# vga_pixel_clk_gen

Figure 1. Selected gate families (vga_pixel_clk_gen).
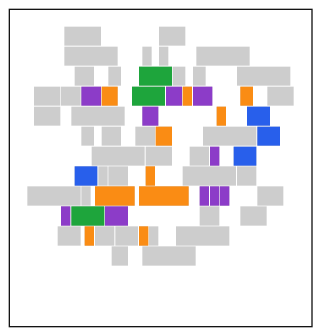

===== src/rtl/vga_pixel_clk_gen.sv =====
// Pixel-clock generator: divides the 100 MHz system clock by a per-resolution half-period.
// Define VGA_CLK_GEN_GATE_EN to hold clk_o low until the new rate is locked.

package vga_pkg;
  typedef enum logic [1:0] {
    VGA_RES_640_480   = 2'd0,
    VGA_RES_800_600   = 2'd1,
    VGA_RES_1280_1024 = 2'd2
  } vga_resolution_e;
endpackage

module vga_pixel_clk_gen
  import vga_pkg::*;
#(
  parameter int HALF_640    = 2,
  parameter int HALF_800    = 1,
  parameter int HALF_1280   = 1,
  parameter int LOCK_CYCLES = 16
) (
  input  logic            clk_100m_i,
  input  logic            arstn_i,
  input  vga_resolution_e resolution_i,
  input  logic            req_i,
  output logic            clk_o,
  output logic            valid_o
);

  localparam int HALF_MAX_A = (HALF_640 > HALF_800) ? HALF_640 : HALF_800;
  localparam int HALF_MAX   = (HALF_MAX_A > HALF_1280) ? HALF_MAX_A : HALF_1280;
  localparam int DIV_W      = (HALF_MAX > 1) ? $clog2(HALF_MAX) : 1;
  localparam int LOCK_W     = (LOCK_CYCLES > 1) ? $clog2(LOCK_CYCLES) : 1;

  localparam logic [DIV_W-1:0]  H640_M1  = DIV_W'(HALF_640 - 1);
  localparam logic [DIV_W-1:0]  H800_M1  = DIV_W'(HALF_800 - 1);
  localparam logic [DIV_W-1:0]  H1280_M1 = DIV_W'(HALF_1280 - 1);
  localparam logic [LOCK_W-1:0] LOCK_M1  = LOCK_W'(LOCK_CYCLES - 1);

  typedef enum logic [1:0] {
    IDLE   = 2'd0,
    SETTLE = 2'd1,
    LOCKED = 2'd2
  } state_e;

  state_e            state;
  vga_resolution_e   res_latched;
  logic [DIV_W-1:0]  div_cnt;
  logic [LOCK_W-1:0] lock_cnt;
  logic              phase;

  logic [DIV_W-1:0]  half_m1;
  logic              wrap;
  logic [DIV_W-1:0]  div_cnt_next;
  logic              phase_next;

  always_comb begin
    half_m1 = H640_M1;
    case (res_latched)
      VGA_RES_640_480:   half_m1 = H640_M1;
      VGA_RES_800_600:   half_m1 = H800_M1;
      VGA_RES_1280_1024: half_m1 = H1280_M1;
      default:           half_m1 = H640_M1;
    endcase
    wrap         = (div_cnt == half_m1);
    div_cnt_next = wrap ? '0 : div_cnt + DIV_W'(1);
    phase_next   = phase ^ wrap;
  end

  // phase is the free-running divider output; clk_o is its (optionally gated) registered copy.
  always_ff @(posedge clk_100m_i) begin
    if (!arstn_i) begin
      state       <= IDLE;
      res_latched <= VGA_RES_640_480;
      div_cnt     <= '0;
      lock_cnt    <= '0;
      phase       <= 1'b0;
      clk_o       <= 1'b0;
      valid_o     <= 1'b0;
    end else if (req_i && (state != SETTLE)) begin
      state       <= SETTLE;
      res_latched <= resolution_i;
      div_cnt     <= '0;
      lock_cnt    <= LOCK_M1;
      phase       <= 1'b0;
      clk_o       <= 1'b0;
      valid_o     <= 1'b0;
    end else begin
      case (state)
        SETTLE: begin
          div_cnt <= div_cnt_next;
          phase   <= phase_next;
          if (lock_cnt == '0) begin
            state   <= LOCKED;
            valid_o <= 1'b1;
            clk_o   <= phase_next;
          end else begin
            lock_cnt <= lock_cnt - LOCK_W'(1);
`ifdef VGA_CLK_GEN_GATE_EN
            clk_o    <= 1'b0;
`else
            clk_o    <= phase_next;
`endif
          end
        end
        LOCKED: begin
          div_cnt <= div_cnt_next;
          phase   <= phase_next;
          clk_o   <= phase_next;
        end
        default: begin
          state   <= IDLE;
          div_cnt <= '0;
          phase   <= 1'b0;
          clk_o   <= 1'b0;
          valid_o <= 1'b0;
        end
      endcase
    end
  end

endmodule


===== config.mk =====
export PLATFORM = sky130hd
export DESIGN_NAME = vga_pixel_clk_gen
export DESIGN_NICKNAME = d
export VERILOG_FILES = /design/src/rtl/vga_pixel_clk_gen.sv
export SDC_FILE = /design/constraint.sdc
export NUM_CORES = 1
export LEC_CHECK = 0
export CORE_AREA = 2 2 39 41
export CTS_CLUSTER_SIZE = 20
export DETAILED_ROUTE_END_ITERATION = 16
export DIE_AREA = 0 0 41 43
export GPL_ROUTABILITY_DRIVEN = 0
export HOLD_SLACK_MARGIN = 0.06
export PLACE_DENSITY_LB_ADDON = 0.25
export SYNTH_ARGS = -nofsm -noshare
export SYNTH_HDL_FRONTEND = slang
export SYNTH_SLANG_ARGS = --single-unit
export TNS_END_PERCENT = 30

===== constraint.sdc =====
create_clock -name clk_100m_i -period 3.5 [get_ports clk_100m_i]
set_input_delay 0.35 -clock clk_100m_i [delete_from_list [all_inputs] [get_ports clk_100m_i]]
set_output_delay 0.35 -clock clk_100m_i [all_outputs]
set_load 0.02 [all_outputs]

# core_periph_bridge_flat

File: config.mk
export PLATFORM = sky130hd
export DESIGN_NAME = core_periph_bridge_flat
export DESIGN_NICKNAME = d
export VERILOG_FILES = /design/src/rtl/core_periph_bridge_if.sv /design/src/rtl/core_periph_bridge.sv /design/src/flat_wrapper.sv
export SDC_FILE = /design/constraint.sdc
export NUM_CORES = 1
export LEC_CHECK = 0
export CAP_MARGIN = 25
export CORE_MARGIN = 2
export CORE_UTILIZATION = 42
export CTS_CLUSTER_SIZE = 12
export DETAILED_ROUTE_END_ITERATION = 8
export PLACE_DENSITY = 0.95
export SETUP_SLACK_MARGIN = 0.05
export SLEW_MARGIN = 10
export SYNTH_ARGS = -nofsm -noshare
export SYNTH_HDL_FRONTEND = slang
export SYNTH_SLANG_ARGS = --single-unit
File: constraint.sdc
create_clock -name iClk -period 3.7 [get_ports iClk]
set_input_delay 0.74 -clock iClk [delete_from_list [all_inputs] [get_ports iClk]]
set_output_delay 0.74 -clock iClk [all_outputs]
set_load 0.05 [all_outputs]
File: src/rtl/core_periph_bridge_if.sv
// Bus bundle between the core, the bridge and the FIFO peripheral.
// slave = bridge view; master = environment view (core requester plus peripheral responder).
interface core_periph_bridge_if #(
  parameter int INTERFACE_WIDTH      = 32,
  parameter int INTERFACE_ADDR_WIDTH = 32
);
  logic [INTERFACE_ADDR_WIDTH-1:0] iCoreAddress;
  logic [INTERFACE_WIDTH-1:0]      iCoreWriteData;
  logic [INTERFACE_WIDTH/8-1:0]    iCoreByteEnable;
  logic                            iCoreRead;
  logic                            iCoreWrite;
  logic                            oCoreBusy;
  logic                            oCoreDone;
  logic [INTERFACE_WIDTH-1:0]      oCoreReadData;
  logic                            oCoreError;
  logic [INTERFACE_ADDR_WIDTH-1:0] oWriteAddress;
  logic [INTERFACE_ADDR_WIDTH-1:0] oReadAddress;
  logic [INTERFACE_WIDTH/8-1:0]    oWriteEnable;
  logic [INTERFACE_WIDTH-1:0]      oWriteData;
  logic                            oWriteRequest;
  logic                            oReadRequest;
  logic [INTERFACE_WIDTH-1:0]      iReadData;
  logic                            iReadDataValid;
  logic                            iWriteAccept;

  modport slave (
    input  iCoreAddress, iCoreWriteData, iCoreByteEnable, iCoreRead, iCoreWrite,
    output oCoreBusy, oCoreDone, oCoreReadData, oCoreError,
    output oWriteAddress, oReadAddress, oWriteEnable, oWriteData,
    output oWriteRequest, oReadRequest,
    input  iReadData, iReadDataValid, iWriteAccept
  );

  modport master (
    output iCoreAddress, iCoreWriteData, iCoreByteEnable, iCoreRead, iCoreWrite,
    input  oCoreBusy, oCoreDone, oCoreReadData, oCoreError,
    input  oWriteAddress, oReadAddress, oWriteEnable, oWriteData,
    input  oWriteRequest, oReadRequest,
    output iReadData, iReadDataValid, iWriteAccept
  );
endinterface

File: src/rtl/core_periph_bridge.sv
// Core-to-peripheral request bridge: single load/store in flight, timeout-guarded,
// one-cycle completion pulse. All outputs are registered from the next-state decode.
module core_periph_bridge #(
  parameter int                            INTERFACE_WIDTH      = 32,
  parameter int                            INTERFACE_ADDR_WIDTH = 32,
  parameter logic [INTERFACE_ADDR_WIDTH-1:0] ADDR_LOW           = 32'h0000_1000,
  parameter logic [INTERFACE_ADDR_WIDTH-1:0] ADDR_HIGH          = 32'h0000_10FF,
  parameter int                            TIMEOUT_CYCLES       = 255,
  parameter logic [INTERFACE_WIDTH-1:0]    ERROR_DATA           = 32'hFFFF_FFFF
) (
  input logic                 iClk,
  input logic                 iReset,
  core_periph_bridge_if.slave bus
);
  localparam int BE_W = INTERFACE_WIDTH / 8;
  // Counter value seen during the last permitted wait cycle.
  localparam logic [7:0] TMO_LAST = 8'(TIMEOUT_CYCLES - 1);

  typedef enum logic [1:0] {
    IDLE       = 2'd0,
    WRITE_WAIT = 2'd1,
    READ_WAIT  = 2'd2,
    RESPOND    = 2'd3
  } state_t;

  state_t                          state_r, state_next_s;
  logic [INTERFACE_ADDR_WIDTH-1:0] addr_r, addr_next_s;
  logic [INTERFACE_WIDTH-1:0]      wdata_r, wdata_next_s;
  logic [BE_W-1:0]                 be_r, be_next_s;
  logic                            collide_r, collide_next_s;
  logic [7:0]                      count_r, count_next_s;
  logic [INTERFACE_WIDTH-1:0]      rdata_r, rdata_next_s;
  logic                            error_r, error_next_s;
  logic                            busy_r, done_r, wreq_r, rreq_r;
  logic [BE_W-1:0]                 wen_r;
  logic                            timeout_s;

  function automatic logic in_window(input logic [INTERFACE_ADDR_WIDTH-1:0] a);
    return (a >= ADDR_LOW) && (a <= ADDR_HIGH);
  endfunction

  assign timeout_s = (count_r == TMO_LAST);

  // Next-state, capture and completion decode.
  always_comb begin
    state_next_s   = state_r;
    addr_next_s    = addr_r;
    wdata_next_s   = wdata_r;
    be_next_s      = be_r;
    collide_next_s = collide_r;
    count_next_s   = count_r;
    rdata_next_s   = rdata_r;
    error_next_s   = 1'b0;
    case (state_r)
      IDLE: begin
        if ((bus.iCoreRead || bus.iCoreWrite) && in_window(bus.iCoreAddress)) begin
          addr_next_s    = bus.iCoreAddress;
          wdata_next_s   = bus.iCoreWriteData;
          be_next_s      = bus.iCoreByteEnable;
          collide_next_s = bus.iCoreRead && bus.iCoreWrite;
          count_next_s   = 8'd0;
          state_next_s   = bus.iCoreWrite ? WRITE_WAIT : READ_WAIT;
        end else begin
          state_next_s   = IDLE;
        end
      end
      WRITE_WAIT: begin
        count_next_s = count_r + 8'd1;
        // A handshake in the terminal cycle takes priority over the timeout.
        if (bus.iWriteAccept) begin
          state_next_s = RESPOND;
          error_next_s = collide_r;
        end else if (timeout_s) begin
          state_next_s = RESPOND;
          error_next_s = 1'b1;
        end else begin
          state_next_s = WRITE_WAIT;
        end
      end
      READ_WAIT: begin
        count_next_s = count_r + 8'd1;
        if (bus.iReadDataValid) begin
          state_next_s = RESPOND;
          rdata_next_s = bus.iReadData;
        end else if (timeout_s) begin
          state_next_s = RESPOND;
          rdata_next_s = ERROR_DATA;
          error_next_s = 1'b1;
        end else begin
          state_next_s = READ_WAIT;
        end
      end
      RESPOND: begin
        state_next_s = IDLE;
      end
      default: begin
        state_next_s = IDLE;
      end
    endcase
  end

  // State, captured request and registered outputs.
  always_ff @(posedge iClk) begin
    if (iReset) begin
      state_r   <= IDLE;
      addr_r    <= {INTERFACE_ADDR_WIDTH{1'b0}};
      wdata_r   <= {INTERFACE_WIDTH{1'b0}};
      be_r      <= {BE_W{1'b0}};
      collide_r <= 1'b0;
      count_r   <= 8'd0;
      rdata_r   <= {INTERFACE_WIDTH{1'b0}};
      error_r   <= 1'b0;
      busy_r    <= 1'b0;
      done_r    <= 1'b0;
      wreq_r    <= 1'b0;
      rreq_r    <= 1'b0;
      wen_r     <= {BE_W{1'b0}};
    end else begin
      state_r   <= state_next_s;
      addr_r    <= addr_next_s;
      wdata_r   <= wdata_next_s;
      be_r      <= be_next_s;
      collide_r <= collide_next_s;
      count_r   <= count_next_s;
      rdata_r   <= rdata_next_s;
      error_r   <= error_next_s;
      busy_r    <= (state_next_s != IDLE);
      done_r    <= (state_next_s == RESPOND);
      wreq_r    <= (state_next_s == WRITE_WAIT);
      rreq_r    <= (state_next_s == READ_WAIT);
      wen_r     <= (state_next_s == WRITE_WAIT) ? be_next_s : {BE_W{1'b0}};
    end
  end

  assign bus.oCoreBusy     = busy_r;
  assign bus.oCoreDone     = done_r;
  assign bus.oCoreReadData = rdata_r;
  assign bus.oCoreError    = error_r;
  assign bus.oWriteAddress = addr_r;
  assign bus.oReadAddress  = addr_r;
  assign bus.oWriteEnable  = wen_r;
  assign bus.oWriteData    = wdata_r;
  assign bus.oWriteRequest = wreq_r;
  assign bus.oReadRequest  = rreq_r;
endmodule

File: src/flat_wrapper.sv
// flat-port wrapper written by rule: the top's interface ports become plain ports
module core_periph_bridge_flat 
#(
  parameter int                            INTERFACE_WIDTH      = 32,
  parameter int                            INTERFACE_ADDR_WIDTH = 32,
  parameter logic [INTERFACE_ADDR_WIDTH-1:0] ADDR_LOW           = 32'h0000_1000,
  parameter logic [INTERFACE_ADDR_WIDTH-1:0] ADDR_HIGH          = 32'h0000_10FF,
  parameter int                            TIMEOUT_CYCLES       = 255,
  parameter logic [INTERFACE_WIDTH-1:0]    ERROR_DATA           = 32'hFFFF_FFFF
)
  (iClk, iReset, bus_iCoreAddress, bus_iCoreWriteData, bus_iCoreByteEnable, bus_iCoreRead, bus_iCoreWrite, bus_oCoreBusy, bus_oCoreDone, bus_oCoreReadData, bus_oCoreError, bus_oWriteAddress, bus_oReadAddress, bus_oWriteEnable, bus_oWriteData, bus_oWriteRequest, bus_oReadRequest, bus_iReadData, bus_iReadDataValid, bus_iWriteAccept);
  core_periph_bridge_if #(.INTERFACE_WIDTH(INTERFACE_WIDTH), .INTERFACE_ADDR_WIDTH(INTERFACE_ADDR_WIDTH)) bus_i ();
  input logic iClk;
  input logic iReset;
  input wire logic [$bits(bus_i.iCoreAddress)-1:0] bus_iCoreAddress;
  input wire logic [$bits(bus_i.iCoreWriteData)-1:0] bus_iCoreWriteData;
  input wire logic [$bits(bus_i.iCoreByteEnable)-1:0] bus_iCoreByteEnable;
  input wire logic [$bits(bus_i.iCoreRead)-1:0] bus_iCoreRead;
  input wire logic [$bits(bus_i.iCoreWrite)-1:0] bus_iCoreWrite;
  output wire logic [$bits(bus_i.oCoreBusy)-1:0] bus_oCoreBusy;
  output wire logic [$bits(bus_i.oCoreDone)-1:0] bus_oCoreDone;
  output wire logic [$bits(bus_i.oCoreReadData)-1:0] bus_oCoreReadData;
  output wire logic [$bits(bus_i.oCoreError)-1:0] bus_oCoreError;
  output wire logic [$bits(bus_i.oWriteAddress)-1:0] bus_oWriteAddress;
  output wire logic [$bits(bus_i.oReadAddress)-1:0] bus_oReadAddress;
  output wire logic [$bits(bus_i.oWriteEnable)-1:0] bus_oWriteEnable;
  output wire logic [$bits(bus_i.oWriteData)-1:0] bus_oWriteData;
  output wire logic [$bits(bus_i.oWriteRequest)-1:0] bus_oWriteRequest;
  output wire logic [$bits(bus_i.oReadRequest)-1:0] bus_oReadRequest;
  input wire logic [$bits(bus_i.iReadData)-1:0] bus_iReadData;
  input wire logic [$bits(bus_i.iReadDataValid)-1:0] bus_iReadDataValid;
  input wire logic [$bits(bus_i.iWriteAccept)-1:0] bus_iWriteAccept;
  assign bus_i.iCoreAddress = bus_iCoreAddress;
  assign bus_i.iCoreWriteData = bus_iCoreWriteData;
  assign bus_i.iCoreByteEnable = bus_iCoreByteEnable;
  assign bus_i.iCoreRead = bus_iCoreRead;
  assign bus_i.iCoreWrite = bus_iCoreWrite;
  assign bus_oCoreBusy = bus_i.oCoreBusy;
  assign bus_oCoreDone = bus_i.oCoreDone;
  assign bus_oCoreReadData = bus_i.oCoreReadData;
  assign bus_oCoreError = bus_i.oCoreError;
  assign bus_oWriteAddress = bus_i.oWriteAddress;
  assign bus_oReadAddress = bus_i.oReadAddress;
  assign bus_oWriteEnable = bus_i.oWriteEnable;
  assign bus_oWriteData = bus_i.oWriteData;
  assign bus_oWriteRequest = bus_i.oWriteRequest;
  assign bus_oReadRequest = bus_i.oReadRequest;
  assign bus_i.iReadData = bus_iReadData;
  assign bus_i.iReadDataValid = bus_iReadDataValid;
  assign bus_i.iWriteAccept = bus_iWriteAccept;
  core_periph_bridge #(.INTERFACE_WIDTH(INTERFACE_WIDTH), .INTERFACE_ADDR_WIDTH(INTERFACE_ADDR_WIDTH), .ADDR_LOW(ADDR_LOW), .ADDR_HIGH(ADDR_HIGH), .TIMEOUT_CYCLES(TIMEOUT_CYCLES), .ERROR_DATA(ERROR_DATA)) u_core (.iClk(iClk), .iReset(iReset), .bus(bus_i));
endmodule
# uart_rx_frame

<file path="src/rtl/uart_pkg.sv">
// rtl/uart_pkg.sv - shared constants, FSM state type and clog2 helper for the UART receiver
package uart_pkg;

   localparam int PAR_NONE = 0;
   localparam int PAR_ODD  = 1;
   localparam int PAR_EVEN = 2;

   typedef enum logic [2:0] {
      ST_IDLE,
      ST_START,
      ST_DATA,
      ST_PARITY,
      ST_STOP
   } rx_state_t;

   function automatic int clog2(input int value);
      int r;
      r = 0;
      while ((1 << r) < value) r++;
      return (r < 1) ? 1 : r;
   endfunction

endpackage

</file>
<file path="src/rtl/uart_rx_sampler.sv">
// rtl/uart_rx_sampler.sv - rx synchroniser, falling-edge detect, tick counter and 3-sample majority vote
module uart_rx_sampler
   import uart_pkg::*;
#(
   parameter int OVERSAMPLE = 16
)
(
   input  logic clk,
   input  logic rst_n,
   input  logic rx,
   input  logic i_clr,
   output logic o_sample_strobe,
   output logic o_bit_value,
   output logic o_start_edge
);

   localparam int TW  = clog2(OVERSAMPLE);
   localparam int MID = OVERSAMPLE / 2;
   localparam logic [TW-1:0] T_WRAP = TW'(OVERSAMPLE - 1);
   localparam logic [TW-1:0] T_S0   = TW'(MID - 1);
   localparam logic [TW-1:0] T_S1   = TW'(MID);
   localparam logic [TW-1:0] T_S2   = TW'(MID + 1);

   logic [1:0]    r_sync;
   logic          r_prev;
   logic [TW-1:0] r_tick;
   logic          r_s0;
   logic          r_s1;
   logic          w_rx;

   assign w_rx            = r_sync[1];
   assign o_start_edge    = r_prev & ~w_rx;
   assign o_sample_strobe = (r_tick == T_S2);
   assign o_bit_value     = (r_s0 & r_s1) | (r_s0 & w_rx) | (r_s1 & w_rx);

   // Two-flop synchroniser plus one history flop; idle-high so reset needs a real falling edge
   always_ff @(posedge clk or negedge rst_n) begin
      if (!rst_n) begin
         r_sync <= 2'b11;
         r_prev <= 1'b1;
      end else begin
         r_sync <= {r_sync[0], rx};
         r_prev <= w_rx;
      end
   end

   // Tick counter: held at 0 while the FSM idles, otherwise wraps every bit period
   always_ff @(posedge clk or negedge rst_n) begin
      if (!rst_n) begin
         r_tick <= '0;
      end else if (i_clr || r_tick == T_WRAP) begin
         r_tick <= '0;
      end else begin
         r_tick <= r_tick + TW'(1);
      end
   end

   // Capture the first two of the three mid-bit samples; the third is live at the strobe tick
   always_ff @(posedge clk or negedge rst_n) begin
      if (!rst_n) begin
         r_s0 <= 1'b1;
         r_s1 <= 1'b1;
      end else begin
         if (r_tick == T_S0) r_s0 <= w_rx;
         if (r_tick == T_S1) r_s1 <= w_rx;
      end
   end

endmodule

</file>
<file path="src/rtl/uart_rx_frame.sv">
// rtl/uart_rx_frame.sv - UART frame receiver with valid/ready output; idle timeout under UART_RX_TIMEOUT_EN
module uart_rx_frame
   import uart_pkg::*;
#(
   parameter int OVERSAMPLE   = 16,
   parameter int DATA_BITS    = 8,
   parameter int FRAME_BYTES  = 2,
   parameter int PARITY       = 0,
   parameter int TIMEOUT_BITS = 32
)
(
   input  logic                             clk,
   input  logic                             rst_n,
   input  logic                             rx,
   output logic [FRAME_BYTES*DATA_BITS-1:0] frame_data,
   output logic                             frame_valid,
   input  logic                             frame_ready,
   output logic                             frame_err,
   output logic                             overrun,
   output logic                             timeout_err
);

   localparam int FW = FRAME_BYTES * DATA_BITS;
   localparam int CW = clog2(FRAME_BYTES + 1);
   localparam int BW = clog2(DATA_BITS + 1);

   rx_state_t      r_state;
   rx_state_t      w_state_next;
   logic           w_strobe;
   logic           w_bit;
   logic           w_edge;
   logic [DATA_BITS-1:0] r_shift;
   logic [BW-1:0]  r_bit_cnt;
   logic [CW-1:0]  r_cnt;
   logic [FW-1:0]  r_buf;
   logic [FW-1:0]  w_assembled;
   logic           r_par_bad;
   logic           w_last_bit;
   logic           w_stop_eval;
   logic           w_char_ok;
   logic           w_complete;
   logic           w_accept;
   logic           w_timeout;

   uart_rx_sampler #(.OVERSAMPLE(OVERSAMPLE)) u_sampler (
      .clk             (clk),
      .rst_n           (rst_n),
      .rx              (rx),
      .i_clr           (w_state_next == ST_IDLE),
      .o_sample_strobe (w_strobe),
      .o_bit_value     (w_bit),
      .o_start_edge    (w_edge)
   );

   assign w_last_bit  = (r_bit_cnt == BW'(DATA_BITS - 1));
   assign w_stop_eval = (r_state == ST_STOP) && w_strobe;
   assign w_char_ok   = w_stop_eval && w_bit && !r_par_bad;
   assign w_complete  = w_char_ok && (r_cnt == CW'(FRAME_BYTES - 1));
   assign w_accept    = frame_valid && frame_ready;

   // State register
   always_ff @(posedge clk or negedge rst_n) begin
      if (!rst_n) r_state <= ST_IDLE;
      else        r_state <= w_state_next;
   end

   // Next-state logic; every decision waits for the majority-vote strobe
   always_comb begin
      w_state_next = r_state;
      case (r_state)
         ST_IDLE:   if (w_edge) w_state_next = ST_START;
         ST_START:  if (w_strobe) w_state_next = w_bit ? ST_IDLE : ST_DATA;
         ST_DATA:   if (w_strobe && w_last_bit)
                       w_state_next = (PARITY != PAR_NONE) ? ST_PARITY : ST_STOP;
         ST_PARITY: if (w_strobe) w_state_next = ST_STOP;
         ST_STOP:   if (w_strobe) w_state_next = ST_IDLE;
         default:   w_state_next = ST_IDLE;
      endcase
   end

   // Drop the just-received character into its slot of the partial frame
   always_comb begin
      w_assembled = r_buf;
      w_assembled[r_cnt*DATA_BITS +: DATA_BITS] = r_shift;
   end

   // Character datapath: shift register, parity check, slot counter, error pulse
   always_ff @(posedge clk or negedge rst_n) begin
      if (!rst_n) begin
         r_shift   <= '0;
         r_bit_cnt <= '0;
         r_par_bad <= 1'b0;
         r_cnt     <= '0;
         r_buf     <= '0;
         frame_err <= 1'b0;
      end else begin
         frame_err <= w_stop_eval && !(w_bit && !r_par_bad);
         if (r_state == ST_START) begin
            r_bit_cnt <= '0;
            r_par_bad <= 1'b0;
         end
         if (r_state == ST_DATA && w_strobe) begin
            r_shift   <= {w_bit, r_shift[DATA_BITS-1:1]};
            r_bit_cnt <= r_bit_cnt + BW'(1);
         end
         if (r_state == ST_PARITY && w_strobe)
            r_par_bad <= ((^r_shift) ^ w_bit) != (PARITY == PAR_ODD);
         if (w_timeout || (w_stop_eval && !w_char_ok)) begin
            r_cnt <= '0;
         end else if (w_char_ok) begin
            r_buf <= w_assembled;
            r_cnt <= w_complete ? '0 : r_cnt + CW'(1);
         end
      end
   end

   // Output handshake: a frame completing while the previous one is still pending is dropped
   always_ff @(posedge clk or negedge rst_n) begin
      if (!rst_n) begin
         frame_data  <= '0;
         frame_valid <= 1'b0;
         overrun     <= 1'b0;
      end else begin
         if (w_complete && (!frame_valid || frame_ready)) begin
            frame_data  <= w_assembled;
            frame_valid <= 1'b1;
         end else if (w_accept) begin
            frame_valid <= 1'b0;
         end
         if (w_complete && frame_valid && !frame_ready) overrun <= 1'b1;
         else if (w_accept)                              overrun <= 1'b0;
      end
   end

`ifdef UART_RX_TIMEOUT_EN
   localparam int TOW = clog2(TIMEOUT_BITS + 1);
   localparam int OSW = clog2(OVERSAMPLE);

   logic [OSW-1:0] r_idle_tick;
   logic [TOW-1:0] r_idle_bits;
   logic           r_timeout_err;

   assign w_timeout = (r_state == ST_IDLE) && (r_cnt != '0) && !w_edge &&
                      (r_idle_tick == OSW'(OVERSAMPLE - 1)) &&
                      (r_idle_bits == TOW'(TIMEOUT_BITS - 1));
   assign timeout_err = r_timeout_err;

   // Count idle bit periods while a partial frame is pending
   always_ff @(posedge clk or negedge rst_n) begin
      if (!rst_n) begin
         r_idle_tick   <= '0;
         r_idle_bits   <= '0;
         r_timeout_err <= 1'b0;
      end else begin
         r_timeout_err <= w_timeout;
         if (r_state != ST_IDLE || r_cnt == '0 || w_edge) begin
            r_idle_tick <= '0;
            r_idle_bits <= '0;
         end else if (r_idle_tick == OSW'(OVERSAMPLE - 1)) begin
            r_idle_tick <= '0;
            r_idle_bits <= r_idle_bits + TOW'(1);
         end else begin
            r_idle_tick <= r_idle_tick + OSW'(1);
         end
      end
   end
`else
   assign w_timeout   = 1'b0;
   assign timeout_err = 1'b0;
`endif

endmodule

</file>
<file path="config.mk">
export PLATFORM = sky130hd
export DESIGN_NAME = uart_rx_frame
export DESIGN_NICKNAME = d
export VERILOG_FILES = /design/src/rtl/uart_pkg.sv /design/src/rtl/uart_rx_sampler.sv /design/src/rtl/uart_rx_frame.sv
export SDC_FILE = /design/constraint.sdc
export NUM_CORES = 1
export LEC_CHECK = 0
export CAP_MARGIN = 0
export CORE_ASPECT_RATIO = 1.4
export CORE_MARGIN = 1
export CORE_UTILIZATION = 57
export CTS_BUF_LIST = sky130_fd_sc_hd__clkbuf_8 sky130_fd_sc_hd__clkbuf_16
export DETAILED_ROUTE_END_ITERATION = 6
export PLACE_DENSITY = 0.79
export SETUP_SLACK_MARGIN = 0.05
export SYNTH_ARGS = -nofsm -noshare
export SYNTH_HDL_FRONTEND = slang
export SYNTH_SLANG_ARGS = --single-unit
</file>
<file path="constraint.sdc">
create_clock -name clk -period 2.05 [get_ports clk]
set_input_delay 0.41 -clock clk [delete_from_list [all_inputs] [get_ports clk]]
set_output_delay 0.41 -clock clk [all_outputs]
set_load 0.05 [all_outputs]
</file>
# jump_ctrl

[src/rtl/cf_pkg.sv]
// Shared types and defaults for the control-flow jump controller.
package cf_pkg;

    localparam int PC_W      = 10;
    localparam int LUT_AW    = 5;
    localparam int RAS_DEPTH = 4;

    // Decoded control-flow operation; encodings 6 and 7 behave like OP_NONE.
    typedef enum logic [2:0] {
        OP_NONE = 3'd0,
        OP_JMP  = 3'd1,
        OP_BZ   = 3'd2,
        OP_BNZ  = 3'd3,
        OP_CALL = 3'd4,
        OP_RET  = 3'd5
    } cf_op_t;

    // RUN serves jumps normally; FAULT is left only through reset.
    typedef enum logic {
        RUN   = 1'b0,
        FAULT = 1'b1
    } cf_state_t;

    // Return address for a CALL: the instruction after the call, wrapping at the PC width.
    function automatic logic [PC_W-1:0] ret_addr(input logic [PC_W-1:0] pc);
        return pc + PC_W'(1);
    endfunction

endpackage

[src/rtl/ras_stack.sv]
// Hardware return-address stack: push/pop one entry per cycle, top is combinational.
module ras_stack #(
    parameter  int DEPTH = 4,
    parameter  int W     = 10,
    localparam int AW    = $clog2(DEPTH),
    localparam int CW    = AW + 1
) (
    input  logic          clk,
    input  logic          reset,
    input  logic          push,
    input  logic          pop,
    input  logic [W-1:0]  push_data,
    output logic [W-1:0]  top,
    output logic [CW-1:0] count,
    output logic          full,
    output logic          empty
);

    logic [W-1:0]  mem_q [DEPTH];
    logic [W-1:0]  mem_d [DEPTH];
    logic [CW-1:0] count_q;
    logic [CW-1:0] count_d;
    logic [AW-1:0] top_idx;

    assign full    = (count_q == CW'(DEPTH));
    assign empty   = (count_q == '0);
    assign count   = count_q;
    assign top_idx = AW'(count_q - CW'(1));
    assign top     = empty ? '0 : mem_q[top_idx];

    // Next stack contents: a push writes the slot above the top, a pop just drops the count.
    always_comb begin
        mem_d   = mem_q;
        count_d = count_q;
        if (push && !full) begin
            mem_d[count_q[AW-1:0]] = push_data;
            count_d                = count_q + CW'(1);
        end else if (pop && !empty) begin
            count_d = count_q - CW'(1);
        end
    end

    // Stack registers, emptied by the active-low synchronous reset.
    always_ff @(posedge clk) begin
        if (!reset) begin
            count_q <= '0;
            mem_q   <= '{default: '0};
        end else begin
            count_q <= count_d;
            mem_q   <= mem_d;
        end
    end

endmodule

[src/rtl/jump_ctrl.sv]
// Resolves JMP/BZ/BNZ/CALL/RET into an absolute PC target using a writable LUT and a return stack.
module jump_ctrl
    import cf_pkg::*;
#(
    parameter int PC_W_P      = PC_W,
    parameter int LUT_AW_P    = LUT_AW,
    parameter int RAS_DEPTH_P = RAS_DEPTH
) (
    input  logic                clk,
    input  logic                reset,
    input  logic [2:0]          op,
    input  logic [LUT_AW_P-1:0] lut_idx,
    input  logic                zero,
    input  logic [PC_W_P-1:0]   prog_ctr,
    input  logic                lut_we,
    input  logic [LUT_AW_P-1:0] lut_widx,
    input  logic [PC_W_P-1:0]   lut_wdata,
    output logic                absjump_en,
    output logic [PC_W_P-1:0]   target,
    output logic                fault,
    output logic [2:0]          ras_count
);

    localparam int LUT_N  = 2 ** LUT_AW_P;
    localparam int RAS_CW = $clog2(RAS_DEPTH_P) + 1;

    logic [PC_W_P-1:0] lut_q [LUT_N];
    logic [PC_W_P-1:0] lut_d [LUT_N];
    logic [PC_W_P-1:0] lut_rd;

    cf_state_t         state_q;
    cf_state_t         state_d;
    logic              fault_q;
    logic              fault_d;

    logic              ras_push;
    logic              ras_pop;
    logic              ras_full;
    logic              ras_empty;
    logic [PC_W_P-1:0] ras_top;
    logic [RAS_CW-1:0] ras_cnt;
    logic              fault_set;
    logic              run;

    ras_stack #(
        .DEPTH (RAS_DEPTH_P),
        .W     (PC_W_P)
    ) u_ras (
        .clk       (clk),
        .reset     (reset),
        .push      (ras_push),
        .pop       (ras_pop),
        .push_data (ret_addr(prog_ctr)),
        .top       (ras_top),
        .count     (ras_cnt),
        .full      (ras_full),
        .empty     (ras_empty)
    );

    assign run       = (state_q == RUN);
    assign lut_rd    = lut_q[lut_idx];
    assign fault     = fault_q;
    assign ras_count = 3'(ras_cnt);

    // Op decode: jump enable, target and stack requests; everything is suppressed while in reset.
    always_comb begin
        absjump_en = 1'b0;
        target     = '0;
        ras_push   = 1'b0;
        ras_pop    = 1'b0;
        fault_set  = 1'b0;
        if (reset) begin
            case (op)
                OP_JMP: begin
                    absjump_en = run;
                    target     = lut_rd;
                end
                OP_BZ: begin
                    absjump_en = run & zero;
                    target     = lut_rd;
                end
                OP_BNZ: begin
                    absjump_en = run & ~zero;
                    target     = lut_rd;
                end
                OP_CALL: begin
                    target = lut_rd;
                    if (run) begin
                        if (ras_full) begin
                            fault_set = 1'b1;
                        end else begin
                            absjump_en = 1'b1;
                            ras_push   = 1'b1;
                        end
                    end
                end
                OP_RET: begin
                    target = ras_top;
                    if (run) begin
                        if (ras_empty) begin
                            fault_set = 1'b1;
                        end else begin
                            absjump_en = 1'b1;
                            ras_pop    = 1'b1;
                        end
                    end
                end
                default: begin
                    absjump_en = 1'b0;
                    target     = '0;
                end
            endcase
        end
    end

    // A stack overflow or underflow latches the controller into FAULT until reset.
    always_comb begin
        state_d = state_q;
        fault_d = fault_q;
        if (fault_set) begin
            state_d = FAULT;
            fault_d = 1'b1;
        end
    end

    // LUT writes land at the edge, so a same-cycle read still sees the old entry.
    always_comb begin
        lut_d = lut_q;
        if (lut_we) begin
            lut_d[lut_widx] = lut_wdata;
        end
    end

    // FSM state and the sticky fault flag.
    always_ff @(posedge clk) begin
        if (!reset) begin
            state_q <= RUN;
            fault_q <= 1'b0;
        end else begin
            state_q <= state_d;
            fault_q <= fault_d;
        end
    end

    // Target LUT storage, cleared on reset and writable in both RUN and FAULT.
    always_ff @(posedge clk) begin
        if (!reset) begin
            lut_q <= '{default: '0};
        end else begin
            lut_q <= lut_d;
        end
    end

endmodule

[config.mk]
export PLATFORM = sky130hd
export DESIGN_NAME = jump_ctrl
export DESIGN_NICKNAME = d
export VERILOG_FILES = /design/src/rtl/cf_pkg.sv /design/src/rtl/ras_stack.sv /design/src/rtl/jump_ctrl.sv
export SDC_FILE = /design/constraint.sdc
export NUM_CORES = 1
export LEC_CHECK = 0
export ABC_AREA = 1
export CORE_ASPECT_RATIO = 0.8
export CORE_MARGIN = 5
export CORE_UTILIZATION = 50
export DETAILED_ROUTE_END_ITERATION = 7
export GPL_TIMING_DRIVEN = 0
export PLACE_DENSITY_LB_ADDON = 0.08
export SYNTH_ARGS = -nofsm -noshare
export SYNTH_HDL_FRONTEND = slang
export SYNTH_HIERARCHICAL = 1
export SYNTH_SLANG_ARGS = --single-unit
[constraint.sdc]
create_clock -name clk -period 4.2 [get_ports clk]
set_input_delay 0.84 -clock clk [delete_from_list [all_inputs] [get_ports clk]]
set_output_delay 0.84 -clock clk [all_outputs]
set_load 0.005 [all_outputs]

==> gallery <==
Cells by drive strength.
panel A
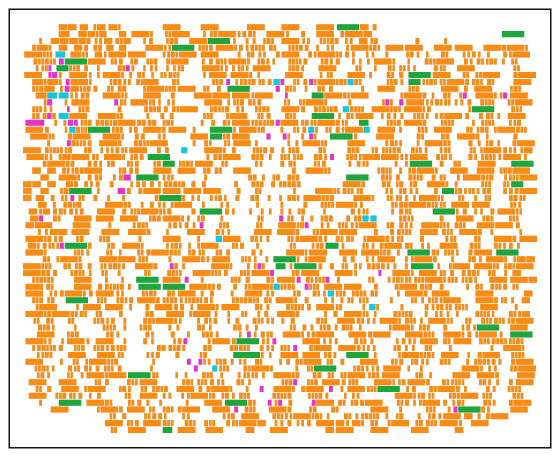
panel B
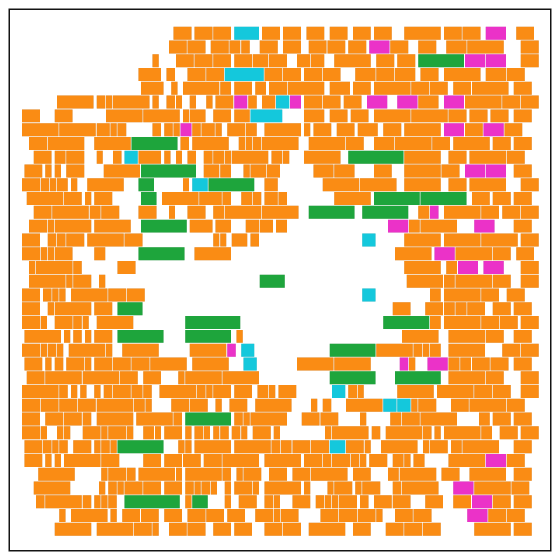
panel C
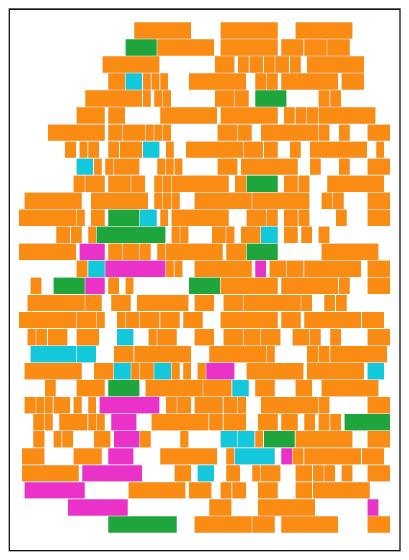
panel D
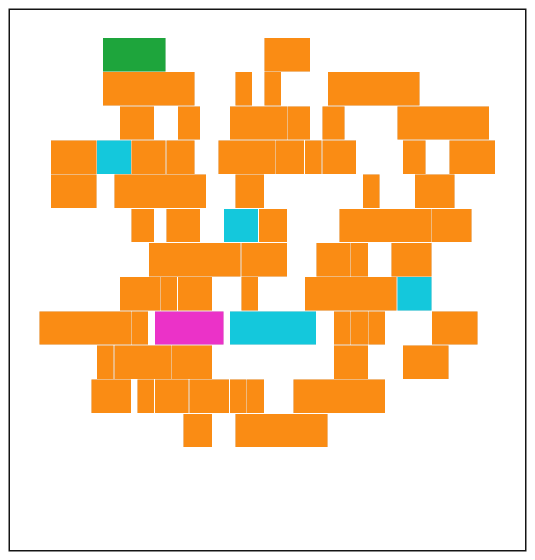
The one with the fewest cells is panel D.
- panel B = core_periph_bridge_flat
- panel D = vga_pixel_clk_gen
- panel C = uart_rx_frame
- panel A = jump_ctrl

Figure 2. Placed cells, one color a class (uart_rx_frame).
Scale bar: 20 um. Fill, decap, tap and diode cells in gray.
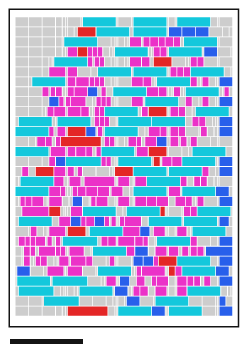
cyan -> sequential cells  # cells 62
red -> clock drivers and dummy loads  # cells 16
blue -> remaining buffers and delay cells  # cells 37
magenta -> combinational and other logic  # cells 195
CORE AREA: 4840 sq um
Site Rows: 30

Figure 3. Selected gate families (uart_rx_frame).
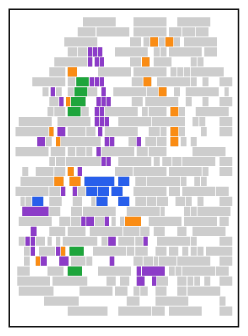
orange -> nor cells  # cells 18
purple -> nand cells  # cells 50
green -> mux cells  # cells 6
blue -> xor and xnor cells  # cells 8, where center
share of cell area taken by multi-input logic gates: 0.352
Final Non-Filler Cells: 374
Top cell excl fill/tap: dfrtp_1

==> out/summary.txt, uart_rx_frame <==
status: finished clean
crit path launch type: flop
Largest regs: frame_data (16), r_buf (16), r_shift (8)
die width: 62.2 um
Max-cap violations: 0
post-route setup slack: 0.0946 ns
Worst VDD drop: 738 uV
port bufs: 22
largest class: registers
Hold Path Class: flop to flop
sequential area share after synthesis: 0.539
I/O pin cnt: 24
DRT antenna net count: 0
Synth Flop Type: dfrtp_1
total clock sinks: 62
number of H-tree levels: 3
Slew HR: 0.667
root buffer cell: clkbuf_8
top cells by count, synth: 57 x dfrtp_1, 40 x nand2_1, 20 x o21ai_1
PostCTS Resize Cnt: 0
multi-input gates: 188
Final Skew: 0.0100 ns
Worst setup endpoint: frame_valid
Area Growth Syn to Fin: 18.6%
detailed placement HPWL: 4050 um
CTS buffer count: 9
-- uart_rx_frame: where the power goes --
group          total (W)  switching (W)  internal (W)
combinational   0.000609       0.000314      0.000296
clock            0.00115       0.000477      0.000677
sequential       0.00150       0.000152       0.00135
-- uart_rx_frame: layout by cell type, fill, tap and decap left out, types with 2 or more instances in the layout --
cell	Yosys	final
clkdlybuf4s50_1	0	21
inv_1	6	7
a22oi_1	8	8
and3_1	3	3
a31oi_1	2	2
nor2_1	5	5
clkinv_2	0	2
buf_4	3	13
nand2b_1	3	3
a21o_1	2	2
mux2_2	2	2
nor3b_1	2	2
nor2b_1	8	8
dfstp_2	5	5
o21ai_0	18	18
a21oi_1	17	17
xnor2_1	7	7
bufinv_16	0	2
clkbuf_8	0	9
nand4_1	2	2
o21ai_1	20	20
nand3_1	2	2
ha_1	6	6
mux2i_1	3	3
and2_1	2	2
o31ai_1	2	2
dfrtp_1	57	57
and3b_1	2	2
nand2_1	40	40
a22o_1	16	16
-- uart_rx_frame: routing by layer --
metal / GRT usage / routed length [um]
met1: 0.284 / 2430
met2: 0.432 / 3050
met3: 0.0447 / 170
met4: 0.127 / 118
met5: 0 / 0
Figure 4. Placed cells, one color a class (core_periph_bridge_flat).
Scale bar: 20 um. Fill, decap, tap and diode cells in gray.
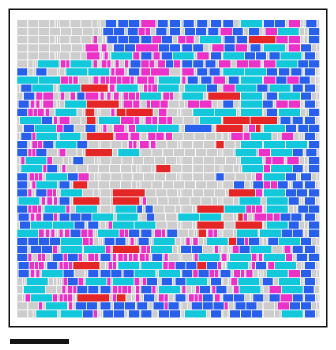
magenta -> combinational and other logic  # cells 274
blue -> remaining buffers and delay cells  # cells 249
red -> clock drivers and dummy loads  # cells 32
cyan -> sequential cells  # cells 120
sequential cell area share: 0.328
post-route cell area: 7320 sq um
CORE AREA: 10,300 sq um
Site Rows: 37
final core occ: 0.713

==> out/summary.txt, core_periph_bridge_flat <==
FF+latch count, synth: 120
DRT Pass-1 Iters: 4
pin count of the biggest net entering global routing: 62
Worst VDD drop: 303 uV
grt ovf: 0
ANT cells: 0
max layer used: met4
r2r endpoint: u_core.count_r[5]$_SDFFE_PP0P_
Hold Path Class: flop to flop
RSZ-0062 raised after global routing: false
top cell type's share of synthesized area: 0.544
fp util: 0.430
DR iter-0 viols: 231
fin crit period: 2.65 ns
antenna violations before repair: 0
port bufs: 242
simple share: 0.176
Final GP Congestion: 0.770
Setup TNS: 0 ns
Hold Slack: 0.455 ns
Final Skew: 0.00710 ns
critical path class: primary input to flop
grt peak-use layer: met2
chip area: 11,400 sq um
pre-CTS setup slack: 0.550 ns
drt via density: 5.18
mux frac, synth: 0.0113
Synth warnings: 0
PostCTS Resize Cnt: 0
cycle use final: 0.716
Post-Synthesis Cells: 458
total wire length: 13,400 um
Main logic family: simple AND/OR/NAND/NOR gates
met1 GRT Util: 0.257
drt wl/cell: 16.6 um
status: finished clean
reg-to-reg startpoint: u_core.state_r[0]$_SDFF_PP0_
root buffer cell: clkbuf_8
first-pass GRT wire length: 21,100 um
critical path, cell by cell: clkdlybuf4s50_1 -> or4b_4 -> nor4_4 -> a32oi_1 -> or4_1 -> a21boi_1
WP data arrival: 3.07 ns
CTS buffer count: 17
Hold Violations, Final: 0
Seq cells: 120
largest class: buffers
via count: 4,198
post-synth top area cell: dfxtp_1
area of placed instances: 6680 sq um
Non-clk invs: 8
I/O pin cnt: 243
# placed instances: 778
Die H: 107 um
Compound Share, Synth: 0.161
Global Route Usage Sum: 0.235
CTS tree: done
core_periph_bridge_flat: report_power, final:
part	switching, W	internal [W]	total, W	leakage, nW
clock	0.000607	0.00112	0.00172	0.298
sequential	0.0000000000242	0.00129	0.00129	0.966
combinational	0.0000411	0.000102	0.000143	1.44
total	0.000648	0.00251	0.00316	2.70
core_periph_bridge_flat: worst max path at each step:
stage / slack, ns / end / depth (start not counted) / startpoint
2_1_floorplan: 1.31 / u_core.count_r[7]$_SDFFE_PP0P_ / 6 / bus_iCoreAddress[9]
3_3_place_gp: 0.61 / u_core.count_r[5]$_SDFFE_PP0P_ / 6 / bus_iCoreAddress[9]
6_report: 1.05 / u_core.count_r[5]$_SDFFE_PP0P_ / 6 / bus_iCoreAddress[9]
5_1_grt: 0.98 / u_core.count_r[5]$_SDFFE_PP0P_ / 6 / bus_iCoreAddress[9]
3_5_place_dp: 0.55 / u_core.count_r[5]$_SDFFE_PP0P_ / 6 / bus_iCoreAddress[9]
4_1_cts: 1.09 / u_core.count_r[5]$_SDFFE_PP0P_ / 6 / bus_iCoreAddress[9]
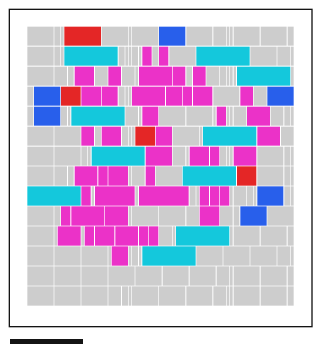
Figure 5: vga_pixel_clk_gen, placed cells, one color a class.
Scale bar: 10 um. Fill, decap, tap and diode cells in gray.
cyan -> sequential cells  # cells 10
blue -> remaining buffers and delay cells  # cells 6
red -> clock drivers and dummy loads  # cells 4
magenta -> combinational and other logic  # cells 46
sequential cell area share: 0.317
post-route cell area: 632 sq um
CORE AREA: 1380 sq um

Notes on Figure 1 above:
green -> fa/ha/maj cells  # cells 3
orange -> nor cells  # cells 10
purple -> nand cells  # cells 10
blue -> xor and xnor cells  # cells 4
share of cell area taken by multi-input logic gates: 0.469
Top cell excl fill/tap: dfxtp_1

==> out/summary.txt, vga_pixel_clk_gen <==
grt ovf: 0
simple share: 0.252
Critical Path Slowest Stage Cell: clkdlybuf4s50_1
detailed placement HPWL: 644 um
Post-synth ARST share: 0
Max Slew Vio Count: 0
fmax: 627 MHz
RSZ-0062 raised after global routing: false
Yosys chip area: 520 sq um
Max-cap violations: 0
count leader, synth: dfxtp_1
area of placed instances: 596 sq um
metal3 WL: 79 um
CTS buffer count: 3
Pleak: 0.242 nW
port bufs: 6
most numerous logic cells after layout: 10 x dfxtp_1, 6 x clkdlybuf4s50_1, 5 x inv_1, 5 x nor2_1, 5 x nand2_1
share of layout cells above drive strength 1: 0.0909
Largest Register: lock_cnt
critical path, cell by cell: clkdlybuf4s50_1
nets: 75
count of cell types in the netlist: 24
die width: 41 um
Synth area leaders: dfxtp_1 38%, ha_1 7.2%, a21boi_0 4.3%
I/O pin cnt: 7
Layout clock area frac: 0.0574
Worst VDD drop: 167 uV
max FFs per register: 4
Site Rows: 14
r2r endpoint: lock_cnt[3]$_SDFFE_PN0P_
sequential area share after synthesis: 0.385
Clock Power Share: 0.368
Synth warnings: 0
via count: 419
Hold Path Depth: 1
multi-input gates: 41
WHS Endpoint: div_cnt$_SDFF_PP0_
number of H-tree levels: 1
# Cells Yosys: 57
cycle use final: 0.455
status: finished clean
Compound Share, Synth: 0.159
Largest regs: lock_cnt (4), res_latched (2)
max layer used: met4
Synth Flop Type: dfxtp_1
DR iter-0 viols: 6
post-synth top area cell: dfxtp_1
pre-CTS setup slack: 1.95 ns
chip area: 1760 sq um
Post-Synthesis Cells: 57
vga_pixel_clk_gen: worst max-delay path by stage:
stage	startpoint	end	slack (ns)	cells past startpoint
after floorplan	valid_o$_SDFFE_PP0P_	lock_cnt[2]$_SDFFE_PN0P_	2.15	6
after global placement	req_i	res_latched[0]$_SDFFE_PN0P_	1.95	4
after detailed placement	req_i	state[0]$_SDFFE_PN0P_	1.95	4
after CTS	valid_o$_SDFFE_PP0P_	valid_o	1.89	1
after global routing	valid_o$_SDFFE_PP0P_	lock_cnt[3]$_SDFFE_PN0P_	1.83	5
final	valid_o$_SDFFE_PP0P_	valid_o	1.91	1
vga_pixel_clk_gen: per-layer routing:
layer | global-route usage | vias up
met1 | 0.137 | 188
li1 | - | 212
met2 | 0.203 | 17
met5 | 0 | -
met4 | 0.0800 | 0
met3 | 0.0785 | 2
vga_pixel_clk_gen: power by group through the flow:
stage	clock (W)	combinational (W)	sequential, W
2_1_floorplan	0	0.0000345	0.000132
3_3_place_gp	0	0.0000473	0.000133
3_5_place_dp	0	0.0000473	0.000133
4_1_cts	0.000109	0.0000477	0.000130
5_1_grt	0.000114	0.0000531	0.000132
6_report	0.000104	0.0000471	0.000130
Figure 6. Selected gate families (jump_ctrl).
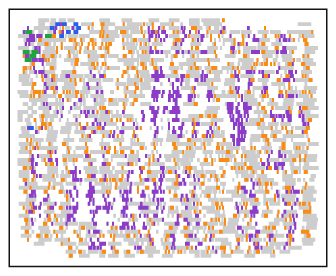
orange -> nor cells  # cells 801, where all over the die
purple -> nand cells  # cells 774, where all over the die
green -> fa/ha/maj cells  # cells 6, where upper left
blue -> xor and xnor cells  # cells 9, where upper left
Top cell excl fill/tap: nor2_1
share of cell area taken by multi-input logic gates: 0.444
Final Non-Filler Cells: 3,162

==> out/summary.txt, jump_ctrl <==
status: finished clean
# Taps: 434
yosys xor share: 0.00468
Gate power share: 0.095
setup violation total in the final timing report: 0
Largest Register: lut_q
CTS buffer count: 39
grt ovf: 0
sequential cell area share: 0.381
Non-clk invs: 77
number of H-tree levels: 2
Post-CTS Setup Bufs: 0
Int Pwr: 0.00566 W
worst path required time: 3.36 ns
mux frac, synth: 0
largest class: logic gates
Worst-Skew Late Latency: 0.53 ns
port bufs: 48
sequential power: 0.00352 W
drt wl/cell: 19.3 um
Final Skew: 0.00734 ns
clk slew on worst S/H paths: 0.06 ns
WP data arrival: 3.29 ns
first-pass GRT wire length: 93,300 um
CP bufs+invs: 4
# Cells Yosys: 2,614
Hold Slack: 0.464 ns
met3 Use GR: 0.0703
syn_area_per_cell: 6.45 sq um
area share of buffers outside the clock network: 0.0669
DR iter-0 viols: 2,040
Main logic family: simple AND/OR/NAND/NOR gates
total wire length: 61,100 um
Global Route met2 Usage: 0.449
comb pwr: 0.000727 W
CP dominant cell by count: nand3_1
Max Slew Vio Count: 0
metal3 WL: 6640 um
Synth warnings: 6
Global Route Usage Sum: 0.315
nets: 2,745
post-synth top area cell: dfxtp_1
Clock Power Share: 0.445
Clock Power: 0.00340 W
sequential share of power: 0.460
count of cell types in the netlist: 24
fp util: 0.503
met1 GRT Util: 0.469
Fill cells: 3,309
# placed instances: 3,096
Mapped Area: 16,800 sq um
Seq cells: 364
Post-synth ARST share: 0
sequential area share after synthesis: 0.433
root buffer cell: clkbuf_16
count leader, synth: nor2_1
I/O pin cnt: 52
top cell type's share of synthesized area: 0.433
syn_nets: 2,657
critical path depth: 8
top cells by count, synth: 779 x nor2_1, 518 x nand2_1, 373 x o21ai_0
fin crit period: 4.13 ns
Hold Path Class: flop to flop
via count: 17,800
Worst VDD drop: 250 uV
register area: 7290 sq um
==> jump_ctrl: timing repair <==
item	4_1_cts	5_1_grt
setup endpoints to repair	11	10
hold buffers	0	0
resized	4	8
==> jump_ctrl: layout by cell type, fill, tap and decap left out, drive strengths merged, types with 9 or more instances in the layout <==
cell / synthesis / final
xor2: 9 / 9
nor2: 782 / 782
dfxtp: 364 / 364
clkinv: 34 / 42
clkdlybuf4s50: 0 / 47
buf: 61 / 62
nand2: 524 / 524
nand3: 250 / 250
inv: 43 / 43
a21oi: 31 / 31
nor3: 17 / 17
o21ai: 373 / 373
clkbuf: 117 / 173
==> jump_ctrl: final timing paths <==
check / from / endpoint / slack, ns
setup reg to reg: u_ras/count[0]$_SDFFE_PN0P_ / u_ras/mem_q[27]$_SDFFE_PN0P_ / 1.25
setup / recovery: lut_idx[4] / target[5] / 0.07
hold / removal: u_ras/mem_q[35]$_SDFFE_PN0P_ / u_ras/mem_q[35]$_SDFFE_PN0P_ / 0.46
hold reg to reg: u_ras/mem_q[35]$_SDFFE_PN0P_ / u_ras/mem_q[35]$_SDFFE_PN0P_ / 0.46

# spi_xfer_sched

Figure 7. Metal 2 (spi_xfer_sched).
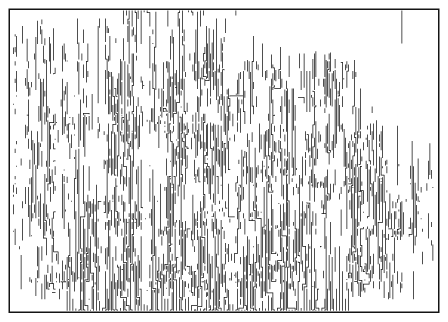

**config.mk**
```make
export PLATFORM = sky130hd
export DESIGN_NAME = spi_xfer_sched
export DESIGN_NICKNAME = d
export VERILOG_FILES = /design/src/rtl/spi_xfer_sched.sv
export SDC_FILE = /design/constraint.sdc
export NUM_CORES = 1
export LEC_CHECK = 0
export CAP_MARGIN = 20
export CORE_ASPECT_RATIO = 0.7
export CORE_UTILIZATION = 45
export CTS_CLUSTER_DIAMETER = 120
export DETAILED_ROUTE_END_ITERATION = 8
export GPL_ROUTABILITY_DRIVEN = 0
export PLACE_DENSITY = 0.79
export SLEW_MARGIN = 0
export SYNTH_ARGS = -nofsm -noshare
export SYNTH_HDL_FRONTEND = slang
export SYNTH_SLANG_ARGS = --single-unit
```
**constraint.sdc**
```tcl
create_clock -name clk -period 5 [get_ports clk]
set_input_delay 1 -clock clk [delete_from_list [all_inputs] [get_ports clk]]
set_output_delay 1 -clock clk [all_outputs]
set_load 0.02 [all_outputs]
```
**src/rtl/spi_xfer_sched.sv**
```systemverilog
// Round-robin scheduler sharing one spi_master between NREQ requesters: latches the winner's
// descriptor, starts the master, streams tx bytes through a 1-entry skid and routes rx bytes back.
module spi_xfer_sched #(
    parameter int unsigned NREQ   = 2,
    parameter int unsigned LENW   = 20,
    parameter int unsigned TO_CYC = 1048575
) (
    input  logic                 clk,
    input  logic                 rstn,
    input  logic [NREQ-1:0]      req,
    input  logic [NREQ*LENW-1:0] req_tx_len,
    input  logic [NREQ*LENW-1:0] req_rx_len,
    input  logic [NREQ-1:0]      req_seq,
    input  logic [NREQ-1:0]      req_tx_vld,
    input  logic [NREQ*8-1:0]    req_tx_byte,
    output logic [NREQ-1:0]      req_tx_rdy,
    output logic [NREQ-1:0]      req_rx_vld,
    output logic [7:0]           rx_byte,
    output logic [NREQ-1:0]      gnt,
    output logic [NREQ-1:0]      done,
    output logic                 err,
    output logic                 spi_start_pulse,
    output logic [LENW-1:0]      tx_len,
    output logic [LENW-1:0]      rx_len,
    output logic                 tx_rx_seq,
    output logic                 tx_buf_vld,
    output logic [7:0]           tx_buf_byte,
    input  logic                 tx_buf_req,
    output logic                 rx_buf_vld,
    input  logic                 rx_buf_req,
    input  logic [7:0]           rx_buf_byte,
    input  logic                 ncs
);

    localparam int unsigned PW  = (NREQ > 1) ? $clog2(NREQ) : 1;
    localparam int unsigned WDW = (TO_CYC > 1) ? $clog2(TO_CYC + 1) : 1;
    localparam int unsigned UCW = 16;

    typedef enum logic [2:0] {S_IDLE, S_ARB, S_START, S_RUN, S_DONE} state_t;

    state_t          state, state_d;
    logic [PW-1:0]   ptr, ptr_d, own, own_d, win, arb_idx;
    logic            found;
    logic            ncs_q, ncs_rise;
    logic [LENW-1:0] tx_cnt, tx_cnt_d, tx_len_d, rx_len_d;
    logic [WDW-1:0]  wd_cnt, wd_cnt_d;
    logic [UCW-1:0]  underrun_cnt, underrun_cnt_d;
    logic [NREQ-1:0] gnt_d, done_d, req_tx_rdy_d, req_rx_vld_d, win_oh;
    logic            err_d, spi_start_pulse_d, tx_rx_seq_d, tx_buf_vld_d, rx_buf_vld_d;
    logic [7:0]      tx_buf_byte_d, rx_byte_d, own_byte;
    logic            own_vld, tx_load, tx_take, wd_hit, wd_sat;

    // Rotating priority search starting at ptr
    always_comb begin
        found   = 1'b0;
        win     = '0;
        arb_idx = '0;
        for (int i = 0; i < int'(NREQ); i++) begin
            arb_idx = PW'((int'(ptr) + i) % int'(NREQ));
            if (!found && req[arb_idx]) begin
                found = 1'b1;
                win   = arb_idx;
            end
        end
    end

    assign win_oh   = NREQ'(1) << win;
    assign own_vld  = req_tx_vld[own];
    assign own_byte = req_tx_byte[int'(own)*8 +: 8];
    assign ncs_rise = ncs & ~ncs_q;
    assign wd_sat   = (wd_cnt == WDW'(TO_CYC));
    assign wd_hit   = (TO_CYC != 0) && wd_sat;
    assign tx_take  = tx_buf_req & tx_buf_vld;
    // The rdy cycle is skipped so the requester can advance its byte before the next load
    assign tx_load  = (state == S_RUN) && (!tx_buf_vld || tx_buf_req) && own_vld
                      && (req_tx_rdy == '0) && (tx_cnt != tx_len);

    always_comb begin
        state_d           = state;
        ptr_d             = ptr;
        own_d             = own;
        tx_cnt_d          = tx_cnt;
        tx_len_d          = tx_len;
        rx_len_d          = rx_len;
        tx_rx_seq_d       = tx_rx_seq;
        wd_cnt_d          = wd_cnt;
        underrun_cnt_d    = underrun_cnt;
        gnt_d             = gnt;
        done_d            = '0;
        err_d             = 1'b0;
        spi_start_pulse_d = 1'b0;
        req_tx_rdy_d      = '0;
        req_rx_vld_d      = '0;
        rx_byte_d         = rx_byte;
        tx_buf_vld_d      = tx_buf_vld;
        tx_buf_byte_d     = tx_buf_byte;
        rx_buf_vld_d      = 1'b0;

        case (state)
            S_IDLE: begin
                if ((req != '0) && ncs) state_d = S_ARB;
            end
            S_ARB: begin
                state_d        = S_IDLE;
                wd_cnt_d       = '0;
                underrun_cnt_d = '0;
                tx_cnt_d       = '0;
                if (found) begin
                    ptr_d       = PW'((int'(win) + 1) % int'(NREQ));
                    own_d       = win;
                    tx_len_d    = req_tx_len[int'(win)*int'(LENW) +: LENW];
                    rx_len_d    = req_rx_len[int'(win)*int'(LENW) +: LENW];
                    tx_rx_seq_d = req_seq[win];
                    if ((req_tx_len[int'(win)*int'(LENW) +: LENW] == '0) &&
                        (req_rx_len[int'(win)*int'(LENW) +: LENW] == '0)) begin
                        done_d = win_oh;
                    end else begin
                        gnt_d             = win_oh;
                        spi_start_pulse_d = 1'b1;
                        state_d           = S_START;
                    end
                end
            end
            S_START: begin
                state_d      = S_RUN;
                rx_buf_vld_d = 1'b1;
                if (!wd_sat) wd_cnt_d = wd_cnt + WDW'(1);
            end
            S_RUN: begin
                rx_buf_vld_d = 1'b1;
                if (!wd_sat) wd_cnt_d = wd_cnt + WDW'(1);
                if (tx_take) begin
                    tx_buf_vld_d  = 1'b0;
                    tx_buf_byte_d = '0;
                end
                if (tx_buf_req && !tx_buf_vld && (underrun_cnt != '1))
                    underrun_cnt_d = underrun_cnt + UCW'(1);
                if (tx_load) begin
                    tx_buf_vld_d  = 1'b1;
                    tx_buf_byte_d = own_byte;
                    req_tx_rdy_d  = gnt;
                    tx_cnt_d      = tx_cnt + LENW'(1);
                end
                if (rx_buf_req) begin
                    rx_byte_d    = rx_buf_byte;
                    req_rx_vld_d = gnt;
                end
                // A real ncs rise wins over a simultaneous watchdog expiry
                if (ncs_rise || wd_hit) begin
                    state_d       = S_DONE;
                    done_d        = gnt;
                    err_d         = ~ncs_rise;
                    tx_buf_vld_d  = 1'b0;
                    tx_buf_byte_d = '0;
                    rx_buf_vld_d  = 1'b0;
                    req_tx_rdy_d  = '0;
                    tx_cnt_d      = tx_cnt;
                end
            end
            S_DONE: begin
                gnt_d   = '0;
                state_d = S_IDLE;
            end
            default: state_d = S_IDLE;
        endcase
    end

    always_ff @(posedge clk) begin
        if (!rstn) begin
            state           <= S_IDLE;
            ptr             <= '0;
            own             <= '0;
            ncs_q           <= 1'b1;
            tx_cnt          <= '0;
            wd_cnt          <= '0;
            underrun_cnt    <= '0;
            tx_len          <= '0;
            rx_len          <= '0;
            tx_rx_seq       <= 1'b0;
            gnt             <= '0;
            done            <= '0;
            err             <= 1'b0;
            spi_start_pulse <= 1'b0;
            req_tx_rdy      <= '0;
            req_rx_vld      <= '0;
            rx_byte         <= '0;
            tx_buf_vld      <= 1'b0;
            tx_buf_byte     <= '0;
            rx_buf_vld      <= 1'b0;
        end else begin
            state           <= state_d;
            ptr             <= ptr_d;
            own             <= own_d;
            ncs_q           <= ncs;
            tx_cnt          <= tx_cnt_d;
            wd_cnt          <= wd_cnt_d;
            underrun_cnt    <= underrun_cnt_d;
            tx_len          <= tx_len_d;
            rx_len          <= rx_len_d;
            tx_rx_seq       <= tx_rx_seq_d;
            gnt             <= gnt_d;
            done            <= done_d;
            err             <= err_d;
            spi_start_pulse <= spi_start_pulse_d;
            req_tx_rdy      <= req_tx_rdy_d;
            req_rx_vld      <= req_rx_vld_d;
            rx_byte         <= rx_byte_d;
            tx_buf_vld      <= tx_buf_vld_d;
            tx_buf_byte     <= tx_buf_byte_d;
            rx_buf_vld      <= rx_buf_vld_d;
        end
    end

endmodule

```
# bmp_scan_seq

$ cat config.mk
export PLATFORM = sky130hd
export DESIGN_NAME = bmp_scan_seq
export DESIGN_NICKNAME = d
export VERILOG_FILES = /design/src/rtl/bmp_scan_pkg.sv /design/src/rtl/bmp_scan_timeout.sv /design/src/rtl/bmp_scan_seq.sv
export SDC_FILE = /design/constraint.sdc
export NUM_CORES = 1
export LEC_CHECK = 0
export CORE_MARGIN = 2
export CORE_UTILIZATION = 52
export CTS_CLUSTER_DIAMETER = 60
export DETAILED_ROUTE_END_ITERATION = 6
export HOLD_SLACK_MARGIN = 0.12
export PLACE_DENSITY = 0.83
export SLEW_MARGIN = 20
export SYNTH_ARGS = -nofsm -noshare
export SYNTH_HDL_FRONTEND = slang
export SYNTH_SLANG_ARGS = --single-unit
export TNS_END_PERCENT = 100
$ cat constraint.sdc
create_clock -name clk -period 2.9 [get_ports clk]
set_clock_uncertainty 0.1 [all_clocks]
set_input_delay 0.29 -clock clk [delete_from_list [all_inputs] [get_ports clk]]
set_output_delay 0.29 -clock clk [all_outputs]
set_load 0.01 [all_outputs]
$ cat src/rtl/bmp_scan_pkg.sv
// Shared types and default sizing for the bitmap scan sequencer.
package bmp_scan_pkg;

    localparam int unsigned NcolsDefault   = 24;
    localparam int unsigned NrowsDefault   = 64;
    localparam int unsigned TimeoutDefault = 15;

    typedef enum logic [2:0] {
        StIdle,
        StReq,
        StWaitRdy,
        StGo,
        StWaitAlu,
        StFinish
    } state_e;

    typedef enum logic [1:0] {
        PhCol,
        PhRowT,
        PhRowB
    } phase_e;

endpackage

$ cat src/rtl/bmp_scan_timeout.sv
// Dwell watchdog: counts cycles spent waiting and flags once TIMEOUT is exceeded.
module bmp_scan_timeout
    import bmp_scan_pkg::*;
#(
    parameter int unsigned TIMEOUT = TimeoutDefault
) (
    input  logic clk,
    input  logic rst,
    input  logic clear,
    input  logic enable,
    output logic expired
);

    localparam int unsigned CntW = (TIMEOUT > 0) ? $clog2(TIMEOUT + 1) : 1;

    logic [CntW-1:0] cnt_q, cnt_d;

    // Counter holds TIMEOUT on the (TIMEOUT+1)-th waiting cycle, which is the first one over budget.
    assign expired = enable && (cnt_q == CntW'(TIMEOUT));

    // Next count: restart on clear, saturate once expired.
    always_comb begin
        cnt_d = cnt_q;
        if (clear) begin
            cnt_d = '0;
        end else if (enable && !expired) begin
            cnt_d = cnt_q + CntW'(1);
        end
    end

    // Count register.
    always_ff @(posedge clk) begin
        if (rst) begin
            cnt_q <= '0;
        end else begin
            cnt_q <= cnt_d;
        end
    end

endmodule

$ cat src/rtl/bmp_scan_seq.sv
// Bitmap scan sequencer: walks column slices then top/bottom row-slice pairs through an
// external ALU, counting matches. Row phases are built only with BMP_SCAN_ROWS_EN defined.
module bmp_scan_seq
    import bmp_scan_pkg::*;
#(
    parameter int unsigned NCOLS   = NcolsDefault,
    parameter int unsigned NROWS   = NrowsDefault,
    parameter int unsigned TIMEOUT = TimeoutDefault
) (
    input  logic                       clk,
    input  logic                       rst,
    input  logic                       start,
    output logic                       nextcol,
    input  logic                       colready,
    output logic                       nextrowtop,
    input  logic                       rowtopready,
    output logic                       nextrowbot,
    input  logic                       rowbotready,
    output logic                       alu_go,
    input  logic                       alu_done,
    input  logic                       alu_match,
    output logic                       busy,
    output logic                       done,
    output logic                       err,
    output logic [$clog2(NCOLS+1)-1:0] col_hits,
    output logic [$clog2(NROWS+1)-1:0] row_hits
);

    localparam int unsigned ColHitW = $clog2(NCOLS + 1);
    localparam int unsigned RowHitW = $clog2(NROWS + 1);
    localparam int unsigned ColIdxW = (NCOLS > 1) ? $clog2(NCOLS) : 1;

    state_e               state_q, state_d;
    phase_e               phase_q, phase_d;
    logic [ColIdxW-1:0]   col_idx_q, col_idx_d;
    logic [ColHitW-1:0]   col_hits_q, col_hits_d;
    logic                 err_q, err_d;
    logic                 in_wait, expired, rdy;

`ifdef BMP_SCAN_ROWS_EN
    localparam int unsigned PairIdxW = (NROWS > 2) ? $clog2(NROWS / 2) : 1;
    logic [PairIdxW-1:0]  pair_q, pair_d;
    logic [RowHitW-1:0]   row_hits_q, row_hits_d;
`else
    logic                 unused_row_rdy;
    assign unused_row_rdy = rowtopready ^ rowbotready;
`endif

    assign in_wait = (state_q == StWaitRdy) || (state_q == StWaitAlu);

    bmp_scan_timeout #(
        .TIMEOUT (TIMEOUT)
    ) u_timeout (
        .clk     (clk),
        .rst     (rst),
        .clear   (!in_wait),
        .enable  (in_wait),
        .expired (expired)
    );

    // Select the ready input belonging to the current phase.
    always_comb begin
        rdy = colready;
`ifdef BMP_SCAN_ROWS_EN
        if (phase_q == PhRowT) begin
            rdy = rowtopready;
        end else if (phase_q == PhRowB) begin
            rdy = rowbotready;
        end
`endif
    end

    // Next-state, item advance and match counting.
    always_comb begin
        state_d    = state_q;
        phase_d    = phase_q;
        col_idx_d  = col_idx_q;
        col_hits_d = col_hits_q;
        err_d      = err_q;
`ifdef BMP_SCAN_ROWS_EN
        pair_d     = pair_q;
        row_hits_d = row_hits_q;
`endif
        case (state_q)
            StIdle: begin
                if (start) begin
                    state_d    = StReq;
                    phase_d    = PhCol;
                    col_idx_d  = '0;
                    col_hits_d = '0;
                    err_d      = 1'b0;
`ifdef BMP_SCAN_ROWS_EN
                    pair_d     = '0;
                    row_hits_d = '0;
`endif
                end
            end
            StReq: state_d = StWaitRdy;
            StWaitRdy: begin
                // A ready arriving on the last allowed cycle still wins over the watchdog.
                if (rdy) begin
                    state_d = StGo;
                end else if (expired) begin
                    state_d = StFinish;
                    err_d   = 1'b1;
                end
            end
            StGo: state_d = StWaitAlu;
            StWaitAlu: begin
                if (alu_done) begin
                    state_d = StReq;
                    case (phase_q)
                        PhCol: begin
                            if (alu_match && (col_hits_q != ColHitW'(NCOLS))) begin
                                col_hits_d = col_hits_q + ColHitW'(1);
                            end
                            if (col_idx_q == ColIdxW'(NCOLS - 1)) begin
`ifdef BMP_SCAN_ROWS_EN
                                phase_d = PhRowT;
`else
                                state_d = StFinish;
`endif
                            end else begin
                                col_idx_d = col_idx_q + ColIdxW'(1);
                            end
                        end
`ifdef BMP_SCAN_ROWS_EN
                        PhRowT: begin
                            if (alu_match && (row_hits_q != RowHitW'(NROWS))) begin
                                row_hits_d = row_hits_q + RowHitW'(1);
                            end
                            phase_d = PhRowB;
                        end
                        PhRowB: begin
                            if (alu_match && (row_hits_q != RowHitW'(NROWS))) begin
                                row_hits_d = row_hits_q + RowHitW'(1);
                            end
                            if (pair_q == PairIdxW'(NROWS / 2 - 1)) begin
                                state_d = StFinish;
                            end else begin
                                pair_d  = pair_q + PairIdxW'(1);
                                phase_d = PhRowT;
                            end
                        end
`endif
                        default: state_d = StFinish;
                    endcase
                end else if (expired) begin
                    state_d = StFinish;
                    err_d   = 1'b1;
                end
            end
            StFinish: state_d = StIdle;
            default:  state_d = StIdle;
        endcase
    end

    // State and datapath registers; reset wins over everything, start included.
    always_ff @(posedge clk) begin
        if (rst) begin
            state_q    <= StIdle;
            phase_q    <= PhCol;
            col_idx_q  <= '0;
            col_hits_q <= '0;
            err_q      <= 1'b0;
`ifdef BMP_SCAN_ROWS_EN
            pair_q     <= '0;
            row_hits_q <= '0;
`endif
        end else begin
            state_q    <= state_d;
            phase_q    <= phase_d;
            col_idx_q  <= col_idx_d;
            col_hits_q <= col_hits_d;
            err_q      <= err_d;
`ifdef BMP_SCAN_ROWS_EN
            pair_q     <= pair_d;
            row_hits_q <= row_hits_d;
`endif
        end
    end

    assign busy     = (state_q != StIdle);
    assign done     = (state_q == StFinish);
    assign alu_go   = (state_q == StGo);
    assign nextcol  = (state_q == StReq) && (phase_q == PhCol);
    assign err      = err_q;
    assign col_hits = col_hits_q;
`ifdef BMP_SCAN_ROWS_EN
    assign nextrowtop = (state_q == StReq) && (phase_q == PhRowT);
    assign nextrowbot = (state_q == StReq) && (phase_q == PhRowB);
    assign row_hits   = row_hits_q;
`else
    assign nextrowtop = 1'b0;
    assign nextrowbot = 1'b0;
    assign row_hits   = '0;
`endif

endmodule

Figure 8. Selected gate families (bmp_scan_seq).
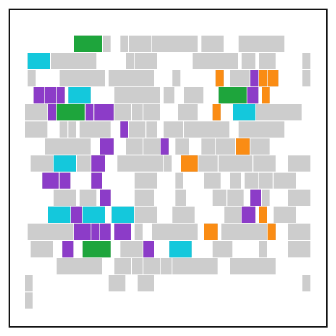
green -> fa/ha/maj cells  # cells 4
orange -> nor cells  # cells 10
purple -> nand cells  # cells 25
cyan -> mux cells  # cells 8
Final Non-Filler Cells: 167
share of cell area taken by multi-input logic gates: 0.511
Top cell excl fill/tap: dfxtp_1

Figure 9. Metal 2 (bmp_scan_seq).
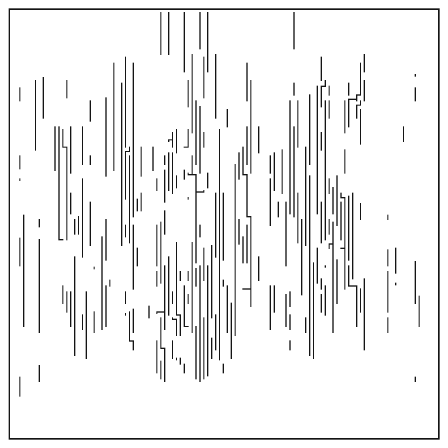
nets with wire on the layer = 126
wire length on this layer = 1,020 um
longest straight run = 27.0 um
share of all routed wire = 49%
main direction = vertical
Global Route met2 Usage: 0.322
total wire length: 2110 um
via count: 961

==> out/summary.txt, bmp_scan_seq <==
status: finished clean
WP data arrival: 1.79 ns
drt via density: 5.75
die width: 50.3 um
ANT cells: 0
sequential power: 0.000265 W
Die H: 50.3 um
Crit. End Element: primary output
first-pass GRT wire length: 3770 um
top cells by count, synth: 18 x dfxtp_1, 11 x nand3_1, 10 x buf_4
Global Route Usage Sum: 0.195
Reg2Reg Setup Slack: 1.03 ns
Clock Power Share: 0.318
root buffer cell: clkbuf_4
Clock Path Buffers: 2
clk slew on worst S/H paths: 0.11 ns
Worst Max-Slew Pin Slew: 0.578 ns
share of layout cells above drive strength 1: 0.0357
Max Slew Vio Count: 0
CP max FO: 17
Pleak: 0.490 nW
worst path required time: 2.51 ns
Hold Path Depth: 2
count leader, synth: dfxtp_1
Switch Pwr: 0.000139 W
final core occ: 0.630
Gate power share: 0.156
Critical Path Start: state_q[2]$_SDFFE_PP0P_
max layer used: met4
reg-to-reg startpoint: state_q[2]$_SDFFE_PP0P_
critical path class: flop to primary output
Pwr Total: 0.000504 W
## bmp_scan_seq: cell type report
class                   instances  area (sq um)
inverters                       8          30.0
multi-input cells              95           638
flip-flops and latches         18           360
clock buffers                   4          36.3
fillers                       184           733
repair buffers                 15           150
well taps                      27          33.8
## bmp_scan_seq: layout by cell type, fill, tap and decap left out, types with 3 or more instances in the layout
cell / count
dfxtp_1: 18
clkdlybuf4s50_1: 15
nand3_1: 11
conb_1: 9
inv_1: 8
mux2i_1: 8
nand2_1: 7
nor2_1: 6
a21oi_1: 5
or4_1: 4
o31ai_1: 4
ha_1: 4
or3_1: 3
nand3b_1: 3
a211o_1: 3
clkbuf_4: 3
## bmp_scan_seq: kinds of logic (layout without fill, tap and decap cells)
group / after synthesis / after routing / share of synthesized area
AND-OR/OR-AND: 22 / 22 / 0.145
XOR/XNOR: 2 / 2 / 0.0157
adder cells (fa/ha/maj): 4 / 4 / 0.0449
buffers and inverters: 24 / 27 / 0.130
flip-flops: 18 / 18 / 0.324
multiplexers: 8 / 8 / 0.0719
other: 1 / 9 / 0.00337
AND/OR/NAND/NOR: 50 / 50 / 0.265
Figure 10. Clock wiring as the flow saved it (spi_xfer_sched).
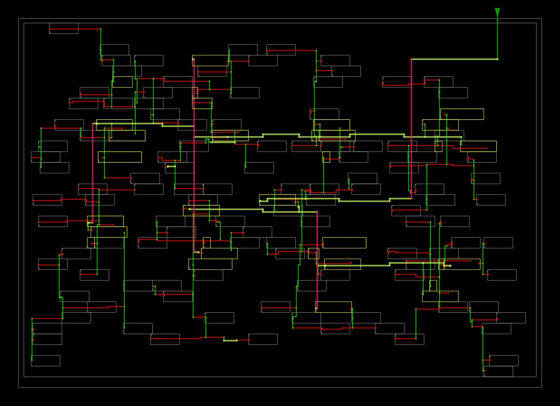
Final Skew: 0.00651 ns
Seq cells: 115
total clock sinks: 115
clock buf count: 21

About Figure 7:
longest straight run = 33.2 um
share of all routed wire = 44%
wire length on this layer = 7,890 um
main direction = vertical
nets with wire on the layer = 826
total wire length: 18,000 um
Global Route met2 Usage: 0.452
via count: 5,751

==> out/summary.txt, spi_xfer_sched <==
status: finished clean
# Cells Yosys: 644
antenna violations before repair: 0
P per Cell Area: 343 nW/um^2
CORE AREA: 11,700 sq um
RSZ-0062 raised after global routing: false
post-route cell area: 7930 sq um
DR iter-0 viols: 496
crit path launch type: primary input
Post-Synthesis Cells: 644
Pwr Total: 0.00272 W
clk slew on worst S/H paths: 0.05 ns
pre-CTS setup slack: 1.51 ns
detailed placement HPWL: 13,200 um
area of placed instances: 7320 sq um
Non-clk invs: 5
chip area: 12,400 sq um
tool warnings: 26
share of layout cells above drive strength 1: 0.0709
syn_area_per_cell: 8.38 sq um
critical path, cell by cell: clkdlybuf4s50_1 -> inv_1 -> a211oi_1 -> o221ai_2 -> a2111oi_4 -> nor2_4 -> or4_1 -> a21oi_1
register area: 2300 sq um
comb pwr: 0.000451 W
Switch Pwr: 0.000696 W
grt ovf: 0
Synth Flop Type: dfxtp_1
Clock Path Buffers: 2
sequential area share after synthesis: 0.426
switch share: 0.256
Post-synth ARST share: 0
top cells by count, synth: 127 x nand2_1, 115 x dfxtp_1, 77 x nor2_1
count leader, synth: nand2_1
top power group: clock
max incr delay on CP: 0.51 ns
Logic cell area: 2920 sq um
critical path depth: 8
Hold Crit Start: rx_byte[5]$_SDFFE_PN0P_
flip-flops with a built-in enable: 0
fp util: 0.462
worst path required time: 5.34 ns
area share of buffers outside the clock network: 0.237
Top cell excl fill/tap: clkdlybuf4s50_1
WHS Endpoint: rx_byte[5]$_SDFFE_PN0P_
Clock Power: 0.00127 W
DRT Pass-1 Iters: 4
Area Growth Syn to Fin: 47.0%
drt via density: 5.81
Int Pwr: 0.00202 W
# placed instances: 957
pin count of the biggest net entering global routing: 48
Gate power share: 0.166
## spi_xfer_sched: kinds of logic (layout without fill, tap and decap cells)
kind of cell | count (synthesis) | count (layout) | share of synthesized area
xor gates and xnor gates | 39 | 39 | 0.0633
muxes | 8 | 8 | 0.0148
and+or+nand+nor | 317 | 317 | 0.284
AOI/OAI and AO/OA | 125 | 125 | 0.171
adders and majority gates | 2 | 2 | 0.00463
buffers and inverters | 38 | 226 | 0.0352
DFF | 115 | 115 | 0.426
## spi_xfer_sched: worst max-delay path by stage
| stage | slack (ns) | start | to |
|---|---|---|---|
| finish | 1.87 | req_tx_vld[1] | tx_cnt[19]$_SDFFE_PN0P_ |
| global placement | 1.61 | req_tx_vld[1] | tx_cnt[19]$_SDFFE_PN0P_ |
| detailed placement | 1.51 | req_tx_vld[1] | tx_cnt[19]$_SDFFE_PN0P_ |
| global route | 1.80 | req_tx_vld[1] | tx_cnt[19]$_SDFFE_PN0P_ |
| floorplan | 2.35 | req_tx_vld[1] | tx_cnt[3]$_SDFFE_PN0P_ |
| CTS | 1.94 | req_tx_vld[1] | tx_cnt[19]$_SDFFE_PN0P_ |

# icache_fetch_ctrl_flat

Figure 11. Placed cells, one color a class (icache_fetch_ctrl_flat).
Scale bar: 20 um. Fill, decap, tap and diode cells in gray.
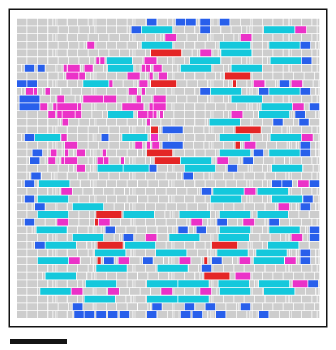

File: config.mk
export PLATFORM = sky130hd
export DESIGN_NAME = icache_fetch_ctrl_flat
export DESIGN_NICKNAME = d
export VERILOG_FILES = /design/src/rtl/icache_fetch_ctrl_if.sv /design/src/rtl/icache_fetch_ctrl.sv /design/src/flat_wrapper.sv
export SDC_FILE = /design/constraint.sdc
export NUM_CORES = 1
export LEC_CHECK = 0
export CAP_MARGIN = 20
export CELL_PAD_IN_SITES_DETAIL_PLACEMENT = 0
export CELL_PAD_IN_SITES_GLOBAL_PLACEMENT = 2
export CORE_MARGIN = 2
export CORE_UTILIZATION = 28
export DETAILED_ROUTE_END_ITERATION = 16
export GPL_ROUTABILITY_DRIVEN = 0
export PLACE_DENSITY_LB_ADDON = 0.1
export SYNTH_ARGS = -nofsm -noshare
export SYNTH_HDL_FRONTEND = slang
export SYNTH_SLANG_ARGS = --single-unit
export TNS_END_PERCENT = 5
File: constraint.sdc
create_clock -name clk -period 3.6 [get_ports clk]
set_input_delay 0.72 -clock clk [delete_from_list [all_inputs] [get_ports clk]]
set_output_delay 0.72 -clock clk [all_outputs]
set_load 0.05 [all_outputs]
File: src/rtl/icache_fetch_ctrl_if.sv
// Fetch-side bus bundle for icache_fetch_ctrl.
// It groups the Fetch1 request, icache request/response, Fetch2 delivery and the flush signals.
// The slave modport is the controller's view. The master modport is the surrounding pipeline's view.
interface icache_fetch_ctrl_if;
    logic        flush;
    logic        f1_req_valid;
    logic [31:0] f1_req_pc;
    logic        f1_req_rdy;
    logic        ic_req_valid;
    logic [31:0] ic_req_pc;
    logic        ic_ready;
    logic        ic_resp_valid;
    logic [31:0] ic_resp_data;
    logic        f2_data_valid;
    logic [31:0] f2_data;
    logic        f2_ack;

    modport slave (
        input  flush, f1_req_valid, f1_req_pc, ic_ready, ic_resp_valid, ic_resp_data, f2_ack,
        output f1_req_rdy, ic_req_valid, ic_req_pc, f2_data_valid, f2_data
    );

    modport master (
        output flush, f1_req_valid, f1_req_pc, ic_ready, ic_resp_valid, ic_resp_data, f2_ack,
        input  f1_req_rdy, ic_req_valid, ic_req_pc, f2_data_valid, f2_data
    );
endinterface

File: src/rtl/icache_fetch_ctrl.sv
// icache_fetch_ctrl: sequences Fetch1 requests into the icache and buffers responses for Fetch2.
// The controller counts live and stale in-flight requests and buffered responses.
// A request is issued only while their sum is below MAX_OUT.
// Because of that bound, a response that cannot be back-pressured always finds room in the FIFO.
// A flush turns every live request into a stale one and empties the FIFO.
// Optional feature: define ICACHE_FETCH_PERF_EN to add the perf_stall_cnt and perf_drop_cnt outputs.
module icache_fetch_ctrl #(
    parameter int unsigned MAX_OUT = 2
) (
    input  logic                 clk,
    input  logic                 rst_n,
    icache_fetch_ctrl_if.slave   bus
`ifdef ICACHE_FETCH_PERF_EN
    ,
    output logic [31:0]          perf_stall_cnt,
    output logic [31:0]          perf_drop_cnt
`endif
);

    localparam int unsigned CW = $clog2(MAX_OUT + 1);
    localparam int unsigned PW = (MAX_OUT > 1) ? $clog2(MAX_OUT) : 1;
    localparam logic [CW+1:0] MAX_SUM  = (CW+2)'(MAX_OUT);
    localparam logic [PW-1:0] LAST_PTR = PW'(MAX_OUT - 1);

    logic [CW-1:0] live_cnt;
    logic [CW-1:0] stale_cnt;
    logic [CW-1:0] fifo_cnt;
    logic [PW-1:0] wr_ptr;
    logic [PW-1:0] rd_ptr;
    logic [31:0]   mem [MAX_OUT];

    logic [CW+1:0] occ;
    logic          credit;
    logic          fire;
    logic          resp_stale;
    logic          resp_inflight;
    logic          resp_push;
    logic          resp_err;
    logic          pop;

    function automatic logic [PW-1:0] ptr_next(input logic [PW-1:0] p);
        return (p == LAST_PTR) ? '0 : p + PW'(1);
    endfunction

    // Handshake outputs and response classification; outputs are held idle while in reset
    always_comb begin
        occ = (CW+2)'(live_cnt) + (CW+2)'(stale_cnt) + (CW+2)'(fifo_cnt);
        credit = (occ < MAX_SUM);
        bus.ic_req_valid  = rst_n & bus.f1_req_valid & ~bus.flush & credit;
        bus.f1_req_rdy    = rst_n & bus.ic_ready & ~bus.flush & credit;
        bus.ic_req_pc     = bus.f1_req_pc;
        bus.f2_data_valid = (fifo_cnt != '0);
        bus.f2_data       = mem[rd_ptr];
        fire          = bus.ic_req_valid & bus.ic_ready;
        resp_stale    = bus.ic_resp_valid & (stale_cnt != '0);
        resp_inflight = bus.ic_resp_valid & ((stale_cnt != '0) | (live_cnt != '0));
        resp_push     = bus.ic_resp_valid & (stale_cnt == '0) & (live_cnt != '0) & ~bus.flush;
        resp_err      = bus.ic_resp_valid & (stale_cnt == '0) & (live_cnt == '0);
        pop           = bus.f2_ack & (fifo_cnt != '0);
    end

    // Counter and FIFO pointer update; flush overrides all normal traffic
    always_ff @(posedge clk or negedge rst_n) begin
        if (!rst_n) begin
            live_cnt  <= '0;
            stale_cnt <= '0;
            fifo_cnt  <= '0;
            wr_ptr    <= '0;
            rd_ptr    <= '0;
        end else if (bus.flush) begin
            // The response arriving in the flush cycle retires the oldest in-flight request.
            // That request is stale if any stale one exists, otherwise live, so the combined count drops by one.
            stale_cnt <= stale_cnt + live_cnt - CW'(resp_inflight);
            live_cnt  <= '0;
            fifo_cnt  <= '0;
            wr_ptr    <= '0;
            rd_ptr    <= '0;
        end else begin
            live_cnt  <= live_cnt + CW'(fire) - CW'(resp_push);
            stale_cnt <= stale_cnt - CW'(resp_stale);
            fifo_cnt  <= fifo_cnt + CW'(resp_push) - CW'(pop);
            if (resp_push) wr_ptr <= ptr_next(wr_ptr);
            if (pop)       rd_ptr <= ptr_next(rd_ptr);
        end
    end

    // Response storage; data needs no reset because fifo_cnt qualifies it
    always_ff @(posedge clk) begin
        if (resp_push) mem[wr_ptr] <= bus.ic_resp_data;
    end

`ifdef ICACHE_FETCH_PERF_EN
    logic stall_evt;
    logic drop_evt;

    // Performance event decode
    always_comb begin
        stall_evt = bus.f1_req_valid & ~bus.f1_req_rdy & ~bus.flush;
        drop_evt  = bus.ic_resp_valid & ((stale_cnt != '0) | bus.flush);
    end

    // Saturating performance counters
    always_ff @(posedge clk or negedge rst_n) begin
        if (!rst_n) begin
            perf_stall_cnt <= '0;
            perf_drop_cnt  <= '0;
        end else begin
            if (stall_evt && perf_stall_cnt != '1) perf_stall_cnt <= perf_stall_cnt + 32'd1;
            if (drop_evt && perf_drop_cnt != '1)   perf_drop_cnt  <= perf_drop_cnt + 32'd1;
        end
    end
`endif

    a_no_orphan_resp: assert property (@(posedge clk) disable iff (!rst_n) !resp_err);
    a_occupancy:      assert property (@(posedge clk) disable iff (!rst_n) occ <= MAX_SUM);

endmodule
File: src/flat_wrapper.sv
// flat-port wrapper written by rule: the top's interface ports become plain ports
module icache_fetch_ctrl_flat 
#(
    parameter int unsigned MAX_OUT = 2
)
  (clk, rst_n, bus_flush, bus_f1_req_valid, bus_f1_req_pc, bus_ic_ready, bus_ic_resp_valid, bus_ic_resp_data, bus_f2_ack, bus_f1_req_rdy, bus_ic_req_valid, bus_ic_req_pc, bus_f2_data_valid, bus_f2_data);
  icache_fetch_ctrl_if bus_i ();
  input  logic clk;
  input  logic rst_n;
  input wire logic [$bits(bus_i.flush)-1:0] bus_flush;
  input wire logic [$bits(bus_i.f1_req_valid)-1:0] bus_f1_req_valid;
  input wire logic [$bits(bus_i.f1_req_pc)-1:0] bus_f1_req_pc;
  input wire logic [$bits(bus_i.ic_ready)-1:0] bus_ic_ready;
  input wire logic [$bits(bus_i.ic_resp_valid)-1:0] bus_ic_resp_valid;
  input wire logic [$bits(bus_i.ic_resp_data)-1:0] bus_ic_resp_data;
  input wire logic [$bits(bus_i.f2_ack)-1:0] bus_f2_ack;
  output wire logic [$bits(bus_i.f1_req_rdy)-1:0] bus_f1_req_rdy;
  output wire logic [$bits(bus_i.ic_req_valid)-1:0] bus_ic_req_valid;
  output wire logic [$bits(bus_i.ic_req_pc)-1:0] bus_ic_req_pc;
  output wire logic [$bits(bus_i.f2_data_valid)-1:0] bus_f2_data_valid;
  output wire logic [$bits(bus_i.f2_data)-1:0] bus_f2_data;
  assign bus_i.flush = bus_flush;
  assign bus_i.f1_req_valid = bus_f1_req_valid;
  assign bus_i.f1_req_pc = bus_f1_req_pc;
  assign bus_i.ic_ready = bus_ic_ready;
  assign bus_i.ic_resp_valid = bus_ic_resp_valid;
  assign bus_i.ic_resp_data = bus_ic_resp_data;
  assign bus_i.f2_ack = bus_f2_ack;
  assign bus_f1_req_rdy = bus_i.f1_req_rdy;
  assign bus_ic_req_valid = bus_i.ic_req_valid;
  assign bus_ic_req_pc = bus_i.ic_req_pc;
  assign bus_f2_data_valid = bus_i.f2_data_valid;
  assign bus_f2_data = bus_i.f2_data;
  icache_fetch_ctrl #(.MAX_OUT(MAX_OUT)) u_core (.clk(clk), .rst_n(rst_n), .bus(bus_i));
endmodule
# seg_scan_ctrl

<file path="src/rtl/seg_scan_ctrl.sv">
// seg_scan_ctrl
//   Time-multiplexed scan controller for an 8-digit, common-decoder 7-segment
//   display. A prescaler paces the digit scan, a frame counter paces blinking,
//   and a one-deep image buffer accepts new display images from a producer.
//   Buffered images are committed only at frame boundaries, so no frame ever
//   shows a mix of two images.
//
// Parameters
//   DIV           clk cycles each digit stays selected (>= 2)
//   BLINK_FRAMES  full 8-digit frames per blink half-period (>= 1)
//
// Ports
//   clk         in   1   clock, rising edge
//   rst         in   1   synchronous active-high reset
//   load_valid  in   1   producer offers a new image
//   load_ready  out  1   block can accept an image this cycle
//   load_data   in  32   eight hex digits, digit i = load_data[4i+3:4i]
//   load_en     in   8   per-digit enable (0 = blanked)
//   load_blink  in   8   per-digit blink enable
//   seg_code    out  5   0-15 = hex digit, 31 = blank
//   seg_sel     out  8   active-low one-hot digit select
//   frame_done  out  1   one-cycle pulse as digit 7's slot ends
module seg_scan_ctrl #(
    parameter int unsigned DIV          = 4,
    parameter int unsigned BLINK_FRAMES = 2
) (
    input  logic        clk,
    input  logic        rst,
    input  logic        load_valid,
    output logic        load_ready,
    input  logic [31:0] load_data,
    input  logic [7:0]  load_en,
    input  logic [7:0]  load_blink,
    output logic [4:0]  seg_code,
    output logic [7:0]  seg_sel,
    output logic        frame_done
);

    localparam int unsigned PW = (DIV > 1) ? $clog2(DIV) : 1;
    localparam int unsigned FW = (BLINK_FRAMES > 1) ? $clog2(BLINK_FRAMES) : 1;
    localparam logic [PW-1:0] P_LAST = PW'(DIV - 1);
    localparam logic [FW-1:0] F_LAST = FW'(BLINK_FRAMES - 1);
    localparam logic [4:0]    BLANK  = 5'd31;

    typedef enum logic {
        EMPTY   = 1'b0,
        PENDING = 1'b1
    } state_t;

    // Scan timing state
    logic [PW-1:0] r_pcnt;
    logic [2:0]    r_idx;
    logic [FW-1:0] r_fcnt;
    logic          r_blink_phase;

    // Image buffer state
    state_t        r_state;
    logic [31:0]   r_pend_data;
    logic [7:0]    r_pend_en;
    logic [7:0]    r_pend_blink;
    logic [31:0]   r_act_data;
    logic [7:0]    r_act_en;
    logic [7:0]    r_act_blink;

    logic          w_tick;
    logic          w_frame;
    logic [3:0]    w_nibble;

    assign w_tick  = (r_pcnt == P_LAST);
    assign w_frame = w_tick && (r_idx == 3'd7);

    // Prescaler, digit index, frame counter and blink phase run freely;
    // nothing on the load side can stall them.
    always_ff @(posedge clk) begin
        if (rst) begin
            r_pcnt        <= '0;
            r_idx         <= '0;
            r_fcnt        <= '0;
            r_blink_phase <= 1'b0;
        end else begin
            if (w_tick) begin
                r_pcnt <= '0;
                r_idx  <= r_idx + 3'd1;
            end else begin
                r_pcnt <= r_pcnt + PW'(1);
            end

            if (w_frame) begin
                if (r_fcnt == F_LAST) begin
                    r_fcnt        <= '0;
                    r_blink_phase <= ~r_blink_phase;
                end else begin
                    r_fcnt <= r_fcnt + FW'(1);
                end
            end
        end
    end

    // One-deep image buffer. A capture made on a frame-boundary cycle lands
    // in the pending registers only, so it waits for the next boundary.
    always_ff @(posedge clk) begin
        if (rst) begin
            r_state      <= EMPTY;
            r_pend_data  <= '0;
            r_pend_en    <= '0;
            r_pend_blink <= '0;
            r_act_data   <= '0;
            r_act_en     <= '0;
            r_act_blink  <= '0;
        end else begin
            case (r_state)
                EMPTY: begin
                    if (load_valid) begin
                        r_pend_data  <= load_data;
                        r_pend_en    <= load_en;
                        r_pend_blink <= load_blink;
                        r_state      <= PENDING;
                    end
                end
                PENDING: begin
                    if (w_frame) begin
                        r_act_data  <= r_pend_data;
                        r_act_en    <= r_pend_en;
                        r_act_blink <= r_pend_blink;
                        r_state     <= EMPTY;
                    end
                end
                default: r_state <= EMPTY;
            endcase
        end
    end

    assign load_ready = (r_state == EMPTY);
    assign seg_sel    = ~(8'b0000_0001 << r_idx);
    assign frame_done = w_frame;
    assign w_nibble   = r_act_data[{r_idx, 2'b00} +: 4];

    always_comb begin
        seg_code = BLANK;
        if (r_act_en[r_idx] && !(r_act_blink[r_idx] && r_blink_phase)) begin
            seg_code = {1'b0, w_nibble};
        end
    end

endmodule

</file>
<file path="config.mk">
export PLATFORM = sky130hd
export DESIGN_NAME = seg_scan_ctrl
export DESIGN_NICKNAME = d
export VERILOG_FILES = /design/src/rtl/seg_scan_ctrl.sv
export SDC_FILE = /design/constraint.sdc
export NUM_CORES = 1
export LEC_CHECK = 0
export ABC_AREA = 1
export CAP_MARGIN = 20
export CORE_MARGIN = 1.5
export CORE_UTILIZATION = 35
export CTS_CLUSTER_SIZE = 8
export DETAILED_ROUTE_END_ITERATION = 7
export PLACE_DENSITY = 0.56
export SYNTH_ARGS = -nofsm -noshare
export SYNTH_HDL_FRONTEND = slang
export SYNTH_SLANG_ARGS = --single-unit
export TNS_END_PERCENT = 30
</file>
<file path="constraint.sdc">
create_clock -name clk -period 2.5 [get_ports clk]
set_clock_uncertainty 0.15 [all_clocks]
set_input_delay 0.5 -clock clk [delete_from_list [all_inputs] [get_ports clk]]
set_output_delay 0.5 -clock clk [all_outputs]
set_load 0.05 [all_outputs]
</file>
# writeback_stage

<file path="config.mk">
export PLATFORM = sky130hd
export DESIGN_NAME = writeback_stage
export DESIGN_NICKNAME = d
export VERILOG_FILES = /design/src/rtl/writeback_stage.sv
export SDC_FILE = /design/constraint.sdc
export NUM_CORES = 1
export LEC_CHECK = 0
export CAP_MARGIN = 15
export CORE_AREA = 2 2 113 126
export DETAILED_ROUTE_END_ITERATION = 10
export DIE_AREA = 0 0 115 128
export PLACE_DENSITY = 0.84
export SYNTH_ARGS = -nofsm -noshare
export SYNTH_HDL_FRONTEND = slang
export SYNTH_SLANG_ARGS = --single-unit
</file>
<file path="constraint.sdc">
create_clock -name CLK -period 13.7 [get_ports CLK]
set_clock_uncertainty 0.2 [all_clocks]
set_input_delay 4.11 -clock CLK [delete_from_list [all_inputs] [get_ports CLK]]
set_output_delay 4.11 -clock CLK [all_outputs]
set_load 0.03 [all_outputs]
</file>
<file path="src/rtl/writeback_stage.sv">
// writeback_stage: MEM/WB latch, register-file write-data mux, sticky halt and retired-instruction counter
module writeback_stage #(
    parameter int WORD_W = 32,
    parameter int REG_W  = 5,
    parameter int CNT_W  = 32
) (
    input  logic              CLK,
    input  logic              RST,
    input  logic              ihit,
    input  logic              dhit,
    input  logic              mem_pend,
    input  logic              flush,
    input  logic              valid_next,
    input  logic              halt_next,
    input  logic              regWr_next,
    input  logic [2:0]        regSel_next,
    input  logic [REG_W-1:0]  regDst_next,
    input  logic [WORD_W-1:0] ALUOut_next,
    input  logic [WORD_W-1:0] dmemload_next,
    input  logic [WORD_W-1:0] nPC_next,
    output logic              WEN,
    output logic [REG_W-1:0]  wsel,
    output logic [WORD_W-1:0] wdat,
    output logic              halt,
    output logic [CNT_W-1:0]  retired
);
    logic              advance, update, valid_q, regwr_q, halt_q;
    logic [2:0]        regsel_q;
    logic [REG_W-1:0]  regdst_q;
    logic [WORD_W-1:0] alu_q, dmem_q, npc_q;
    assign advance = (ihit & ~mem_pend) | (mem_pend & dhit);
    assign update  = advance & ~halt_q;
    // A flushed update loads a bubble with zeroed data fields.
    always_ff @(posedge CLK or posedge RST) begin
        if (RST) begin
            valid_q  <= 1'b0;
            regwr_q  <= 1'b0;
            halt_q   <= 1'b0;
            regsel_q <= '0;
            regdst_q <= '0;
            alu_q    <= '0;
            dmem_q   <= '0;
            npc_q    <= '0;
            retired  <= '0;
        end else if (update) begin
            valid_q  <= valid_next & ~flush;
            regwr_q  <= regWr_next & ~flush;
            halt_q   <= halt_next & valid_next & ~flush;
            regsel_q <= flush ? '0 : regSel_next;
            regdst_q <= flush ? '0 : regDst_next;
            alu_q    <= flush ? '0 : ALUOut_next;
            dmem_q   <= flush ? '0 : dmemload_next;
            npc_q    <= flush ? '0 : nPC_next;
            if (valid_next & ~flush)
                retired <= retired + CNT_W'(1);
        end
    end
    assign wdat = regsel_q == 3'd1 ? dmem_q : regsel_q == 3'd2 ? npc_q : alu_q;
    assign wsel = regdst_q;
    assign WEN  = valid_q & regwr_q & (regdst_q != '0) & ~halt_q;
    assign halt = halt_q;
endmodule

</file>
Figure 12. Placed cells, one color a class (writeback_stage).
Scale bar: 20 um. Fill, decap, tap and diode cells in gray.
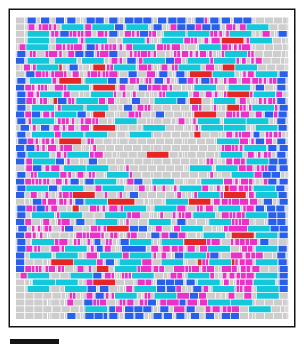
cyan -> sequential cells  # cells 139
red -> clock drivers and dummy loads  # cells 31
blue -> remaining buffers and delay cells  # cells 189
magenta -> combinational and other logic  # cells 519
final core occ: 0.674
sequential cell area share: 0.382
Site Rows: 45

Figure 13. Metal 2 (writeback_stage).
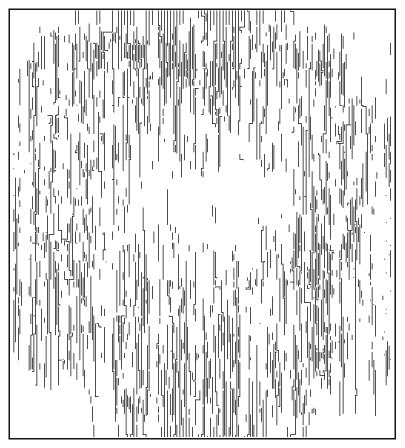
main direction = vertical
wire length on this layer = 8,030 um
longest straight run = 52.5 um
nets with wire on the layer = 766
share of all routed wire = 50%
total wire length: 16,100 um
via count: 5,418
Global Route met2 Usage: 0.365

==> out/summary.txt, writeback_stage <==
CTS buffer count: 17
share of layout cells above drive strength 1: 0.0581
fin crit period: 7.02 ns
Int Pwr: 0.00100 W
nets: 980
top cells by count, synth: 250 x nand2_1, 139 x dfrtp_1, 105 x nand3b_1
Global Route Usage Sum: 0.227
WP data arrival: 2.71 ns
DRT Pass-1 Iters: 4
status: finished clean
Synth warnings: 0
max incr delay on CP: 0.74 ns
cycle use final: 0.513
CTS tree: done
antenna violations before repair: 1
number of H-tree levels: 4
sequential power: 0.000571 W
tool warnings: 31
Slew HR: 0.254
Final GP Congestion: 0.777
FF+latch count, synth: 139
switch share: 0.345
==> writeback_stage: layout make-up <==
type,count,area (sq um)
inverters,4,20.0
clock inverters,6,60.1
multi-input cells,515,2940
repair buffers,189,1890
clock buffers,25,515
flip-flops and latches,139,3480
well taps,164,205
fillers,1053,4400
==> writeback_stage: path summary, 6_finish.rpt <==
| path | from | endpoint | slack (ns) | cells after the start |
|---|---|---|---|---|
| setup / recovery | regsel_q[0]$_DFFE_PP0P_ | wdat[27] | 6.68 | 5 |
| hold / removal | alu_q[5]$_DFFE_PP0P_ | alu_q[5]$_DFFE_PP0P_ | 0.26 | 2 |
| setup reg to reg | halt$_DFFE_PP0P_ | retired[25]$_DFFE_PP0P_ | 11.39 | 5 |
| hold reg to reg | alu_q[5]$_DFFE_PP0P_ | alu_q[5]$_DFFE_PP0P_ | 0.26 | 2 |
| max in group asynchronous | RST | regsel_q[1]$_DFFE_PP0P_ | 7.99 | 3 |
| min in group asynchronous | RST | npc_q[18]$_DFFE_PP0P_ | 3.94 | 2 |
==> writeback_stage: layer usage <==
layer / vias up / routed length, um
met5: - / 0
met4: 0 / 280
met3: 23 / 925
met2: 168 / 8030
met1: 2580 / 6870
li1: 2647 / -
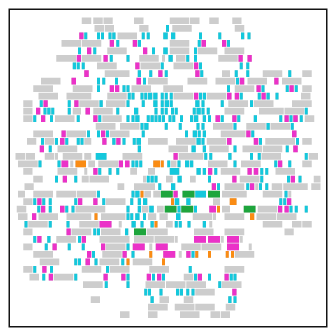
Figure 14: seg_scan_ctrl, selected gate families.
magenta -> aoi and oai cells  # cells 100, where all over the die
orange -> nor cells  # cells 17
green -> fa/ha/maj cells  # cells 7
cyan -> nand cells  # cells 291, where all over the die
Final Non-Filler Cells: 783
Top cell excl fill/tap: nand2_1
share of cell area taken by multi-input logic gates: 0.344

==> out/summary.txt, seg_scan_ctrl <==
Non-clk invs: 19
Mapped Area: 4320 sq um
reg-to-reg startpoint: r_idx[1]$_SDFFE_PP0P_
status: finished clean
CTS tree: done
CP top delay family: buffers and inverters
Seq cells: 104
Layout clock area frac: 0.0640
most numerous logic cells after layout: 258 x nand2_1, 102 x dfxtp_1, 90 x a21oi_1
Critical Path Slowest Stage Cell: dfxtp_2
grt ovf: 0
switch share: 0.234
Fill cells: 1,228
Setup TNS: 0 ns
fp util: 0.359
DR iter-0 viols: 157
yosys xor share: 0.00203
fmax: 424 MHz
comb pwr: 0.000382 W
DRT Pass-1 Iters: 4
WP data arrival: 1.71 ns
count of cell types in the netlist: 24
Main logic family: simple AND/OR/NAND/NOR gates
top power group: registers
Gate power share: 0.102
Non-Clock Buffer Count: 80
FF+latch count, synth: 104
Clock Path Buffers: 2
register area: 2080 sq um
Area Growth Syn to Fin: 27.8%
syn_nets: 639
worst path required time: 1.85 ns
ANT cells: 0
Clock Power: 0.00164 W
area share of buffers outside the clock network: 0.166
Final GP Congestion: 0.820
top cells by count, synth: 258 x nand2_1, 104 x dfxtp_1, 90 x a21oi_1
seg_scan_ctrl: state kept, by name (all words and copies together), names as in the netlist:
name	cells
r_pcnt	2
r_pend_data	32
r_blink_phase	1
r_fcnt	1
r_state	1
r_act_data	32
r_idx	3
r_act_blink	8
r_pend_blink	8
r_act_en	8
r_pend_en	8
seg_scan_ctrl: worst max path at each step:
stage / from / end / slack, ns / cells after the start
finish: r_idx[1]$_SDFFE_PP0P_ / seg_code[0] / 0.14 / 7
global placement: r_idx[1]$_SDFFE_PP0P_ / seg_code[3] / 0.37 / 8
floorplan: r_idx[0]$_SDFFE_PP0P_ / seg_code[0] / 0.47 / 8
global route: r_idx[1]$_SDFFE_PP0P_ / seg_code[0] / 0.01 / 7
detailed placement: r_idx[1]$_SDFFE_PP0P_ / seg_code[0] / 0.24 / 8
CTS: r_idx[0]$_SDFFE_PP0P_ / seg_code[0] / 0.04 / 9
seg_scan_ctrl: layer usage:
metal / GRT usage / vias up
li1: - / 1955
met1: 0.217 / 1635
met2: 0.252 / 61
met3: 0.0436 / 14
met4: 0.0692 / 0
met5: 0 / -
Figure 15. Cells by drive strength (icache_fetch_ctrl_flat).
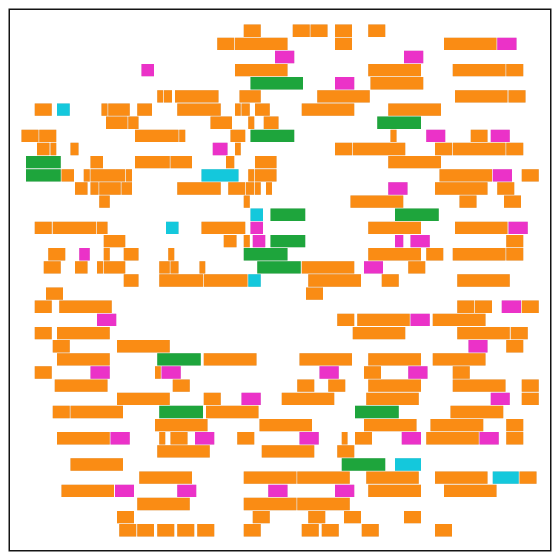
green -> _6 and larger  # cells 14, share 5.4%
magenta -> _2 cells  # cells 36, share 14%
cyan -> _3 and _4 cells  # cells 7, share 2.7%
orange -> _0 and _1 cells  # cells 202, share 78%
Area Growth Syn to Fin: 30.2%
Non-Clock Buffer Count: 78

Figure 16. Metal 2 (icache_fetch_ctrl_flat).
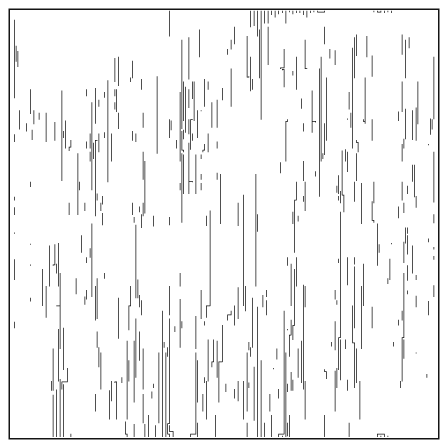
longest straight run = 33.8 um
main direction = vertical
share of all routed wire = 43%
wire length on this layer = 2,670 um
total wire length: 6160 um
via count: 1,697
Global Route met2 Usage: 0.159

About Figure 11:
magenta -> combinational and other logic  # cells 93
blue -> remaining buffers and delay cells  # cells 78
cyan -> sequential cells  # cells 72
red -> clock drivers and dummy loads  # cells 16
final core occ: 0.372
Site Rows: 39
sequential cell area share: 0.502

==> out/summary.txt, icache_fetch_ctrl_flat <==
number of H-tree levels: 3
post-route cell area: 4230 sq um
sequential power: 0.000969 W
worst path required time: 2.88 ns
P per Cell Area: 563 nW/um^2
flip-flops with a built-in enable: 64
count of cell types in the netlist: 29
Synth area leaders: edfxtp_1 59%, mux2_2 10%, buf_4 7.4%
tool warnings: 29
CP top delay family: adder cells
post-route setup slack: 0.0877 ns
Max Slew Vio Count: 0
WL met1: 2740 um
grt ovf: 0
CTS buffer count: 9
Crit. End Element: primary output
RSZ-0062 raised after global routing: true
Largest Register: u_core.mem
status: finished clean
Max-cap violations: 0
chip area: 12,500 sq um
share of layout cells above drive strength 1: 0.220
Hold Path Class: flop to flop
syn_nets: 285
top cells by count, synth: 64 x edfxtp_1, 32 x buf_4, 30 x mux2_2
port bufs: 73
Hold Path Depth: 2
DRT Pass-1 Iters: 4
Mapped Area: 3250 sq um
vias in the first global route: 1,899
pre-CTS setup slack: 0.423 ns
Die H: 112 um
grt peak-use layer: met2
reg-to-reg startpoint: u_core.stale_cnt[0]$_DFF_PN0_
DRT antenna net count: 0
Slew HR: 0.646
clk slew on worst S/H paths: 0.06 ns
Worst VDD drop: 202 uV
CORE AREA: 11,400 sq um
max incr delay on CP: 0.54 ns
comb pwr: 0.000564 W
Hold Violations, Final: 0
-- icache_fetch_ctrl_flat: final cells by class --
| cell class | instances | area [sq um] | share of cell area |
|---|---|---|---|
| timing repair buffer | 78 | 813 | 0.192 |
| tap | 143 | 179 | 0.0423 |
| sequential | 72 | 2120 | 0.502 |
| inverter | 10 | 37.5 | 0.00887 |
| clock buffer | 13 | 240 | 0.0568 |
| clock inverter | 3 | 42.5 | 0.0101 |
| multi-input combinational | 83 | 796 | 0.188 |
-- icache_fetch_ctrl_flat: cell usage in the layout (no fill, tap or decap), types with 4 or more instances in the layout --
cell type / synthesis / layout
buf_12: 0 / 4
clkbuf_1: 0 / 4
clkbuf_16: 0 / 9
clkdlybuf4s50_1: 0 / 71
dfrtp_1: 8 / 8
edfxtp_1: 64 / 64
ha_1: 10 / 10
inv_1: 10 / 10
mux2_2: 30 / 30
nor2_1: 6 / 6
xor2_1: 4 / 4
-- icache_fetch_ctrl_flat: kinds of logic after synthesis --
logic type / count (synthesis) / synth area share
compound gates: 9 / 0.0196
xor+xnor: 6 / 0.0162
fa+ha+maj: 12 / 0.0508
buf+inv: 47 / 0.103
flops: 72 / 0.653
mux: 32 / 0.113
simple gates: 24 / 0.0443

==> notes/layouts.md <==
Pictures saved along the way, in no particular order.

Clock wiring as the flow saved it.
Plate I
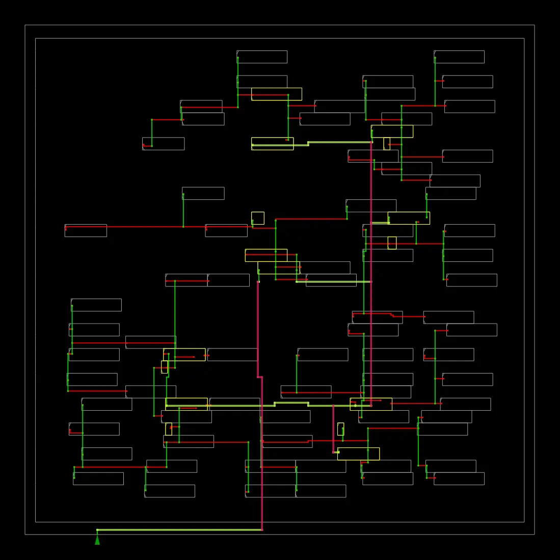
Plate II
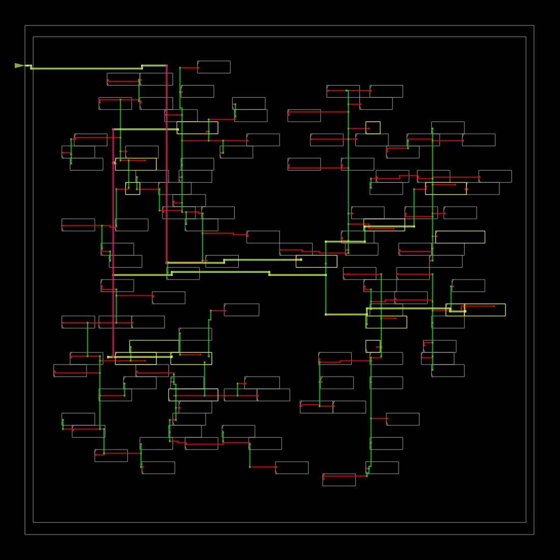
Plate III
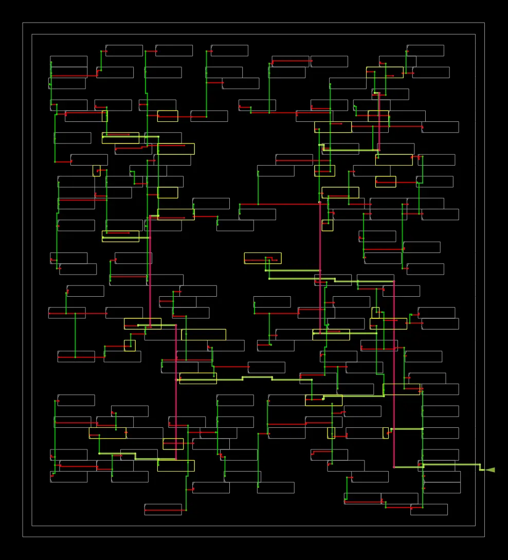
icache_fetch_ctrl_flat: Plate I
writeback_stage: Plate III
seg_scan_ctrl: Plate II
Of these, fewest clock buffers: Plate II
Of these, most clock buffers: Plate III


# matrix_result_streamer_flat

Figure 17. Clock wiring as the flow saved it (matrix_result_streamer_flat).
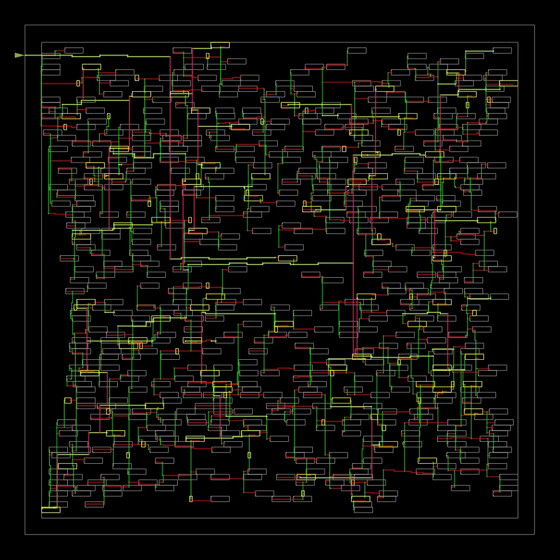

--- src/rtl/matrix_result_streamer_if.sv ---
// rtl/matrix_result_streamer_if.sv - word stream interface between the result streamer and its consumer
interface matrix_result_streamer_if #(
    parameter int ELEM_WIDTH = 32
);
    logic [ELEM_WIDTH-1:0] out_data;
    logic                  out_valid;
    logic                  out_ready;
    logic                  out_last;

    modport master (
        output out_data,
        output out_valid,
        output out_last,
        input  out_ready
    );

    modport slave (
        input  out_data,
        input  out_valid,
        input  out_last,
        output out_ready
    );
endinterface

--- src/rtl/matrix_result_streamer.sv ---
// rtl/matrix_result_streamer.sv - snapshots VALU result vectors on done rise and streams them as words
// Optional trailing XOR checksum beat: MATRIX_RESULT_CHECKSUM_EN
module matrix_result_streamer #(
    parameter  int ELEM_WIDTH = 32,
    parameter  int VEC_COUNT  = 4,
    localparam int VLEN       = ELEM_WIDTH * VEC_COUNT
) (
    input  logic                      clk,
    input  logic                      reset_n,
    input  logic                      done_in,
    input  logic [VLEN-1:0]           result_in [VEC_COUNT],
    matrix_result_streamer_if.master  stream,
    output logic                      busy,
    output logic                      frame_done,
    output logic                      overrun
);
    localparam int WORDS_PER_VEC = VLEN / ELEM_WIDTH;
    localparam int DATA_BEATS    = VEC_COUNT * WORDS_PER_VEC;
`ifdef MATRIX_RESULT_CHECKSUM_EN
    localparam int NUM_BEATS     = DATA_BEATS + 1;
`else
    localparam int NUM_BEATS     = DATA_BEATS;
`endif
    localparam int AW            = $clog2(NUM_BEATS);
    localparam logic [4:0] LAST_IDX = 5'(NUM_BEATS - 1);

    typedef enum logic {IDLE, STREAM} state_t;

    state_t                state;
    logic [4:0]            idx;
    logic                  done_q;
    logic                  done_rise;
    logic [ELEM_WIDTH-1:0] snap [NUM_BEATS];
    logic [ELEM_WIDTH-1:0] cap  [NUM_BEATS];
    logic [AW-1:0]         nxt_a;

    assign done_rise = done_in & ~done_q;
    assign nxt_a     = AW'(idx + 5'd1);

    // Capture image in beat order: beat v*WORDS_PER_VEC+e is vector v, element e
`ifdef MATRIX_RESULT_CHECKSUM_EN
    logic [ELEM_WIDTH-1:0] csum;

    always_comb begin
        csum = '0;
        for (int v = 0; v < VEC_COUNT; v++) begin
            for (int e = 0; e < WORDS_PER_VEC; e++) begin
                cap[v*WORDS_PER_VEC+e] = result_in[v][e*ELEM_WIDTH +: ELEM_WIDTH];
                csum = csum ^ result_in[v][e*ELEM_WIDTH +: ELEM_WIDTH];
            end
        end
        cap[DATA_BEATS] = csum;
    end
`else
    always_comb begin
        for (int v = 0; v < VEC_COUNT; v++) begin
            for (int e = 0; e < WORDS_PER_VEC; e++) begin
                cap[v*WORDS_PER_VEC+e] = result_in[v][e*ELEM_WIDTH +: ELEM_WIDTH];
            end
        end
    end
`endif

    always_ff @(posedge clk or negedge reset_n) begin
        if (!reset_n) begin
            state            <= IDLE;
            idx              <= '0;
            done_q           <= 1'b0;
            for (int i = 0; i < NUM_BEATS; i++) snap[i] <= '0;
            stream.out_data  <= '0;
            stream.out_valid <= 1'b0;
            stream.out_last  <= 1'b0;
            busy             <= 1'b0;
            frame_done       <= 1'b0;
            overrun          <= 1'b0;
        end else begin
            done_q     <= done_in;
            frame_done <= 1'b0;
            case (state)
                IDLE: begin
                    if (done_rise) begin
                        snap             <= cap;
                        idx              <= '0;
                        stream.out_data  <= cap[0];
                        stream.out_valid <= 1'b1;
                        stream.out_last  <= 1'b0;
                        busy             <= 1'b1;
                        state            <= STREAM;
                    end
                end
                STREAM: begin
                    // A rise while streaming is dropped, including on the final-beat edge
                    if (done_rise) overrun <= 1'b1;
                    if (stream.out_valid && stream.out_ready) begin
                        if (idx == LAST_IDX) begin
                            stream.out_data  <= '0;
                            stream.out_valid <= 1'b0;
                            stream.out_last  <= 1'b0;
                            busy             <= 1'b0;
                            frame_done       <= 1'b1;
                            state            <= IDLE;
                        end else begin
                            idx             <= idx + 5'd1;
                            stream.out_data <= snap[nxt_a];
                            stream.out_last <= ((idx + 5'd1) == LAST_IDX);
                        end
                    end
                end
                default: state <= IDLE;
            endcase
        end
    end
endmodule

--- src/flat_wrapper.sv ---
// flat-port wrapper written by rule: the top's interface ports become plain ports
module matrix_result_streamer_flat 
#(
    parameter  int ELEM_WIDTH = 32,
    parameter  int VEC_COUNT  = 4,
    localparam int VLEN       = ELEM_WIDTH * VEC_COUNT
)
  (clk, reset_n, done_in, result_in, busy, frame_done, overrun, stream_out_data, stream_out_valid, stream_out_last, stream_out_ready);
  matrix_result_streamer_if #(.ELEM_WIDTH(ELEM_WIDTH)) stream_i ();
  input  logic clk;
  input  logic reset_n;
  input  logic done_in;
  input  logic [VLEN-1:0] result_in[VEC_COUNT];
  output logic busy;
  output logic frame_done;
  output logic overrun;
  output wire logic [$bits(stream_i.out_data)-1:0] stream_out_data;
  output wire logic [$bits(stream_i.out_valid)-1:0] stream_out_valid;
  output wire logic [$bits(stream_i.out_last)-1:0] stream_out_last;
  input wire logic [$bits(stream_i.out_ready)-1:0] stream_out_ready;
  assign stream_out_data = stream_i.out_data;
  assign stream_out_valid = stream_i.out_valid;
  assign stream_out_last = stream_i.out_last;
  assign stream_i.out_ready = stream_out_ready;
  matrix_result_streamer #(.ELEM_WIDTH(ELEM_WIDTH), .VEC_COUNT(VEC_COUNT)) u_core (.clk(clk), .reset_n(reset_n), .done_in(done_in), .result_in(result_in), .stream(stream_i), .busy(busy), .frame_done(frame_done), .overrun(overrun));
endmodule
--- config.mk ---
export PLATFORM = sky130hd
export DESIGN_NAME = matrix_result_streamer_flat
export DESIGN_NICKNAME = d
export VERILOG_FILES = /design/src/rtl/matrix_result_streamer_if.sv /design/src/rtl/matrix_result_streamer.sv /design/src/flat_wrapper.sv
export SDC_FILE = /design/constraint.sdc
export NUM_CORES = 1
export LEC_CHECK = 0
export ABC_AREA = 1
export CAP_MARGIN = 20
export CELL_PAD_IN_SITES_DETAIL_PLACEMENT = 1
export CELL_PAD_IN_SITES_GLOBAL_PLACEMENT = 1
export CORE_MARGIN = 8
export CORE_UTILIZATION = 46
export CTS_BUF_LIST = sky130_fd_sc_hd__clkbuf_16
export DETAILED_ROUTE_END_ITERATION = 12
export DONT_BUFFER_PORTS = 1
export PLACE_DENSITY_LB_ADDON = 0.1
export SLEW_MARGIN = 40
export SYNTH_ARGS = -nofsm -noshare
export SYNTH_HDL_FRONTEND = slang
export SYNTH_SLANG_ARGS = --single-unit
export TNS_END_PERCENT = 20
--- constraint.sdc ---
create_clock -name clk -period 2.8 [get_ports clk]
set_input_delay 0.28 -clock clk [delete_from_list [all_inputs] [get_ports clk]]
set_output_delay 0.28 -clock clk [all_outputs]
set_load 0.005 [all_outputs]
# adas_sensor_monitor_flat

===== config.mk =====
export PLATFORM = sky130hd
export DESIGN_NAME = adas_sensor_monitor_flat
export DESIGN_NICKNAME = d
export VERILOG_FILES = /design/src/rtl/adas_sensor_monitor_if.sv /design/src/rtl/adas_sensor_monitor.sv /design/src/flat_wrapper.sv
export SDC_FILE = /design/constraint.sdc
export NUM_CORES = 1
export LEC_CHECK = 0
export ABC_AREA = 1
export CORE_ASPECT_RATIO = 0.7
export CORE_UTILIZATION = 39
export CTS_CLUSTER_DIAMETER = 150
export CTS_CLUSTER_SIZE = 8
export DETAILED_ROUTE_END_ITERATION = 10
export HOLD_SLACK_MARGIN = 0.12
export PLACE_DENSITY = 0.59
export SLEW_MARGIN = 25
export SYNTH_ARGS = -nofsm -noshare
export SYNTH_HDL_FRONTEND = slang
export SYNTH_SLANG_ARGS = --single-unit
export TNS_END_PERCENT = 30

===== constraint.sdc =====
create_clock -name clock -period 4.41 [get_ports clock]
set_clock_uncertainty 0.1 [all_clocks]
set_input_delay 0.441 -clock clock [delete_from_list [all_inputs] [get_ports clock]]
set_output_delay 0.441 -clock clock [all_outputs]
set_load 0.005 [all_outputs]

===== src/rtl/adas_sensor_monitor_if.sv =====
// Signal bundle between the ADAS sensor monitor and its environment.
// master side drives raw sensor inputs and heartbeats; slave is the monitor.
// Outputs feed the downstream adas brake-decision module.
interface adas_sensor_monitor_if;
  logic       driver_break_raw;
  logic       camera_raw;
  logic       radar_raw;
  logic       camera_heartbeat;
  logic       radar_heartbeat;
  logic       error_clear;
  logic       driver_break;
  logic       camera;
  logic       radar;
  logic       adas_error;
  logic [1:0] state;
  logic [1:0] fault_code;

  modport master (
    output driver_break_raw, camera_raw, radar_raw,
    output camera_heartbeat, radar_heartbeat, error_clear,
    input  driver_break, camera, radar, adas_error, state, fault_code
  );

  modport slave (
    input  driver_break_raw, camera_raw, radar_raw,
    input  camera_heartbeat, radar_heartbeat, error_clear,
    output driver_break, camera, radar, adas_error, state, fault_code
  );
endinterface


===== src/rtl/adas_sensor_monitor.sv =====
// Debounces pedal/camera/radar, watches sensor heartbeats and plausibility, latches faults.
// Latency: outputs registered; a debounced change appears DEBOUNCE_CYCLES edges after the first differing sample.
// Backpressure: none; every input is sampled on every rising clock edge.
module adas_sensor_monitor #(
  parameter int DEBOUNCE_CYCLES   = 4,
  parameter int HEARTBEAT_TIMEOUT = 8,
  parameter int MISMATCH_CYCLES   = 6
) (
  input  logic                  clock,
  input  logic                  reset_n,
  adas_sensor_monitor_if.slave  bus
);

  typedef enum logic [1:0] {
    ST_STARTUP = 2'd0,
    ST_RUN     = 2'd1,
    ST_FAULT   = 2'd2
  } state_e;

  localparam logic [3:0] DB_LAST = 4'(DEBOUNCE_CYCLES - 1);
  localparam logic [7:0] HB_MAX  = 8'(HEARTBEAT_TIMEOUT);
  localparam logic [7:0] MM_MAX  = 8'(MISMATCH_CYCLES);

  // Index 0 pedal, 1 camera, 2 radar.
  logic [2:0] raw;
  logic [2:0] deb_q, deb_d;
  logic [3:0] dcnt_q [3];
  logic [3:0] dcnt_d [3];

  // Index 0 camera, 1 radar.
  logic [1:0] hb;
  logic [7:0] wd_q [2];
  logic [7:0] wd_d [2];
  logic [1:0] seen_q, seen_d;
  logic [1:0] timeout;
  logic       clr_seen;

  logic [7:0] mm_q, mm_d;
  logic       mismatch;

  state_e     state_q, state_d;
  logic [1:0] fault_code_q, fault_code_d;
  logic       driver_break_q, driver_break_d;
  logic       camera_q, camera_d;
  logic       radar_q, radar_d;
  logic       adas_error_q, adas_error_d;

  assign raw      = {bus.radar_raw, bus.camera_raw, bus.driver_break_raw};
  assign hb       = {bus.radar_heartbeat, bus.camera_heartbeat};
  assign mismatch = (mm_q == MM_MAX);

  // Debouncers: adopt raw only after DEBOUNCE_CYCLES consecutive differing samples.
  always_comb begin
    deb_d = deb_q;
    for (int i = 0; i < 3; i++) begin
      dcnt_d[i] = 4'd0;
      if (raw[i] != deb_q[i]) begin
        if (dcnt_q[i] == DB_LAST) deb_d[i] = raw[i];
        else                      dcnt_d[i] = dcnt_q[i] + 4'd1;
      end
    end
  end

  // Supervisory FSM next state and sticky fault cause.
  always_comb begin
    for (int i = 0; i < 2; i++) timeout[i] = (wd_q[i] == HB_MAX);
    state_d      = state_q;
    fault_code_d = fault_code_q;
    clr_seen     = 1'b0;
    case (state_q)
      ST_STARTUP: if (&seen_q && ~|timeout) state_d = ST_RUN;
      ST_RUN: begin
        if (|timeout || mismatch) begin
          state_d      = ST_FAULT;
          fault_code_d = fault_code_q | {mismatch, |timeout};
        end
      end
      ST_FAULT: begin
        // Acknowledge only honoured once both sensors are alive again.
        if (bus.error_clear && ~|timeout) begin
          state_d      = ST_STARTUP;
          fault_code_d = 2'b00;
          clr_seen     = 1'b1;
        end
      end
      default: state_d = ST_STARTUP;
    endcase
  end

  // Heartbeat watchdogs; a pulse on the limit edge still wins. Leaving FAULT forgets liveness.
  always_comb begin
    seen_d = seen_q;
    for (int i = 0; i < 2; i++) begin
      if (hb[i]) begin
        wd_d[i]   = 8'd0;
        seen_d[i] = 1'b1;
      end else begin
        wd_d[i] = (wd_q[i] == HB_MAX) ? wd_q[i] : wd_q[i] + 8'd1;
      end
    end
    if (clr_seen) seen_d = 2'b00;
  end

  // Plausibility: count consecutive RUN cycles with camera and radar disagreeing.
  always_comb begin
    mm_d = 8'd0;
    if (state_q == ST_RUN && deb_q[1] != deb_q[2])
      mm_d = (mm_q == MM_MAX) ? mm_q : mm_q + 8'd1;
  end

  // Outputs follow the next state so they change on the same edge as the FSM.
  always_comb begin
    driver_break_d = deb_d[0];
    camera_d       = (state_d == ST_RUN) && deb_d[1];
    radar_d        = (state_d == ST_RUN) && deb_d[2];
    adas_error_d   = (state_d != ST_RUN);
  end

  // All state, with synchronous active-low reset.
  always_ff @(posedge clock) begin
    if (!reset_n) begin
      deb_q          <= 3'b000;
      for (int i = 0; i < 3; i++) dcnt_q[i] <= 4'd0;
      for (int i = 0; i < 2; i++) wd_q[i]   <= 8'd0;
      seen_q         <= 2'b00;
      mm_q           <= 8'd0;
      state_q        <= ST_STARTUP;
      fault_code_q   <= 2'b00;
      driver_break_q <= 1'b0;
      camera_q       <= 1'b0;
      radar_q        <= 1'b0;
      adas_error_q   <= 1'b1;
    end else begin
      deb_q          <= deb_d;
      for (int i = 0; i < 3; i++) dcnt_q[i] <= dcnt_d[i];
      for (int i = 0; i < 2; i++) wd_q[i]   <= wd_d[i];
      seen_q         <= seen_d;
      mm_q           <= mm_d;
      state_q        <= state_d;
      fault_code_q   <= fault_code_d;
      driver_break_q <= driver_break_d;
      camera_q       <= camera_d;
      radar_q        <= radar_d;
      adas_error_q   <= adas_error_d;
    end
  end

  assign bus.driver_break = driver_break_q;
  assign bus.camera       = camera_q;
  assign bus.radar        = radar_q;
  assign bus.adas_error   = adas_error_q;
  assign bus.state        = state_q;
  assign bus.fault_code   = fault_code_q;

endmodule


===== src/flat_wrapper.sv =====
// flat-port wrapper written by rule: the top's interface ports become plain ports
module adas_sensor_monitor_flat 
#(
  parameter int DEBOUNCE_CYCLES   = 4,
  parameter int HEARTBEAT_TIMEOUT = 8,
  parameter int MISMATCH_CYCLES   = 6
)
  (clock, reset_n, bus_driver_break_raw, bus_camera_raw, bus_radar_raw, bus_camera_heartbeat, bus_radar_heartbeat, bus_error_clear, bus_driver_break, bus_camera, bus_radar, bus_adas_error, bus_state, bus_fault_code);
  adas_sensor_monitor_if bus_i ();
  input  logic clock;
  input  logic reset_n;
  input wire logic [$bits(bus_i.driver_break_raw)-1:0] bus_driver_break_raw;
  input wire logic [$bits(bus_i.camera_raw)-1:0] bus_camera_raw;
  input wire logic [$bits(bus_i.radar_raw)-1:0] bus_radar_raw;
  input wire logic [$bits(bus_i.camera_heartbeat)-1:0] bus_camera_heartbeat;
  input wire logic [$bits(bus_i.radar_heartbeat)-1:0] bus_radar_heartbeat;
  input wire logic [$bits(bus_i.error_clear)-1:0] bus_error_clear;
  output wire logic [$bits(bus_i.driver_break)-1:0] bus_driver_break;
  output wire logic [$bits(bus_i.camera)-1:0] bus_camera;
  output wire logic [$bits(bus_i.radar)-1:0] bus_radar;
  output wire logic [$bits(bus_i.adas_error)-1:0] bus_adas_error;
  output wire logic [$bits(bus_i.state)-1:0] bus_state;
  output wire logic [$bits(bus_i.fault_code)-1:0] bus_fault_code;
  assign bus_i.driver_break_raw = bus_driver_break_raw;
  assign bus_i.camera_raw = bus_camera_raw;
  assign bus_i.radar_raw = bus_radar_raw;
  assign bus_i.camera_heartbeat = bus_camera_heartbeat;
  assign bus_i.radar_heartbeat = bus_radar_heartbeat;
  assign bus_i.error_clear = bus_error_clear;
  assign bus_driver_break = bus_i.driver_break;
  assign bus_camera = bus_i.camera;
  assign bus_radar = bus_i.radar;
  assign bus_adas_error = bus_i.adas_error;
  assign bus_state = bus_i.state;
  assign bus_fault_code = bus_i.fault_code;
  adas_sensor_monitor #(.DEBOUNCE_CYCLES(DEBOUNCE_CYCLES), .HEARTBEAT_TIMEOUT(HEARTBEAT_TIMEOUT), .MISMATCH_CYCLES(MISMATCH_CYCLES)) u_core (.clock(clock), .reset_n(reset_n), .bus(bus_i));
endmodule

# sseg_scan_ctrl_flat

[src/rtl/sseg_pkg.sv]
// Shared widths, defaults and character codes for the seven-segment display path.
// The Morse decoder uses the same character codes.
package sseg_pkg;

    localparam int DIGIT_IDX_W         = 3;
    localparam int CODE_W              = 4;
    localparam int FILL_W              = 4;
    localparam int DEFAULT_DIGITS      = 8;
    localparam int DEFAULT_REFRESH_DIV = 100000;

    localparam logic [CODE_W-1:0] CODE_BLANK = 4'h0;

endpackage

[src/rtl/sseg_scan_ctrl_if.sv]
// Character-buffer strobes in, per-digit driver controls out.
// The master side is the Morse decoder; the slave side is the scan controller.
interface sseg_scan_if
    import sseg_pkg::*;
#(
    parameter int DIGITS = DEFAULT_DIGITS
);

    logic                   char_valid;
    logic [CODE_W-1:0]      char_code;
    logic                   backspace;
    logic                   clear;
    logic                   disp_en;
    logic [DIGITS-1:0]      dp_mask;
    logic [CODE_W-1:0]      num;
    logic [DIGIT_IDX_W-1:0] active_digit;
    logic                   DP_ctrl;
    logic                   en;
    logic [FILL_W-1:0]      fill;

    modport master (
        output char_valid, char_code, backspace, clear, disp_en, dp_mask,
        input  num, active_digit, DP_ctrl, en, fill
    );

    modport slave (
        input  char_valid, char_code, backspace, clear, disp_en, dp_mask,
        output num, active_digit, DP_ctrl, en, fill
    );

endinterface

[src/rtl/sseg_scan_ctrl_prescaler.sv]
// Free-running divider that emits a one-cycle tick every REFRESH_DIV clocks.
// The Morse timing logic reuses this block as well.
module refresh_prescaler #(
    parameter int REFRESH_DIV = 100000,
    parameter int CW          = 17
) (
    input  logic clk,
    input  logic reset_n,
    output logic tick
);

    logic [CW-1:0] count;

    assign tick = (count == CW'(REFRESH_DIV - 1));

    always_ff @(posedge clk or negedge reset_n) begin
        if (!reset_n) begin
            count <= '0;
        end else if (tick) begin
            count <= '0;
        end else begin
            count <= count + 1'b1;
        end
    end

endmodule

[src/rtl/sseg_scan_ctrl.sv]
// Scan controller: right-justified character buffer plus time-multiplexed digit
// selection, with registered per-digit outputs for the seven-segment driver.
module sseg_scan_ctrl
    import sseg_pkg::*;
#(
    parameter int DIGITS      = DEFAULT_DIGITS,
    parameter int REFRESH_DIV = DEFAULT_REFRESH_DIV,
    parameter int CW          = 17
) (
    input  logic        clk,
    input  logic        reset_n,
    sseg_scan_if.slave  bus
);

    logic                   tick;
    logic [DIGIT_IDX_W-1:0] scan_idx;
    logic [CODE_W-1:0]      char_buf [DIGITS];
    logic [FILL_W-1:0]      fill_q;

    refresh_prescaler #(
        .REFRESH_DIV (REFRESH_DIV),
        .CW          (CW)
    ) u_prescaler (
        .clk     (clk),
        .reset_n (reset_n),
        .tick    (tick)
    );

    always_ff @(posedge clk or negedge reset_n) begin
        if (!reset_n) begin
            scan_idx <= '0;
        end else if (tick) begin
            if (scan_idx == DIGIT_IDX_W'(DIGITS - 1)) begin
                scan_idx <= '0;
            end else begin
                scan_idx <= scan_idx + 1'b1;
            end
        end
    end

    // Strobe priority is clear > char_valid > backspace; index 0 is the newest character.
    always_ff @(posedge clk or negedge reset_n) begin
        if (!reset_n) begin
            for (int i = 0; i < DIGITS; i++) begin
                char_buf[i] <= CODE_BLANK;
            end
            fill_q <= '0;
        end else if (bus.clear) begin
            for (int i = 0; i < DIGITS; i++) begin
                char_buf[i] <= CODE_BLANK;
            end
            fill_q <= '0;
        end else if (bus.char_valid) begin
            char_buf[0] <= bus.char_code;
            for (int i = 1; i < DIGITS; i++) begin
                char_buf[i] <= char_buf[i-1];
            end
            if (fill_q != FILL_W'(DIGITS)) begin
                fill_q <= fill_q + 1'b1;
            end
        end else if (bus.backspace && (fill_q != '0)) begin
            for (int i = 0; i < DIGITS - 1; i++) begin
                char_buf[i] <= char_buf[i+1];
            end
            char_buf[DIGITS-1] <= CODE_BLANK;
            fill_q <= fill_q - 1'b1;
        end
    end

    always_ff @(posedge clk or negedge reset_n) begin
        if (!reset_n) begin
            bus.num          <= CODE_BLANK;
            bus.active_digit <= '0;
            bus.DP_ctrl      <= 1'b1;
            bus.en           <= 1'b0;
        end else begin
            bus.num          <= char_buf[scan_idx];
            bus.active_digit <= scan_idx;
            bus.DP_ctrl      <= ~(bus.dp_mask[scan_idx] & bus.disp_en);
            bus.en           <= bus.disp_en & ({1'b0, scan_idx} < fill_q);
        end
    end

    assign bus.fill = fill_q;

endmodule
[src/flat_wrapper.sv]
// flat-port wrapper written by rule: the top's interface ports become plain ports
module sseg_scan_ctrl_flat import sseg_pkg::*;
#(
    parameter int DIGITS      = DEFAULT_DIGITS,
    parameter int REFRESH_DIV = DEFAULT_REFRESH_DIV,
    parameter int CW          = 17
)
  (clk, reset_n, bus_char_valid, bus_char_code, bus_backspace, bus_clear, bus_disp_en, bus_dp_mask, bus_num, bus_active_digit, bus_DP_ctrl, bus_en, bus_fill);
  sseg_scan_if #(.DIGITS(DIGITS)) bus_i ();
  input  logic clk;
  input  logic reset_n;
  input wire logic [$bits(bus_i.char_valid)-1:0] bus_char_valid;
  input wire logic [$bits(bus_i.char_code)-1:0] bus_char_code;
  input wire logic [$bits(bus_i.backspace)-1:0] bus_backspace;
  input wire logic [$bits(bus_i.clear)-1:0] bus_clear;
  input wire logic [$bits(bus_i.disp_en)-1:0] bus_disp_en;
  input wire logic [$bits(bus_i.dp_mask)-1:0] bus_dp_mask;
  output wire logic [$bits(bus_i.num)-1:0] bus_num;
  output wire logic [$bits(bus_i.active_digit)-1:0] bus_active_digit;
  output wire logic [$bits(bus_i.DP_ctrl)-1:0] bus_DP_ctrl;
  output wire logic [$bits(bus_i.en)-1:0] bus_en;
  output wire logic [$bits(bus_i.fill)-1:0] bus_fill;
  assign bus_i.char_valid = bus_char_valid;
  assign bus_i.char_code = bus_char_code;
  assign bus_i.backspace = bus_backspace;
  assign bus_i.clear = bus_clear;
  assign bus_i.disp_en = bus_disp_en;
  assign bus_i.dp_mask = bus_dp_mask;
  assign bus_num = bus_i.num;
  assign bus_active_digit = bus_i.active_digit;
  assign bus_DP_ctrl = bus_i.DP_ctrl;
  assign bus_en = bus_i.en;
  assign bus_fill = bus_i.fill;
  sseg_scan_ctrl #(.DIGITS(DIGITS), .REFRESH_DIV(REFRESH_DIV), .CW(CW)) u_core (.clk(clk), .reset_n(reset_n), .bus(bus_i));
endmodule
[config.mk]
export PLATFORM = sky130hd
export DESIGN_NAME = sseg_scan_ctrl_flat
export DESIGN_NICKNAME = d
export VERILOG_FILES = /design/src/rtl/sseg_pkg.sv /design/src/rtl/sseg_scan_ctrl_if.sv /design/src/rtl/sseg_scan_ctrl_prescaler.sv /design/src/rtl/sseg_scan_ctrl.sv /design/src/flat_wrapper.sv
export SDC_FILE = /design/constraint.sdc
export NUM_CORES = 1
export LEC_CHECK = 0
export CORE_AREA = 2 2 82 84
export DETAILED_ROUTE_END_ITERATION = 12
export DIE_AREA = 0 0 84 86
export PLACE_DENSITY = 0.8
export SKIP_CTS_REPAIR_TIMING = 1
export SLEW_MARGIN = 20
export SYNTH_ARGS = -nofsm -noshare
export SYNTH_HDL_FRONTEND = slang
export SYNTH_SLANG_ARGS = --single-unit
[constraint.sdc]
create_clock -name clk -period 1.9 [get_ports clk]
set_clock_uncertainty 0.05 [all_clocks]
set_input_delay 0.285 -clock clk [delete_from_list [all_inputs] [get_ports clk]]
set_output_delay 0.285 -clock clk [all_outputs]
set_load 0.02 [all_outputs]
Figure 18. Cells by drive strength (adas_sensor_monitor_flat).
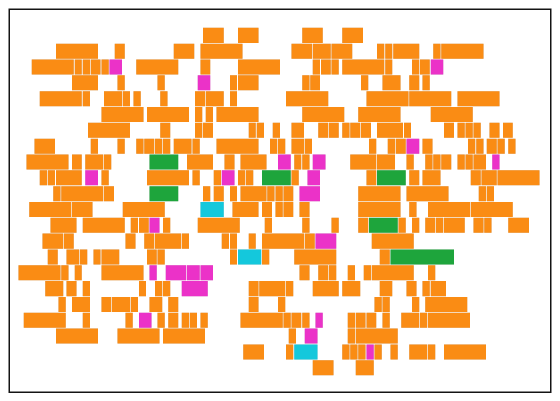
orange -> _0 and _1 cells  # cells 284, share 90%
magenta -> _2 cells  # cells 22, share 7.0%
cyan -> _3 and _4 cells  # cells 3, share 0.95%
green -> _6 and larger  # cells 6, share 1.9%
Non-Clock Buffer Count: 15
post-route setup slack: 2.64 ns
post-route cell area: 2590 sq um
Area Growth Syn to Fin: 15.2%

Figure 19. Clock wiring as the flow saved it (adas_sensor_monitor_flat).
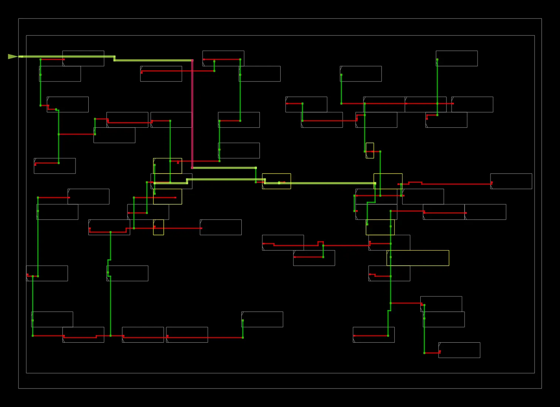
Seq cells: 48
Clock Power: 0.000307 W
Worst-Skew Late Latency: 0.29 ns
CTS buffer count: 5

==> out/summary.txt, adas_sensor_monitor_flat <==
status: finished clean
# Taps: 72
nets: 335
number of H-tree levels: 2
WHS Endpoint: u_core.dcnt_q[0][4]$_SDFF_PP0_
tool warnings: 32
Global Route met2 Usage: 0.232
DRT antenna net count: 0
Worst VDD drop: 164 uV
CP max FO: 4
syn_nets: 314
Max Slew Vio Count: 0
I/O pin cnt: 16
CP bufs+invs: 1
Worst Max-Slew Pin Slew: 0.409 ns
syn_area_per_cell: 7.68 sq um
fp util: 0.417
Hold Crit Start: u_core.dcnt_q[0][4]$_SDFF_PP0_
Global Route Usage Sum: 0.145
comb pwr: 0.0000461 W
total wire length: 3850 um
met2 WL: 1490 um
Post-CTS Setup Bufs: 0
Post-Synthesis Cells: 293
setup violation total in the final timing report: 0
sequential power: 0.000447 W
FF+latch count, synth: 48
critical path class: flop to primary output
Clock Path Buffers: 2
most numerous logic cells after layout: 48 x nor2_1, 48 x dfxtp_1, 45 x inv_1
Pleak: 1.03 nW
pin count of the biggest net entering global routing: 15
share of cell area taken by multi-input logic gates: 0.425
# placed instances: 379
met3 Use GR: 0.0440
## adas_sensor_monitor_flat: flip-flops by register name, summed over array words and instances, names as in the netlist
signal,cells
u_core.dcnt_q,12
u_core.bus.fault_code,2
u_core.seen_q,2
u_core.deb_q,3
u_core.wd_q,16
u_core.bus.state,2
u_core.mm_q,8
u_core.bus.adas_error,1
u_core.bus.camera,1
u_core.bus.radar,1
## adas_sensor_monitor_flat: how the worst max path moves through the flow
stage / start / endpoint / cells past startpoint / slack (ns)
after floorplan: u_core.wd_q[0][8]$_SDFFE_PP0N_ / u_core.bus.camera$_SDFF_PN0_ / 11 / 2.85
after global placement: reset_n / u_core.wd_q[0][10]$_SDFFE_PP0N_ / 5 / 2.35
after detailed placement: reset_n / u_core.wd_q[0][10]$_SDFFE_PP0N_ / 5 / 2.31
after CTS: u_core.bus.state[1]$_SDFF_PN0_ / bus_state[1] / 1 / 2.62
after global routing: u_core.wd_q[0][8]$_SDFFE_PP0N_ / u_core.bus.radar$_SDFF_PN0_ / 10 / 2.49
final: u_core.bus.state[1]$_SDFF_PN0_ / bus_state[1] / 1 / 2.64
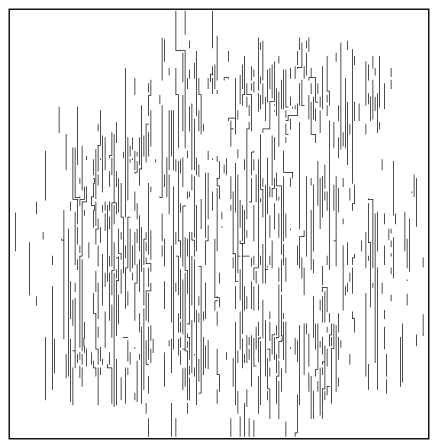
Figure 20: sseg_scan_ctrl_flat, metal 2.
wire length on this layer = 3,620 um
share of all routed wire = 50%
nets with wire on the layer = 335
main direction = vertical
Global Route met2 Usage: 0.367
total wire length: 7280 um
via count: 2,673

==> out/summary.txt, sseg_scan_ctrl_flat <==
status: finished clean
fin crit period: 1.85 ns
Worst VDD drop: 726 uV
yosys xor share: 0.0401
setup violation total in the final timing report: 0
r2r endpoint: u_core.char_buf[24]$_DFFE_PN0P_
drt via density: 6.08
sequential area share after synthesis: 0.466
Yosys chip area: 3490 sq um
flip-flops with a built-in enable: 0
antenna violations before repair: 0
met3 Use GR: 0.0462
Synth Flop Type: dfrtp_1
pre-CTS setup slack: -0.0265 ns
critical path depth: 5
area share of buffers outside the clock network: 0.115
Slew HR: 0.703
Worst setup endpoint: u_core.char_buf[24]$_DFFE_PN0P_
max incr delay on CP: 0.43 ns
[sseg_scan_ctrl_flat: placed cells by master (no fill, tap or decap), drive strengths merged, types with 8 or more instances in the layout]
| master | n |
|---|---|
| a2111oi | 28 |
| buf | 18 |
| clkbuf | 9 |
| clkdlybuf4s50 | 28 |
| dfrtp | 64 |
| inv | 27 |
| mux2 | 8 |
| mux4 | 10 |
| nand2 | 10 |
| nand3 | 11 |
| nor2 | 30 |
| nor3 | 52 |
| xnor2 | 12 |
[sseg_scan_ctrl_flat: metrics by stage]
step | instance area, sq um | instances
2_1_floorplan | 3490 | 324
3_3_place_gp | 3940 | 423
3_5_place_dp | 3940 | 423
4_1_cts | 4160 | 439
5_1_grt | 4210 | 440
6_report | 4210 | 440
[sseg_scan_ctrl_flat: cell usage after synthesis, types with 3 or more instances]
cell       number
inv_1          27
buf_2           5
nor2_1         30
a2111oi_1      11
a21oi_1         7
nand3_1        11
xor2_1          4
ha_1            7
nand2_1        10
clkbuf_1       10
xnor2_1        12
nor3_1         51
buf_1           3
buf_4           3
mux4_2         10
mux2_2          7
a2111oi_2       9
nand4_1         6
dfrtp_1        64
a2111oi_0       6
Figure 21. Metal 2 (matrix_result_streamer_flat).
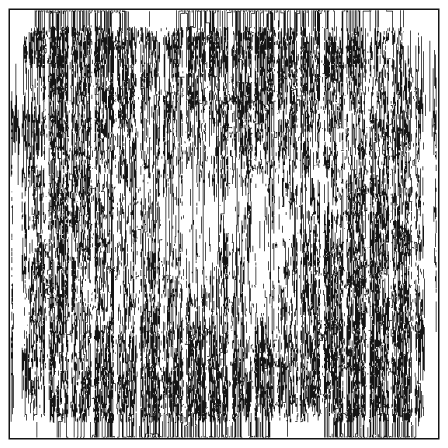
longest straight run = 103 um
wire length on this layer = 61.0 mm
nets with wire on the layer = 4,047
main direction = vertical
share of all routed wire = 49%
via count: 27,300
total wire length: 125,000 um

Notes on Figure 17 above:
Clock Power: 0.00815 W
CTS buffer count: 66
Final Skew: 0.0213 ns

==> out/summary.txt, matrix_result_streamer_flat <==
cycle use final: 0.874
simple share: 0.371
pre-CTS setup slack: 0.359 ns
status: complete, but fails checks
Compound Share, Synth: 0.0311
Final Non-Filler Cells: 4,742
post-route setup slack: 0.354 ns
top cells by count, synth: 1,971 x nand2_1, 555 x dfrtp_1, 418 x nand3_1
Hold Violations, Final: 555
Critical Path Slowest Stage Cell: dfrtp_4
Max Slew Vio Count: 264
Slew HR: -0.256
violated checks: negative hold slack, max-slew violations
# Taps: 756
share of layout cells above drive strength 1: 0.0324
nets: 4,424
most numerous logic cells after layout: 1,971 x nand2_1, 554 x dfrtp_1, 514 x dlygate4sd3_1
worst path required time: 3.33 ns
Main logic family: simple AND/OR/NAND/NOR gates
Global Route Usage Sum: 0.377
Gate power share: 0.441
CTS tree: done
Worst VDD drop: 1390 uV
Post-CTS Setup Bufs: 0
Layout clock area frac: 0.0584
post-route cell area: 33,700 sq um
met3 Use GR: 0.0930
fmax: 409 MHz
Clock Path Buffers: 3
drt wl/cell: 26.3 um
setup violation total in the final timing report: 0
CP bufs+invs: 2
Synth area leaders: dfrtp_1 54%, nand2_1 29%, nand3_1 8.1%
PostCTS Resize Cnt: 0
critical path, cell by cell: buf_12 -> nand3_2 -> xor2_4 -> buf_4 -> nand2_1 -> nand2_1 -> nand2_1 -> nand3_1
Hold Slack: -0.610 ns
CTS Hold Bufs: 514
area of placed instances: 26,400 sq um
critical path class: flop to flop
-- matrix_result_streamer_flat: path summary, 6_finish.rpt --
| path | depth (start not counted) | from | endpoint | slack [ns] |
|---|---|---|---|---|
| worst min-delay path | 0 | reset_n | u_core.snap[277]$_DFFE_PN0P_ | -0.61 |
| worst max register to register | 8 | u_core.idx[0]$_DFFE_PN0P_ | u_core.stream.out_data[10]$_DFFE_PN0P_ | 0.35 |
| worst max-delay path | 8 | u_core.idx[0]$_DFFE_PN0P_ | u_core.stream.out_data[10]$_DFFE_PN0P_ | 0.35 |
| min in group clk | 4 | done_in | u_core.snap[301]$_DFFE_PN0P_ | 0.19 |
| worst min register to register | 2 | u_core.snap[466]$_DFFE_PN0P_ | u_core.snap[466]$_DFFE_PN0P_ | 0.48 |
| max in group asynchronous | 0 | reset_n | u_core.snap[336]$_DFFE_PN0P_ | 1.90 |
-- matrix_result_streamer_flat: flip-flops by register name, indices dropped and copies added (netlist names) --
register                 cells
u_core.done_q                1
u_core.frame_done            1
u_core.idx                   5
u_core.overrun               1
u_core.snap                512
u_core.state                 1
u_core.stream.out_data      32
u_core.stream.out_last       1
u_core.stream.out_valid      1

# ram_sync_be

Figure 22. Cells by drive strength (ram_sync_be).
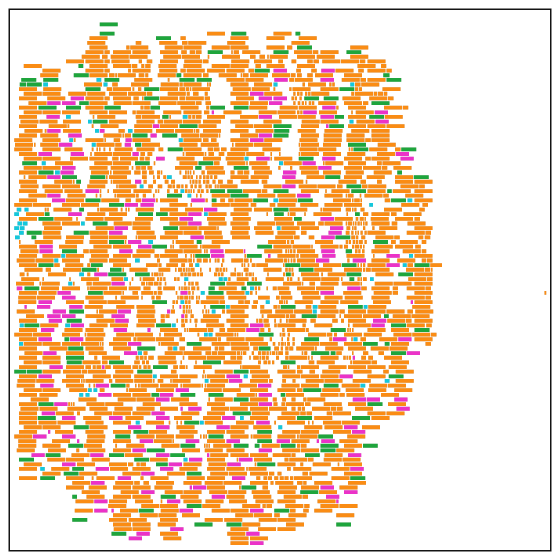

**src/rtl/ram_pkg.sv**
```systemverilog
// Shared types and helpers for the byte-enabled synchronous RAM and its clear sequencer.
package ram_pkg;

    // Operating state of the RAM: filling every word after reset, or serving requests.
    typedef enum logic {
        ST_CLEAR = 1'b0,
        ST_RUN   = 1'b1
    } ram_state_t;

    // Widest word the merge helper supports; callers zero-extend into it and truncate back.
    localparam int MAX_DATA_W = 512;
    localparam int MAX_BE_W   = MAX_DATA_W / 8;

    // One byte-enable bit per 8-bit lane of the data word.
    function automatic int be_width(input int data_w);
        return data_w / 8;
    endfunction

    // Replace the lanes of old_word selected by be with the matching lanes of new_word.
    function automatic logic [MAX_DATA_W-1:0] byte_merge(
        input logic [MAX_DATA_W-1:0] old_word,
        input logic [MAX_DATA_W-1:0] new_word,
        input logic [MAX_BE_W-1:0]   be
    );
        logic [MAX_DATA_W-1:0] res;
        res = old_word;
        for (int i = 0; i < MAX_BE_W; i++) begin
            if (be[i]) begin
                res[8*i +: 8] = new_word[8*i +: 8];
            end
        end
        return res;
    endfunction

endpackage

```
**src/rtl/ram_clear_seq.sv**
```systemverilog
// Post-reset clear sequencer: walks every word address once, one per cycle, and then
// hands the write port back to normal traffic. With CLEAR_EN=0 it starts directly in RUN.
module ram_clear_seq
    import ram_pkg::*;
#(
    parameter int ADDR_W   = 7,
    parameter int DEPTH    = 128,
    parameter int CLEAR_EN = 1
) (
    input  logic              clk,
    input  logic              rst,
    output logic              busy,
    output logic              clr_we,
    output logic [ADDR_W-1:0] clr_addr,
    output logic              state_dbg
);

    localparam logic [ADDR_W-1:0] LAST_ADDR   = ADDR_W'(DEPTH - 1);
    localparam ram_state_t        START_STATE = (CLEAR_EN != 0) ? ST_CLEAR : ST_RUN;

    ram_state_t        state_q;
    ram_state_t        state_d;
    logic [ADDR_W-1:0] cnt_q;
    logic [ADDR_W-1:0] cnt_d;

    // State and clear-address registers; reset restarts the sweep at word 0.
    always_ff @(posedge clk) begin
        if (rst) begin
            state_q <= START_STATE;
            cnt_q   <= '0;
        end else begin
            state_q <= state_d;
            cnt_q   <= cnt_d;
        end
    end

    // Next state: one word cleared per cycle, leave CLEAR on the edge that writes the last word.
    always_comb begin
        state_d = state_q;
        cnt_d   = cnt_q;
        clr_we  = 1'b0;
        case (state_q)
            ST_CLEAR: begin
                clr_we = 1'b1;
                if (cnt_q == LAST_ADDR) begin
                    state_d = ST_RUN;
                    cnt_d   = '0;
                end else begin
                    cnt_d = cnt_q + 1'b1;
                end
            end
            ST_RUN: begin
                state_d = ST_RUN;
            end
            default: begin
                state_d = ST_RUN;
            end
        endcase
    end

    assign busy      = (state_q == ST_CLEAR);
    assign clr_addr  = cnt_q;
    assign state_dbg = state_q;

endmodule

```
**src/rtl/ram_sync_be.sv**
```systemverilog
// Single-port synchronous RAM with byte-lane write enables, a registered read port with a
// one-cycle valid strobe, selectable read-during-write behaviour and a post-reset clear.
//
// Request semantics: we/re are single-cycle requests sampled on the rising edge; there is no
// back-pressure. A request is accepted only when the clear sequence is idle and addr < DEPTH.
// Each accepted read yields exactly one rd_valid pulse one cycle later; a request to an
// address >= DEPTH yields exactly one addr_err pulse and touches nothing else.
module ram_sync_be
    import ram_pkg::*;
#(
    parameter int                DATA_W    = 8,
    parameter int                ADDR_W    = 7,
    parameter int                DEPTH     = 128,
    parameter int                RDW_MODE  = 0,
    parameter int                CLEAR_EN  = 1,
    parameter logic [DATA_W-1:0] CLEAR_VAL = '0
) (
    input  logic                  clk,
    input  logic                  rst,
    input  logic                  we,
    input  logic                  re,
    input  logic [ADDR_W-1:0]     addr,
    input  logic [DATA_W-1:0]     data_in,
    input  logic [DATA_W/8-1:0]   byte_en,
    output logic [DATA_W-1:0]     data_out,
    output logic                  rd_valid,
    output logic                  busy,
    output logic                  addr_err
);

    localparam int              BE_W    = be_width(DATA_W);
    localparam logic [ADDR_W:0] DEPTH_L = (ADDR_W + 1)'(DEPTH);

    // Reject configurations the lane logic or address decode cannot represent.
    if ((DATA_W % 8) != 0 || DATA_W > MAX_DATA_W || DEPTH < 1 || DEPTH > (1 << ADDR_W)) begin : g_param_check
        $error("ram_sync_be: DATA_W must be a multiple of 8 and DEPTH must lie in 1..2**ADDR_W");
    end

    logic [DATA_W-1:0] mem [0:DEPTH-1];

    logic              seq_state;
    logic              clr_we;
    logic [ADDR_W-1:0] clr_addr;

    logic              run;
    logic              in_range;
    logic              wr_fire;
    logic              rd_fire;
    logic              req_err;
    logic [DATA_W-1:0] old_word;
    logic [DATA_W-1:0] merged_word;

    ram_clear_seq #(
        .ADDR_W   (ADDR_W),
        .DEPTH    (DEPTH),
        .CLEAR_EN (CLEAR_EN)
    ) u_clear_seq (
        .clk       (clk),
        .rst       (rst),
        .busy      (busy),
        .clr_we    (clr_we),
        .clr_addr  (clr_addr),
        .state_dbg (seq_state)
    );

    // Request decode: accept only in RUN outside reset; the wide compare stops aliasing.
    always_comb begin
        run         = (seq_state == ST_RUN) && !rst;
        in_range    = ({1'b0, addr} < DEPTH_L);
        wr_fire     = run && we && in_range;
        rd_fire     = run && re && in_range;
        req_err     = run && (we || re) && !in_range;
        old_word    = in_range ? mem[addr] : '0;
        merged_word = DATA_W'(byte_merge(MAX_DATA_W'(old_word),
                                         MAX_DATA_W'(data_in),
                                         MAX_BE_W'(byte_en)));
    end

    // Single write port: the clear sequencer owns it while busy, otherwise lane-masked writes.
    always_ff @(posedge clk) begin
        if (clr_we) begin
            mem[clr_addr] <= CLEAR_VAL;
        end else if (wr_fire) begin
            for (int i = 0; i < BE_W; i++) begin
                if (byte_en[i]) begin
                    mem[addr][8*i +: 8] <= data_in[8*i +: 8];
                end
            end
        end
    end

    // Registered read with valid/error strobes; same-address write is forwarded in write-first mode.
    always_ff @(posedge clk) begin
        if (rst) begin
            data_out <= '0;
            rd_valid <= 1'b0;
            addr_err <= 1'b0;
        end else begin
            rd_valid <= rd_fire;
            addr_err <= req_err;
            if (rd_fire) begin
                if (RDW_MODE != 0 && wr_fire) begin
                    data_out <= merged_word;
                end else begin
                    data_out <= old_word;
                end
            end
        end
    end

endmodule

```
**config.mk**
```make
export PLATFORM = sky130hd
export DESIGN_NAME = ram_sync_be
export DESIGN_NICKNAME = d
export VERILOG_FILES = /design/src/rtl/ram_pkg.sv /design/src/rtl/ram_clear_seq.sv /design/src/rtl/ram_sync_be.sv
export SDC_FILE = /design/constraint.sdc
export NUM_CORES = 1
export LEC_CHECK = 0
export ABC_CLOCK_PERIOD_IN_PS = 6250
export CORE_MARGIN = 2
export CORE_UTILIZATION = 42
export CTS_CLUSTER_DIAMETER = 30
export DETAILED_ROUTE_END_ITERATION = 6
export DONT_BUFFER_PORTS = 1
export GPL_ROUTABILITY_DRIVEN = 0
export MAX_ROUTING_LAYER = met4
export PLACE_DENSITY = 0.67
export SLEW_MARGIN = 20
export SYNTH_ARGS = -nofsm -noshare
export SYNTH_HDL_FRONTEND = slang
export SYNTH_SLANG_ARGS = --single-unit
```
**constraint.sdc**
```tcl
create_clock -name clk -period 6.25 [get_ports clk]
set_clock_uncertainty 0.1 [all_clocks]
set_input_delay 1.875 -clock clk [delete_from_list [all_inputs] [get_ports clk]]
set_output_delay 1.875 -clock clk [all_outputs]
set_load 0.03 [all_outputs]
```
# fdiv_arbiter

===== src/rtl/fdiv_arbiter.sv =====
`default_nettype none
// ============================================================================
//  Module      : fdiv_arbiter
//  Description : Round-robin arbiter sharing one handshake floating-point
//                divider between NREQ requesters, one operation in flight.
//  Revision    : 1.0 - initial release
// ============================================================================
module fdiv_arbiter #(
    parameter int NREQ = 3,
    parameter int OW   = $clog2(NREQ)
) (
    input  logic                 clk,
    input  logic                 rstn,
    input  logic [NREQ-1:0]      req_valid,
    output logic [NREQ-1:0]      req_ready,
    input  logic [32*NREQ-1:0]   req_adata,
    input  logic [32*NREQ-1:0]   req_bdata,
    output logic [NREQ-1:0]      rsp_valid,
    input  logic [NREQ-1:0]      rsp_ready,
    output logic [31:0]          rsp_data,
    output logic                 fdiv_en,
    output logic [31:0]          fdiv_adata,
    output logic [31:0]          fdiv_bdata,
    input  logic [31:0]          fdiv_result,
    input  logic                 fdiv_done,
    input  logic                 fdiv_busy,
    output logic                 busy,
    output logic [OW-1:0]        owner,
    output logic                 err
);

    localparam logic [1:0]    c_IDLE  = 2'd0;
    localparam logic [1:0]    c_ISSUE = 2'd1;
    localparam logic [1:0]    c_WAIT  = 2'd2;
    localparam logic [1:0]    c_RESP  = 2'd3;
    localparam logic [OW-1:0] c_LAST  = OW'(NREQ - 1);
    localparam logic [OW:0]   c_NREQ  = (OW + 1)'(NREQ);

    logic [1:0]    r_state_q,    w_state_d;
    logic [OW-1:0] r_ptr_q,      w_ptr_d;
    logic [OW-1:0] r_owner_q,    w_owner_d;
    logic          r_fdiv_en_q,  w_fdiv_en_d;
    logic [31:0]   r_adata_q,    w_adata_d;
    logic [31:0]   r_bdata_q,    w_bdata_d;
    logic [31:0]   r_rsp_data_q, w_rsp_data_d;
    logic          r_err_q,      w_err_d;

    logic [31:0]   w_adata_arr [NREQ];
    logic [31:0]   w_bdata_arr [NREQ];
    logic          w_grant_any;
    logic [OW-1:0] w_grant_idx;
    logic          w_grant_fire;

    generate
        for (genvar gi = 0; gi < NREQ; gi++) begin : g_unpack
            assign w_adata_arr[gi] = req_adata[32*gi +: 32];
            assign w_bdata_arr[gi] = req_bdata[32*gi +: 32];
        end
    endgenerate

    // First set request at or above ptr, wrapping modulo NREQ.
    always_comb begin
        logic [OW:0] w_scan;
        w_grant_any = 1'b0;
        w_grant_idx = '0;
        w_scan      = '0;
        for (int k = 0; k < NREQ; k++) begin
            w_scan = {1'b0, r_ptr_q} + (OW + 1)'(k);
            if (w_scan >= c_NREQ) begin
                w_scan = w_scan - c_NREQ;
            end
            if (!w_grant_any && req_valid[w_scan[OW-1:0]]) begin
                w_grant_any = 1'b1;
                w_grant_idx = w_scan[OW-1:0];
            end
        end
    end

    assign w_grant_fire = (r_state_q == c_IDLE) && w_grant_any;

    // FSM: state register
    always_ff @(posedge clk or negedge rstn) begin
        if (!rstn) begin
            r_state_q <= c_IDLE;
        end else begin
            r_state_q <= w_state_d;
        end
    end

    // FSM: next state
    always_comb begin
        w_state_d = r_state_q;
        case (r_state_q)
            c_IDLE:  if (w_grant_any)          w_state_d = c_ISSUE;
            c_ISSUE:                           w_state_d = c_WAIT;
            c_WAIT:  if (fdiv_done)            w_state_d = c_RESP;
            c_RESP:  if (rsp_ready[r_owner_q]) w_state_d = c_IDLE;
            default:                           w_state_d = c_IDLE;
        endcase
    end

    // FSM: outputs
    always_comb begin
        req_ready = '0;
        rsp_valid = '0;
        busy      = (r_state_q != c_IDLE);
        if (w_grant_fire) begin
            req_ready[w_grant_idx] = 1'b1;
        end
        if (r_state_q == c_RESP) begin
            rsp_valid[r_owner_q] = 1'b1;
        end
    end

    // Operands only move on a grant: the divider forwards them until it accepts.
    always_comb begin
        w_ptr_d      = r_ptr_q;
        w_owner_d    = r_owner_q;
        w_adata_d    = r_adata_q;
        w_bdata_d    = r_bdata_q;
        w_rsp_data_d = r_rsp_data_q;
        w_fdiv_en_d  = w_grant_fire;
        if (w_grant_fire) begin
            w_owner_d = w_grant_idx;
            w_ptr_d   = (w_grant_idx == c_LAST) ? '0 : w_grant_idx + 1'b1;
            w_adata_d = w_adata_arr[w_grant_idx];
            w_bdata_d = w_bdata_arr[w_grant_idx];
        end
        if ((r_state_q == c_WAIT) && fdiv_done) begin
            w_rsp_data_d = fdiv_result;
        end
        w_err_d = r_err_q
                | (fdiv_done && (r_state_q != c_WAIT))
                | (fdiv_busy && (r_state_q == c_IDLE));
    end

    always_ff @(posedge clk or negedge rstn) begin
        if (!rstn) begin
            r_ptr_q      <= '0;
            r_owner_q    <= '0;
            r_fdiv_en_q  <= 1'b0;
            r_adata_q    <= '0;
            r_bdata_q    <= '0;
            r_rsp_data_q <= '0;
            r_err_q      <= 1'b0;
        end else begin
            r_ptr_q      <= w_ptr_d;
            r_owner_q    <= w_owner_d;
            r_fdiv_en_q  <= w_fdiv_en_d;
            r_adata_q    <= w_adata_d;
            r_bdata_q    <= w_bdata_d;
            r_rsp_data_q <= w_rsp_data_d;
            r_err_q      <= w_err_d;
        end
    end

    assign fdiv_en    = r_fdiv_en_q;
    assign fdiv_adata = r_adata_q;
    assign fdiv_bdata = r_bdata_q;
    assign rsp_data   = r_rsp_data_q;
    assign owner      = r_owner_q;
    assign err        = r_err_q;

endmodule
`default_nettype wire


===== config.mk =====
export PLATFORM = sky130hd
export DESIGN_NAME = fdiv_arbiter
export DESIGN_NICKNAME = d
export VERILOG_FILES = /design/src/rtl/fdiv_arbiter.sv
export SDC_FILE = /design/constraint.sdc
export NUM_CORES = 1
export LEC_CHECK = 0
export CAP_MARGIN = 5
export CORE_MARGIN = 2
export CORE_UTILIZATION = 40
export CTS_CLUSTER_SIZE = 8
export DETAILED_ROUTE_END_ITERATION = 10
export MAX_ROUTING_LAYER = met4
export PLACE_DENSITY = 0.88
export SLEW_MARGIN = 40
export SYNTH_ARGS = -nofsm -noshare
export SYNTH_HDL_FRONTEND = slang
export SYNTH_SLANG_ARGS = --single-unit

===== constraint.sdc =====
create_clock -name clk -period 3.2 [get_ports clk]
set_input_delay 0.64 -clock clk [delete_from_list [all_inputs] [get_ports clk]]
set_output_delay 0.64 -clock clk [all_outputs]
set_load 0.01 [all_outputs]

# regwrite_scheduler

===== src/rtl/regwrite_scheduler.sv =====
// regwrite_scheduler: arbitrates the regfile write port between WB and buffered muldiv results, tracking pending muldiv destinations
module regwrite_scheduler #(
  parameter int WORD_LEN = 32,
  parameter int FIFO_DEPTH = 2,
  parameter int STARVE_LIMIT = 4
) (
  input  logic                          clk,
  input  logic                          rst_n,
  input  logic                          wb_write,
  input  logic [4:0]                    wb_dest,
  input  logic [WORD_LEN-1:0]           wb_data,
  output logic                          wb_hold,
  input  logic                          md_valid,
  input  logic [4:0]                    md_dest,
  input  logic [WORD_LEN-1:0]           md_data,
  output logic                          md_ready,
  input  logic                          md_issue,
  input  logic [4:0]                    md_issue_dest,
  input  logic [4:0]                    id_rs,
  input  logic [4:0]                    id_rt,
  input  logic [4:0]                    id_dest,
  input  logic                          id_write,
  output logic                          id_stall,
  output logic                          rf_write,
  output logic [4:0]                    rf_dest,
  output logic [WORD_LEN-1:0]           rf_wdata,
  output logic [$clog2(FIFO_DEPTH):0]   md_count
);
  localparam int AW = $clog2(FIFO_DEPTH);
  localparam int SW = $clog2(STARVE_LIMIT + 1);
  logic [4:0]          fdest [FIFO_DEPTH];
  logic [WORD_LEN-1:0] fdata [FIFO_DEPTH];
  logic [AW-1:0]       rd_ptr, wr_ptr;
  logic [AW:0]         count;
  logic [SW-1:0]       starve_cnt;
  logic [31:0]         pending, clr, set, pend_m;
  logic                nonempty, starve, pop, push, issue_ok;
  // Grant, handshake and hazard detection; outputs are forced quiet while reset is held
  always_comb begin
    nonempty = count != '0;
    starve = nonempty && starve_cnt == SW'(STARVE_LIMIT);
    pop = rst_n && nonempty && (starve || !wb_write);
    md_ready = rst_n && count < (AW+1)'(FIFO_DEPTH);
    push = md_valid && md_ready;
    clr = pop ? 32'd1 << fdest[rd_ptr] : '0;
    pend_m = pending & ~clr;
    id_stall = pend_m[id_rs] | pend_m[id_rt] | (id_write & pend_m[id_dest]) | (md_issue & pend_m[md_issue_dest]);
    issue_ok = md_issue && !id_stall && md_issue_dest != 5'd0;
    set = issue_ok ? 32'd1 << md_issue_dest : '0;
    rf_write = rst_n && (pop || wb_write);
    wb_hold = pop && wb_write;
    rf_dest = !rst_n ? '0 : pop ? fdest[rd_ptr] : wb_dest;
    rf_wdata = !rst_n ? '0 : pop ? fdata[rd_ptr] : wb_data;
    md_count = count;
  end
  // Result buffer storage; contents are meaningless once count says empty
  always_ff @(posedge clk) begin
    if (push) begin
      fdest[wr_ptr] <= md_dest;
      fdata[wr_ptr] <= md_data;
    end
  end
  // Pointers, occupancy, starvation age of the head and the pending-write scoreboard
  always_ff @(posedge clk or negedge rst_n) begin
    if (!rst_n) begin
      rd_ptr <= '0;
      wr_ptr <= '0;
      count <= '0;
      starve_cnt <= '0;
      pending <= '0;
    end else begin
      count <= count + (AW+1)'(push) - (AW+1)'(pop);
      if (push) wr_ptr <= wr_ptr + AW'(1);
      if (pop) rd_ptr <= rd_ptr + AW'(1);
      starve_cnt <= (pop || !nonempty) ? '0 : starve_cnt == SW'(STARVE_LIMIT) ? starve_cnt : starve_cnt + SW'(1);
      pending <= ((pending & ~clr) | set) & ~32'd1;
    end
  end
endmodule


===== config.mk =====
export PLATFORM = sky130hd
export DESIGN_NAME = regwrite_scheduler
export DESIGN_NICKNAME = d
export VERILOG_FILES = /design/src/rtl/regwrite_scheduler.sv
export SDC_FILE = /design/constraint.sdc
export NUM_CORES = 1
export LEC_CHECK = 0
export CAP_MARGIN = 20
export CORE_ASPECT_RATIO = 1.5
export CORE_MARGIN = 3
export CORE_UTILIZATION = 38
export CTS_CLUSTER_DIAMETER = 120
export DETAILED_ROUTE_END_ITERATION = 10
export HOLD_SLACK_MARGIN = 0.15
export PLACE_DENSITY = 0.63
export SKIP_CTS_REPAIR_TIMING = 1
export SLEW_MARGIN = 20
export SYNTH_ARGS = -nofsm -noshare
export SYNTH_HDL_FRONTEND = slang
export SYNTH_SLANG_ARGS = --single-unit

===== constraint.sdc =====
create_clock -name clk -period 10.5 [get_ports clk]
set_clock_uncertainty 0.1 [all_clocks]
set_input_delay 2.1 -clock clk [delete_from_list [all_inputs] [get_ports clk]]
set_output_delay 2.1 -clock clk [all_outputs]
set_load 0.1 [all_outputs]

# mem_stage_sram

===== src/rtl/mem_stage_sram.sv =====
// Memory stage: splits each 32-bit load/store into two 16-bit SRAM accesses
// and holds the rest of the pipeline with freeze while the access is in flight.
module mem_stage_sram #(
   parameter int unsigned WAIT_CYCLES = 3,
   parameter int unsigned BASE_ADDR   = 1024
) (
   input  logic        clk,
   input  logic        rst,
   input  logic        wb_en_in,
   input  logic        mem_r_en_in,
   input  logic        mem_w_en_in,
   input  logic [3:0]  dest_in,
   input  logic [31:0] alu_res_in,
   input  logic [31:0] val_Rm_in,
   output logic        wb_en_out,
   output logic        mem_r_en_out,
   output logic [3:0]  dest_out,
   output logic [31:0] alu_res_out,
   output logic [31:0] mem_data_out,
   output logic        freeze,
   output logic [17:0] sram_addr,
   output logic [15:0] sram_dq_out,
   output logic        sram_dq_oe,
   input  logic [15:0] sram_dq_in,
   output logic        sram_we_n
);

   localparam int unsigned CNT_W  = 4;
   localparam int unsigned WORD_W = 17;
   localparam int unsigned HALF_W = 16;
   localparam logic [CNT_W-1:0] CNT_LOAD = CNT_W'(WAIT_CYCLES - 1);

   typedef enum logic [1:0] {S_IDLE, S_LO, S_HI, S_DONE} state_t;

   state_t             state, state_nxt;
   logic [CNT_W-1:0]   cnt, cnt_nxt;
   logic [17:0]        addr_nxt;
   logic [HALF_W-1:0]  dq_nxt;
   logic               oe_nxt;
   logic               we_n_nxt;
   logic [31:0]        data_nxt;

   logic               req;
   logic               is_write;
   logic               is_read;
   logic [WORD_W-1:0]  word;

   assign req      = mem_r_en_in | mem_w_en_in;
   assign is_write = mem_w_en_in;
   assign is_read  = mem_r_en_in & ~mem_w_en_in;
   assign word     = WORD_W'((alu_res_in - 32'(BASE_ADDR)) >> 2);

   // Non-memory fields pass straight through with no added latency
   assign wb_en_out    = wb_en_in;
   assign mem_r_en_out = mem_r_en_in;
   assign dest_out     = dest_in;
   assign alu_res_out  = alu_res_in;

   // Stall everything upstream until the access reaches DONE
   assign freeze = req & (state != S_DONE) & ~rst;

   // Next-state and next SRAM/load-data values
   always_comb begin
      state_nxt = state;
      cnt_nxt   = cnt;
      addr_nxt  = sram_addr;
      dq_nxt    = sram_dq_out;
      oe_nxt    = sram_dq_oe;
      we_n_nxt  = sram_we_n;
      data_nxt  = mem_data_out;
      case (state)
         S_IDLE: begin
            if (req) begin
               state_nxt = S_LO;
               addr_nxt  = {word, 1'b0};
               cnt_nxt   = CNT_LOAD;
               if (is_write) begin
                  dq_nxt   = val_Rm_in[15:0];
                  we_n_nxt = 1'b0;
                  oe_nxt   = 1'b1;
               end
            end
         end
         S_LO: begin
            if (cnt == '0) begin
               if (is_read) data_nxt[15:0] = sram_dq_in;
               addr_nxt  = {word, 1'b1};
               dq_nxt    = val_Rm_in[31:16];
               cnt_nxt   = CNT_LOAD;
               state_nxt = S_HI;
            end else begin
               cnt_nxt = cnt - CNT_W'(1);
            end
         end
         S_HI: begin
            if (cnt == '0) begin
               if (is_read) data_nxt[31:16] = sram_dq_in;
               we_n_nxt  = 1'b1;
               oe_nxt    = 1'b0;
               state_nxt = S_DONE;
            end else begin
               cnt_nxt = cnt - CNT_W'(1);
            end
         end
         S_DONE: begin
            state_nxt = S_IDLE;
         end
         default: begin
            state_nxt = S_IDLE;
         end
      endcase
   end

   // State, counter and SRAM-facing registers
   always_ff @(posedge clk) begin
      if (rst) begin
         state        <= S_IDLE;
         cnt          <= '0;
         sram_addr    <= '0;
         sram_dq_out  <= '0;
         sram_dq_oe   <= 1'b0;
         sram_we_n    <= 1'b1;
         mem_data_out <= '0;
      end else begin
         state        <= state_nxt;
         cnt          <= cnt_nxt;
         sram_addr    <= addr_nxt;
         sram_dq_out  <= dq_nxt;
         sram_dq_oe   <= oe_nxt;
         sram_we_n    <= we_n_nxt;
         mem_data_out <= data_nxt;
      end
   end

endmodule


===== config.mk =====
export PLATFORM = sky130hd
export DESIGN_NAME = mem_stage_sram
export DESIGN_NICKNAME = d
export VERILOG_FILES = /design/src/rtl/mem_stage_sram.sv
export SDC_FILE = /design/constraint.sdc
export NUM_CORES = 1
export LEC_CHECK = 0
export CORE_ASPECT_RATIO = 1.5
export CORE_MARGIN = 2
export CORE_UTILIZATION = 25
export CTS_CLUSTER_SIZE = 28
export DETAILED_ROUTE_END_ITERATION = 16
export GPL_TIMING_DRIVEN = 1
export HOLD_SLACK_MARGIN = 0.15
export PLACE_DENSITY_LB_ADDON = 0.2
export REMOVE_ABC_BUFFERS = 1
export SYNTH_ARGS = -nofsm -noshare
export SYNTH_HDL_FRONTEND = slang
export SYNTH_SLANG_ARGS = --single-unit
export TNS_END_PERCENT = 100

===== constraint.sdc =====
create_clock -name clk -period 4.3 [get_ports clk]
set_input_delay 1.29 -clock clk [delete_from_list [all_inputs] [get_ports clk]]
set_output_delay 1.29 -clock clk [all_outputs]
set_load 0.02 [all_outputs]

# decode_queue_ctrl

--- config.mk ---
export PLATFORM = sky130hd
export DESIGN_NAME = decode_queue_ctrl
export DESIGN_NICKNAME = d
export VERILOG_FILES = /design/src/rtl/decode_queue_ctrl.sv
export SDC_FILE = /design/constraint.sdc
export NUM_CORES = 1
export LEC_CHECK = 0
export CELL_PAD_IN_SITES_DETAIL_PLACEMENT = 1
export CELL_PAD_IN_SITES_GLOBAL_PLACEMENT = 2
export CORE_ASPECT_RATIO = 0.9
export CORE_UTILIZATION = 43
export CTS_CLUSTER_DIAMETER = 150
export CTS_CLUSTER_SIZE = 8
export DETAILED_ROUTE_END_ITERATION = 10
export PLACE_DENSITY = 0.81
export SLEW_MARGIN = 10
export SYNTH_ARGS = -nofsm -noshare
export SYNTH_HDL_FRONTEND = slang
export SYNTH_SLANG_ARGS = --single-unit
--- constraint.sdc ---
create_clock -name clk -period 6.92 [get_ports clk]
set_input_delay 1.384 -clock clk [delete_from_list [all_inputs] [get_ports clk]]
set_output_delay 1.384 -clock clk [all_outputs]
set_load 0.1 [all_outputs]
--- src/rtl/decode_queue_ctrl.sv ---
// decode_queue_ctrl
//   Decode-stage instruction queue between fetch and the two decoder slots.
//   Buffers fetched instruction pairs in a circular queue. It presents the
//   oldest one or two entries to decoder slots 0/1 in program order. It applies
//   back-pressure to fetch, and a flush discards all queued entries.
//
// Ports
//   clk            clock, all state on rising edge
//   rst_n          synchronous active-low reset
//   flush_i        discard all entries (beats any same-cycle enqueue/dequeue)
//   fetch_valid_i  fetch bundle present
//   fetch_mask_i   per-slot valid in bundle, bit 0 = older slot
//   fetch_instr_i  bundle instructions, slot0 = [31:0]
//   fetch_pc_i     bundle PCs, slot0 = [31:0]
//   fetch_ready_o  queue has room for a full 2-wide bundle
//   dec_valid_o    decoder slot k holds a valid instruction
//   dec_instr_o    instructions to decoders, slot0 = [31:0]
//   dec_pc_o       PCs matching dec_instr_o
//   dec_ready_i    per-slot consume request (thermometer, in order)
//   count_o        occupied entries, 0..DEPTH
module decode_queue_ctrl #(
    parameter  int unsigned DEPTH = 8,
    localparam int unsigned PTR_W = $clog2(DEPTH)
) (
    input  logic             clk,
    input  logic             rst_n,
    input  logic             flush_i,
    input  logic             fetch_valid_i,
    input  logic [1:0]       fetch_mask_i,
    input  logic [63:0]      fetch_instr_i,
    input  logic [63:0]      fetch_pc_i,
    output logic             fetch_ready_o,
    output logic [1:0]       dec_valid_o,
    output logic [63:0]      dec_instr_o,
    output logic [63:0]      dec_pc_o,
    input  logic [1:0]       dec_ready_i,
    output logic [PTR_W:0]   count_o
);

    localparam int unsigned CW = PTR_W + 1;

    // Each entry is {instr[31:0], pc[31:0]}.
    logic [63:0]      mem [DEPTH];

    // Pointers carry a wrap bit in the MSB.
    logic [PTR_W:0]   head;
    logic [PTR_W:0]   tail;
    logic [PTR_W:0]   count;

    logic [1:0]       valid;
    logic             ready;
    logic             enq_fire;
    logic [PTR_W:0]   enq_n;
    logic [PTR_W:0]   deq_n;

    logic [PTR_W-1:0] head_idx;
    logic [PTR_W-1:0] head_nxt_idx;
    logic [PTR_W-1:0] tail_idx;
    logic [PTR_W-1:0] tail_nxt_idx;

    always_comb begin
        // Flags come only from the registered count, so there is no
        // combinational path from dec_ready_i to fetch_ready_o.
        valid    = {count >= CW'(2), count >= CW'(1)};
        ready    = count <= CW'(DEPTH - 2);
        enq_fire = fetch_valid_i & ready & ~flush_i;

        enq_n = '0;
        if (enq_fire) begin
            enq_n = CW'(fetch_mask_i[0]) + CW'(fetch_mask_i[1]);
        end

        // Slot1 can only be consumed together with slot0; ready on an
        // invalid slot consumes nothing.
        deq_n = '0;
        if (dec_ready_i[0] && valid[0]) begin
            deq_n = (dec_ready_i[1] && valid[1]) ? CW'(2) : CW'(1);
        end

        head_idx     = head[PTR_W-1:0];
        head_nxt_idx = head_idx + PTR_W'(1);
        tail_idx     = tail[PTR_W-1:0];
        tail_nxt_idx = tail_idx + PTR_W'(1);
    end

    always_ff @(posedge clk) begin
        if (!rst_n || flush_i) begin
            head  <= '0;
            tail  <= '0;
            count <= '0;
        end else begin
            head  <= head + deq_n;
            tail  <= tail + enq_n;
            count <= count + enq_n - deq_n;
        end
    end

    // Valid slots are compacted: a lone slot1 instruction lands at tail.
    always_ff @(posedge clk) begin
        if (rst_n && enq_fire) begin
            case (fetch_mask_i)
                2'b01: mem[tail_idx] <= {fetch_instr_i[31:0], fetch_pc_i[31:0]};
                2'b10: mem[tail_idx] <= {fetch_instr_i[63:32], fetch_pc_i[63:32]};
                2'b11: begin
                    mem[tail_idx]     <= {fetch_instr_i[31:0], fetch_pc_i[31:0]};
                    mem[tail_nxt_idx] <= {fetch_instr_i[63:32], fetch_pc_i[63:32]};
                end
                default: ;
            endcase
        end
    end

    always_comb begin
        fetch_ready_o = ready;
        dec_valid_o   = valid;
        count_o       = count;
        dec_instr_o   = {mem[head_nxt_idx][63:32], mem[head_idx][63:32]};
        dec_pc_o      = {mem[head_nxt_idx][31:0], mem[head_idx][31:0]};
    end

endmodule

Figure 23. Selected gate families (mem_stage_sram).
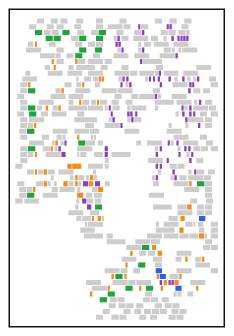
blue -> xor and xnor cells  # cells 4, where lower right
orange -> nor cells  # cells 55, where all over the die
green -> mux cells  # cells 26
purple -> nand cells  # cells 76
Top cell excl fill/tap: clkdlybuf4s50_1
Final Non-Filler Cells: 676
share of cell area taken by multi-input logic gates: 0.301

Figure 24. Placed cells, one color a class (mem_stage_sram).
Scale bar: 20 um. Fill, decap, tap and diode cells in gray.
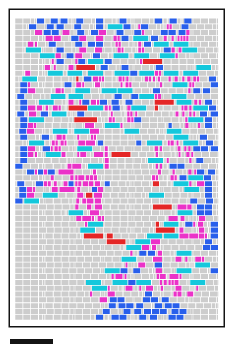
magenta -> combinational and other logic  # cells 263
red -> clock drivers and dummy loads  # cells 16
blue -> remaining buffers and delay cells  # cells 161
cyan -> sequential cells  # cells 74
Site Rows: 52
post-route cell area: 5140 sq um
sequential cell area share: 0.288
CORE AREA: 13,500 sq um
final core occ: 0.382

==> out/summary.txt, mem_stage_sram <==
r2r endpoint: sram_addr[3]$_SDFFE_PP0P_
worst path required time: 3.01 ns
# placed instances: 660
crit path launch type: primary input
pre-CTS setup slack: 0.288 ns
Synth area leaders: dfxtp_1 43%, buf_4 8.3%, mux2i_1 7.5%
Hold Violations, Final: 0
share of layout cells above drive strength 1: 0.0739
FF+latch count, synth: 74
pin count of the biggest net entering global routing: 75
I/O pin cnt: 196
Worst Max-Slew Pin Slew: 0.833 ns
Yosys chip area: 3450 sq um
count leader, synth: dfxtp_1
CTS Hold Bufs: 0
metal3 WL: 584 um
Global Route met2 Usage: 0.240
status: finished clean
Fill cells: 1,377
Crit. End Element: primary output
reg-to-reg startpoint: state[1]$_SDFFE_PP0P_
CP top delay family: buffers and inverters
WP data arrival: 2.74 ns
syn_area_per_cell: 8.63 sq um
Synth Flop Type: dfxtp_1
CTS tree: done
critical path class: primary input to primary output
Area Growth Syn to Fin: 49.0%
max layer used: met4
die width: 99.9 um
drt via density: 4.57
nets: 605
fmax: 248 MHz
WHS Endpoint: mem_data_out[29]$_SDFFE_PP0P_
Slew HR: 0.445
max incr delay on CP: 0.64 ns
Clock Path Buffers: 2
antenna violations before repair: 0
Hold Crit Start: mem_data_out[29]$_SDFFE_PP0P_
critical path, cell by cell: clkdlybuf4s50_1 -> nor2_1 -> nor3_1 -> clkdlybuf4s50_1
CTS buffer count: 9
top cell type's share of synthesized area: 0.429
Synth warnings: 0
Mapped Area: 3450 sq um
DR DRC count: 0
total wire length: 9860 um
RSZ-0062 raised after global routing: false
fin crit period: 4.03 ns
tool warnings: 29
cycle use final: 0.937
ANT cells: 0
DRT Pass-1 Iters: 4
met3 Use GR: 0.0454
Critical Path Start: mem_r_en_in
post-synth top area cell: dfxtp_1
Reg2Reg Setup Slack: 2.07 ns
Worst-Skew Late Latency: 0.33 ns
==> mem_stage_sram: cells by family after synthesis <==
kind of cell             after synthesis  share of synthesized area
flip-flops                            74                      0.429
AND-OR/OR-AND                         81                      0.157
XOR/XNOR                               4                     0.0101
adder cells (fa/ha/maj)                7                     0.0254
buffers and inverters                 70                      0.125
multiplexers                          26                     0.0754
AND/OR/NAND/NOR                      138                      0.178
==> mem_stage_sram: where the power goes <==
| part | internal, W | switching, W | total (W) |
|---|---|---|---|
| logic | 0.000694 | 0.000843 | 0.00154 |
| registers | 0.000865 | 0.0000926 | 0.000958 |
| clock network | 0.000451 | 0.000286 | 0.000737 |
| total | 0.00201 | 0.00122 | 0.00323 |
==> mem_stage_sram: state kept, by name (all words and copies together) (netlist names) <==
register,flops
state,2
sram_we_n,1
sram_dq_oe,1
mem_data_out,32
sram_dq_out,16
sram_addr,18
cnt,4
==> mem_stage_sram: area by class of cell <==
type,instances,area share
tap,162,0.0394
clock inverter,6,0.0129
sequential,74,0.288
inverter,7,0.00511
timing repair buffer,161,0.309
multi-input combinational,256,0.301
clock buffer,10,0.0445
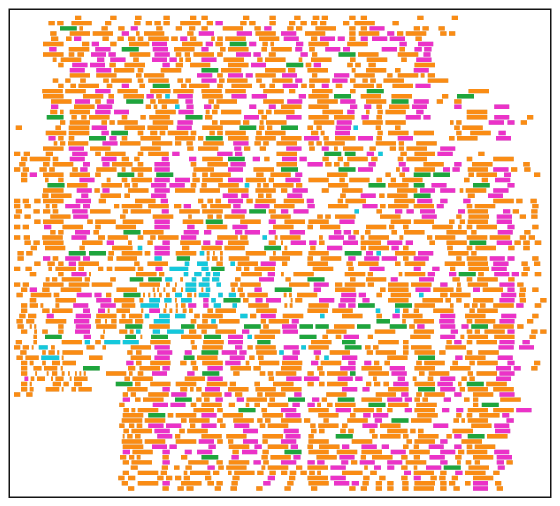
Figure 25: decode_queue_ctrl, cells by drive strength.
green -> _6 and larger  # cells 91, share 4.5%
magenta -> _2 cells  # cells 480, share 24%
orange -> _0 and _1 cells  # cells 1,368, share 68%
cyan -> _3 and _4 cells  # cells 62, share 3.1%
post-route setup slack: 1.04 ns
post-route cell area: 35,400 sq um
Non-Clock Buffer Count: 312

Figure 26. Clock wiring as the flow saved it (decode_queue_ctrl).
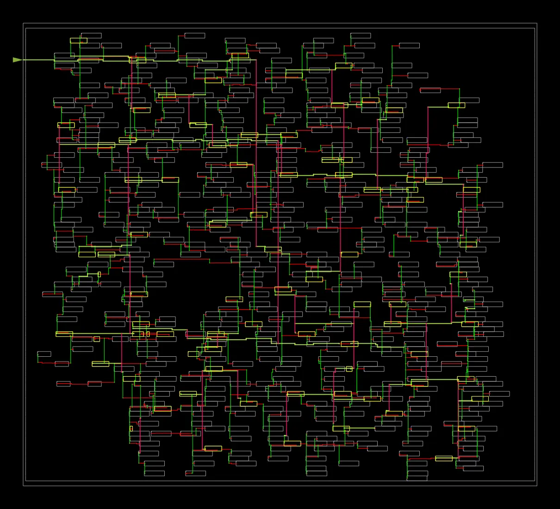
Clock Power: 0.00326 W
Final Skew: 0.0241 ns

==> out/summary.txt, decode_queue_ctrl <==
number of H-tree levels: 3
antenna violations before repair: 8
Worst Max-Slew Pin Slew: 1.25 ns
Area Growth Syn to Fin: 17.5%
clk slew on worst S/H paths: 0.05 ns
Critical Path Slowest Stage Cell: clkdlybuf4s50_1
Hold Slack: 0.628 ns
Largest Register: mem
status: finished clean
Hold Crit Start: count_o[0]$_SDFF_PP0_
nets: 2,147
Compound Share, Synth: 0.115
Pleak: 11.8 nW
CORE AREA: 68,900 sq um
detailed placement HPWL: 55,900 um
r2r endpoint: mem[4][14]$_DFFE_PP_
I/O pin cnt: 271
root buffer cell: clkbuf_16
total wire length: 100,000 um
fmax: 170 MHz
Synth area leaders: edfxtp_1 51%, mux4_2 19%, a22o_1 11%
syn_nets: 2,047
Crit. End Element: primary output
Mapped Area: 30,100 sq um
Critical Path Start: head[0]$_SDFF_PP0_
Post-CTS Setup Bufs: 0
Hold Violations, Final: 0
critical path depth: 5
post-synth top area cell: edfxtp_1
Global Route Usage Sum: 0.283
Post-synth ARST share: 0
Logic cell area: 13,400 sq um
Hold Path Depth: 2
Hold Path Class: flop to flop
[decode_queue_ctrl: where the power goes]
group,total [W],switching [W],internal [W]
clock,0.00326,0.00134,0.00192
combinational,0.00330,0.00218,0.00112
sequential,0.00357,0.0000517,0.00352
[decode_queue_ctrl: layout by cell type (no fill, tap or decap), types with 11 or more instances in the layout]
cell / Yosys / layout
a22o_1: 366 / 366
and2_1: 66 / 66
buf_12: 0 / 11
buf_4: 14 / 31
clkbuf_16: 0 / 75
clkdlybuf4s50_1: 0 / 270
edfxtp_1: 512 / 512
ha_1: 13 / 12
inv_1: 13 / 13
mux2_1: 46 / 46
mux2_2: 219 / 219
mux4_2: 256 / 256
nand2_1: 11 / 11
nor2_1: 18 / 13
o21ai_0: 12 / 12
[decode_queue_ctrl: layout make-up]
cell class	instances	share of cell area
multi-input combinational	1070	0.380
inverter	13	0.00138
sequential	522	0.441
timing repair buffer	312	0.0892
antenna	4	0.000283
tap	930	0.0329
clock inverter	6	0.00233
clock buffer	78	0.0534
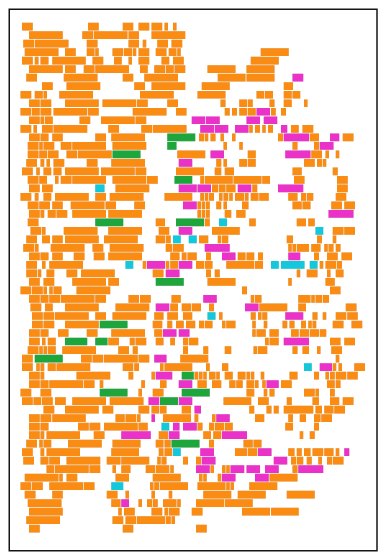
Figure 27: regwrite_scheduler, cells by drive strength.
green -> _6 and larger  # cells 16, share 2.1%
orange -> _0 and _1 cells  # cells 684, share 88%
magenta -> _2 cells  # cells 64, share 8.2%
cyan -> _3 and _4 cells  # cells 14, share 1.8%
post-route cell area: 8900 sq um
post-route setup slack: 1.48 ns
Non-Clock Buffer Count: 155
Area Growth Syn to Fin: 26.5%

Figure 28. Placed cells, one color a class (regwrite_scheduler).
Scale bar: 20 um. Fill, decap, tap and diode cells in gray.
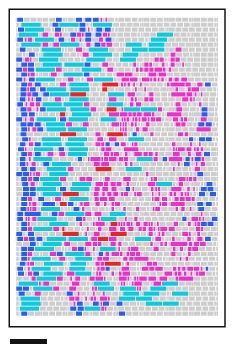
red -> clock drivers and dummy loads  # cells 16
cyan -> sequential cells  # cells 112
magenta -> combinational and other logic  # cells 495
blue -> remaining buffers and delay cells  # cells 155
Site Rows: 60
CORE AREA: 18,000 sq um
final core occ: 0.494

==> out/summary.txt, regwrite_scheduler <==
status: finished clean
top cells by count, synth: 74 x edfxtp_1, 71 x nor2_1, 47 x mux2i_1
area of placed instances: 8550 sq um
tool warnings: 27
DR iter-0 viols: 453
sequential area share after synthesis: 0.451
port bufs: 142
Pleak: 3.06 nW
DRT Pass-1 Iters: 6
I/O pin cnt: 143
r2r endpoint: pending[31]$_DFF_PN0_
Max-cap violations: 0
worst path required time: 8.30 ns
Global Route Usage Sum: 0.238
vias in the first global route: 6,501
detailed placement HPWL: 18,400 um
Worst Max-Slew Pin Slew: 1.03 ns
Synth area leaders: edfxtp_1 32%, dfrtp_1 14%, mux2i_1 6.7%
first-pass GRT wire length: 36,500 um
CTS buffer count: 9
met3 Use GR: 0.0490
CP top delay family: AND-OR/OR-AND gates
met2 WL: 12,100 um
max incr delay on CP: 1.13 ns
Top cell excl fill/tap: clkdlybuf4s50_1
drt wl/cell: 24.1 um
Hold Path Class: flop to flop
cycle use final: 0.859
comb pwr: 0.000857 W
Yosys chip area: 7030 sq um
-- regwrite_scheduler: state kept, by name, indices dropped and copies added, names as in the netlist --
register and cells:
fdest 10, fdata 64, pending 31, wr_ptr 1, rd_ptr 1, md_count 2, starve_cnt 3
-- regwrite_scheduler: final cells by class --
cell class	count	area, sq um
multi-input cells	475	3530
inverters	20	75.1
repair buffers	155	1540
clock buffers	9	225
clock inverters	7	76.3
flip-flops and latches	112	3170
fillers	1706	9120
well taps	217	272
-- regwrite_scheduler: cell families (layout without fill, tap and decap cells) --
logic type               after synthesis  after routing  share of synthesized area
AND-OR/OR-AND                        206            206                      0.245
flip-flops                           112            112                      0.451
XOR/XNOR                               5              5                    0.00623
multiplexers                          58             58                     0.0995
adder cells (fa/ha/maj)                4              4                    0.00712
buffers and inverters                 70            191                     0.0480
AND/OR/NAND/NOR                      202            202                      0.143
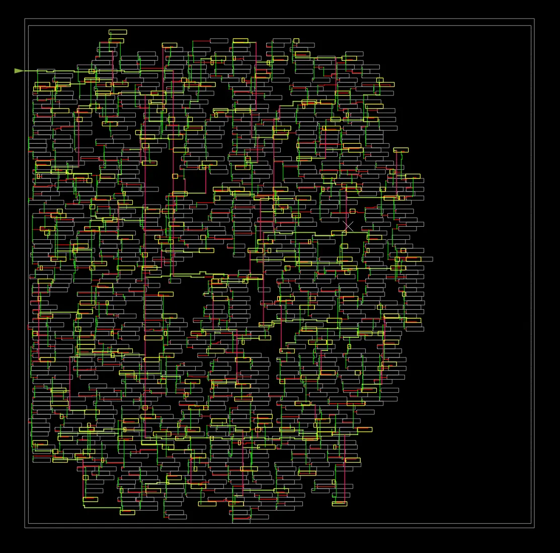
Figure 29: ram_sync_be, clock wiring as the flow saved it.
total clock sinks: 1,041
CTS buffer count: 152
Clock Power: 0.00860 W
Worst-Skew Late Latency: 0.76 ns

About Figure 22:
magenta -> _2 cells  # cells 204, share 8.6%
cyan -> _3 and _4 cells  # cells 85, share 3.6%
orange -> _0 and _1 cells  # cells 1,880, share 79%
green -> _6 and larger  # cells 216, share 9.1%
post-route setup slack: 1.80 ns
Area Growth Syn to Fin: 16.0%
Non-Clock Buffer Count: 57
post-route cell area: 47,800 sq um

==> out/summary.txt, ram_sync_be <==
CTS tree: done
# placed instances: 3,381
Layout clock area frac: 0.110
DR DRC count: 1
worst path required time: 6.52 ns
Hold Violations, Final: 0
grt peak-use layer: met2
drt wl/cell: 28.2 um
status: complete, but fails checks
critical path class: primary input to flop
drt via density: 5.96
DRT Pass-1 Iters: 7
r2r endpoint: mem[109][2]$_DFFE_PP_
area share of buffers outside the clock network: 0.0102
clk slew on worst S/H paths: 0.06 ns
ANT cells: 1
Worst VDD drop: 274 uV
most numerous logic cells after layout: 1,024 x edfxtp_1, 187 x mux2i_1, 174 x mux4_2
R2R cell count: 6
fp util: 0.425
Post-CTS Setup Bufs: 0
Switch Pwr: 0.00349 W
Seq cells: 1,041
Critical Path Slowest Stage Cell: nand3_1
violated checks: design-rule violations, max-slew violations
CTS Hold Bufs: 0
Die H: 317 um
post-synth top area cell: edfxtp_1
Max Slew Vio Count: 77
Clock Path Buffers: 3
via count: 21,800
Slew HR: -0.135
largest class: registers
Pwr Total: 0.0165 W
sequential share of power: 0.459
-- ram_sync_be: metal layers --
| metal | vias to the layer above | share of wire |
|---|---|---|
| li1 | 9108 | - |
| met1 | 11200 | 0.38 |
| met2 | 1299 | 0.48 |
| met3 | 222 | 0.11 |
| met4 | 0 | 0.032 |
| met5 | - | 0 |
-- ram_sync_be: power groups by stage --
stage	Sequential (W)	Clock [W]	Combinational, W
2_1_floorplan	0.00772	0	0.000331
3_3_place_gp	0.00772	0	0.000328
3_5_place_dp	0.00773	0	0.000333
4_1_cts	0.00758	0.00868	0.000334
5_1_grt	0.00758	0.00900	0.000354
6_report	0.00759	0.00860	0.000350
-- ram_sync_be: logic make-up after synthesis --
kind of cell             count (synthesis)  share of synthesized area
other                                    1                  0.0000911
AND-OR/OR-AND                          288                     0.0456
XOR/XNOR                                 4                   0.000851
flip-flops                            1041                      0.755
adder cells (fa/ha/maj)                  1                   0.000304
AND/OR/NAND/NOR                        335                     0.0347
buffers and inverters                  128                     0.0195
multiplexers                           373                      0.144
-- ram_sync_be: registers in the layout (all words and copies together), names as in the netlist --
name,count
rd_valid,1
u_clear_seq.clr_addr,7
data_out,8
mem,1024
u_clear_seq.state_dbg,1
Figure 30. Cells by drive strength (fdiv_arbiter).
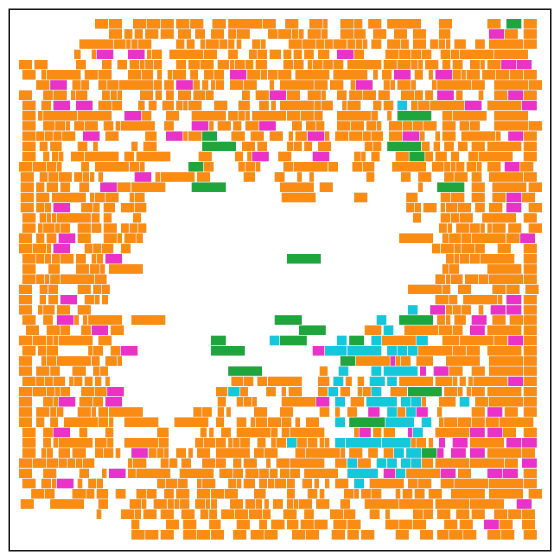
orange -> _0 and _1 cells  # cells 1,031, share 87%
cyan -> _3 and _4 cells  # cells 47, share 4.0%
green -> _6 and larger  # cells 22, share 1.9%
magenta -> _2 cells  # cells 84, share 7.1%
Non-Clock Buffer Count: 381
post-route cell area: 11,800 sq um
Area Growth Syn to Fin: 51.7%
post-route setup slack: 0.0698 ns

==> out/summary.txt, fdiv_arbiter <==
critical path class: flop to primary output
Yosys chip area: 7810 sq um
fin crit period: 3.13 ns
Mapped Area: 7810 sq um
FF+latch count, synth: 104
top power group: combinational logic
Max Slew Vio Count: 0
count of cell types in the netlist: 43
Pwr Total: 0.0110 W
syn_nets: 1,134
area of placed instances: 11,500 sq um
crit path launch type: flop
DRT antenna net count: 0
WP data arrival: 2.49 ns
number of H-tree levels: 3
CTS Hold Bufs: 0
status: finished clean
Clock Power Share: 0.103
Crit. End Element: primary output
CTS tree: done
Post-synth ARST share: 1.00
Hold Violations, Final: 0
Clock Power: 0.00113 W
total wire length: 28,800 um
Final Skew: 0.0146 ns
yosys xor share: 0
Synth Flop Type: dfrtp_1
I/O pin cnt: 341
DRT Pass-1 Iters: 5
fdiv_arbiter: per-layer routing:
metal / vias up / GRT usage
met5: - / -
met4: 0 / 0.127
met3: 91 / 0.0590
met2: 465 / 0.461
met1: 4192 / 0.323
li1: 3910 / -
fdiv_arbiter: area by class of cell:
cell class,count,area (sq um)
repair buffers,381,3760
clock buffers,9,225
diodes,1,2.50
multi-input cells,672,4820
well taps,265,332
flip-flops and latches,104,2600
fillers,1631,7490
inverters,11,41.3
clock inverters,7,70.1
fdiv_arbiter: final timing paths:
path / from / to / slack (ns) / depth (start not counted)
setup reg to reg: r_ptr_q[0]$_DFFE_PN0P_ / r_ptr_q[1]$_DFFE_PN0P_ / 0.20 / 12
hold reg to reg: fdiv_bdata[26]$_DFFE_PN0P_ / fdiv_bdata[26]$_DFFE_PN0P_ / 0.49 / 2
setup / recovery: r_ptr_q[0]$_DFFE_PN0P_ / req_ready[0] / 0.07 / 7
min in group clk: fdiv_bdata[26]$_DFFE_PN0P_ / fdiv_bdata[26]$_DFFE_PN0P_ / 0.49 / 2
hold / removal: rstn / rsp_data[19]$_DFFE_PN0P_ / 0.24 / 1
max in group asynchronous: rstn / fdiv_en$_DFF_PN0_ / 2.27 / 2

## Gallery

Metal 2.
(a)
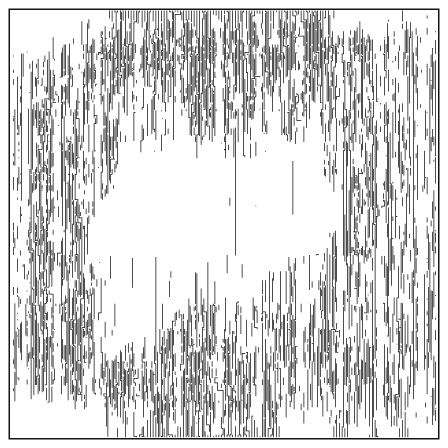
(b)
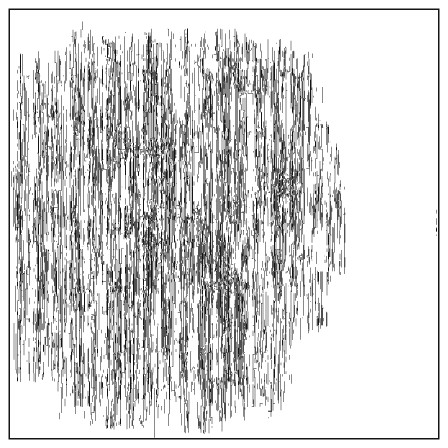
(c)
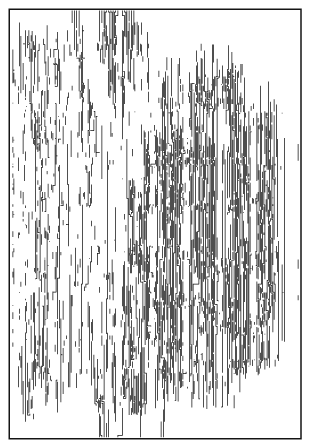
(d)
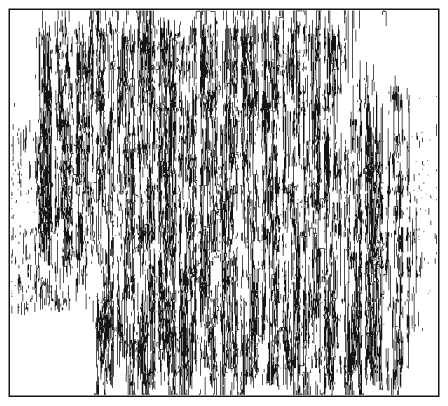
(e)
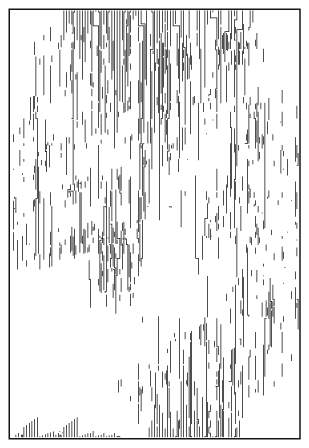
fdiv_arbiter: (a)
decode_queue_ctrl: (d)
mem_stage_sram: (e)
ram_sync_be: (b)
regwrite_scheduler: (c)


# mtr_pwm_drv_flat

--- src/rtl/mtr_pwm_pkg.sv ---
// ----------------------------------------------------------------------------
// mtr_pwm_pkg
// Shared types, widths and helpers for the motor PWM driver.
//   pwm_state_t : driver sequencing states (IDLE, RAMP, TRACK, BRAKE)
//   PWM_W       : width of the PWM counter and of the duty value
//   MAG_W       : width of the drive magnitude coming from the PID block
//   SLEW_DIV_W  : width of the period counter that decimates slew ticks
//   DUTY_CAP    : highest duty allowed when MTR_PWM_DUTY_CAP_EN is defined
//   slew_up()   : one slew-limited step towards a higher target, no wrap
// ----------------------------------------------------------------------------
package mtr_pwm_pkg;

    localparam int PWM_W      = 11;
    localparam int MAG_W      = 12;
    localparam int SLEW_DIV_W = 4;

    localparam logic [PWM_W-1:0] DUTY_CAP = 11'h7C0;

    typedef enum logic [1:0] {
        IDLE  = 2'd0,
        RAMP  = 2'd1,
        TRACK = 2'd2,
        BRAKE = 2'd3
    } pwm_state_t;

    // The sum is one bit wider so a step near full scale saturates at the
    // target instead of wrapping back to a small duty.
    function automatic logic [PWM_W-1:0] slew_up(input logic [PWM_W-1:0] cur,
                                                 input logic [PWM_W-1:0] tgt,
                                                 input logic [PWM_W-1:0] step);
        logic [PWM_W:0] sum;
        sum = {1'b0, cur} + {1'b0, step};
        return (sum > {1'b0, tgt}) ? tgt : sum[PWM_W-1:0];
    endfunction

endpackage

--- src/rtl/mtr_pwm_drv_if.sv ---
// ----------------------------------------------------------------------------
// mtr_pwm_drv_if
// Bundle between the PID / supervisor side and the PWM driver.
//   en        : motor enable
//   brake_n   : active-low brake request, overrides en
//   drv_mag   : unsigned drive magnitude, the driver uses drv_mag[11:1]
//   pwm_hi    : high-side gate
//   pwm_lo    : low-side gate
//   duty      : duty currently applied
//   pwm_synch : one-clock pulse at the start of each PWM period
//   ramp_busy : high while the duty is still slewing up
// Modports: master = controller side, slave = the driver.
// ----------------------------------------------------------------------------
interface mtr_pwm_drv_if;
    import mtr_pwm_pkg::*;

    logic             en;
    logic             brake_n;
    logic [MAG_W-1:0] drv_mag;
    logic             pwm_hi;
    logic             pwm_lo;
    logic [PWM_W-1:0] duty;
    logic             pwm_synch;
    logic             ramp_busy;

    modport master (
        output en, brake_n, drv_mag,
        input  pwm_hi, pwm_lo, duty, pwm_synch, ramp_busy
    );

    modport slave (
        input  en, brake_n, drv_mag,
        output pwm_hi, pwm_lo, duty, pwm_synch, ramp_busy
    );

endinterface

--- src/rtl/pwm_deadtime.sv ---
// ----------------------------------------------------------------------------
// pwm_deadtime
// Turns the raw PWM comparison into a complementary gate pair with a
// deadtime of DEADTIME clocks (both gates low) around every gate change.
//   clk, rst_n   : clock, asynchronous active-low reset
//   i_raw        : raw PWM level (cnt < duty)
//   i_force_off  : both gates off (driver idle)
//   i_force_lo   : low-side on, high-side off (brake)
//   o_pwm_hi     : high-side gate, registered
//   o_pwm_lo     : low-side gate, registered
// A change of the requested pair at clock t drives both gates low at t+1
// and applies the new pair at t+1+DEADTIME; a request that changes again
// inside the window restarts it, so short pulses never reach the gates.
// ----------------------------------------------------------------------------
module pwm_deadtime #(
    parameter logic [5:0] DEADTIME = 6'd32
) (
    input  logic clk,
    input  logic rst_n,
    input  logic i_raw,
    input  logic i_force_off,
    input  logic i_force_lo,
    output logic o_pwm_hi,
    output logic o_pwm_lo
);

    logic [1:0] w_req;     // {hi, lo} the gates should settle to
    logic [1:0] r_req;     // request seen on the previous clock
    logic [5:0] r_dt_cnt;

    // NOTE: combinational blocks assign every output first so that no path
    // leaves a value unassigned, which would otherwise infer a latch.
    always_comb begin
        w_req = {i_raw, ~i_raw};
        if (i_force_lo) begin
            w_req = 2'b01;
        end
        if (i_force_off) begin
            w_req = 2'b00;
        end
    end

    // NOTE: clocked state uses non-blocking assignments so every flop samples
    // the pre-edge values regardless of statement order.
    always_ff @(posedge clk or negedge rst_n) begin
        if (!rst_n) begin
            r_req    <= 2'b00;
            r_dt_cnt <= '0;
            o_pwm_hi <= 1'b0;
            o_pwm_lo <= 1'b0;
        end else begin
            r_req <= w_req;
            if (w_req != r_req) begin
                r_dt_cnt <= DEADTIME;
                o_pwm_hi <= 1'b0;
                o_pwm_lo <= 1'b0;
            end else if (r_dt_cnt > 6'd1) begin
                r_dt_cnt <= r_dt_cnt - 6'd1;
                o_pwm_hi <= 1'b0;
                o_pwm_lo <= 1'b0;
            end else begin
                // Last count of the window: gates switch on this edge.
                r_dt_cnt <= '0;
                o_pwm_hi <= w_req[1];
                o_pwm_lo <= w_req[0];
            end
        end
    end

endmodule

--- src/rtl/mtr_pwm_drv.sv ---
// ----------------------------------------------------------------------------
// mtr_pwm_drv
// Consumer of the PID drive magnitude: slew-limited 11-bit duty and a
// deadtime-protected complementary PWM pair for one half-bridge, with
// enable and brake sequencing.
//   clk, rst_n : clock, asynchronous active-low reset
//   bus        : mtr_pwm_drv_if.slave (en, brake_n, drv_mag in;
//                pwm_hi, pwm_lo, duty, pwm_synch, ramp_busy out)
// Parameters:
//   FAST_SIM  : 1 = slew tick every period, 0 = every 16th period
//   DEADTIME  : clocks with both gates low around each gate change
//   SLEW_STEP : maximum duty increase per slew tick
// Build option: MTR_PWM_DUTY_CAP_EN clips the target to DUTY_CAP so the
// low side always conducts long enough to recharge the bootstrap supply.
// ----------------------------------------------------------------------------
module mtr_pwm_drv
    import mtr_pwm_pkg::*;
#(
    parameter bit               FAST_SIM  = 1'b0,
    parameter logic [5:0]       DEADTIME  = 6'd32,
    parameter logic [PWM_W-1:0] SLEW_STEP = 11'd16
) (
    input logic          clk,
    input logic          rst_n,
    mtr_pwm_drv_if.slave bus
);

    pwm_state_t            r_state;
    pwm_state_t            w_state_nxt;
    logic [PWM_W-1:0]      r_cnt;
    logic [PWM_W-1:0]      r_duty;
    logic [PWM_W-1:0]      w_duty_nxt;
    logic [PWM_W-1:0]      w_ramp_duty;
    logic [PWM_W-1:0]      w_target;
    logic [SLEW_DIV_W-1:0] r_slew_div;
    logic                  r_synch;
    logic                  w_boundary;
    logic                  w_tick;
    logic                  w_gap_big;
    logic                  w_raw;
    logic                  w_force_off;
    logic                  w_force_lo;
    logic                  w_pwm_hi;
    logic                  w_pwm_lo;
    logic                  w_unused_mag_lsb;

    assign w_unused_mag_lsb = bus.drv_mag[0];

`ifdef MTR_PWM_DUTY_CAP_EN
    assign w_target = (bus.drv_mag[MAG_W-1:1] > DUTY_CAP) ? DUTY_CAP
                                                          : bus.drv_mag[MAG_W-1:1];
`else
    assign w_target = bus.drv_mag[MAG_W-1:1];
`endif

    // The duty register only moves on the last count of a period, so a new
    // value always starts cleanly at cnt==0.
    assign w_boundary = (r_cnt == '1);
    assign w_tick     = w_boundary && (FAST_SIM || (r_slew_div == '1));
    assign w_gap_big  = ({1'b0, w_target} > ({1'b0, r_duty} + {1'b0, SLEW_STEP}));

    // Down moves are applied at once; up moves wait for a slew tick.
    assign w_ramp_duty = (w_target < r_duty) ? w_target :
                         w_tick              ? slew_up(r_duty, w_target, SLEW_STEP) :
                                               r_duty;

    always_comb begin
        w_state_nxt = r_state;
        w_duty_nxt  = r_duty;
        case (r_state)
            IDLE: begin
                w_duty_nxt = '0;
                if (bus.en) begin
                    w_state_nxt = RAMP;
                end
            end
            RAMP: begin
                if (w_boundary) begin
                    w_duty_nxt = w_ramp_duty;
                    if (w_ramp_duty == w_target) begin
                        w_state_nxt = TRACK;
                    end
                end
            end
            TRACK: begin
                if (w_gap_big) begin
                    w_state_nxt = RAMP;
                end else if (w_boundary) begin
                    w_duty_nxt = w_target;
                end
            end
            BRAKE: begin
                w_duty_nxt = '0;
                if (bus.brake_n) begin
                    w_state_nxt = IDLE;
                end
            end
        endcase
        // Dropping enable and braking cut the duty immediately, mid-period.
        if (!bus.en && (r_state == RAMP || r_state == TRACK)) begin
            w_state_nxt = IDLE;
            w_duty_nxt  = '0;
        end
        if (!bus.brake_n) begin
            w_state_nxt = BRAKE;
            w_duty_nxt  = '0;
        end
    end

    always_ff @(posedge clk or negedge rst_n) begin
        if (!rst_n) begin
            r_state    <= IDLE;
            r_cnt      <= '0;
            r_duty     <= '0;
            r_slew_div <= '0;
            r_synch    <= 1'b0;
        end else begin
            r_state <= w_state_nxt;
            r_cnt   <= r_cnt + 11'd1;
            r_duty  <= w_duty_nxt;
            r_synch <= (r_cnt == '0);
            if (w_boundary) begin
                r_slew_div <= r_slew_div + 4'd1;
            end
        end
    end

    // Gate forcing follows the next state so that enable-drop and brake act
    // on the gates in the same clock as on the duty.
    assign w_raw       = (r_cnt < r_duty);
    assign w_force_off = (w_state_nxt == IDLE);
    assign w_force_lo  = (w_state_nxt == BRAKE);

    pwm_deadtime #(
        .DEADTIME (DEADTIME)
    ) u_deadtime (
        .clk         (clk),
        .rst_n       (rst_n),
        .i_raw       (w_raw),
        .i_force_off (w_force_off),
        .i_force_lo  (w_force_lo),
        .o_pwm_hi    (w_pwm_hi),
        .o_pwm_lo    (w_pwm_lo)
    );

    assign bus.pwm_hi    = w_pwm_hi;
    assign bus.pwm_lo    = w_pwm_lo;
    assign bus.duty      = r_duty;
    assign bus.pwm_synch = r_synch;
    assign bus.ramp_busy = (r_state == RAMP);

endmodule

--- src/flat_wrapper.sv ---
// flat-port wrapper written by rule: the top's interface ports become plain ports
module mtr_pwm_drv_flat import mtr_pwm_pkg::*;
#(
    parameter bit               FAST_SIM  = 1'b0,
    parameter logic [5:0]       DEADTIME  = 6'd32,
    parameter logic [PWM_W-1:0] SLEW_STEP = 11'd16
)
  (clk, rst_n, bus_en, bus_brake_n, bus_drv_mag, bus_pwm_hi, bus_pwm_lo, bus_duty, bus_pwm_synch, bus_ramp_busy);
  mtr_pwm_drv_if bus_i ();
  input logic clk;
  input logic rst_n;
  input wire logic [$bits(bus_i.en)-1:0] bus_en;
  input wire logic [$bits(bus_i.brake_n)-1:0] bus_brake_n;
  input wire logic [$bits(bus_i.drv_mag)-1:0] bus_drv_mag;
  output wire logic [$bits(bus_i.pwm_hi)-1:0] bus_pwm_hi;
  output wire logic [$bits(bus_i.pwm_lo)-1:0] bus_pwm_lo;
  output wire logic [$bits(bus_i.duty)-1:0] bus_duty;
  output wire logic [$bits(bus_i.pwm_synch)-1:0] bus_pwm_synch;
  output wire logic [$bits(bus_i.ramp_busy)-1:0] bus_ramp_busy;
  assign bus_i.en = bus_en;
  assign bus_i.brake_n = bus_brake_n;
  assign bus_i.drv_mag = bus_drv_mag;
  assign bus_pwm_hi = bus_i.pwm_hi;
  assign bus_pwm_lo = bus_i.pwm_lo;
  assign bus_duty = bus_i.duty;
  assign bus_pwm_synch = bus_i.pwm_synch;
  assign bus_ramp_busy = bus_i.ramp_busy;
  mtr_pwm_drv #(.FAST_SIM(FAST_SIM), .DEADTIME(DEADTIME), .SLEW_STEP(SLEW_STEP)) u_core (.clk(clk), .rst_n(rst_n), .bus(bus_i));
endmodule
--- config.mk ---
export PLATFORM = sky130hd
export DESIGN_NAME = mtr_pwm_drv_flat
export DESIGN_NICKNAME = d
export VERILOG_FILES = /design/src/rtl/mtr_pwm_pkg.sv /design/src/rtl/mtr_pwm_drv_if.sv /design/src/rtl/pwm_deadtime.sv /design/src/rtl/mtr_pwm_drv.sv /design/src/flat_wrapper.sv
export SDC_FILE = /design/constraint.sdc
export NUM_CORES = 1
export LEC_CHECK = 0
export CORE_MARGIN = 2
export CORE_UTILIZATION = 61
export DETAILED_ROUTE_END_ITERATION = 10
export PLACE_DENSITY = 0.85
export SYNTH_ARGS = -nofsm -noshare
export SYNTH_HDL_FRONTEND = slang
export SYNTH_SLANG_ARGS = --single-unit
--- constraint.sdc ---
create_clock -name clk -period 9.5 [get_ports clk]
set_clock_uncertainty 0.05 [all_clocks]
set_input_delay 0.95 -clock clk [delete_from_list [all_inputs] [get_ports clk]]
set_output_delay 0.95 -clock clk [all_outputs]
set_load 0.02 [all_outputs]
# parking_gate_ctrl

==> config.mk <==
export PLATFORM = sky130hd
export DESIGN_NAME = parking_gate_ctrl
export DESIGN_NICKNAME = d
export VERILOG_FILES = /design/src/rtl/parking_pkg.sv /design/src/rtl/parking_gate_fsm.sv /design/src/rtl/parking_gate_ctrl.sv
export SDC_FILE = /design/constraint.sdc
export NUM_CORES = 1
export LEC_CHECK = 0
export ABC_AREA = 0
export CAP_MARGIN = 20
export CORE_MARGIN = 5
export CORE_UTILIZATION = 60
export CTS_CLUSTER_DIAMETER = 120
export DETAILED_ROUTE_END_ITERATION = 10
export DONT_BUFFER_PORTS = 1
export PLACE_DENSITY_LB_ADDON = 0.05
export SKIP_CTS_REPAIR_TIMING = 1
export SKIP_LAST_GASP = 1
export SLEW_MARGIN = 0
export SYNTH_ARGS = -nofsm -noshare
export SYNTH_HDL_FRONTEND = slang
export SYNTH_SLANG_ARGS = --single-unit
==> constraint.sdc <==
create_clock -name clk -period 2.4 [get_ports clk]
set_input_delay 0.24 -clock clk [delete_from_list [all_inputs] [get_ports clk]]
set_output_delay 0.24 -clock clk [all_outputs]
set_load 0.01 [all_outputs]
==> src/rtl/parking_pkg.sv <==
// Shared types and sizing helpers for the parking barrier controller.
package parking_pkg;

  typedef enum logic [2:0] {
    IDLE   = 3'd0,
    CHECK  = 3'd1,
    OPEN   = 3'd2,
    SETUP  = 3'd3,
    PULSE  = 3'd4,
    HOLD   = 3'd5,
    REJECT = 3'd6
  } gate_state_t;

  localparam int CNT_W_DEF         = 11;
  localparam int OPEN_TIMEOUT_DEF  = 30;
  localparam int PULSE_CYCLES_DEF  = 2;
  localparam int REJECT_CYCLES_DEF = 5;

  function automatic int timer_width(input int a, input int b, input int c);
    int m;
    m = a;
    if (b > m) m = b;
    if (c > m) m = c;
    return $clog2(m) + 1;
  endfunction

  localparam int TMR_W_DEF = timer_width(OPEN_TIMEOUT_DEF, REJECT_CYCLES_DEF, PULSE_CYCLES_DEF);

endpackage

==> src/rtl/parking_gate_fsm.sv <==
// One barrier lane: request check, open window, strobe sequencing and re-arm.
module parking_gate_fsm
  import parking_pkg::*;
#(
  parameter int OPEN_TIMEOUT  = OPEN_TIMEOUT_DEF,
  parameter int PULSE_CYCLES  = PULSE_CYCLES_DEF,
  parameter int REJECT_CYCLES = REJECT_CYCLES_DEF,
  parameter bit HAS_REJECT    = 1'b1
) (
  input  logic clk,
  input  logic rst_n,
  input  logic req,
  input  logic pass,
  input  logic is_uni,
  input  logic permit,
  output logic open,
  output logic strobe,
  output logic flag,
  output logic reject
);

  localparam int TMR_W = timer_width(OPEN_TIMEOUT, REJECT_CYCLES, PULSE_CYCLES);

  gate_state_t      state, state_next;
  logic [TMR_W-1:0] timer, timer_next;
  logic             armed, armed_next;
  logic             flag_next;

  always_comb begin
    state_next = state;
    case (state)
      IDLE:   if (req && armed) state_next = CHECK;
      CHECK:  if (permit) state_next = OPEN;
              else if (HAS_REJECT) state_next = REJECT;
              else state_next = IDLE;
      OPEN:   if (pass) state_next = SETUP;
              else if (timer == TMR_W'(OPEN_TIMEOUT - 1)) state_next = IDLE;
      SETUP:  state_next = PULSE;
      PULSE:  if (timer == TMR_W'(PULSE_CYCLES - 1)) state_next = HOLD;
      HOLD:   state_next = IDLE;
      REJECT: if (timer == TMR_W'(REJECT_CYCLES - 1)) state_next = IDLE;
      default: state_next = IDLE;
    endcase
  end

  // Timer restarts on every state change and only runs in timed states.
  always_comb begin
    timer_next = '0;
    if (state_next == state && (state == OPEN || state == PULSE || state == REJECT))
      timer_next = timer + 1'b1;
  end

  // A request is consumed when CHECK is entered; only a low req re-arms the lane.
  always_comb begin
    armed_next = armed;
    if (!req) armed_next = 1'b1;
    else if (state_next == CHECK) armed_next = 1'b0;
  end

  always_comb begin
    flag_next = flag;
    if (state == IDLE && state_next == CHECK) flag_next = is_uni;
    else if (state_next == IDLE) flag_next = 1'b0;
  end

  always_ff @(posedge clk or negedge rst_n) begin
    if (!rst_n) begin
      state  <= IDLE;
      timer  <= '0;
      armed  <= 1'b1;
      flag   <= 1'b0;
      open   <= 1'b0;
      strobe <= 1'b0;
      reject <= 1'b0;
    end else begin
      state  <= state_next;
      timer  <= timer_next;
      armed  <= armed_next;
      flag   <= flag_next;
      open   <= (state_next == OPEN);
      strobe <= (state_next == PULSE);
      reject <= (state_next == REJECT);
    end
  end

endmodule

==> src/rtl/parking_gate_ctrl.sv <==
// Entry/exit barrier controller feeding the occupancy counter.
// Define PARKING_GATE_REJECT_CNT_EN to add the saturating reject_count output.
module parking_gate_ctrl
  import parking_pkg::*;
#(
  parameter int OPEN_TIMEOUT  = OPEN_TIMEOUT_DEF,
  parameter int PULSE_CYCLES  = PULSE_CYCLES_DEF,
  parameter int REJECT_CYCLES = REJECT_CYCLES_DEF,
  parameter int CNT_W         = CNT_W_DEF
) (
  input  logic                    clk,
  input  logic                    rst_n,
  input  logic                    entry_req,
  input  logic                    entry_is_uni,
  input  logic                    entry_pass,
  input  logic                    exit_req,
  input  logic                    exit_is_uni,
  input  logic                    exit_pass,
  input  logic                    uni_is_vacated_space,
  input  logic                    is_vacated_space,
  input  logic signed [CNT_W-1:0] uni_parked_car,
  input  logic signed [CNT_W-1:0] parked_car,
  output logic                    car_entered,
  output logic                    is_uni_car_entered,
  output logic                    car_exited,
  output logic                    is_uni_car_exited,
  output logic                    entry_open,
  output logic                    exit_open,
  output logic                    entry_reject
`ifdef PARKING_GATE_REJECT_CNT_EN
  , output logic [15:0]           reject_count
`endif
);

  logic                    entry_permit;
  logic                    exit_permit;
  logic signed [CNT_W-1:0] exit_cnt;

  assign entry_permit = entry_is_uni ? uni_is_vacated_space : is_vacated_space;
  // The exit category is the latched flag, so a badge change after IDLE cannot flip it.
  assign exit_cnt     = is_uni_car_exited ? uni_parked_car : parked_car;
  assign exit_permit  = (exit_cnt > 0);

  parking_gate_fsm #(
    .OPEN_TIMEOUT (OPEN_TIMEOUT),
    .PULSE_CYCLES (PULSE_CYCLES),
    .REJECT_CYCLES(REJECT_CYCLES),
    .HAS_REJECT   (1'b1)
  ) u_entry (
    .clk   (clk),
    .rst_n (rst_n),
    .req   (entry_req),
    .pass  (entry_pass),
    .is_uni(entry_is_uni),
    .permit(entry_permit),
    .open  (entry_open),
    .strobe(car_entered),
    .flag  (is_uni_car_entered),
    .reject(entry_reject)
  );

  logic exit_reject_unused;

  parking_gate_fsm #(
    .OPEN_TIMEOUT (OPEN_TIMEOUT),
    .PULSE_CYCLES (PULSE_CYCLES),
    .REJECT_CYCLES(REJECT_CYCLES),
    .HAS_REJECT   (1'b0)
  ) u_exit (
    .clk   (clk),
    .rst_n (rst_n),
    .req   (exit_req),
    .pass  (exit_pass),
    .is_uni(exit_is_uni),
    .permit(exit_permit),
    .open  (exit_open),
    .strobe(car_exited),
    .flag  (is_uni_car_exited),
    .reject(exit_reject_unused)
  );

`ifdef PARKING_GATE_REJECT_CNT_EN
  logic reject_prev;

  // Lamp rising edge marks entry into REJECT; consecutive rejects always pass through IDLE.
  always_ff @(posedge clk or negedge rst_n) begin
    if (!rst_n) begin
      reject_prev  <= 1'b0;
      reject_count <= 16'd0;
    end else begin
      reject_prev <= entry_reject;
      if (entry_reject && !reject_prev && reject_count != 16'hFFFF)
        reject_count <= reject_count + 16'd1;
    end
  end
`endif

endmodule
# chip8_blitter

==> src/rtl/chip8_blit_pkg.sv <==
// rtl/chip8_blit_pkg.sv - shared types, screen constants and pixel placement for chip8_blitter (BLIT_WRAP_EN selects wrap vs clip)
package chip8_blit_pkg;

    localparam int SCREEN_W    = 128;
    localparam int SCREEN_H    = 64;
    localparam int WIDE_ROWS   = 16;
    localparam int NARROW_BITS = 8;

    typedef enum logic [2:0] {
        ST_IDLE,
        ST_FETCH,
        ST_LATCH,
        ST_PIX,
        ST_PIX_WR,
        ST_DONE
    } blit_state_t;

    typedef struct packed {
        logic       visible;
        logic [6:0] hpos;
        logic [5:0] vpos;
    } pix_pos_t;

    // Carry bits of the untruncated sums tell whether a pixel fell off the right/bottom edge.
    function automatic pix_pos_t pixel_pos(input logic [6:0] x, input logic [5:0] y,
                                           input logic [3:0] col, input logic [3:0] row);
        logic [7:0] px;
        logic [6:0] py;
        pix_pos_t   p;
        px     = {1'b0, x} + {4'b0000, col};
        py     = {1'b0, y} + {3'b000, row};
        p.hpos = px[6:0];
        p.vpos = py[5:0];
`ifdef BLIT_WRAP_EN
        p.visible = 1'b1;
`else
        p.visible = !px[7] && !py[6];
`endif
        return p;
    endfunction

endpackage

==> src/rtl/chip8_blitter.sv <==
// rtl/chip8_blitter.sv - CHIP-8/SCHIP sprite blitter: fetch rows from RAM, XOR planes into 2bpp VRAM (BLIT_WRAP_EN: wrap at edges)
module chip8_blitter
    import chip8_blit_pkg::*;
#(
    parameter int ADDR_W = 12
) (
    input  logic              clk,
    input  logic              reset,
    input  logic              start,
    input  logic [ADDR_W-1:0] sprite_addr,
    input  logic [6:0]        sprite_x,
    input  logic [5:0]        sprite_y,
    input  logic [3:0]        sprite_rows,
    input  logic [1:0]        plane,
    output logic              busy,
    output logic              done,
    output logic              collision,
    output logic [ADDR_W-1:0] ram_addr,
    input  logic [7:0]        ram_dout,
    output logic [6:0]        vram_hpos,
    output logic [5:0]        vram_vpos,
    input  logic [1:0]        vram_pixelo,
    output logic [1:0]        vram_pixeli,
    output logic              vram_we
);

    blit_state_t state, state_nxt;

    logic [ADDR_W-1:0] addr_q;
    logic [6:0]        x_q;
    logic [5:0]        y_q;
    logic [3:0]        n_q;
    logic [1:0]        plane_q;
    logic [3:0]        row;
    logic [3:0]        col;
    logic              byte_sel;
    logic [15:0]       shreg;
    logic              coll_q;

    logic              wide;
    logic              last_col;
    logic              last_row;
    logic              pix_bit;
    logic              draw_pix;
    logic              advance;
    logic [4:0]        ram_off;
    pix_pos_t          pos;
    blit_state_t       adv_state;

    assign wide     = (n_q == 4'd0);
    assign last_col = wide ? (col == 4'(WIDE_ROWS - 1)) : (col == 4'(NARROW_BITS - 1));
    assign last_row = wide ? (row == 4'(WIDE_ROWS - 1)) : (row == n_q - 4'd1);
    assign pos      = pixel_pos(x_q, y_q, col, row);
    // Both widths are left-aligned in shreg, so column c is always bit 15-c.
    assign pix_bit  = shreg[4'd15 - col];
    assign draw_pix = pix_bit && pos.visible && (plane_q != 2'b00);
    assign advance  = (state == ST_PIX_WR) || ((state == ST_PIX) && !draw_pix);
    assign adv_state = last_col ? (last_row ? ST_DONE : ST_FETCH) : ST_PIX;

    assign ram_off  = wide ? {row, byte_sel} : {1'b0, row};
    assign ram_addr = addr_q + {{(ADDR_W-5){1'b0}}, ram_off};

    assign busy        = (state != ST_IDLE);
    assign done        = (state == ST_DONE);
    assign vram_we     = (state == ST_PIX_WR);
    assign vram_hpos   = pos.hpos;
    assign vram_vpos   = pos.vpos;
    assign vram_pixeli = vram_we ? (vram_pixelo ^ plane_q) : 2'b00;
    assign collision   = coll_q;

    always_ff @(posedge clk or negedge reset) begin
        if (!reset) begin
            state <= ST_IDLE;
        end else begin
            state <= state_nxt;
        end
    end

    always_comb begin
        state_nxt = state;
        case (state)
            ST_IDLE:   if (start) state_nxt = ST_FETCH;
            ST_FETCH:  state_nxt = ST_LATCH;
            ST_LATCH:  state_nxt = (wide && !byte_sel) ? ST_FETCH : ST_PIX;
            ST_PIX:    state_nxt = draw_pix ? ST_PIX_WR : adv_state;
            ST_PIX_WR: state_nxt = adv_state;
            ST_DONE:   state_nxt = ST_IDLE;
            default:   state_nxt = ST_IDLE;
        endcase
    end

    always_ff @(posedge clk or negedge reset) begin
        if (!reset) begin
            addr_q   <= '0;
            x_q      <= '0;
            y_q      <= '0;
            n_q      <= '0;
            plane_q  <= '0;
            row      <= '0;
            col      <= '0;
            byte_sel <= 1'b0;
            shreg    <= '0;
            coll_q   <= 1'b0;
        end else begin
            if (state == ST_IDLE && start) begin
                addr_q   <= sprite_addr;
                x_q      <= sprite_x;
                y_q      <= sprite_y;
                n_q      <= sprite_rows;
                plane_q  <= plane;
                row      <= '0;
                col      <= '0;
                byte_sel <= 1'b0;
                coll_q   <= 1'b0;
            end
            if (state == ST_LATCH) begin
                if (byte_sel) begin
                    shreg[7:0] <= ram_dout;
                end else begin
                    shreg <= {ram_dout, 8'h00};
                end
                if (wide && !byte_sel) begin
                    byte_sel <= 1'b1;
                end
            end
            if (state == ST_PIX_WR && (vram_pixelo & plane_q) != 2'b00) begin
                coll_q <= 1'b1;
            end
            if (advance) begin
                if (last_col) begin
                    col      <= '0;
                    row      <= row + 4'd1;
                    byte_sel <= 1'b0;
                end else begin
                    col <= col + 4'd1;
                end
            end
        end
    end

endmodule

==> config.mk <==
export PLATFORM = sky130hd
export DESIGN_NAME = chip8_blitter
export DESIGN_NICKNAME = d
export VERILOG_FILES = /design/src/rtl/chip8_blit_pkg.sv /design/src/rtl/chip8_blitter.sv
export SDC_FILE = /design/constraint.sdc
export NUM_CORES = 1
export LEC_CHECK = 0
export ABC_AREA = 1
export CORE_ASPECT_RATIO = 1.4
export CORE_MARGIN = 5
export CORE_UTILIZATION = 45
export DETAILED_ROUTE_END_ITERATION = 7
export PLACE_DENSITY = 0.75
export SLEW_MARGIN = 20
export SYNTH_ARGS = -nofsm -noshare
export SYNTH_HDL_FRONTEND = slang
export SYNTH_SLANG_ARGS = --single-unit
==> constraint.sdc <==
create_clock -name clk -period 4.1 [get_ports clk]
set_input_delay 0.615 -clock clk [delete_from_list [all_inputs] [get_ports clk]]
set_output_delay 0.615 -clock clk [all_outputs]
set_load 0.01 [all_outputs]

## Gallery

Metal 2.
image #1
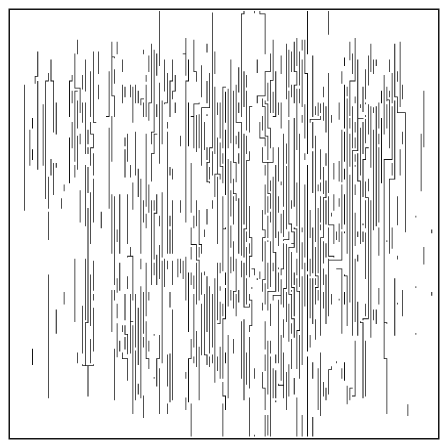
image #2
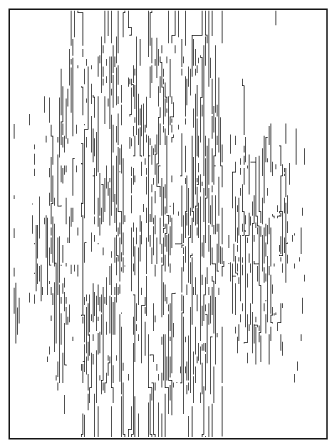
image #3
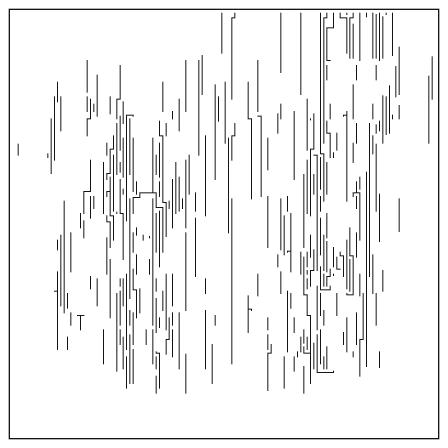
- mtr_pwm_drv_flat = image #1
- parking_gate_ctrl = image #3
- chip8_blitter = image #2

Figure 31. Selected gate families (mtr_pwm_drv_flat).
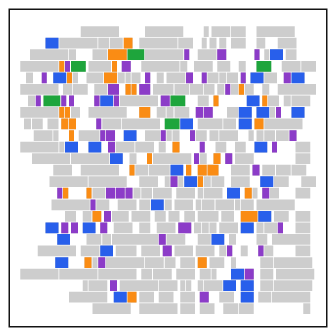
purple -> nand cells  # cells 56
orange -> nor cells  # cells 34
blue -> xor and xnor cells  # cells 35, where all over the die
green -> mux cells  # cells 6
Final Non-Filler Cells: 428
Top cell excl fill/tap: dfrtp_1
share of cell area taken by multi-input logic gates: 0.559

Figure 32. Cells by drive strength (mtr_pwm_drv_flat).
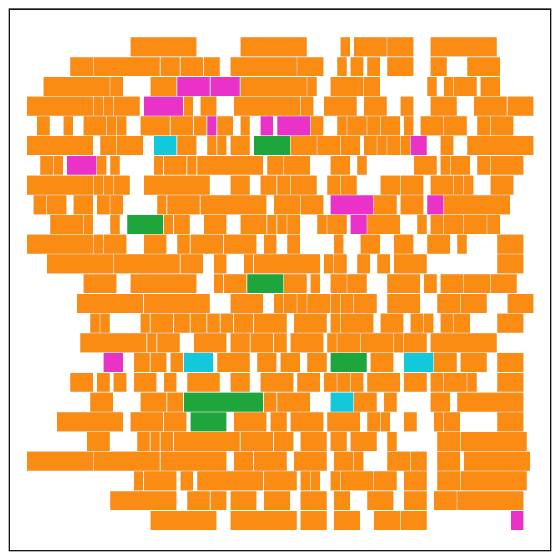
cyan -> _3 and _4 cells  # cells 4, share 1.1%
orange -> _0 and _1 cells  # cells 338, share 94%
green -> _6 and larger  # cells 6, share 1.7%
magenta -> _2 cells  # cells 13, share 3.6%
Non-Clock Buffer Count: 29
Area Growth Syn to Fin: 15.7%
post-route cell area: 3500 sq um
post-route setup slack: 4.67 ns

==> out/summary.txt, mtr_pwm_drv_flat <==
drt wl/cell: 17.1 um
post-synth top area cell: dfrtp_1
# Cells Yosys: 326
register area: 976 sq um
syn_nets: 379
CORE AREA: 4750 sq um
Reg2Reg Setup Slack: 4.67 ns
WL met1: 3100 um
Layout clock area frac: 0.0322
sequential share of power: 0.328
Max-cap violations: 0
CTS Hold Bufs: 0
tool warnings: 32
final core occ: 0.737
Slew HR: 0.422
Int Pwr: 0.000408 W
Gate power share: 0.465
top cell type's share of synthesized area: 0.322
Post-Synthesis Cells: 326
CP max FO: 8
Worst setup endpoint: u_core.u_deadtime.r_dt_cnt[0]$_DFF_PN0_
area share of buffers outside the clock network: 0.0815
I/O pin cnt: 31
FF+latch count, synth: 39
Global Route met2 Usage: 0.489
Critical Path Start: u_core.bus.duty[4]$_DFFE_PN0P_
Clock Power: 0.000141 W
yosys xor share: 0.101
CTS tree: done
r2r endpoint: u_core.u_deadtime.r_dt_cnt[0]$_DFF_PN0_
Setup TNS: 0 ns
fp util: 0.637
CP top delay family: AND-OR/OR-AND gates
number of H-tree levels: 2
Max Slew Vio Count: 0
DRT antenna net count: 0
critical path class: flop to flop
sequential cell area share: 0.279
WHS Endpoint: u_core.r_slew_div[3]$_DFFE_PN0P_
Non-clk invs: 23
cycle use final: 0.509
DR iter-0 viols: 191
status: finished clean
Worst VDD drop: 141 uV
comb pwr: 0.000317 W
Die H: 74.5 um
antenna violations before repair: 0
multi-input gates: 262
mux frac, synth: 0.0207
die width: 74.5 um
root buffer cell: clkbuf_8
## mtr_pwm_drv_flat: cells by family (layout without fill, tap and decap cells)
group	count (synthesis)	count (layout)
multiplexers	6	6
adder cells (fa/ha/maj)	37	37
XOR/XNOR	35	35
AND/OR/NAND/NOR	105	105
AND-OR/OR-AND	79	79
buffers and inverters	25	60
flip-flops	39	39
## mtr_pwm_drv_flat: state kept, by name, indices dropped and copies added, names as in the netlist
register	cells
u_core.bus.duty	11
u_core.bus.pwm_synch	1
u_core.r_cnt	11
u_core.r_slew_div	4
u_core.r_state	2
u_core.u_deadtime.o_pwm_hi	1
u_core.u_deadtime.o_pwm_lo	1
u_core.u_deadtime.r_dt_cnt	6
u_core.u_deadtime.r_req	2
## mtr_pwm_drv_flat: synthesized netlist by cell type, drive strengths merged (3+ instances only)
cell type / instances
o21ai: 18
a21oi: 12
nor4: 4
a21o: 7
and2: 3
xor2: 8
ha: 37
mux2i: 4
a211oi: 6
nand2b: 3
inv: 23
xnor2: 27
nor2: 19
a211o: 3
nand4: 7
o31ai: 5
and3: 3
nand2: 26
o211ai: 3
dfrtp: 39
nand3: 17
a22o: 8
nor3: 6
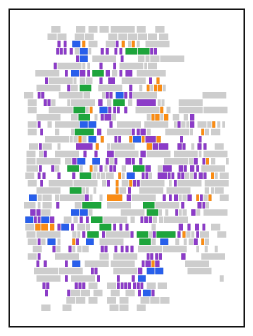
Figure 33: chip8_blitter, selected gate families.
green -> fa/ha/maj cells  # cells 21
purple -> nand cells  # cells 197, where all over the die
orange -> nor cells  # cells 38
blue -> xor and xnor cells  # cells 27
Top cell excl fill/tap: nand2_1
share of cell area taken by multi-input logic gates: 0.391
Final Non-Filler Cells: 655

Figure 34. Cells by drive strength (chip8_blitter).
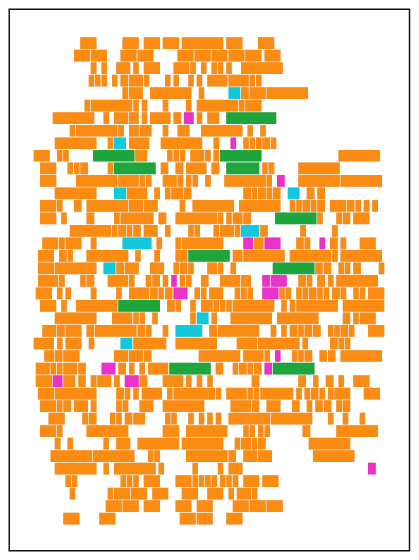
green -> _6 and larger  # cells 11, share 2.0%
magenta -> _2 cells  # cells 17, share 3.1%
cyan -> _3 and _4 cells  # cells 10, share 1.8%
orange -> _0 and _1 cells  # cells 515, share 93%
post-route cell area: 4780 sq um
post-route setup slack: 0.235 ns
Area Growth Syn to Fin: 29.0%
Non-Clock Buffer Count: 78

==> out/summary.txt, chip8_blitter <==
Synth area leaders: dfrtp_1 41%, nand2_1 15%, ha_1 6.1%
first-pass GRT wire length: 15,300 um
Global Route met2 Usage: 0.340
max layer used: met4
Worst setup endpoint: ram_addr[6]
Worst Max-Slew Pin Slew: 0.718 ns
Clock Path Buffers: 2
DRT Pass-1 Iters: 4
fin crit period: 3.87 ns
ANT cells: 0
mux frac, synth: 0
r2r endpoint: byte_sel$_DFF_PN0_
clk slew on worst S/H paths: 0.05 ns
share of layout cells above drive strength 1: 0.0687
Crit. End Element: primary output
Critical Path Start: n_q[0]$_DFFE_PN0P_
root buffer cell: clkbuf_16
die width: 86.7 um
status: finished clean
Yosys chip area: 3700 sq um
grt ovf: 0
Reg2Reg Setup Slack: 2.04 ns
critical path class: flop to primary output
Final Skew: 0.00323 ns
tool warnings: 26
CTS Hold Bufs: 0
DRT antenna net count: 0
Site Rows: 39
sequential cell area share: 0.314
nets: 613
Hold Path Class: primary input to asynchronous set/reset pin
DR DRC count: 0
top cell type's share of synthesized area: 0.405
Max-cap violations: 0
Compound Share, Synth: 0.0831
chip area: 10,200 sq um
count leader, synth: nand2_1
Adders+Majority by Area: 0.0770
==> chip8_blitter: metrics by stage <==
stage          std cells  hold slack [ns]  cell area [sq um]   util
4_1_cts              655            0.364               4780  0.590
6_report             655            0.342               4780  0.590
3_5_place_dp         639            0.466               4480  0.553
5_1_grt              655            0.410               4780  0.590
3_3_place_gp         639            0.458               4480  0.553
2_1_floorplan        476            0.319               3700      -
==> chip8_blitter: worst max-delay path: stages (launching register included) <==
cell,delay (ns)
dfrtp_1,0.34
inv_1,0.07
ha_1,0.26
nand3_4,0.15
nor2_1,0.07
inv_1,0.07
o21ai_0,0.09
inv_1,0.07
ha_1,0.16
inv_1,0.05
fa_1,0.41
o21ai_2,0.18
nand2_1,0.08
a21oi_2,0.15
xor2_1,0.21
clkdlybuf4s50_1,0.57
==> chip8_blitter: power by group <==
| group | internal [W] | switching [W] | leakage, nW |
|---|---|---|---|
| combinational | 0.000786 | 0.000985 | 1.47 |
| sequential | 0.000859 | 0.000211 | 0.756 |
| clock | 0.000466 | 0.000274 | 0.137 |
==> chip8_blitter: state kept, by name (all words and copies together), names as in the netlist <==
register	cells
shreg	16
addr_q	12
x_q	7
y_q	6
col	4
n_q	4
row	4
state	3
plane_q	2
byte_sel	1
collision	1
Figure 35. Selected gate families (parking_gate_ctrl).
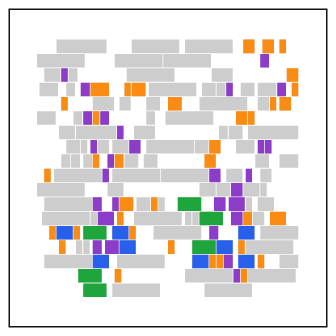
blue -> xor and xnor cells  # cells 8
orange -> nor cells  # cells 36
purple -> nand cells  # cells 28
green -> fa/ha/maj cells  # cells 6
share of cell area taken by multi-input logic gates: 0.476
Top cell excl fill/tap: dfrtp_1

Figure 36. Cells by drive strength (parking_gate_ctrl).
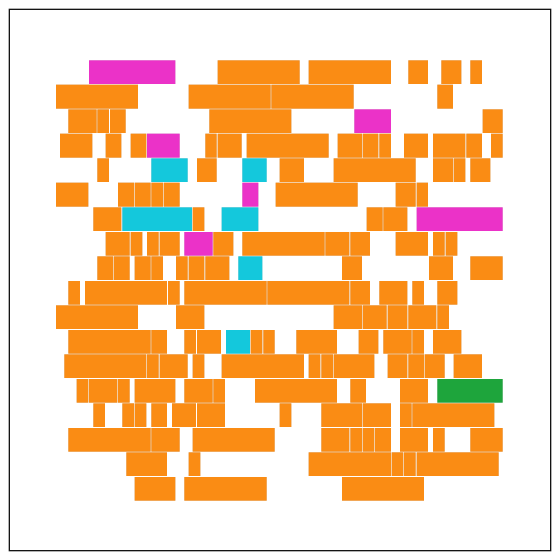
cyan -> _3 and _4 cells  # cells 6, share 3.8%
orange -> _0 and _1 cells  # cells 145, share 92%
green -> _6 and larger  # cells 1, share 0.63%
magenta -> _2 cells  # cells 6, share 3.8%
Non-Clock Buffer Count: 4
Area Growth Syn to Fin: 5.52%
post-route cell area: 1580 sq um
post-route setup slack: 0.429 ns

==> out/summary.txt, parking_gate_ctrl <==
Die H: 59.9 um
cycle use final: 0.821
Synth warnings: 0
Worst Max-Slew Pin Slew: 0.500 ns
flip-flops with a built-in enable: 0
most numerous logic cells after layout: 25 x dfrtp_1, 22 x nor2_1, 11 x nand2_1
nets: 197
chip area: 3590 sq um
Switch Pwr: 0.000620 W
CP max FO: 4
Setup TNS: 0 ns
Critical Path Start: u_entry.timer[1]$_DFF_PN0_
fp util: 0.615
post-synth top area cell: dfrtp_1
status: finished clean
Hold Path Depth: 1
Int Pwr: 0.000910 W
pin count of the biggest net entering global routing: 28
fmax: 507 MHz
Global Route met2 Usage: 0.301
fin crit period: 1.97 ns
## parking_gate_ctrl: worst max-delay path, cell delays in order, from the launching register on
cell and delay [ns]:
dfrtp_1 0.43, inv_1 0.09, ha_1 0.16, nor3b_1 0.29, or3b_4 0.44, a31oi_4 0.24
nor2_1 0.07, and2_1 0.16
## parking_gate_ctrl: cells in the mapped netlist, drive strengths merged (4+ instances only)
library cell  number
dfrtp             25
nor2              22
nand2             11
inv                9
nand3              9
ha                 6
a21oi              5
nor4               5
o21ai              4
xnor2              4
xor2               4
## parking_gate_ctrl: per-stage QoR
step / cell area, sq um / power [W] / hold WS, ns / cells
final: 1580 / 0.00153 / 0.0484 / 188
after global routing: 1580 / 0.00166 / 0.0491 / 188
after CTS: 1530 / 0.00153 / -0.422 / 184
after detailed placement: 1500 / 0.00134 / -0.0549 / 180
after global placement: 1500 / 0.00131 / -0.0550 / 180
after floorplan: 1500 / 0.00121 / -0.0556 / 156
## parking_gate_ctrl: layout make-up
type / count / area (sq um)
fillers: 198 / 853
multi-input cells: 114 / 752
flip-flops and latches: 27 / 678
repair buffers: 4 / 50.0
well taps: 30 / 37.5
inverters: 9 / 33.8
clock buffers: 3 / 22.5
clock inverters: 1 / 5.00

# rr_mux_arbiter

Figure 37. Metal 2 (rr_mux_arbiter).
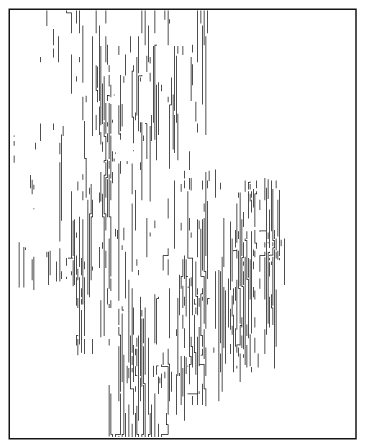

`src/rtl/mux_ctrl_pkg.sv`:
```
// Shared definitions for the round-robin mux-select arbiter.
// Holds the FSM state encoding and the default sizing of the requester bank.
package mux_ctrl_pkg;

    localparam int NREQ_DEF  = 16;
    localparam int SEL_W_DEF = 4;

    typedef enum logic {
        IDLE  = 1'b0,
        GRANT = 1'b1
    } state_t;

endpackage

```
`src/rtl/rr_pick.sv`:
```
// Round-robin pick: first set request at or after ptr, wrapping mod NREQ.
// Latency: combinational.
// Backpressure: none; pure function of req and ptr.
module rr_pick
    import mux_ctrl_pkg::*;
#(
    parameter int NREQ  = NREQ_DEF,
    parameter int SEL_W = SEL_W_DEF
) (
    input  logic [NREQ-1:0]  req,
    input  logic [SEL_W-1:0] ptr,
    output logic [SEL_W-1:0] idx,
    output logic             any
);

    logic [NREQ-1:0]  rot;
    logic [SEL_W-1:0] off;

    // Rotating right by ptr puts the highest-priority requester at bit 0.
    always_comb begin
        rot = NREQ'({req, req} >> ptr);
        off = '0;
        for (int i = NREQ - 1; i >= 0; i--) begin
            if (rot[i]) begin
                off = SEL_W'(i);
            end
        end
    end

    // NREQ is a power of two, so the SEL_W-bit add wraps mod NREQ for free.
    assign idx = off + ptr;
    assign any = |req;

endmodule

```
`src/rtl/rr_mux_arbiter.sv`:
```
// Round-robin arbiter driving the 16:1 mux select, holding each grant for up to MAX_BURST transfers.
// Latency: req sampled at edge n gives registered sel/gnt/valid at n+1; one idle bubble between grants.
// Backpressure: ready=0 holds sel/gnt/valid and the beat count; dropping req[sel] releases the grant.
module rr_mux_arbiter
    import mux_ctrl_pkg::*;
#(
    parameter int NREQ      = NREQ_DEF,
    parameter int SEL_W     = SEL_W_DEF,
    parameter int MAX_BURST = 4
) (
    input  logic             clk,
    input  logic             rst,
    input  logic [NREQ-1:0]  req,
    input  logic             ready,
    output logic [SEL_W-1:0] sel,
    output logic [NREQ-1:0]  gnt,
    output logic             valid
);

    localparam int BEAT_W = (MAX_BURST > 1) ? $clog2(MAX_BURST) : 1;

    state_t            state, state_n;
    logic [SEL_W-1:0]  ptr, ptr_n;
    logic [BEAT_W-1:0] beats, beats_n;
    logic [SEL_W-1:0]  sel_n;
    logic [NREQ-1:0]   gnt_n;
    logic              valid_n;

    logic [SEL_W-1:0]  pick_idx;
    logic              pick_any;
    logic              xfer;
    logic              last;
    logic              drop;

    rr_pick #(
        .NREQ  (NREQ),
        .SEL_W (SEL_W)
    ) u_pick (
        .req (req),
        .ptr (ptr),
        .idx (pick_idx),
        .any (pick_any)
    );

    assign xfer = valid & ready;
    assign last = xfer && (beats == BEAT_W'(MAX_BURST - 1));
    assign drop = ~req[sel];

    always_ff @(posedge clk or posedge rst) begin
        if (rst) begin
            state <= IDLE;
            ptr   <= '0;
            beats <= '0;
            sel   <= '0;
            gnt   <= '0;
            valid <= 1'b0;
        end else begin
            state <= state_n;
            ptr   <= ptr_n;
            beats <= beats_n;
            sel   <= sel_n;
            gnt   <= gnt_n;
            valid <= valid_n;
        end
    end

    always_comb begin
        state_n = state;
        ptr_n   = ptr;
        beats_n = beats;
        sel_n   = sel;
        gnt_n   = gnt;
        valid_n = valid;
        case (state)
            IDLE: begin
                if (pick_any) begin
                    state_n = GRANT;
                    sel_n   = pick_idx;
                    gnt_n   = NREQ'(1) << pick_idx;
                    valid_n = 1'b1;
                    beats_n = '0;
                end
            end
            GRANT: begin
                // Burst end and request drop on the same edge is a single release.
                if (last || drop) begin
                    state_n = IDLE;
                    gnt_n   = '0;
                    valid_n = 1'b0;
                    ptr_n   = sel + SEL_W'(1);
                    beats_n = '0;
                end else if (xfer) begin
                    beats_n = beats + BEAT_W'(1);
                end
            end
            default: begin
                state_n = IDLE;
            end
        endcase
    end

endmodule

```
`config.mk`:
```
export PLATFORM = sky130hd
export DESIGN_NAME = rr_mux_arbiter
export DESIGN_NICKNAME = d
export VERILOG_FILES = /design/src/rtl/mux_ctrl_pkg.sv /design/src/rtl/rr_pick.sv /design/src/rtl/rr_mux_arbiter.sv
export SDC_FILE = /design/constraint.sdc
export NUM_CORES = 1
export LEC_CHECK = 0
export CORE_ASPECT_RATIO = 1.25
export CORE_MARGIN = 2
export CORE_UTILIZATION = 25
export CTS_CLUSTER_DIAMETER = 60
export DETAILED_ROUTE_END_ITERATION = 12
export PLACE_DENSITY = 0.47
export SLEW_MARGIN = 20
export SYNTH_ARGS = -nofsm -noshare
export SYNTH_HDL_FRONTEND = slang
export SYNTH_HIERARCHICAL = 1
export SYNTH_SLANG_ARGS = --single-unit
```
`constraint.sdc`:
```
create_clock -name clk -period 5.5 [get_ports clk]
set_clock_uncertainty 0.15 [all_clocks]
set_input_delay 1.1 -clock clk [delete_from_list [all_inputs] [get_ports clk]]
set_output_delay 1.1 -clock clk [all_outputs]
set_load 0.005 [all_outputs]
```
# interrupt_entry_sequencer

File: src/rtl/interrupt_entry_sequencer.sv
// Hardware interrupt entry: drain the pipeline, push the resume PC (high word,
// then low word) and the flags onto the stack, fetch the two-word service
// routine address from the vector in data memory and load it into the PC.
// The front end is held stalled for the whole sequence.
module interrupt_entry_sequencer #(
  parameter int PC_WIDTH     = 32,
  parameter int DATA_WIDTH   = 16,
  parameter int ADDR_WIDTH   = 12,
  parameter int FLAG_WIDTH   = 3,
  parameter int DRAIN_CYCLES = 3,
  parameter int VECTOR_ADDR  = 0
) (
  input  logic                  clk,
  input  logic                  reset,
  input  logic                  intr_req,
  input  logic [PC_WIDTH-1:0]   pc_in,
  input  logic [FLAG_WIDTH-1:0] flags_in,
  input  logic [ADDR_WIDTH-1:0] sp_in,
  input  logic [DATA_WIDTH-1:0] mem_rdata,
  output logic                  busy,
  output logic                  stall,
  output logic                  flush,
  output logic                  mem_we,
  output logic                  mem_re,
  output logic [ADDR_WIDTH-1:0] mem_addr,
  output logic [DATA_WIDTH-1:0] mem_wdata,
  output logic                  sp_dec,
  output logic                  flags_clr,
  output logic                  pc_we,
  output logic [PC_WIDTH-1:0]   pc_out
);

  localparam int CNT_W = (DRAIN_CYCLES > 1) ? $clog2(DRAIN_CYCLES) : 1;
  localparam logic [CNT_W-1:0] CNT_INIT = CNT_W'(DRAIN_CYCLES - 1);
  // Vector low word sits one above the high word; the add wraps at the address width.
  localparam logic [ADDR_WIDTH-1:0] VEC_HI_ADDR = ADDR_WIDTH'(VECTOR_ADDR);
  localparam logic [ADDR_WIDTH-1:0] VEC_LO_ADDR = VEC_HI_ADDR + ADDR_WIDTH'(1);

  typedef enum logic [2:0] {
    IDLE,
    DRAIN,
    PUSH_HI,
    PUSH_LO,
    PUSH_FLG,
    RD_HI,
    RD_LO,
    LOAD
  } state_t;

  state_t                  state_q;
  state_t                  state_d;
  logic                    pending_q;
  logic [CNT_W-1:0]        cnt_q;
  logic [PC_WIDTH-1:0]     pc_lat_q;
  logic [FLAG_WIDTH-1:0]   flg_lat_q;
  logic [DATA_WIDTH-1:0]   vec_hi_q;
  logic                    accept;

  // A new sequence starts only from IDLE, for a live pulse or a remembered one.
  assign accept = (state_q == IDLE) && (intr_req || pending_q);

  assign busy  = (state_q != IDLE);
  assign stall = busy;

  // Control state: FSM register, one-deep pending request, drain counter.
  always_ff @(posedge clk or negedge reset) begin
    if (!reset) begin
      state_q   <= IDLE;
      pending_q <= 1'b0;
      cnt_q     <= '0;
    end else begin
      state_q <= state_d;
      if (accept) begin
        pending_q <= 1'b0;
        cnt_q     <= CNT_INIT;
      end else begin
        // Requests seen while busy (including a held pulse) merge into one.
        if ((state_q != IDLE) && intr_req) pending_q <= 1'b1;
        if ((state_q == DRAIN) && (cnt_q != '0)) cnt_q <= cnt_q - CNT_W'(1);
      end
    end
  end

  // Captured context: resume PC and flags at acceptance, vector high word at RD_LO.
  always_ff @(posedge clk or negedge reset) begin
    if (!reset) begin
      pc_lat_q  <= '0;
      flg_lat_q <= '0;
      vec_hi_q  <= '0;
    end else begin
      if (accept) begin
        pc_lat_q  <= pc_in;
        flg_lat_q <= flags_in;
      end
      // Read data of the RD_HI access arrives during RD_LO.
      if (state_q == RD_LO) vec_hi_q <= mem_rdata;
    end
  end

  // Next-state and strobe decode; every output idles at zero.
  always_comb begin
    state_d   = state_q;
    flush     = 1'b0;
    mem_we    = 1'b0;
    mem_re    = 1'b0;
    mem_addr  = '0;
    mem_wdata = '0;
    sp_dec    = 1'b0;
    flags_clr = 1'b0;
    pc_we     = 1'b0;
    pc_out    = '0;
    unique case (state_q)
      IDLE: begin
        if (accept) state_d = DRAIN;
      end
      DRAIN: begin
        // The counter only moves down, so its load value marks the first cycle.
        flush = (cnt_q == CNT_INIT);
        if (cnt_q == '0) state_d = PUSH_HI;
      end
      PUSH_HI: begin
        mem_we    = 1'b1;
        mem_addr  = sp_in;
        mem_wdata = pc_lat_q[PC_WIDTH-1:DATA_WIDTH];
        sp_dec    = 1'b1;
        state_d   = PUSH_LO;
      end
      PUSH_LO: begin
        mem_we    = 1'b1;
        mem_addr  = sp_in;
        mem_wdata = pc_lat_q[DATA_WIDTH-1:0];
        sp_dec    = 1'b1;
        state_d   = PUSH_FLG;
      end
      PUSH_FLG: begin
        mem_we    = 1'b1;
        mem_addr  = sp_in;
        mem_wdata = DATA_WIDTH'(flg_lat_q);
        sp_dec    = 1'b1;
        flags_clr = 1'b1;
        state_d   = RD_HI;
      end
      RD_HI: begin
        mem_re   = 1'b1;
        mem_addr = VEC_HI_ADDR;
        state_d  = RD_LO;
      end
      RD_LO: begin
        mem_re   = 1'b1;
        mem_addr = VEC_LO_ADDR;
        state_d  = LOAD;
      end
      LOAD: begin
        pc_we   = 1'b1;
        pc_out  = {vec_hi_q, mem_rdata};
        flush   = 1'b1;
        state_d = IDLE;
      end
      default: state_d = IDLE;
    endcase
  end

endmodule
File: config.mk
export PLATFORM = sky130hd
export DESIGN_NAME = interrupt_entry_sequencer
export DESIGN_NICKNAME = d
export VERILOG_FILES = /design/src/rtl/interrupt_entry_sequencer.sv
export SDC_FILE = /design/constraint.sdc
export NUM_CORES = 1
export LEC_CHECK = 0
export CAP_MARGIN = 20
export CORE_UTILIZATION = 55
export CTS_CLUSTER_DIAMETER = 200
export CTS_CLUSTER_SIZE = 30
export DETAILED_ROUTE_END_ITERATION = 8
export DONT_BUFFER_PORTS = 1
export PLACE_DENSITY = 0.81
export SLEW_MARGIN = 25
export SYNTH_ARGS = -nofsm -noshare
export SYNTH_HDL_FRONTEND = slang
export SYNTH_SLANG_ARGS = --single-unit
File: constraint.sdc
create_clock -name clk -period 2.2 [get_ports clk]
set_input_delay 0.33 -clock clk [delete_from_list [all_inputs] [get_ports clk]]
set_output_delay 0.33 -clock clk [all_outputs]
set_load 0.05 [all_outputs]

==> gallery <==
Selected gate families.
picture 1
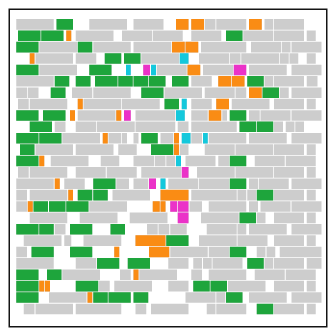
picture 2
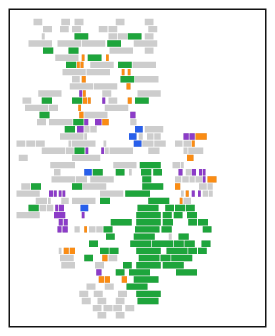
interrupt_entry_sequencer: picture 1
rr_mux_arbiter: picture 2

Figure 38. Cells by drive strength (interrupt_entry_sequencer).
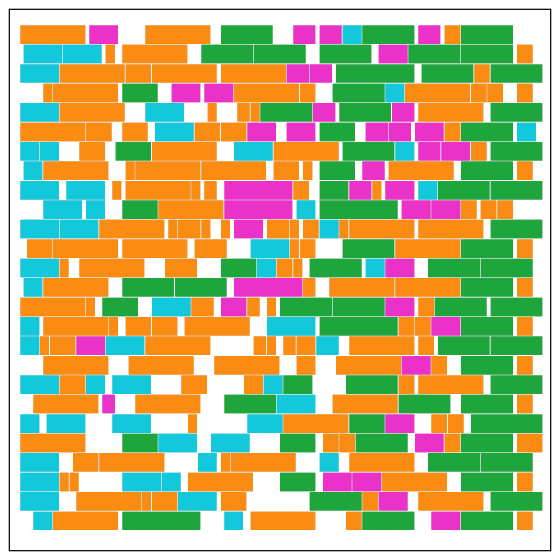
cyan -> _3 and _4 cells  # cells 55, share 18%
magenta -> _2 cells  # cells 40, share 13%
orange -> _0 and _1 cells  # cells 149, share 48%
green -> _6 and larger  # cells 69, share 22%
Non-Clock Buffer Count: 77
post-route setup slack: 0.0591 ns

==> out/summary.txt, interrupt_entry_sequencer <==
syn_area_per_cell: 12.4 sq um
CP dominant cell by count: buf_12
R2R cell count: 4
Mapped Area: 2970 sq um
CTS buffer count: 9
count of cell types in the netlist: 29
critical path, cell by cell: nor3b_4 -> nor2b_4 -> buf_12 -> nor2b_2 -> buf_12
fmax: 467 MHz
Fill cells: 231
Final Skew: 0.00617 ns
# placed instances: 362
# Cells Yosys: 239
P per Cell Area: 1860 nW/um^2
top cells by count, synth: 57 x dfrtp_1, 32 x and2_1, 28 x mux2_4
Site Rows: 26
Hold Crit Start: intr_req
drt wl/cell: 21.3 um
post-synth top area cell: dfrtp_1
ANT cells: 0
flip-flops with a built-in enable: 0
Yosys chip area: 2970 sq um
pin count of the biggest net entering global routing: 58
Synth area leaders: dfrtp_1 48%, mux2_4 14%, mux2_2 8.7%
Hold Slack: 0.118 ns
Max Slew Vio Count: 0
DR iter-0 viols: 84
Critical Path Slowest Stage Cell: dfrtp_2
register area: 1430 sq um
critical path depth: 5
top cell type's share of synthesized area: 0.480
vias in the first global route: 2,210
CTS tree: done
Pleak: 2.03 nW
fp util: 0.575
root buffer cell: clkbuf_8
post-route cell area: 4490 sq um
most numerous logic cells after layout: 54 x dfrtp_1, 50 x buf_12, 32 x and2_1
fin crit period: 2.14 ns
status: finished clean
Logic cell area: 1440 sq um
port bufs: 0
drt via density: 5.49
WHS Endpoint: pending_q$_DFFE_PN0P_
via count: 2,101
interrupt_entry_sequencer: power by group:
| part | internal (W) | total [W] | leakage (nW) | switching [W] |
|---|---|---|---|---|
| clock | 0.000927 | 0.00136 | 0.140 | 0.000429 |
| combinational | 0.00233 | 0.00500 | 1.23 | 0.00267 |
| sequential | 0.00160 | 0.00199 | 0.667 | 0.000382 |
interrupt_entry_sequencer: area by class of cell:
class,count,area share
Clock buffer,11,0.0337
Clock inverter,5,0.0279
Inverter,4,0.00418
Multi-Input combinational cell,159,0.321
Sequential cell,57,0.319
Tap cell,70,0.0195
Timing Repair Buffer,77,0.275
interrupt_entry_sequencer: state kept, by name, indices dropped and copies added, names as in the netlist:
signal and cells:
flg_lat_q 3, state_q 3, pc_lat_q 32, vec_hi_q 16, cnt_q 2, pending_q 1
interrupt_entry_sequencer: per-layer routing:
metal / up-vias / wire length, um / global-route usage / share of wire
li1: 929 / - / - / -
met1: 1041 / 3070 / 0.316 / 0.38
met2: 113 / 4290 / 0.522 / 0.53
met3: 18 / 593 / 0.0899 / 0.073
met4: 0 / 194 / 0.0947 / 0.024
met5: - / 0 / 0 / 0
Figure 39. Placed cells, one color a class (rr_mux_arbiter).
Scale bar: 20 um. Fill, decap, tap and diode cells in gray.
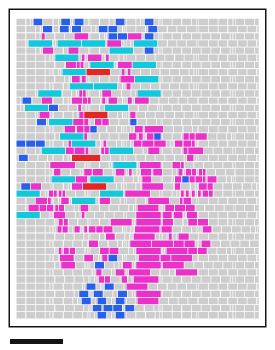
blue -> remaining buffers and delay cells  # cells 43
cyan -> sequential cells  # cells 28
magenta -> combinational and other logic  # cells 187
red -> clock drivers and dummy loads  # cells 4
final core occ: 0.311
CORE AREA: 10,600 sq um
post-route cell area: 3290 sq um
sequential cell area share: 0.213
Site Rows: 42

About Figure 37:
main direction = vertical
nets with wire on the layer = 257
via count: 2,028
Global Route met2 Usage: 0.218
total wire length: 6760 um

==> out/summary.txt, rr_mux_arbiter <==
r2r endpoint: gnt[0]$_DFFE_PP0P_
syn_area_per_cell: 11.9 sq um
WP data arrival: 5.25 ns
DR DRC count: 0
sequential share of power: 0.194
Gate power share: 0.717
clk slew on worst S/H paths: 0.07 ns
Fill cells: 1,072
Switch Pwr: 0.00111 W
yosys xor share: 0.0162
mux frac, synth: 0.425
Post-Synthesis Cells: 227
grt ovf: 0
Global Route Usage Sum: 0.117
fmax: 193 MHz
total clock sinks: 28
I/O pin cnt: 40
status: finished clean
sequential power: 0.000479 W
Max-cap violations: 0
-- rr_mux_arbiter: metrics by stage --
step / cells / utilization
6_report: 394 / 0.311
5_1_grt: 394 / 0.311
4_1_cts: 394 / 0.311
3_5_place_dp: 390 / 0.301
3_3_place_gp: 390 / 0.301
2_1_floorplan: 227 / -
-- rr_mux_arbiter: cell type report --
type	count	area (sq um)	share of cell area
clock inverters	1	30.0	0.00913
repair buffers	43	420	0.128
multi-input cells	177	1860	0.566
flip-flops and latches	28	701	0.213
clock buffers	3	75.1	0.0228
inverters	10	37.5	0.0114
well taps	132	165	0.0502
-- rr_mux_arbiter: critical path, cell delays in order --
cell and delay (ns):
clkdlybuf4s50_1 0.54, mux4_1 0.65, mux4_2 0.54, nor2_2 0.14, a21boi_0 0.21, o21ai_1 0.08
a41oi_1 0.26, ha_1 0.28, a21o_1 0.15, a21oi_1 0.16, xnor2_1 0.15, xnor2_1 0.15
or3_1 0.49, nor3_1 0.17, mux2_4 0.17
-- rr_mux_arbiter: flip-flops by register name, summed over array words and instances, names as in the netlist --
| name | count |
|---|---|
| beats | 2 |
| gnt | 16 |
| ptr | 4 |
| sel | 4 |
| state | 1 |
| valid | 1 |


==> screenshots <==
Selected gate families.
shot_01.png
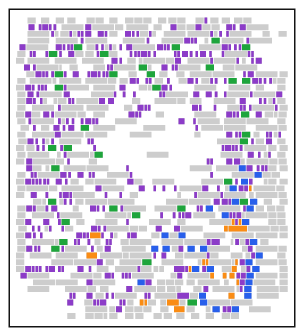
shot_02.png
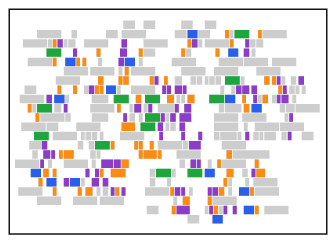
shot_03.png
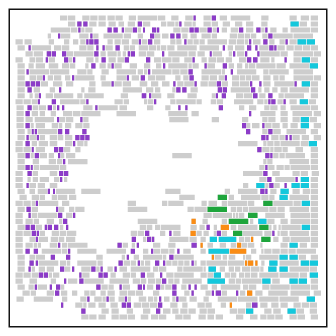
shot_04.png
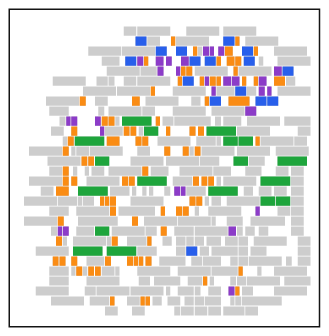
shot_05.png
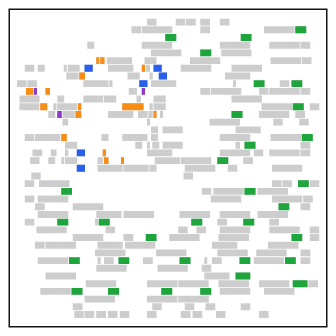
shot_06.png
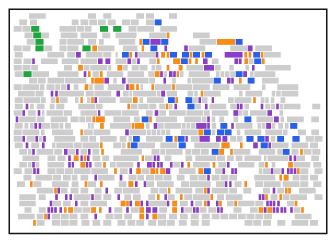
- writeback_stage = shot_01.png
- sseg_scan_ctrl_flat = shot_04.png
- adas_sensor_monitor_flat = shot_02.png
- icache_fetch_ctrl_flat = shot_05.png
- spi_xfer_sched = shot_06.png
- fdiv_arbiter = shot_03.png


==> gallery <==
Cells by drive strength.
(a)
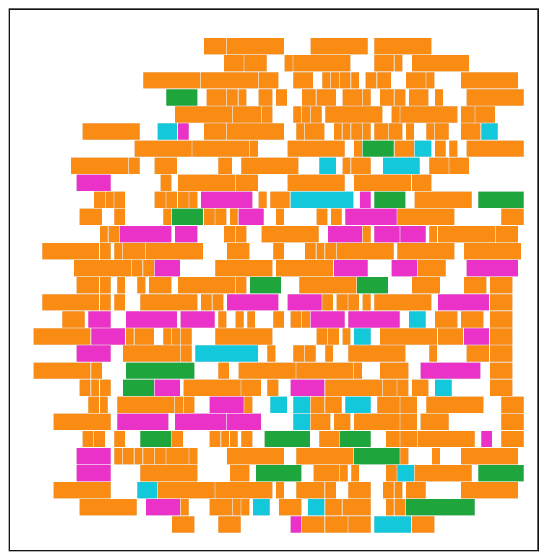
(b)
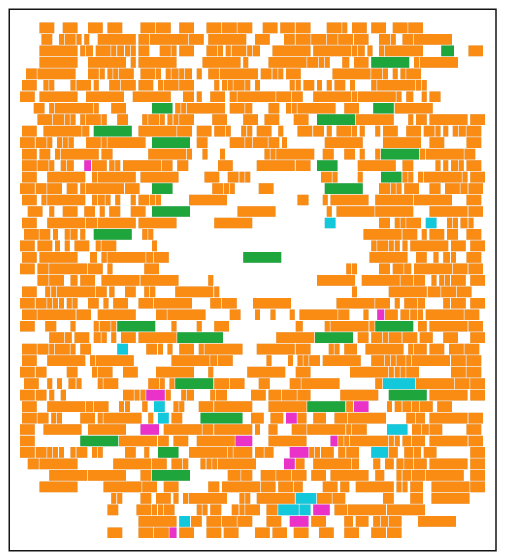
(c)
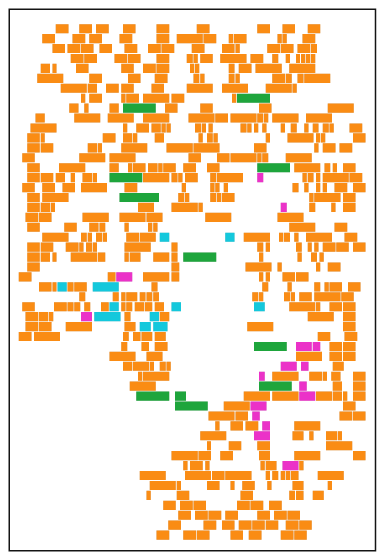
(d)
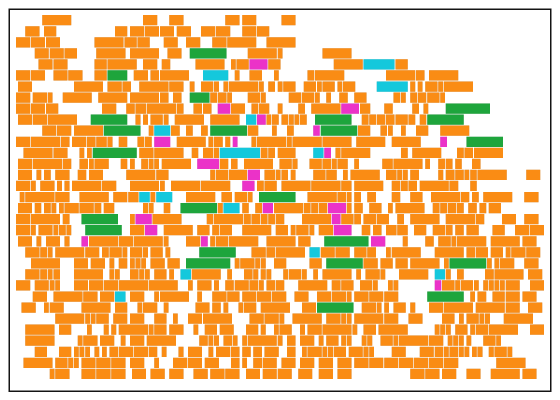
(e)
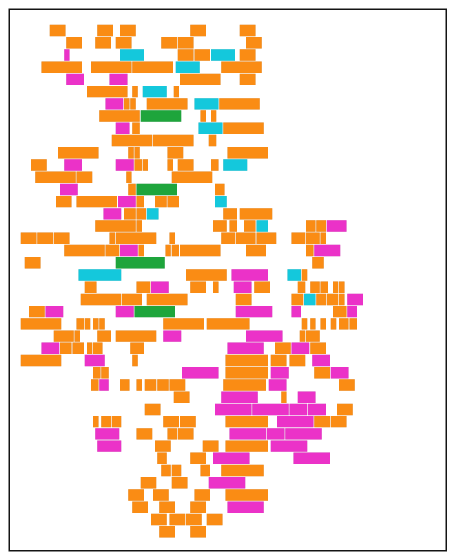
(f)
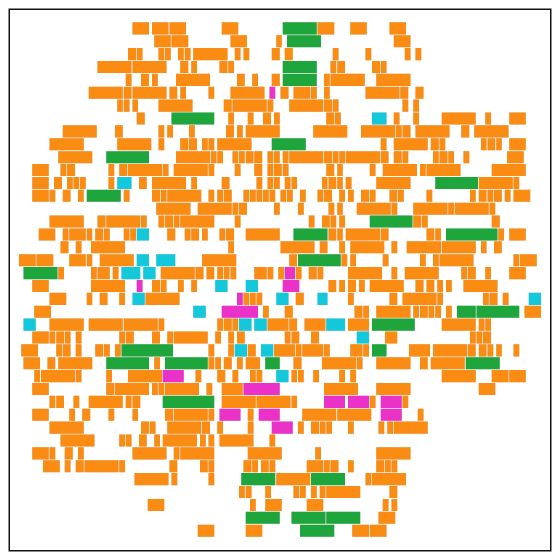
(a): sseg_scan_ctrl_flat
(f): seg_scan_ctrl
(b): writeback_stage
(c): mem_stage_sram
(d): spi_xfer_sched
(e): rr_mux_arbiter

Power and IR drop assume default switching activity.
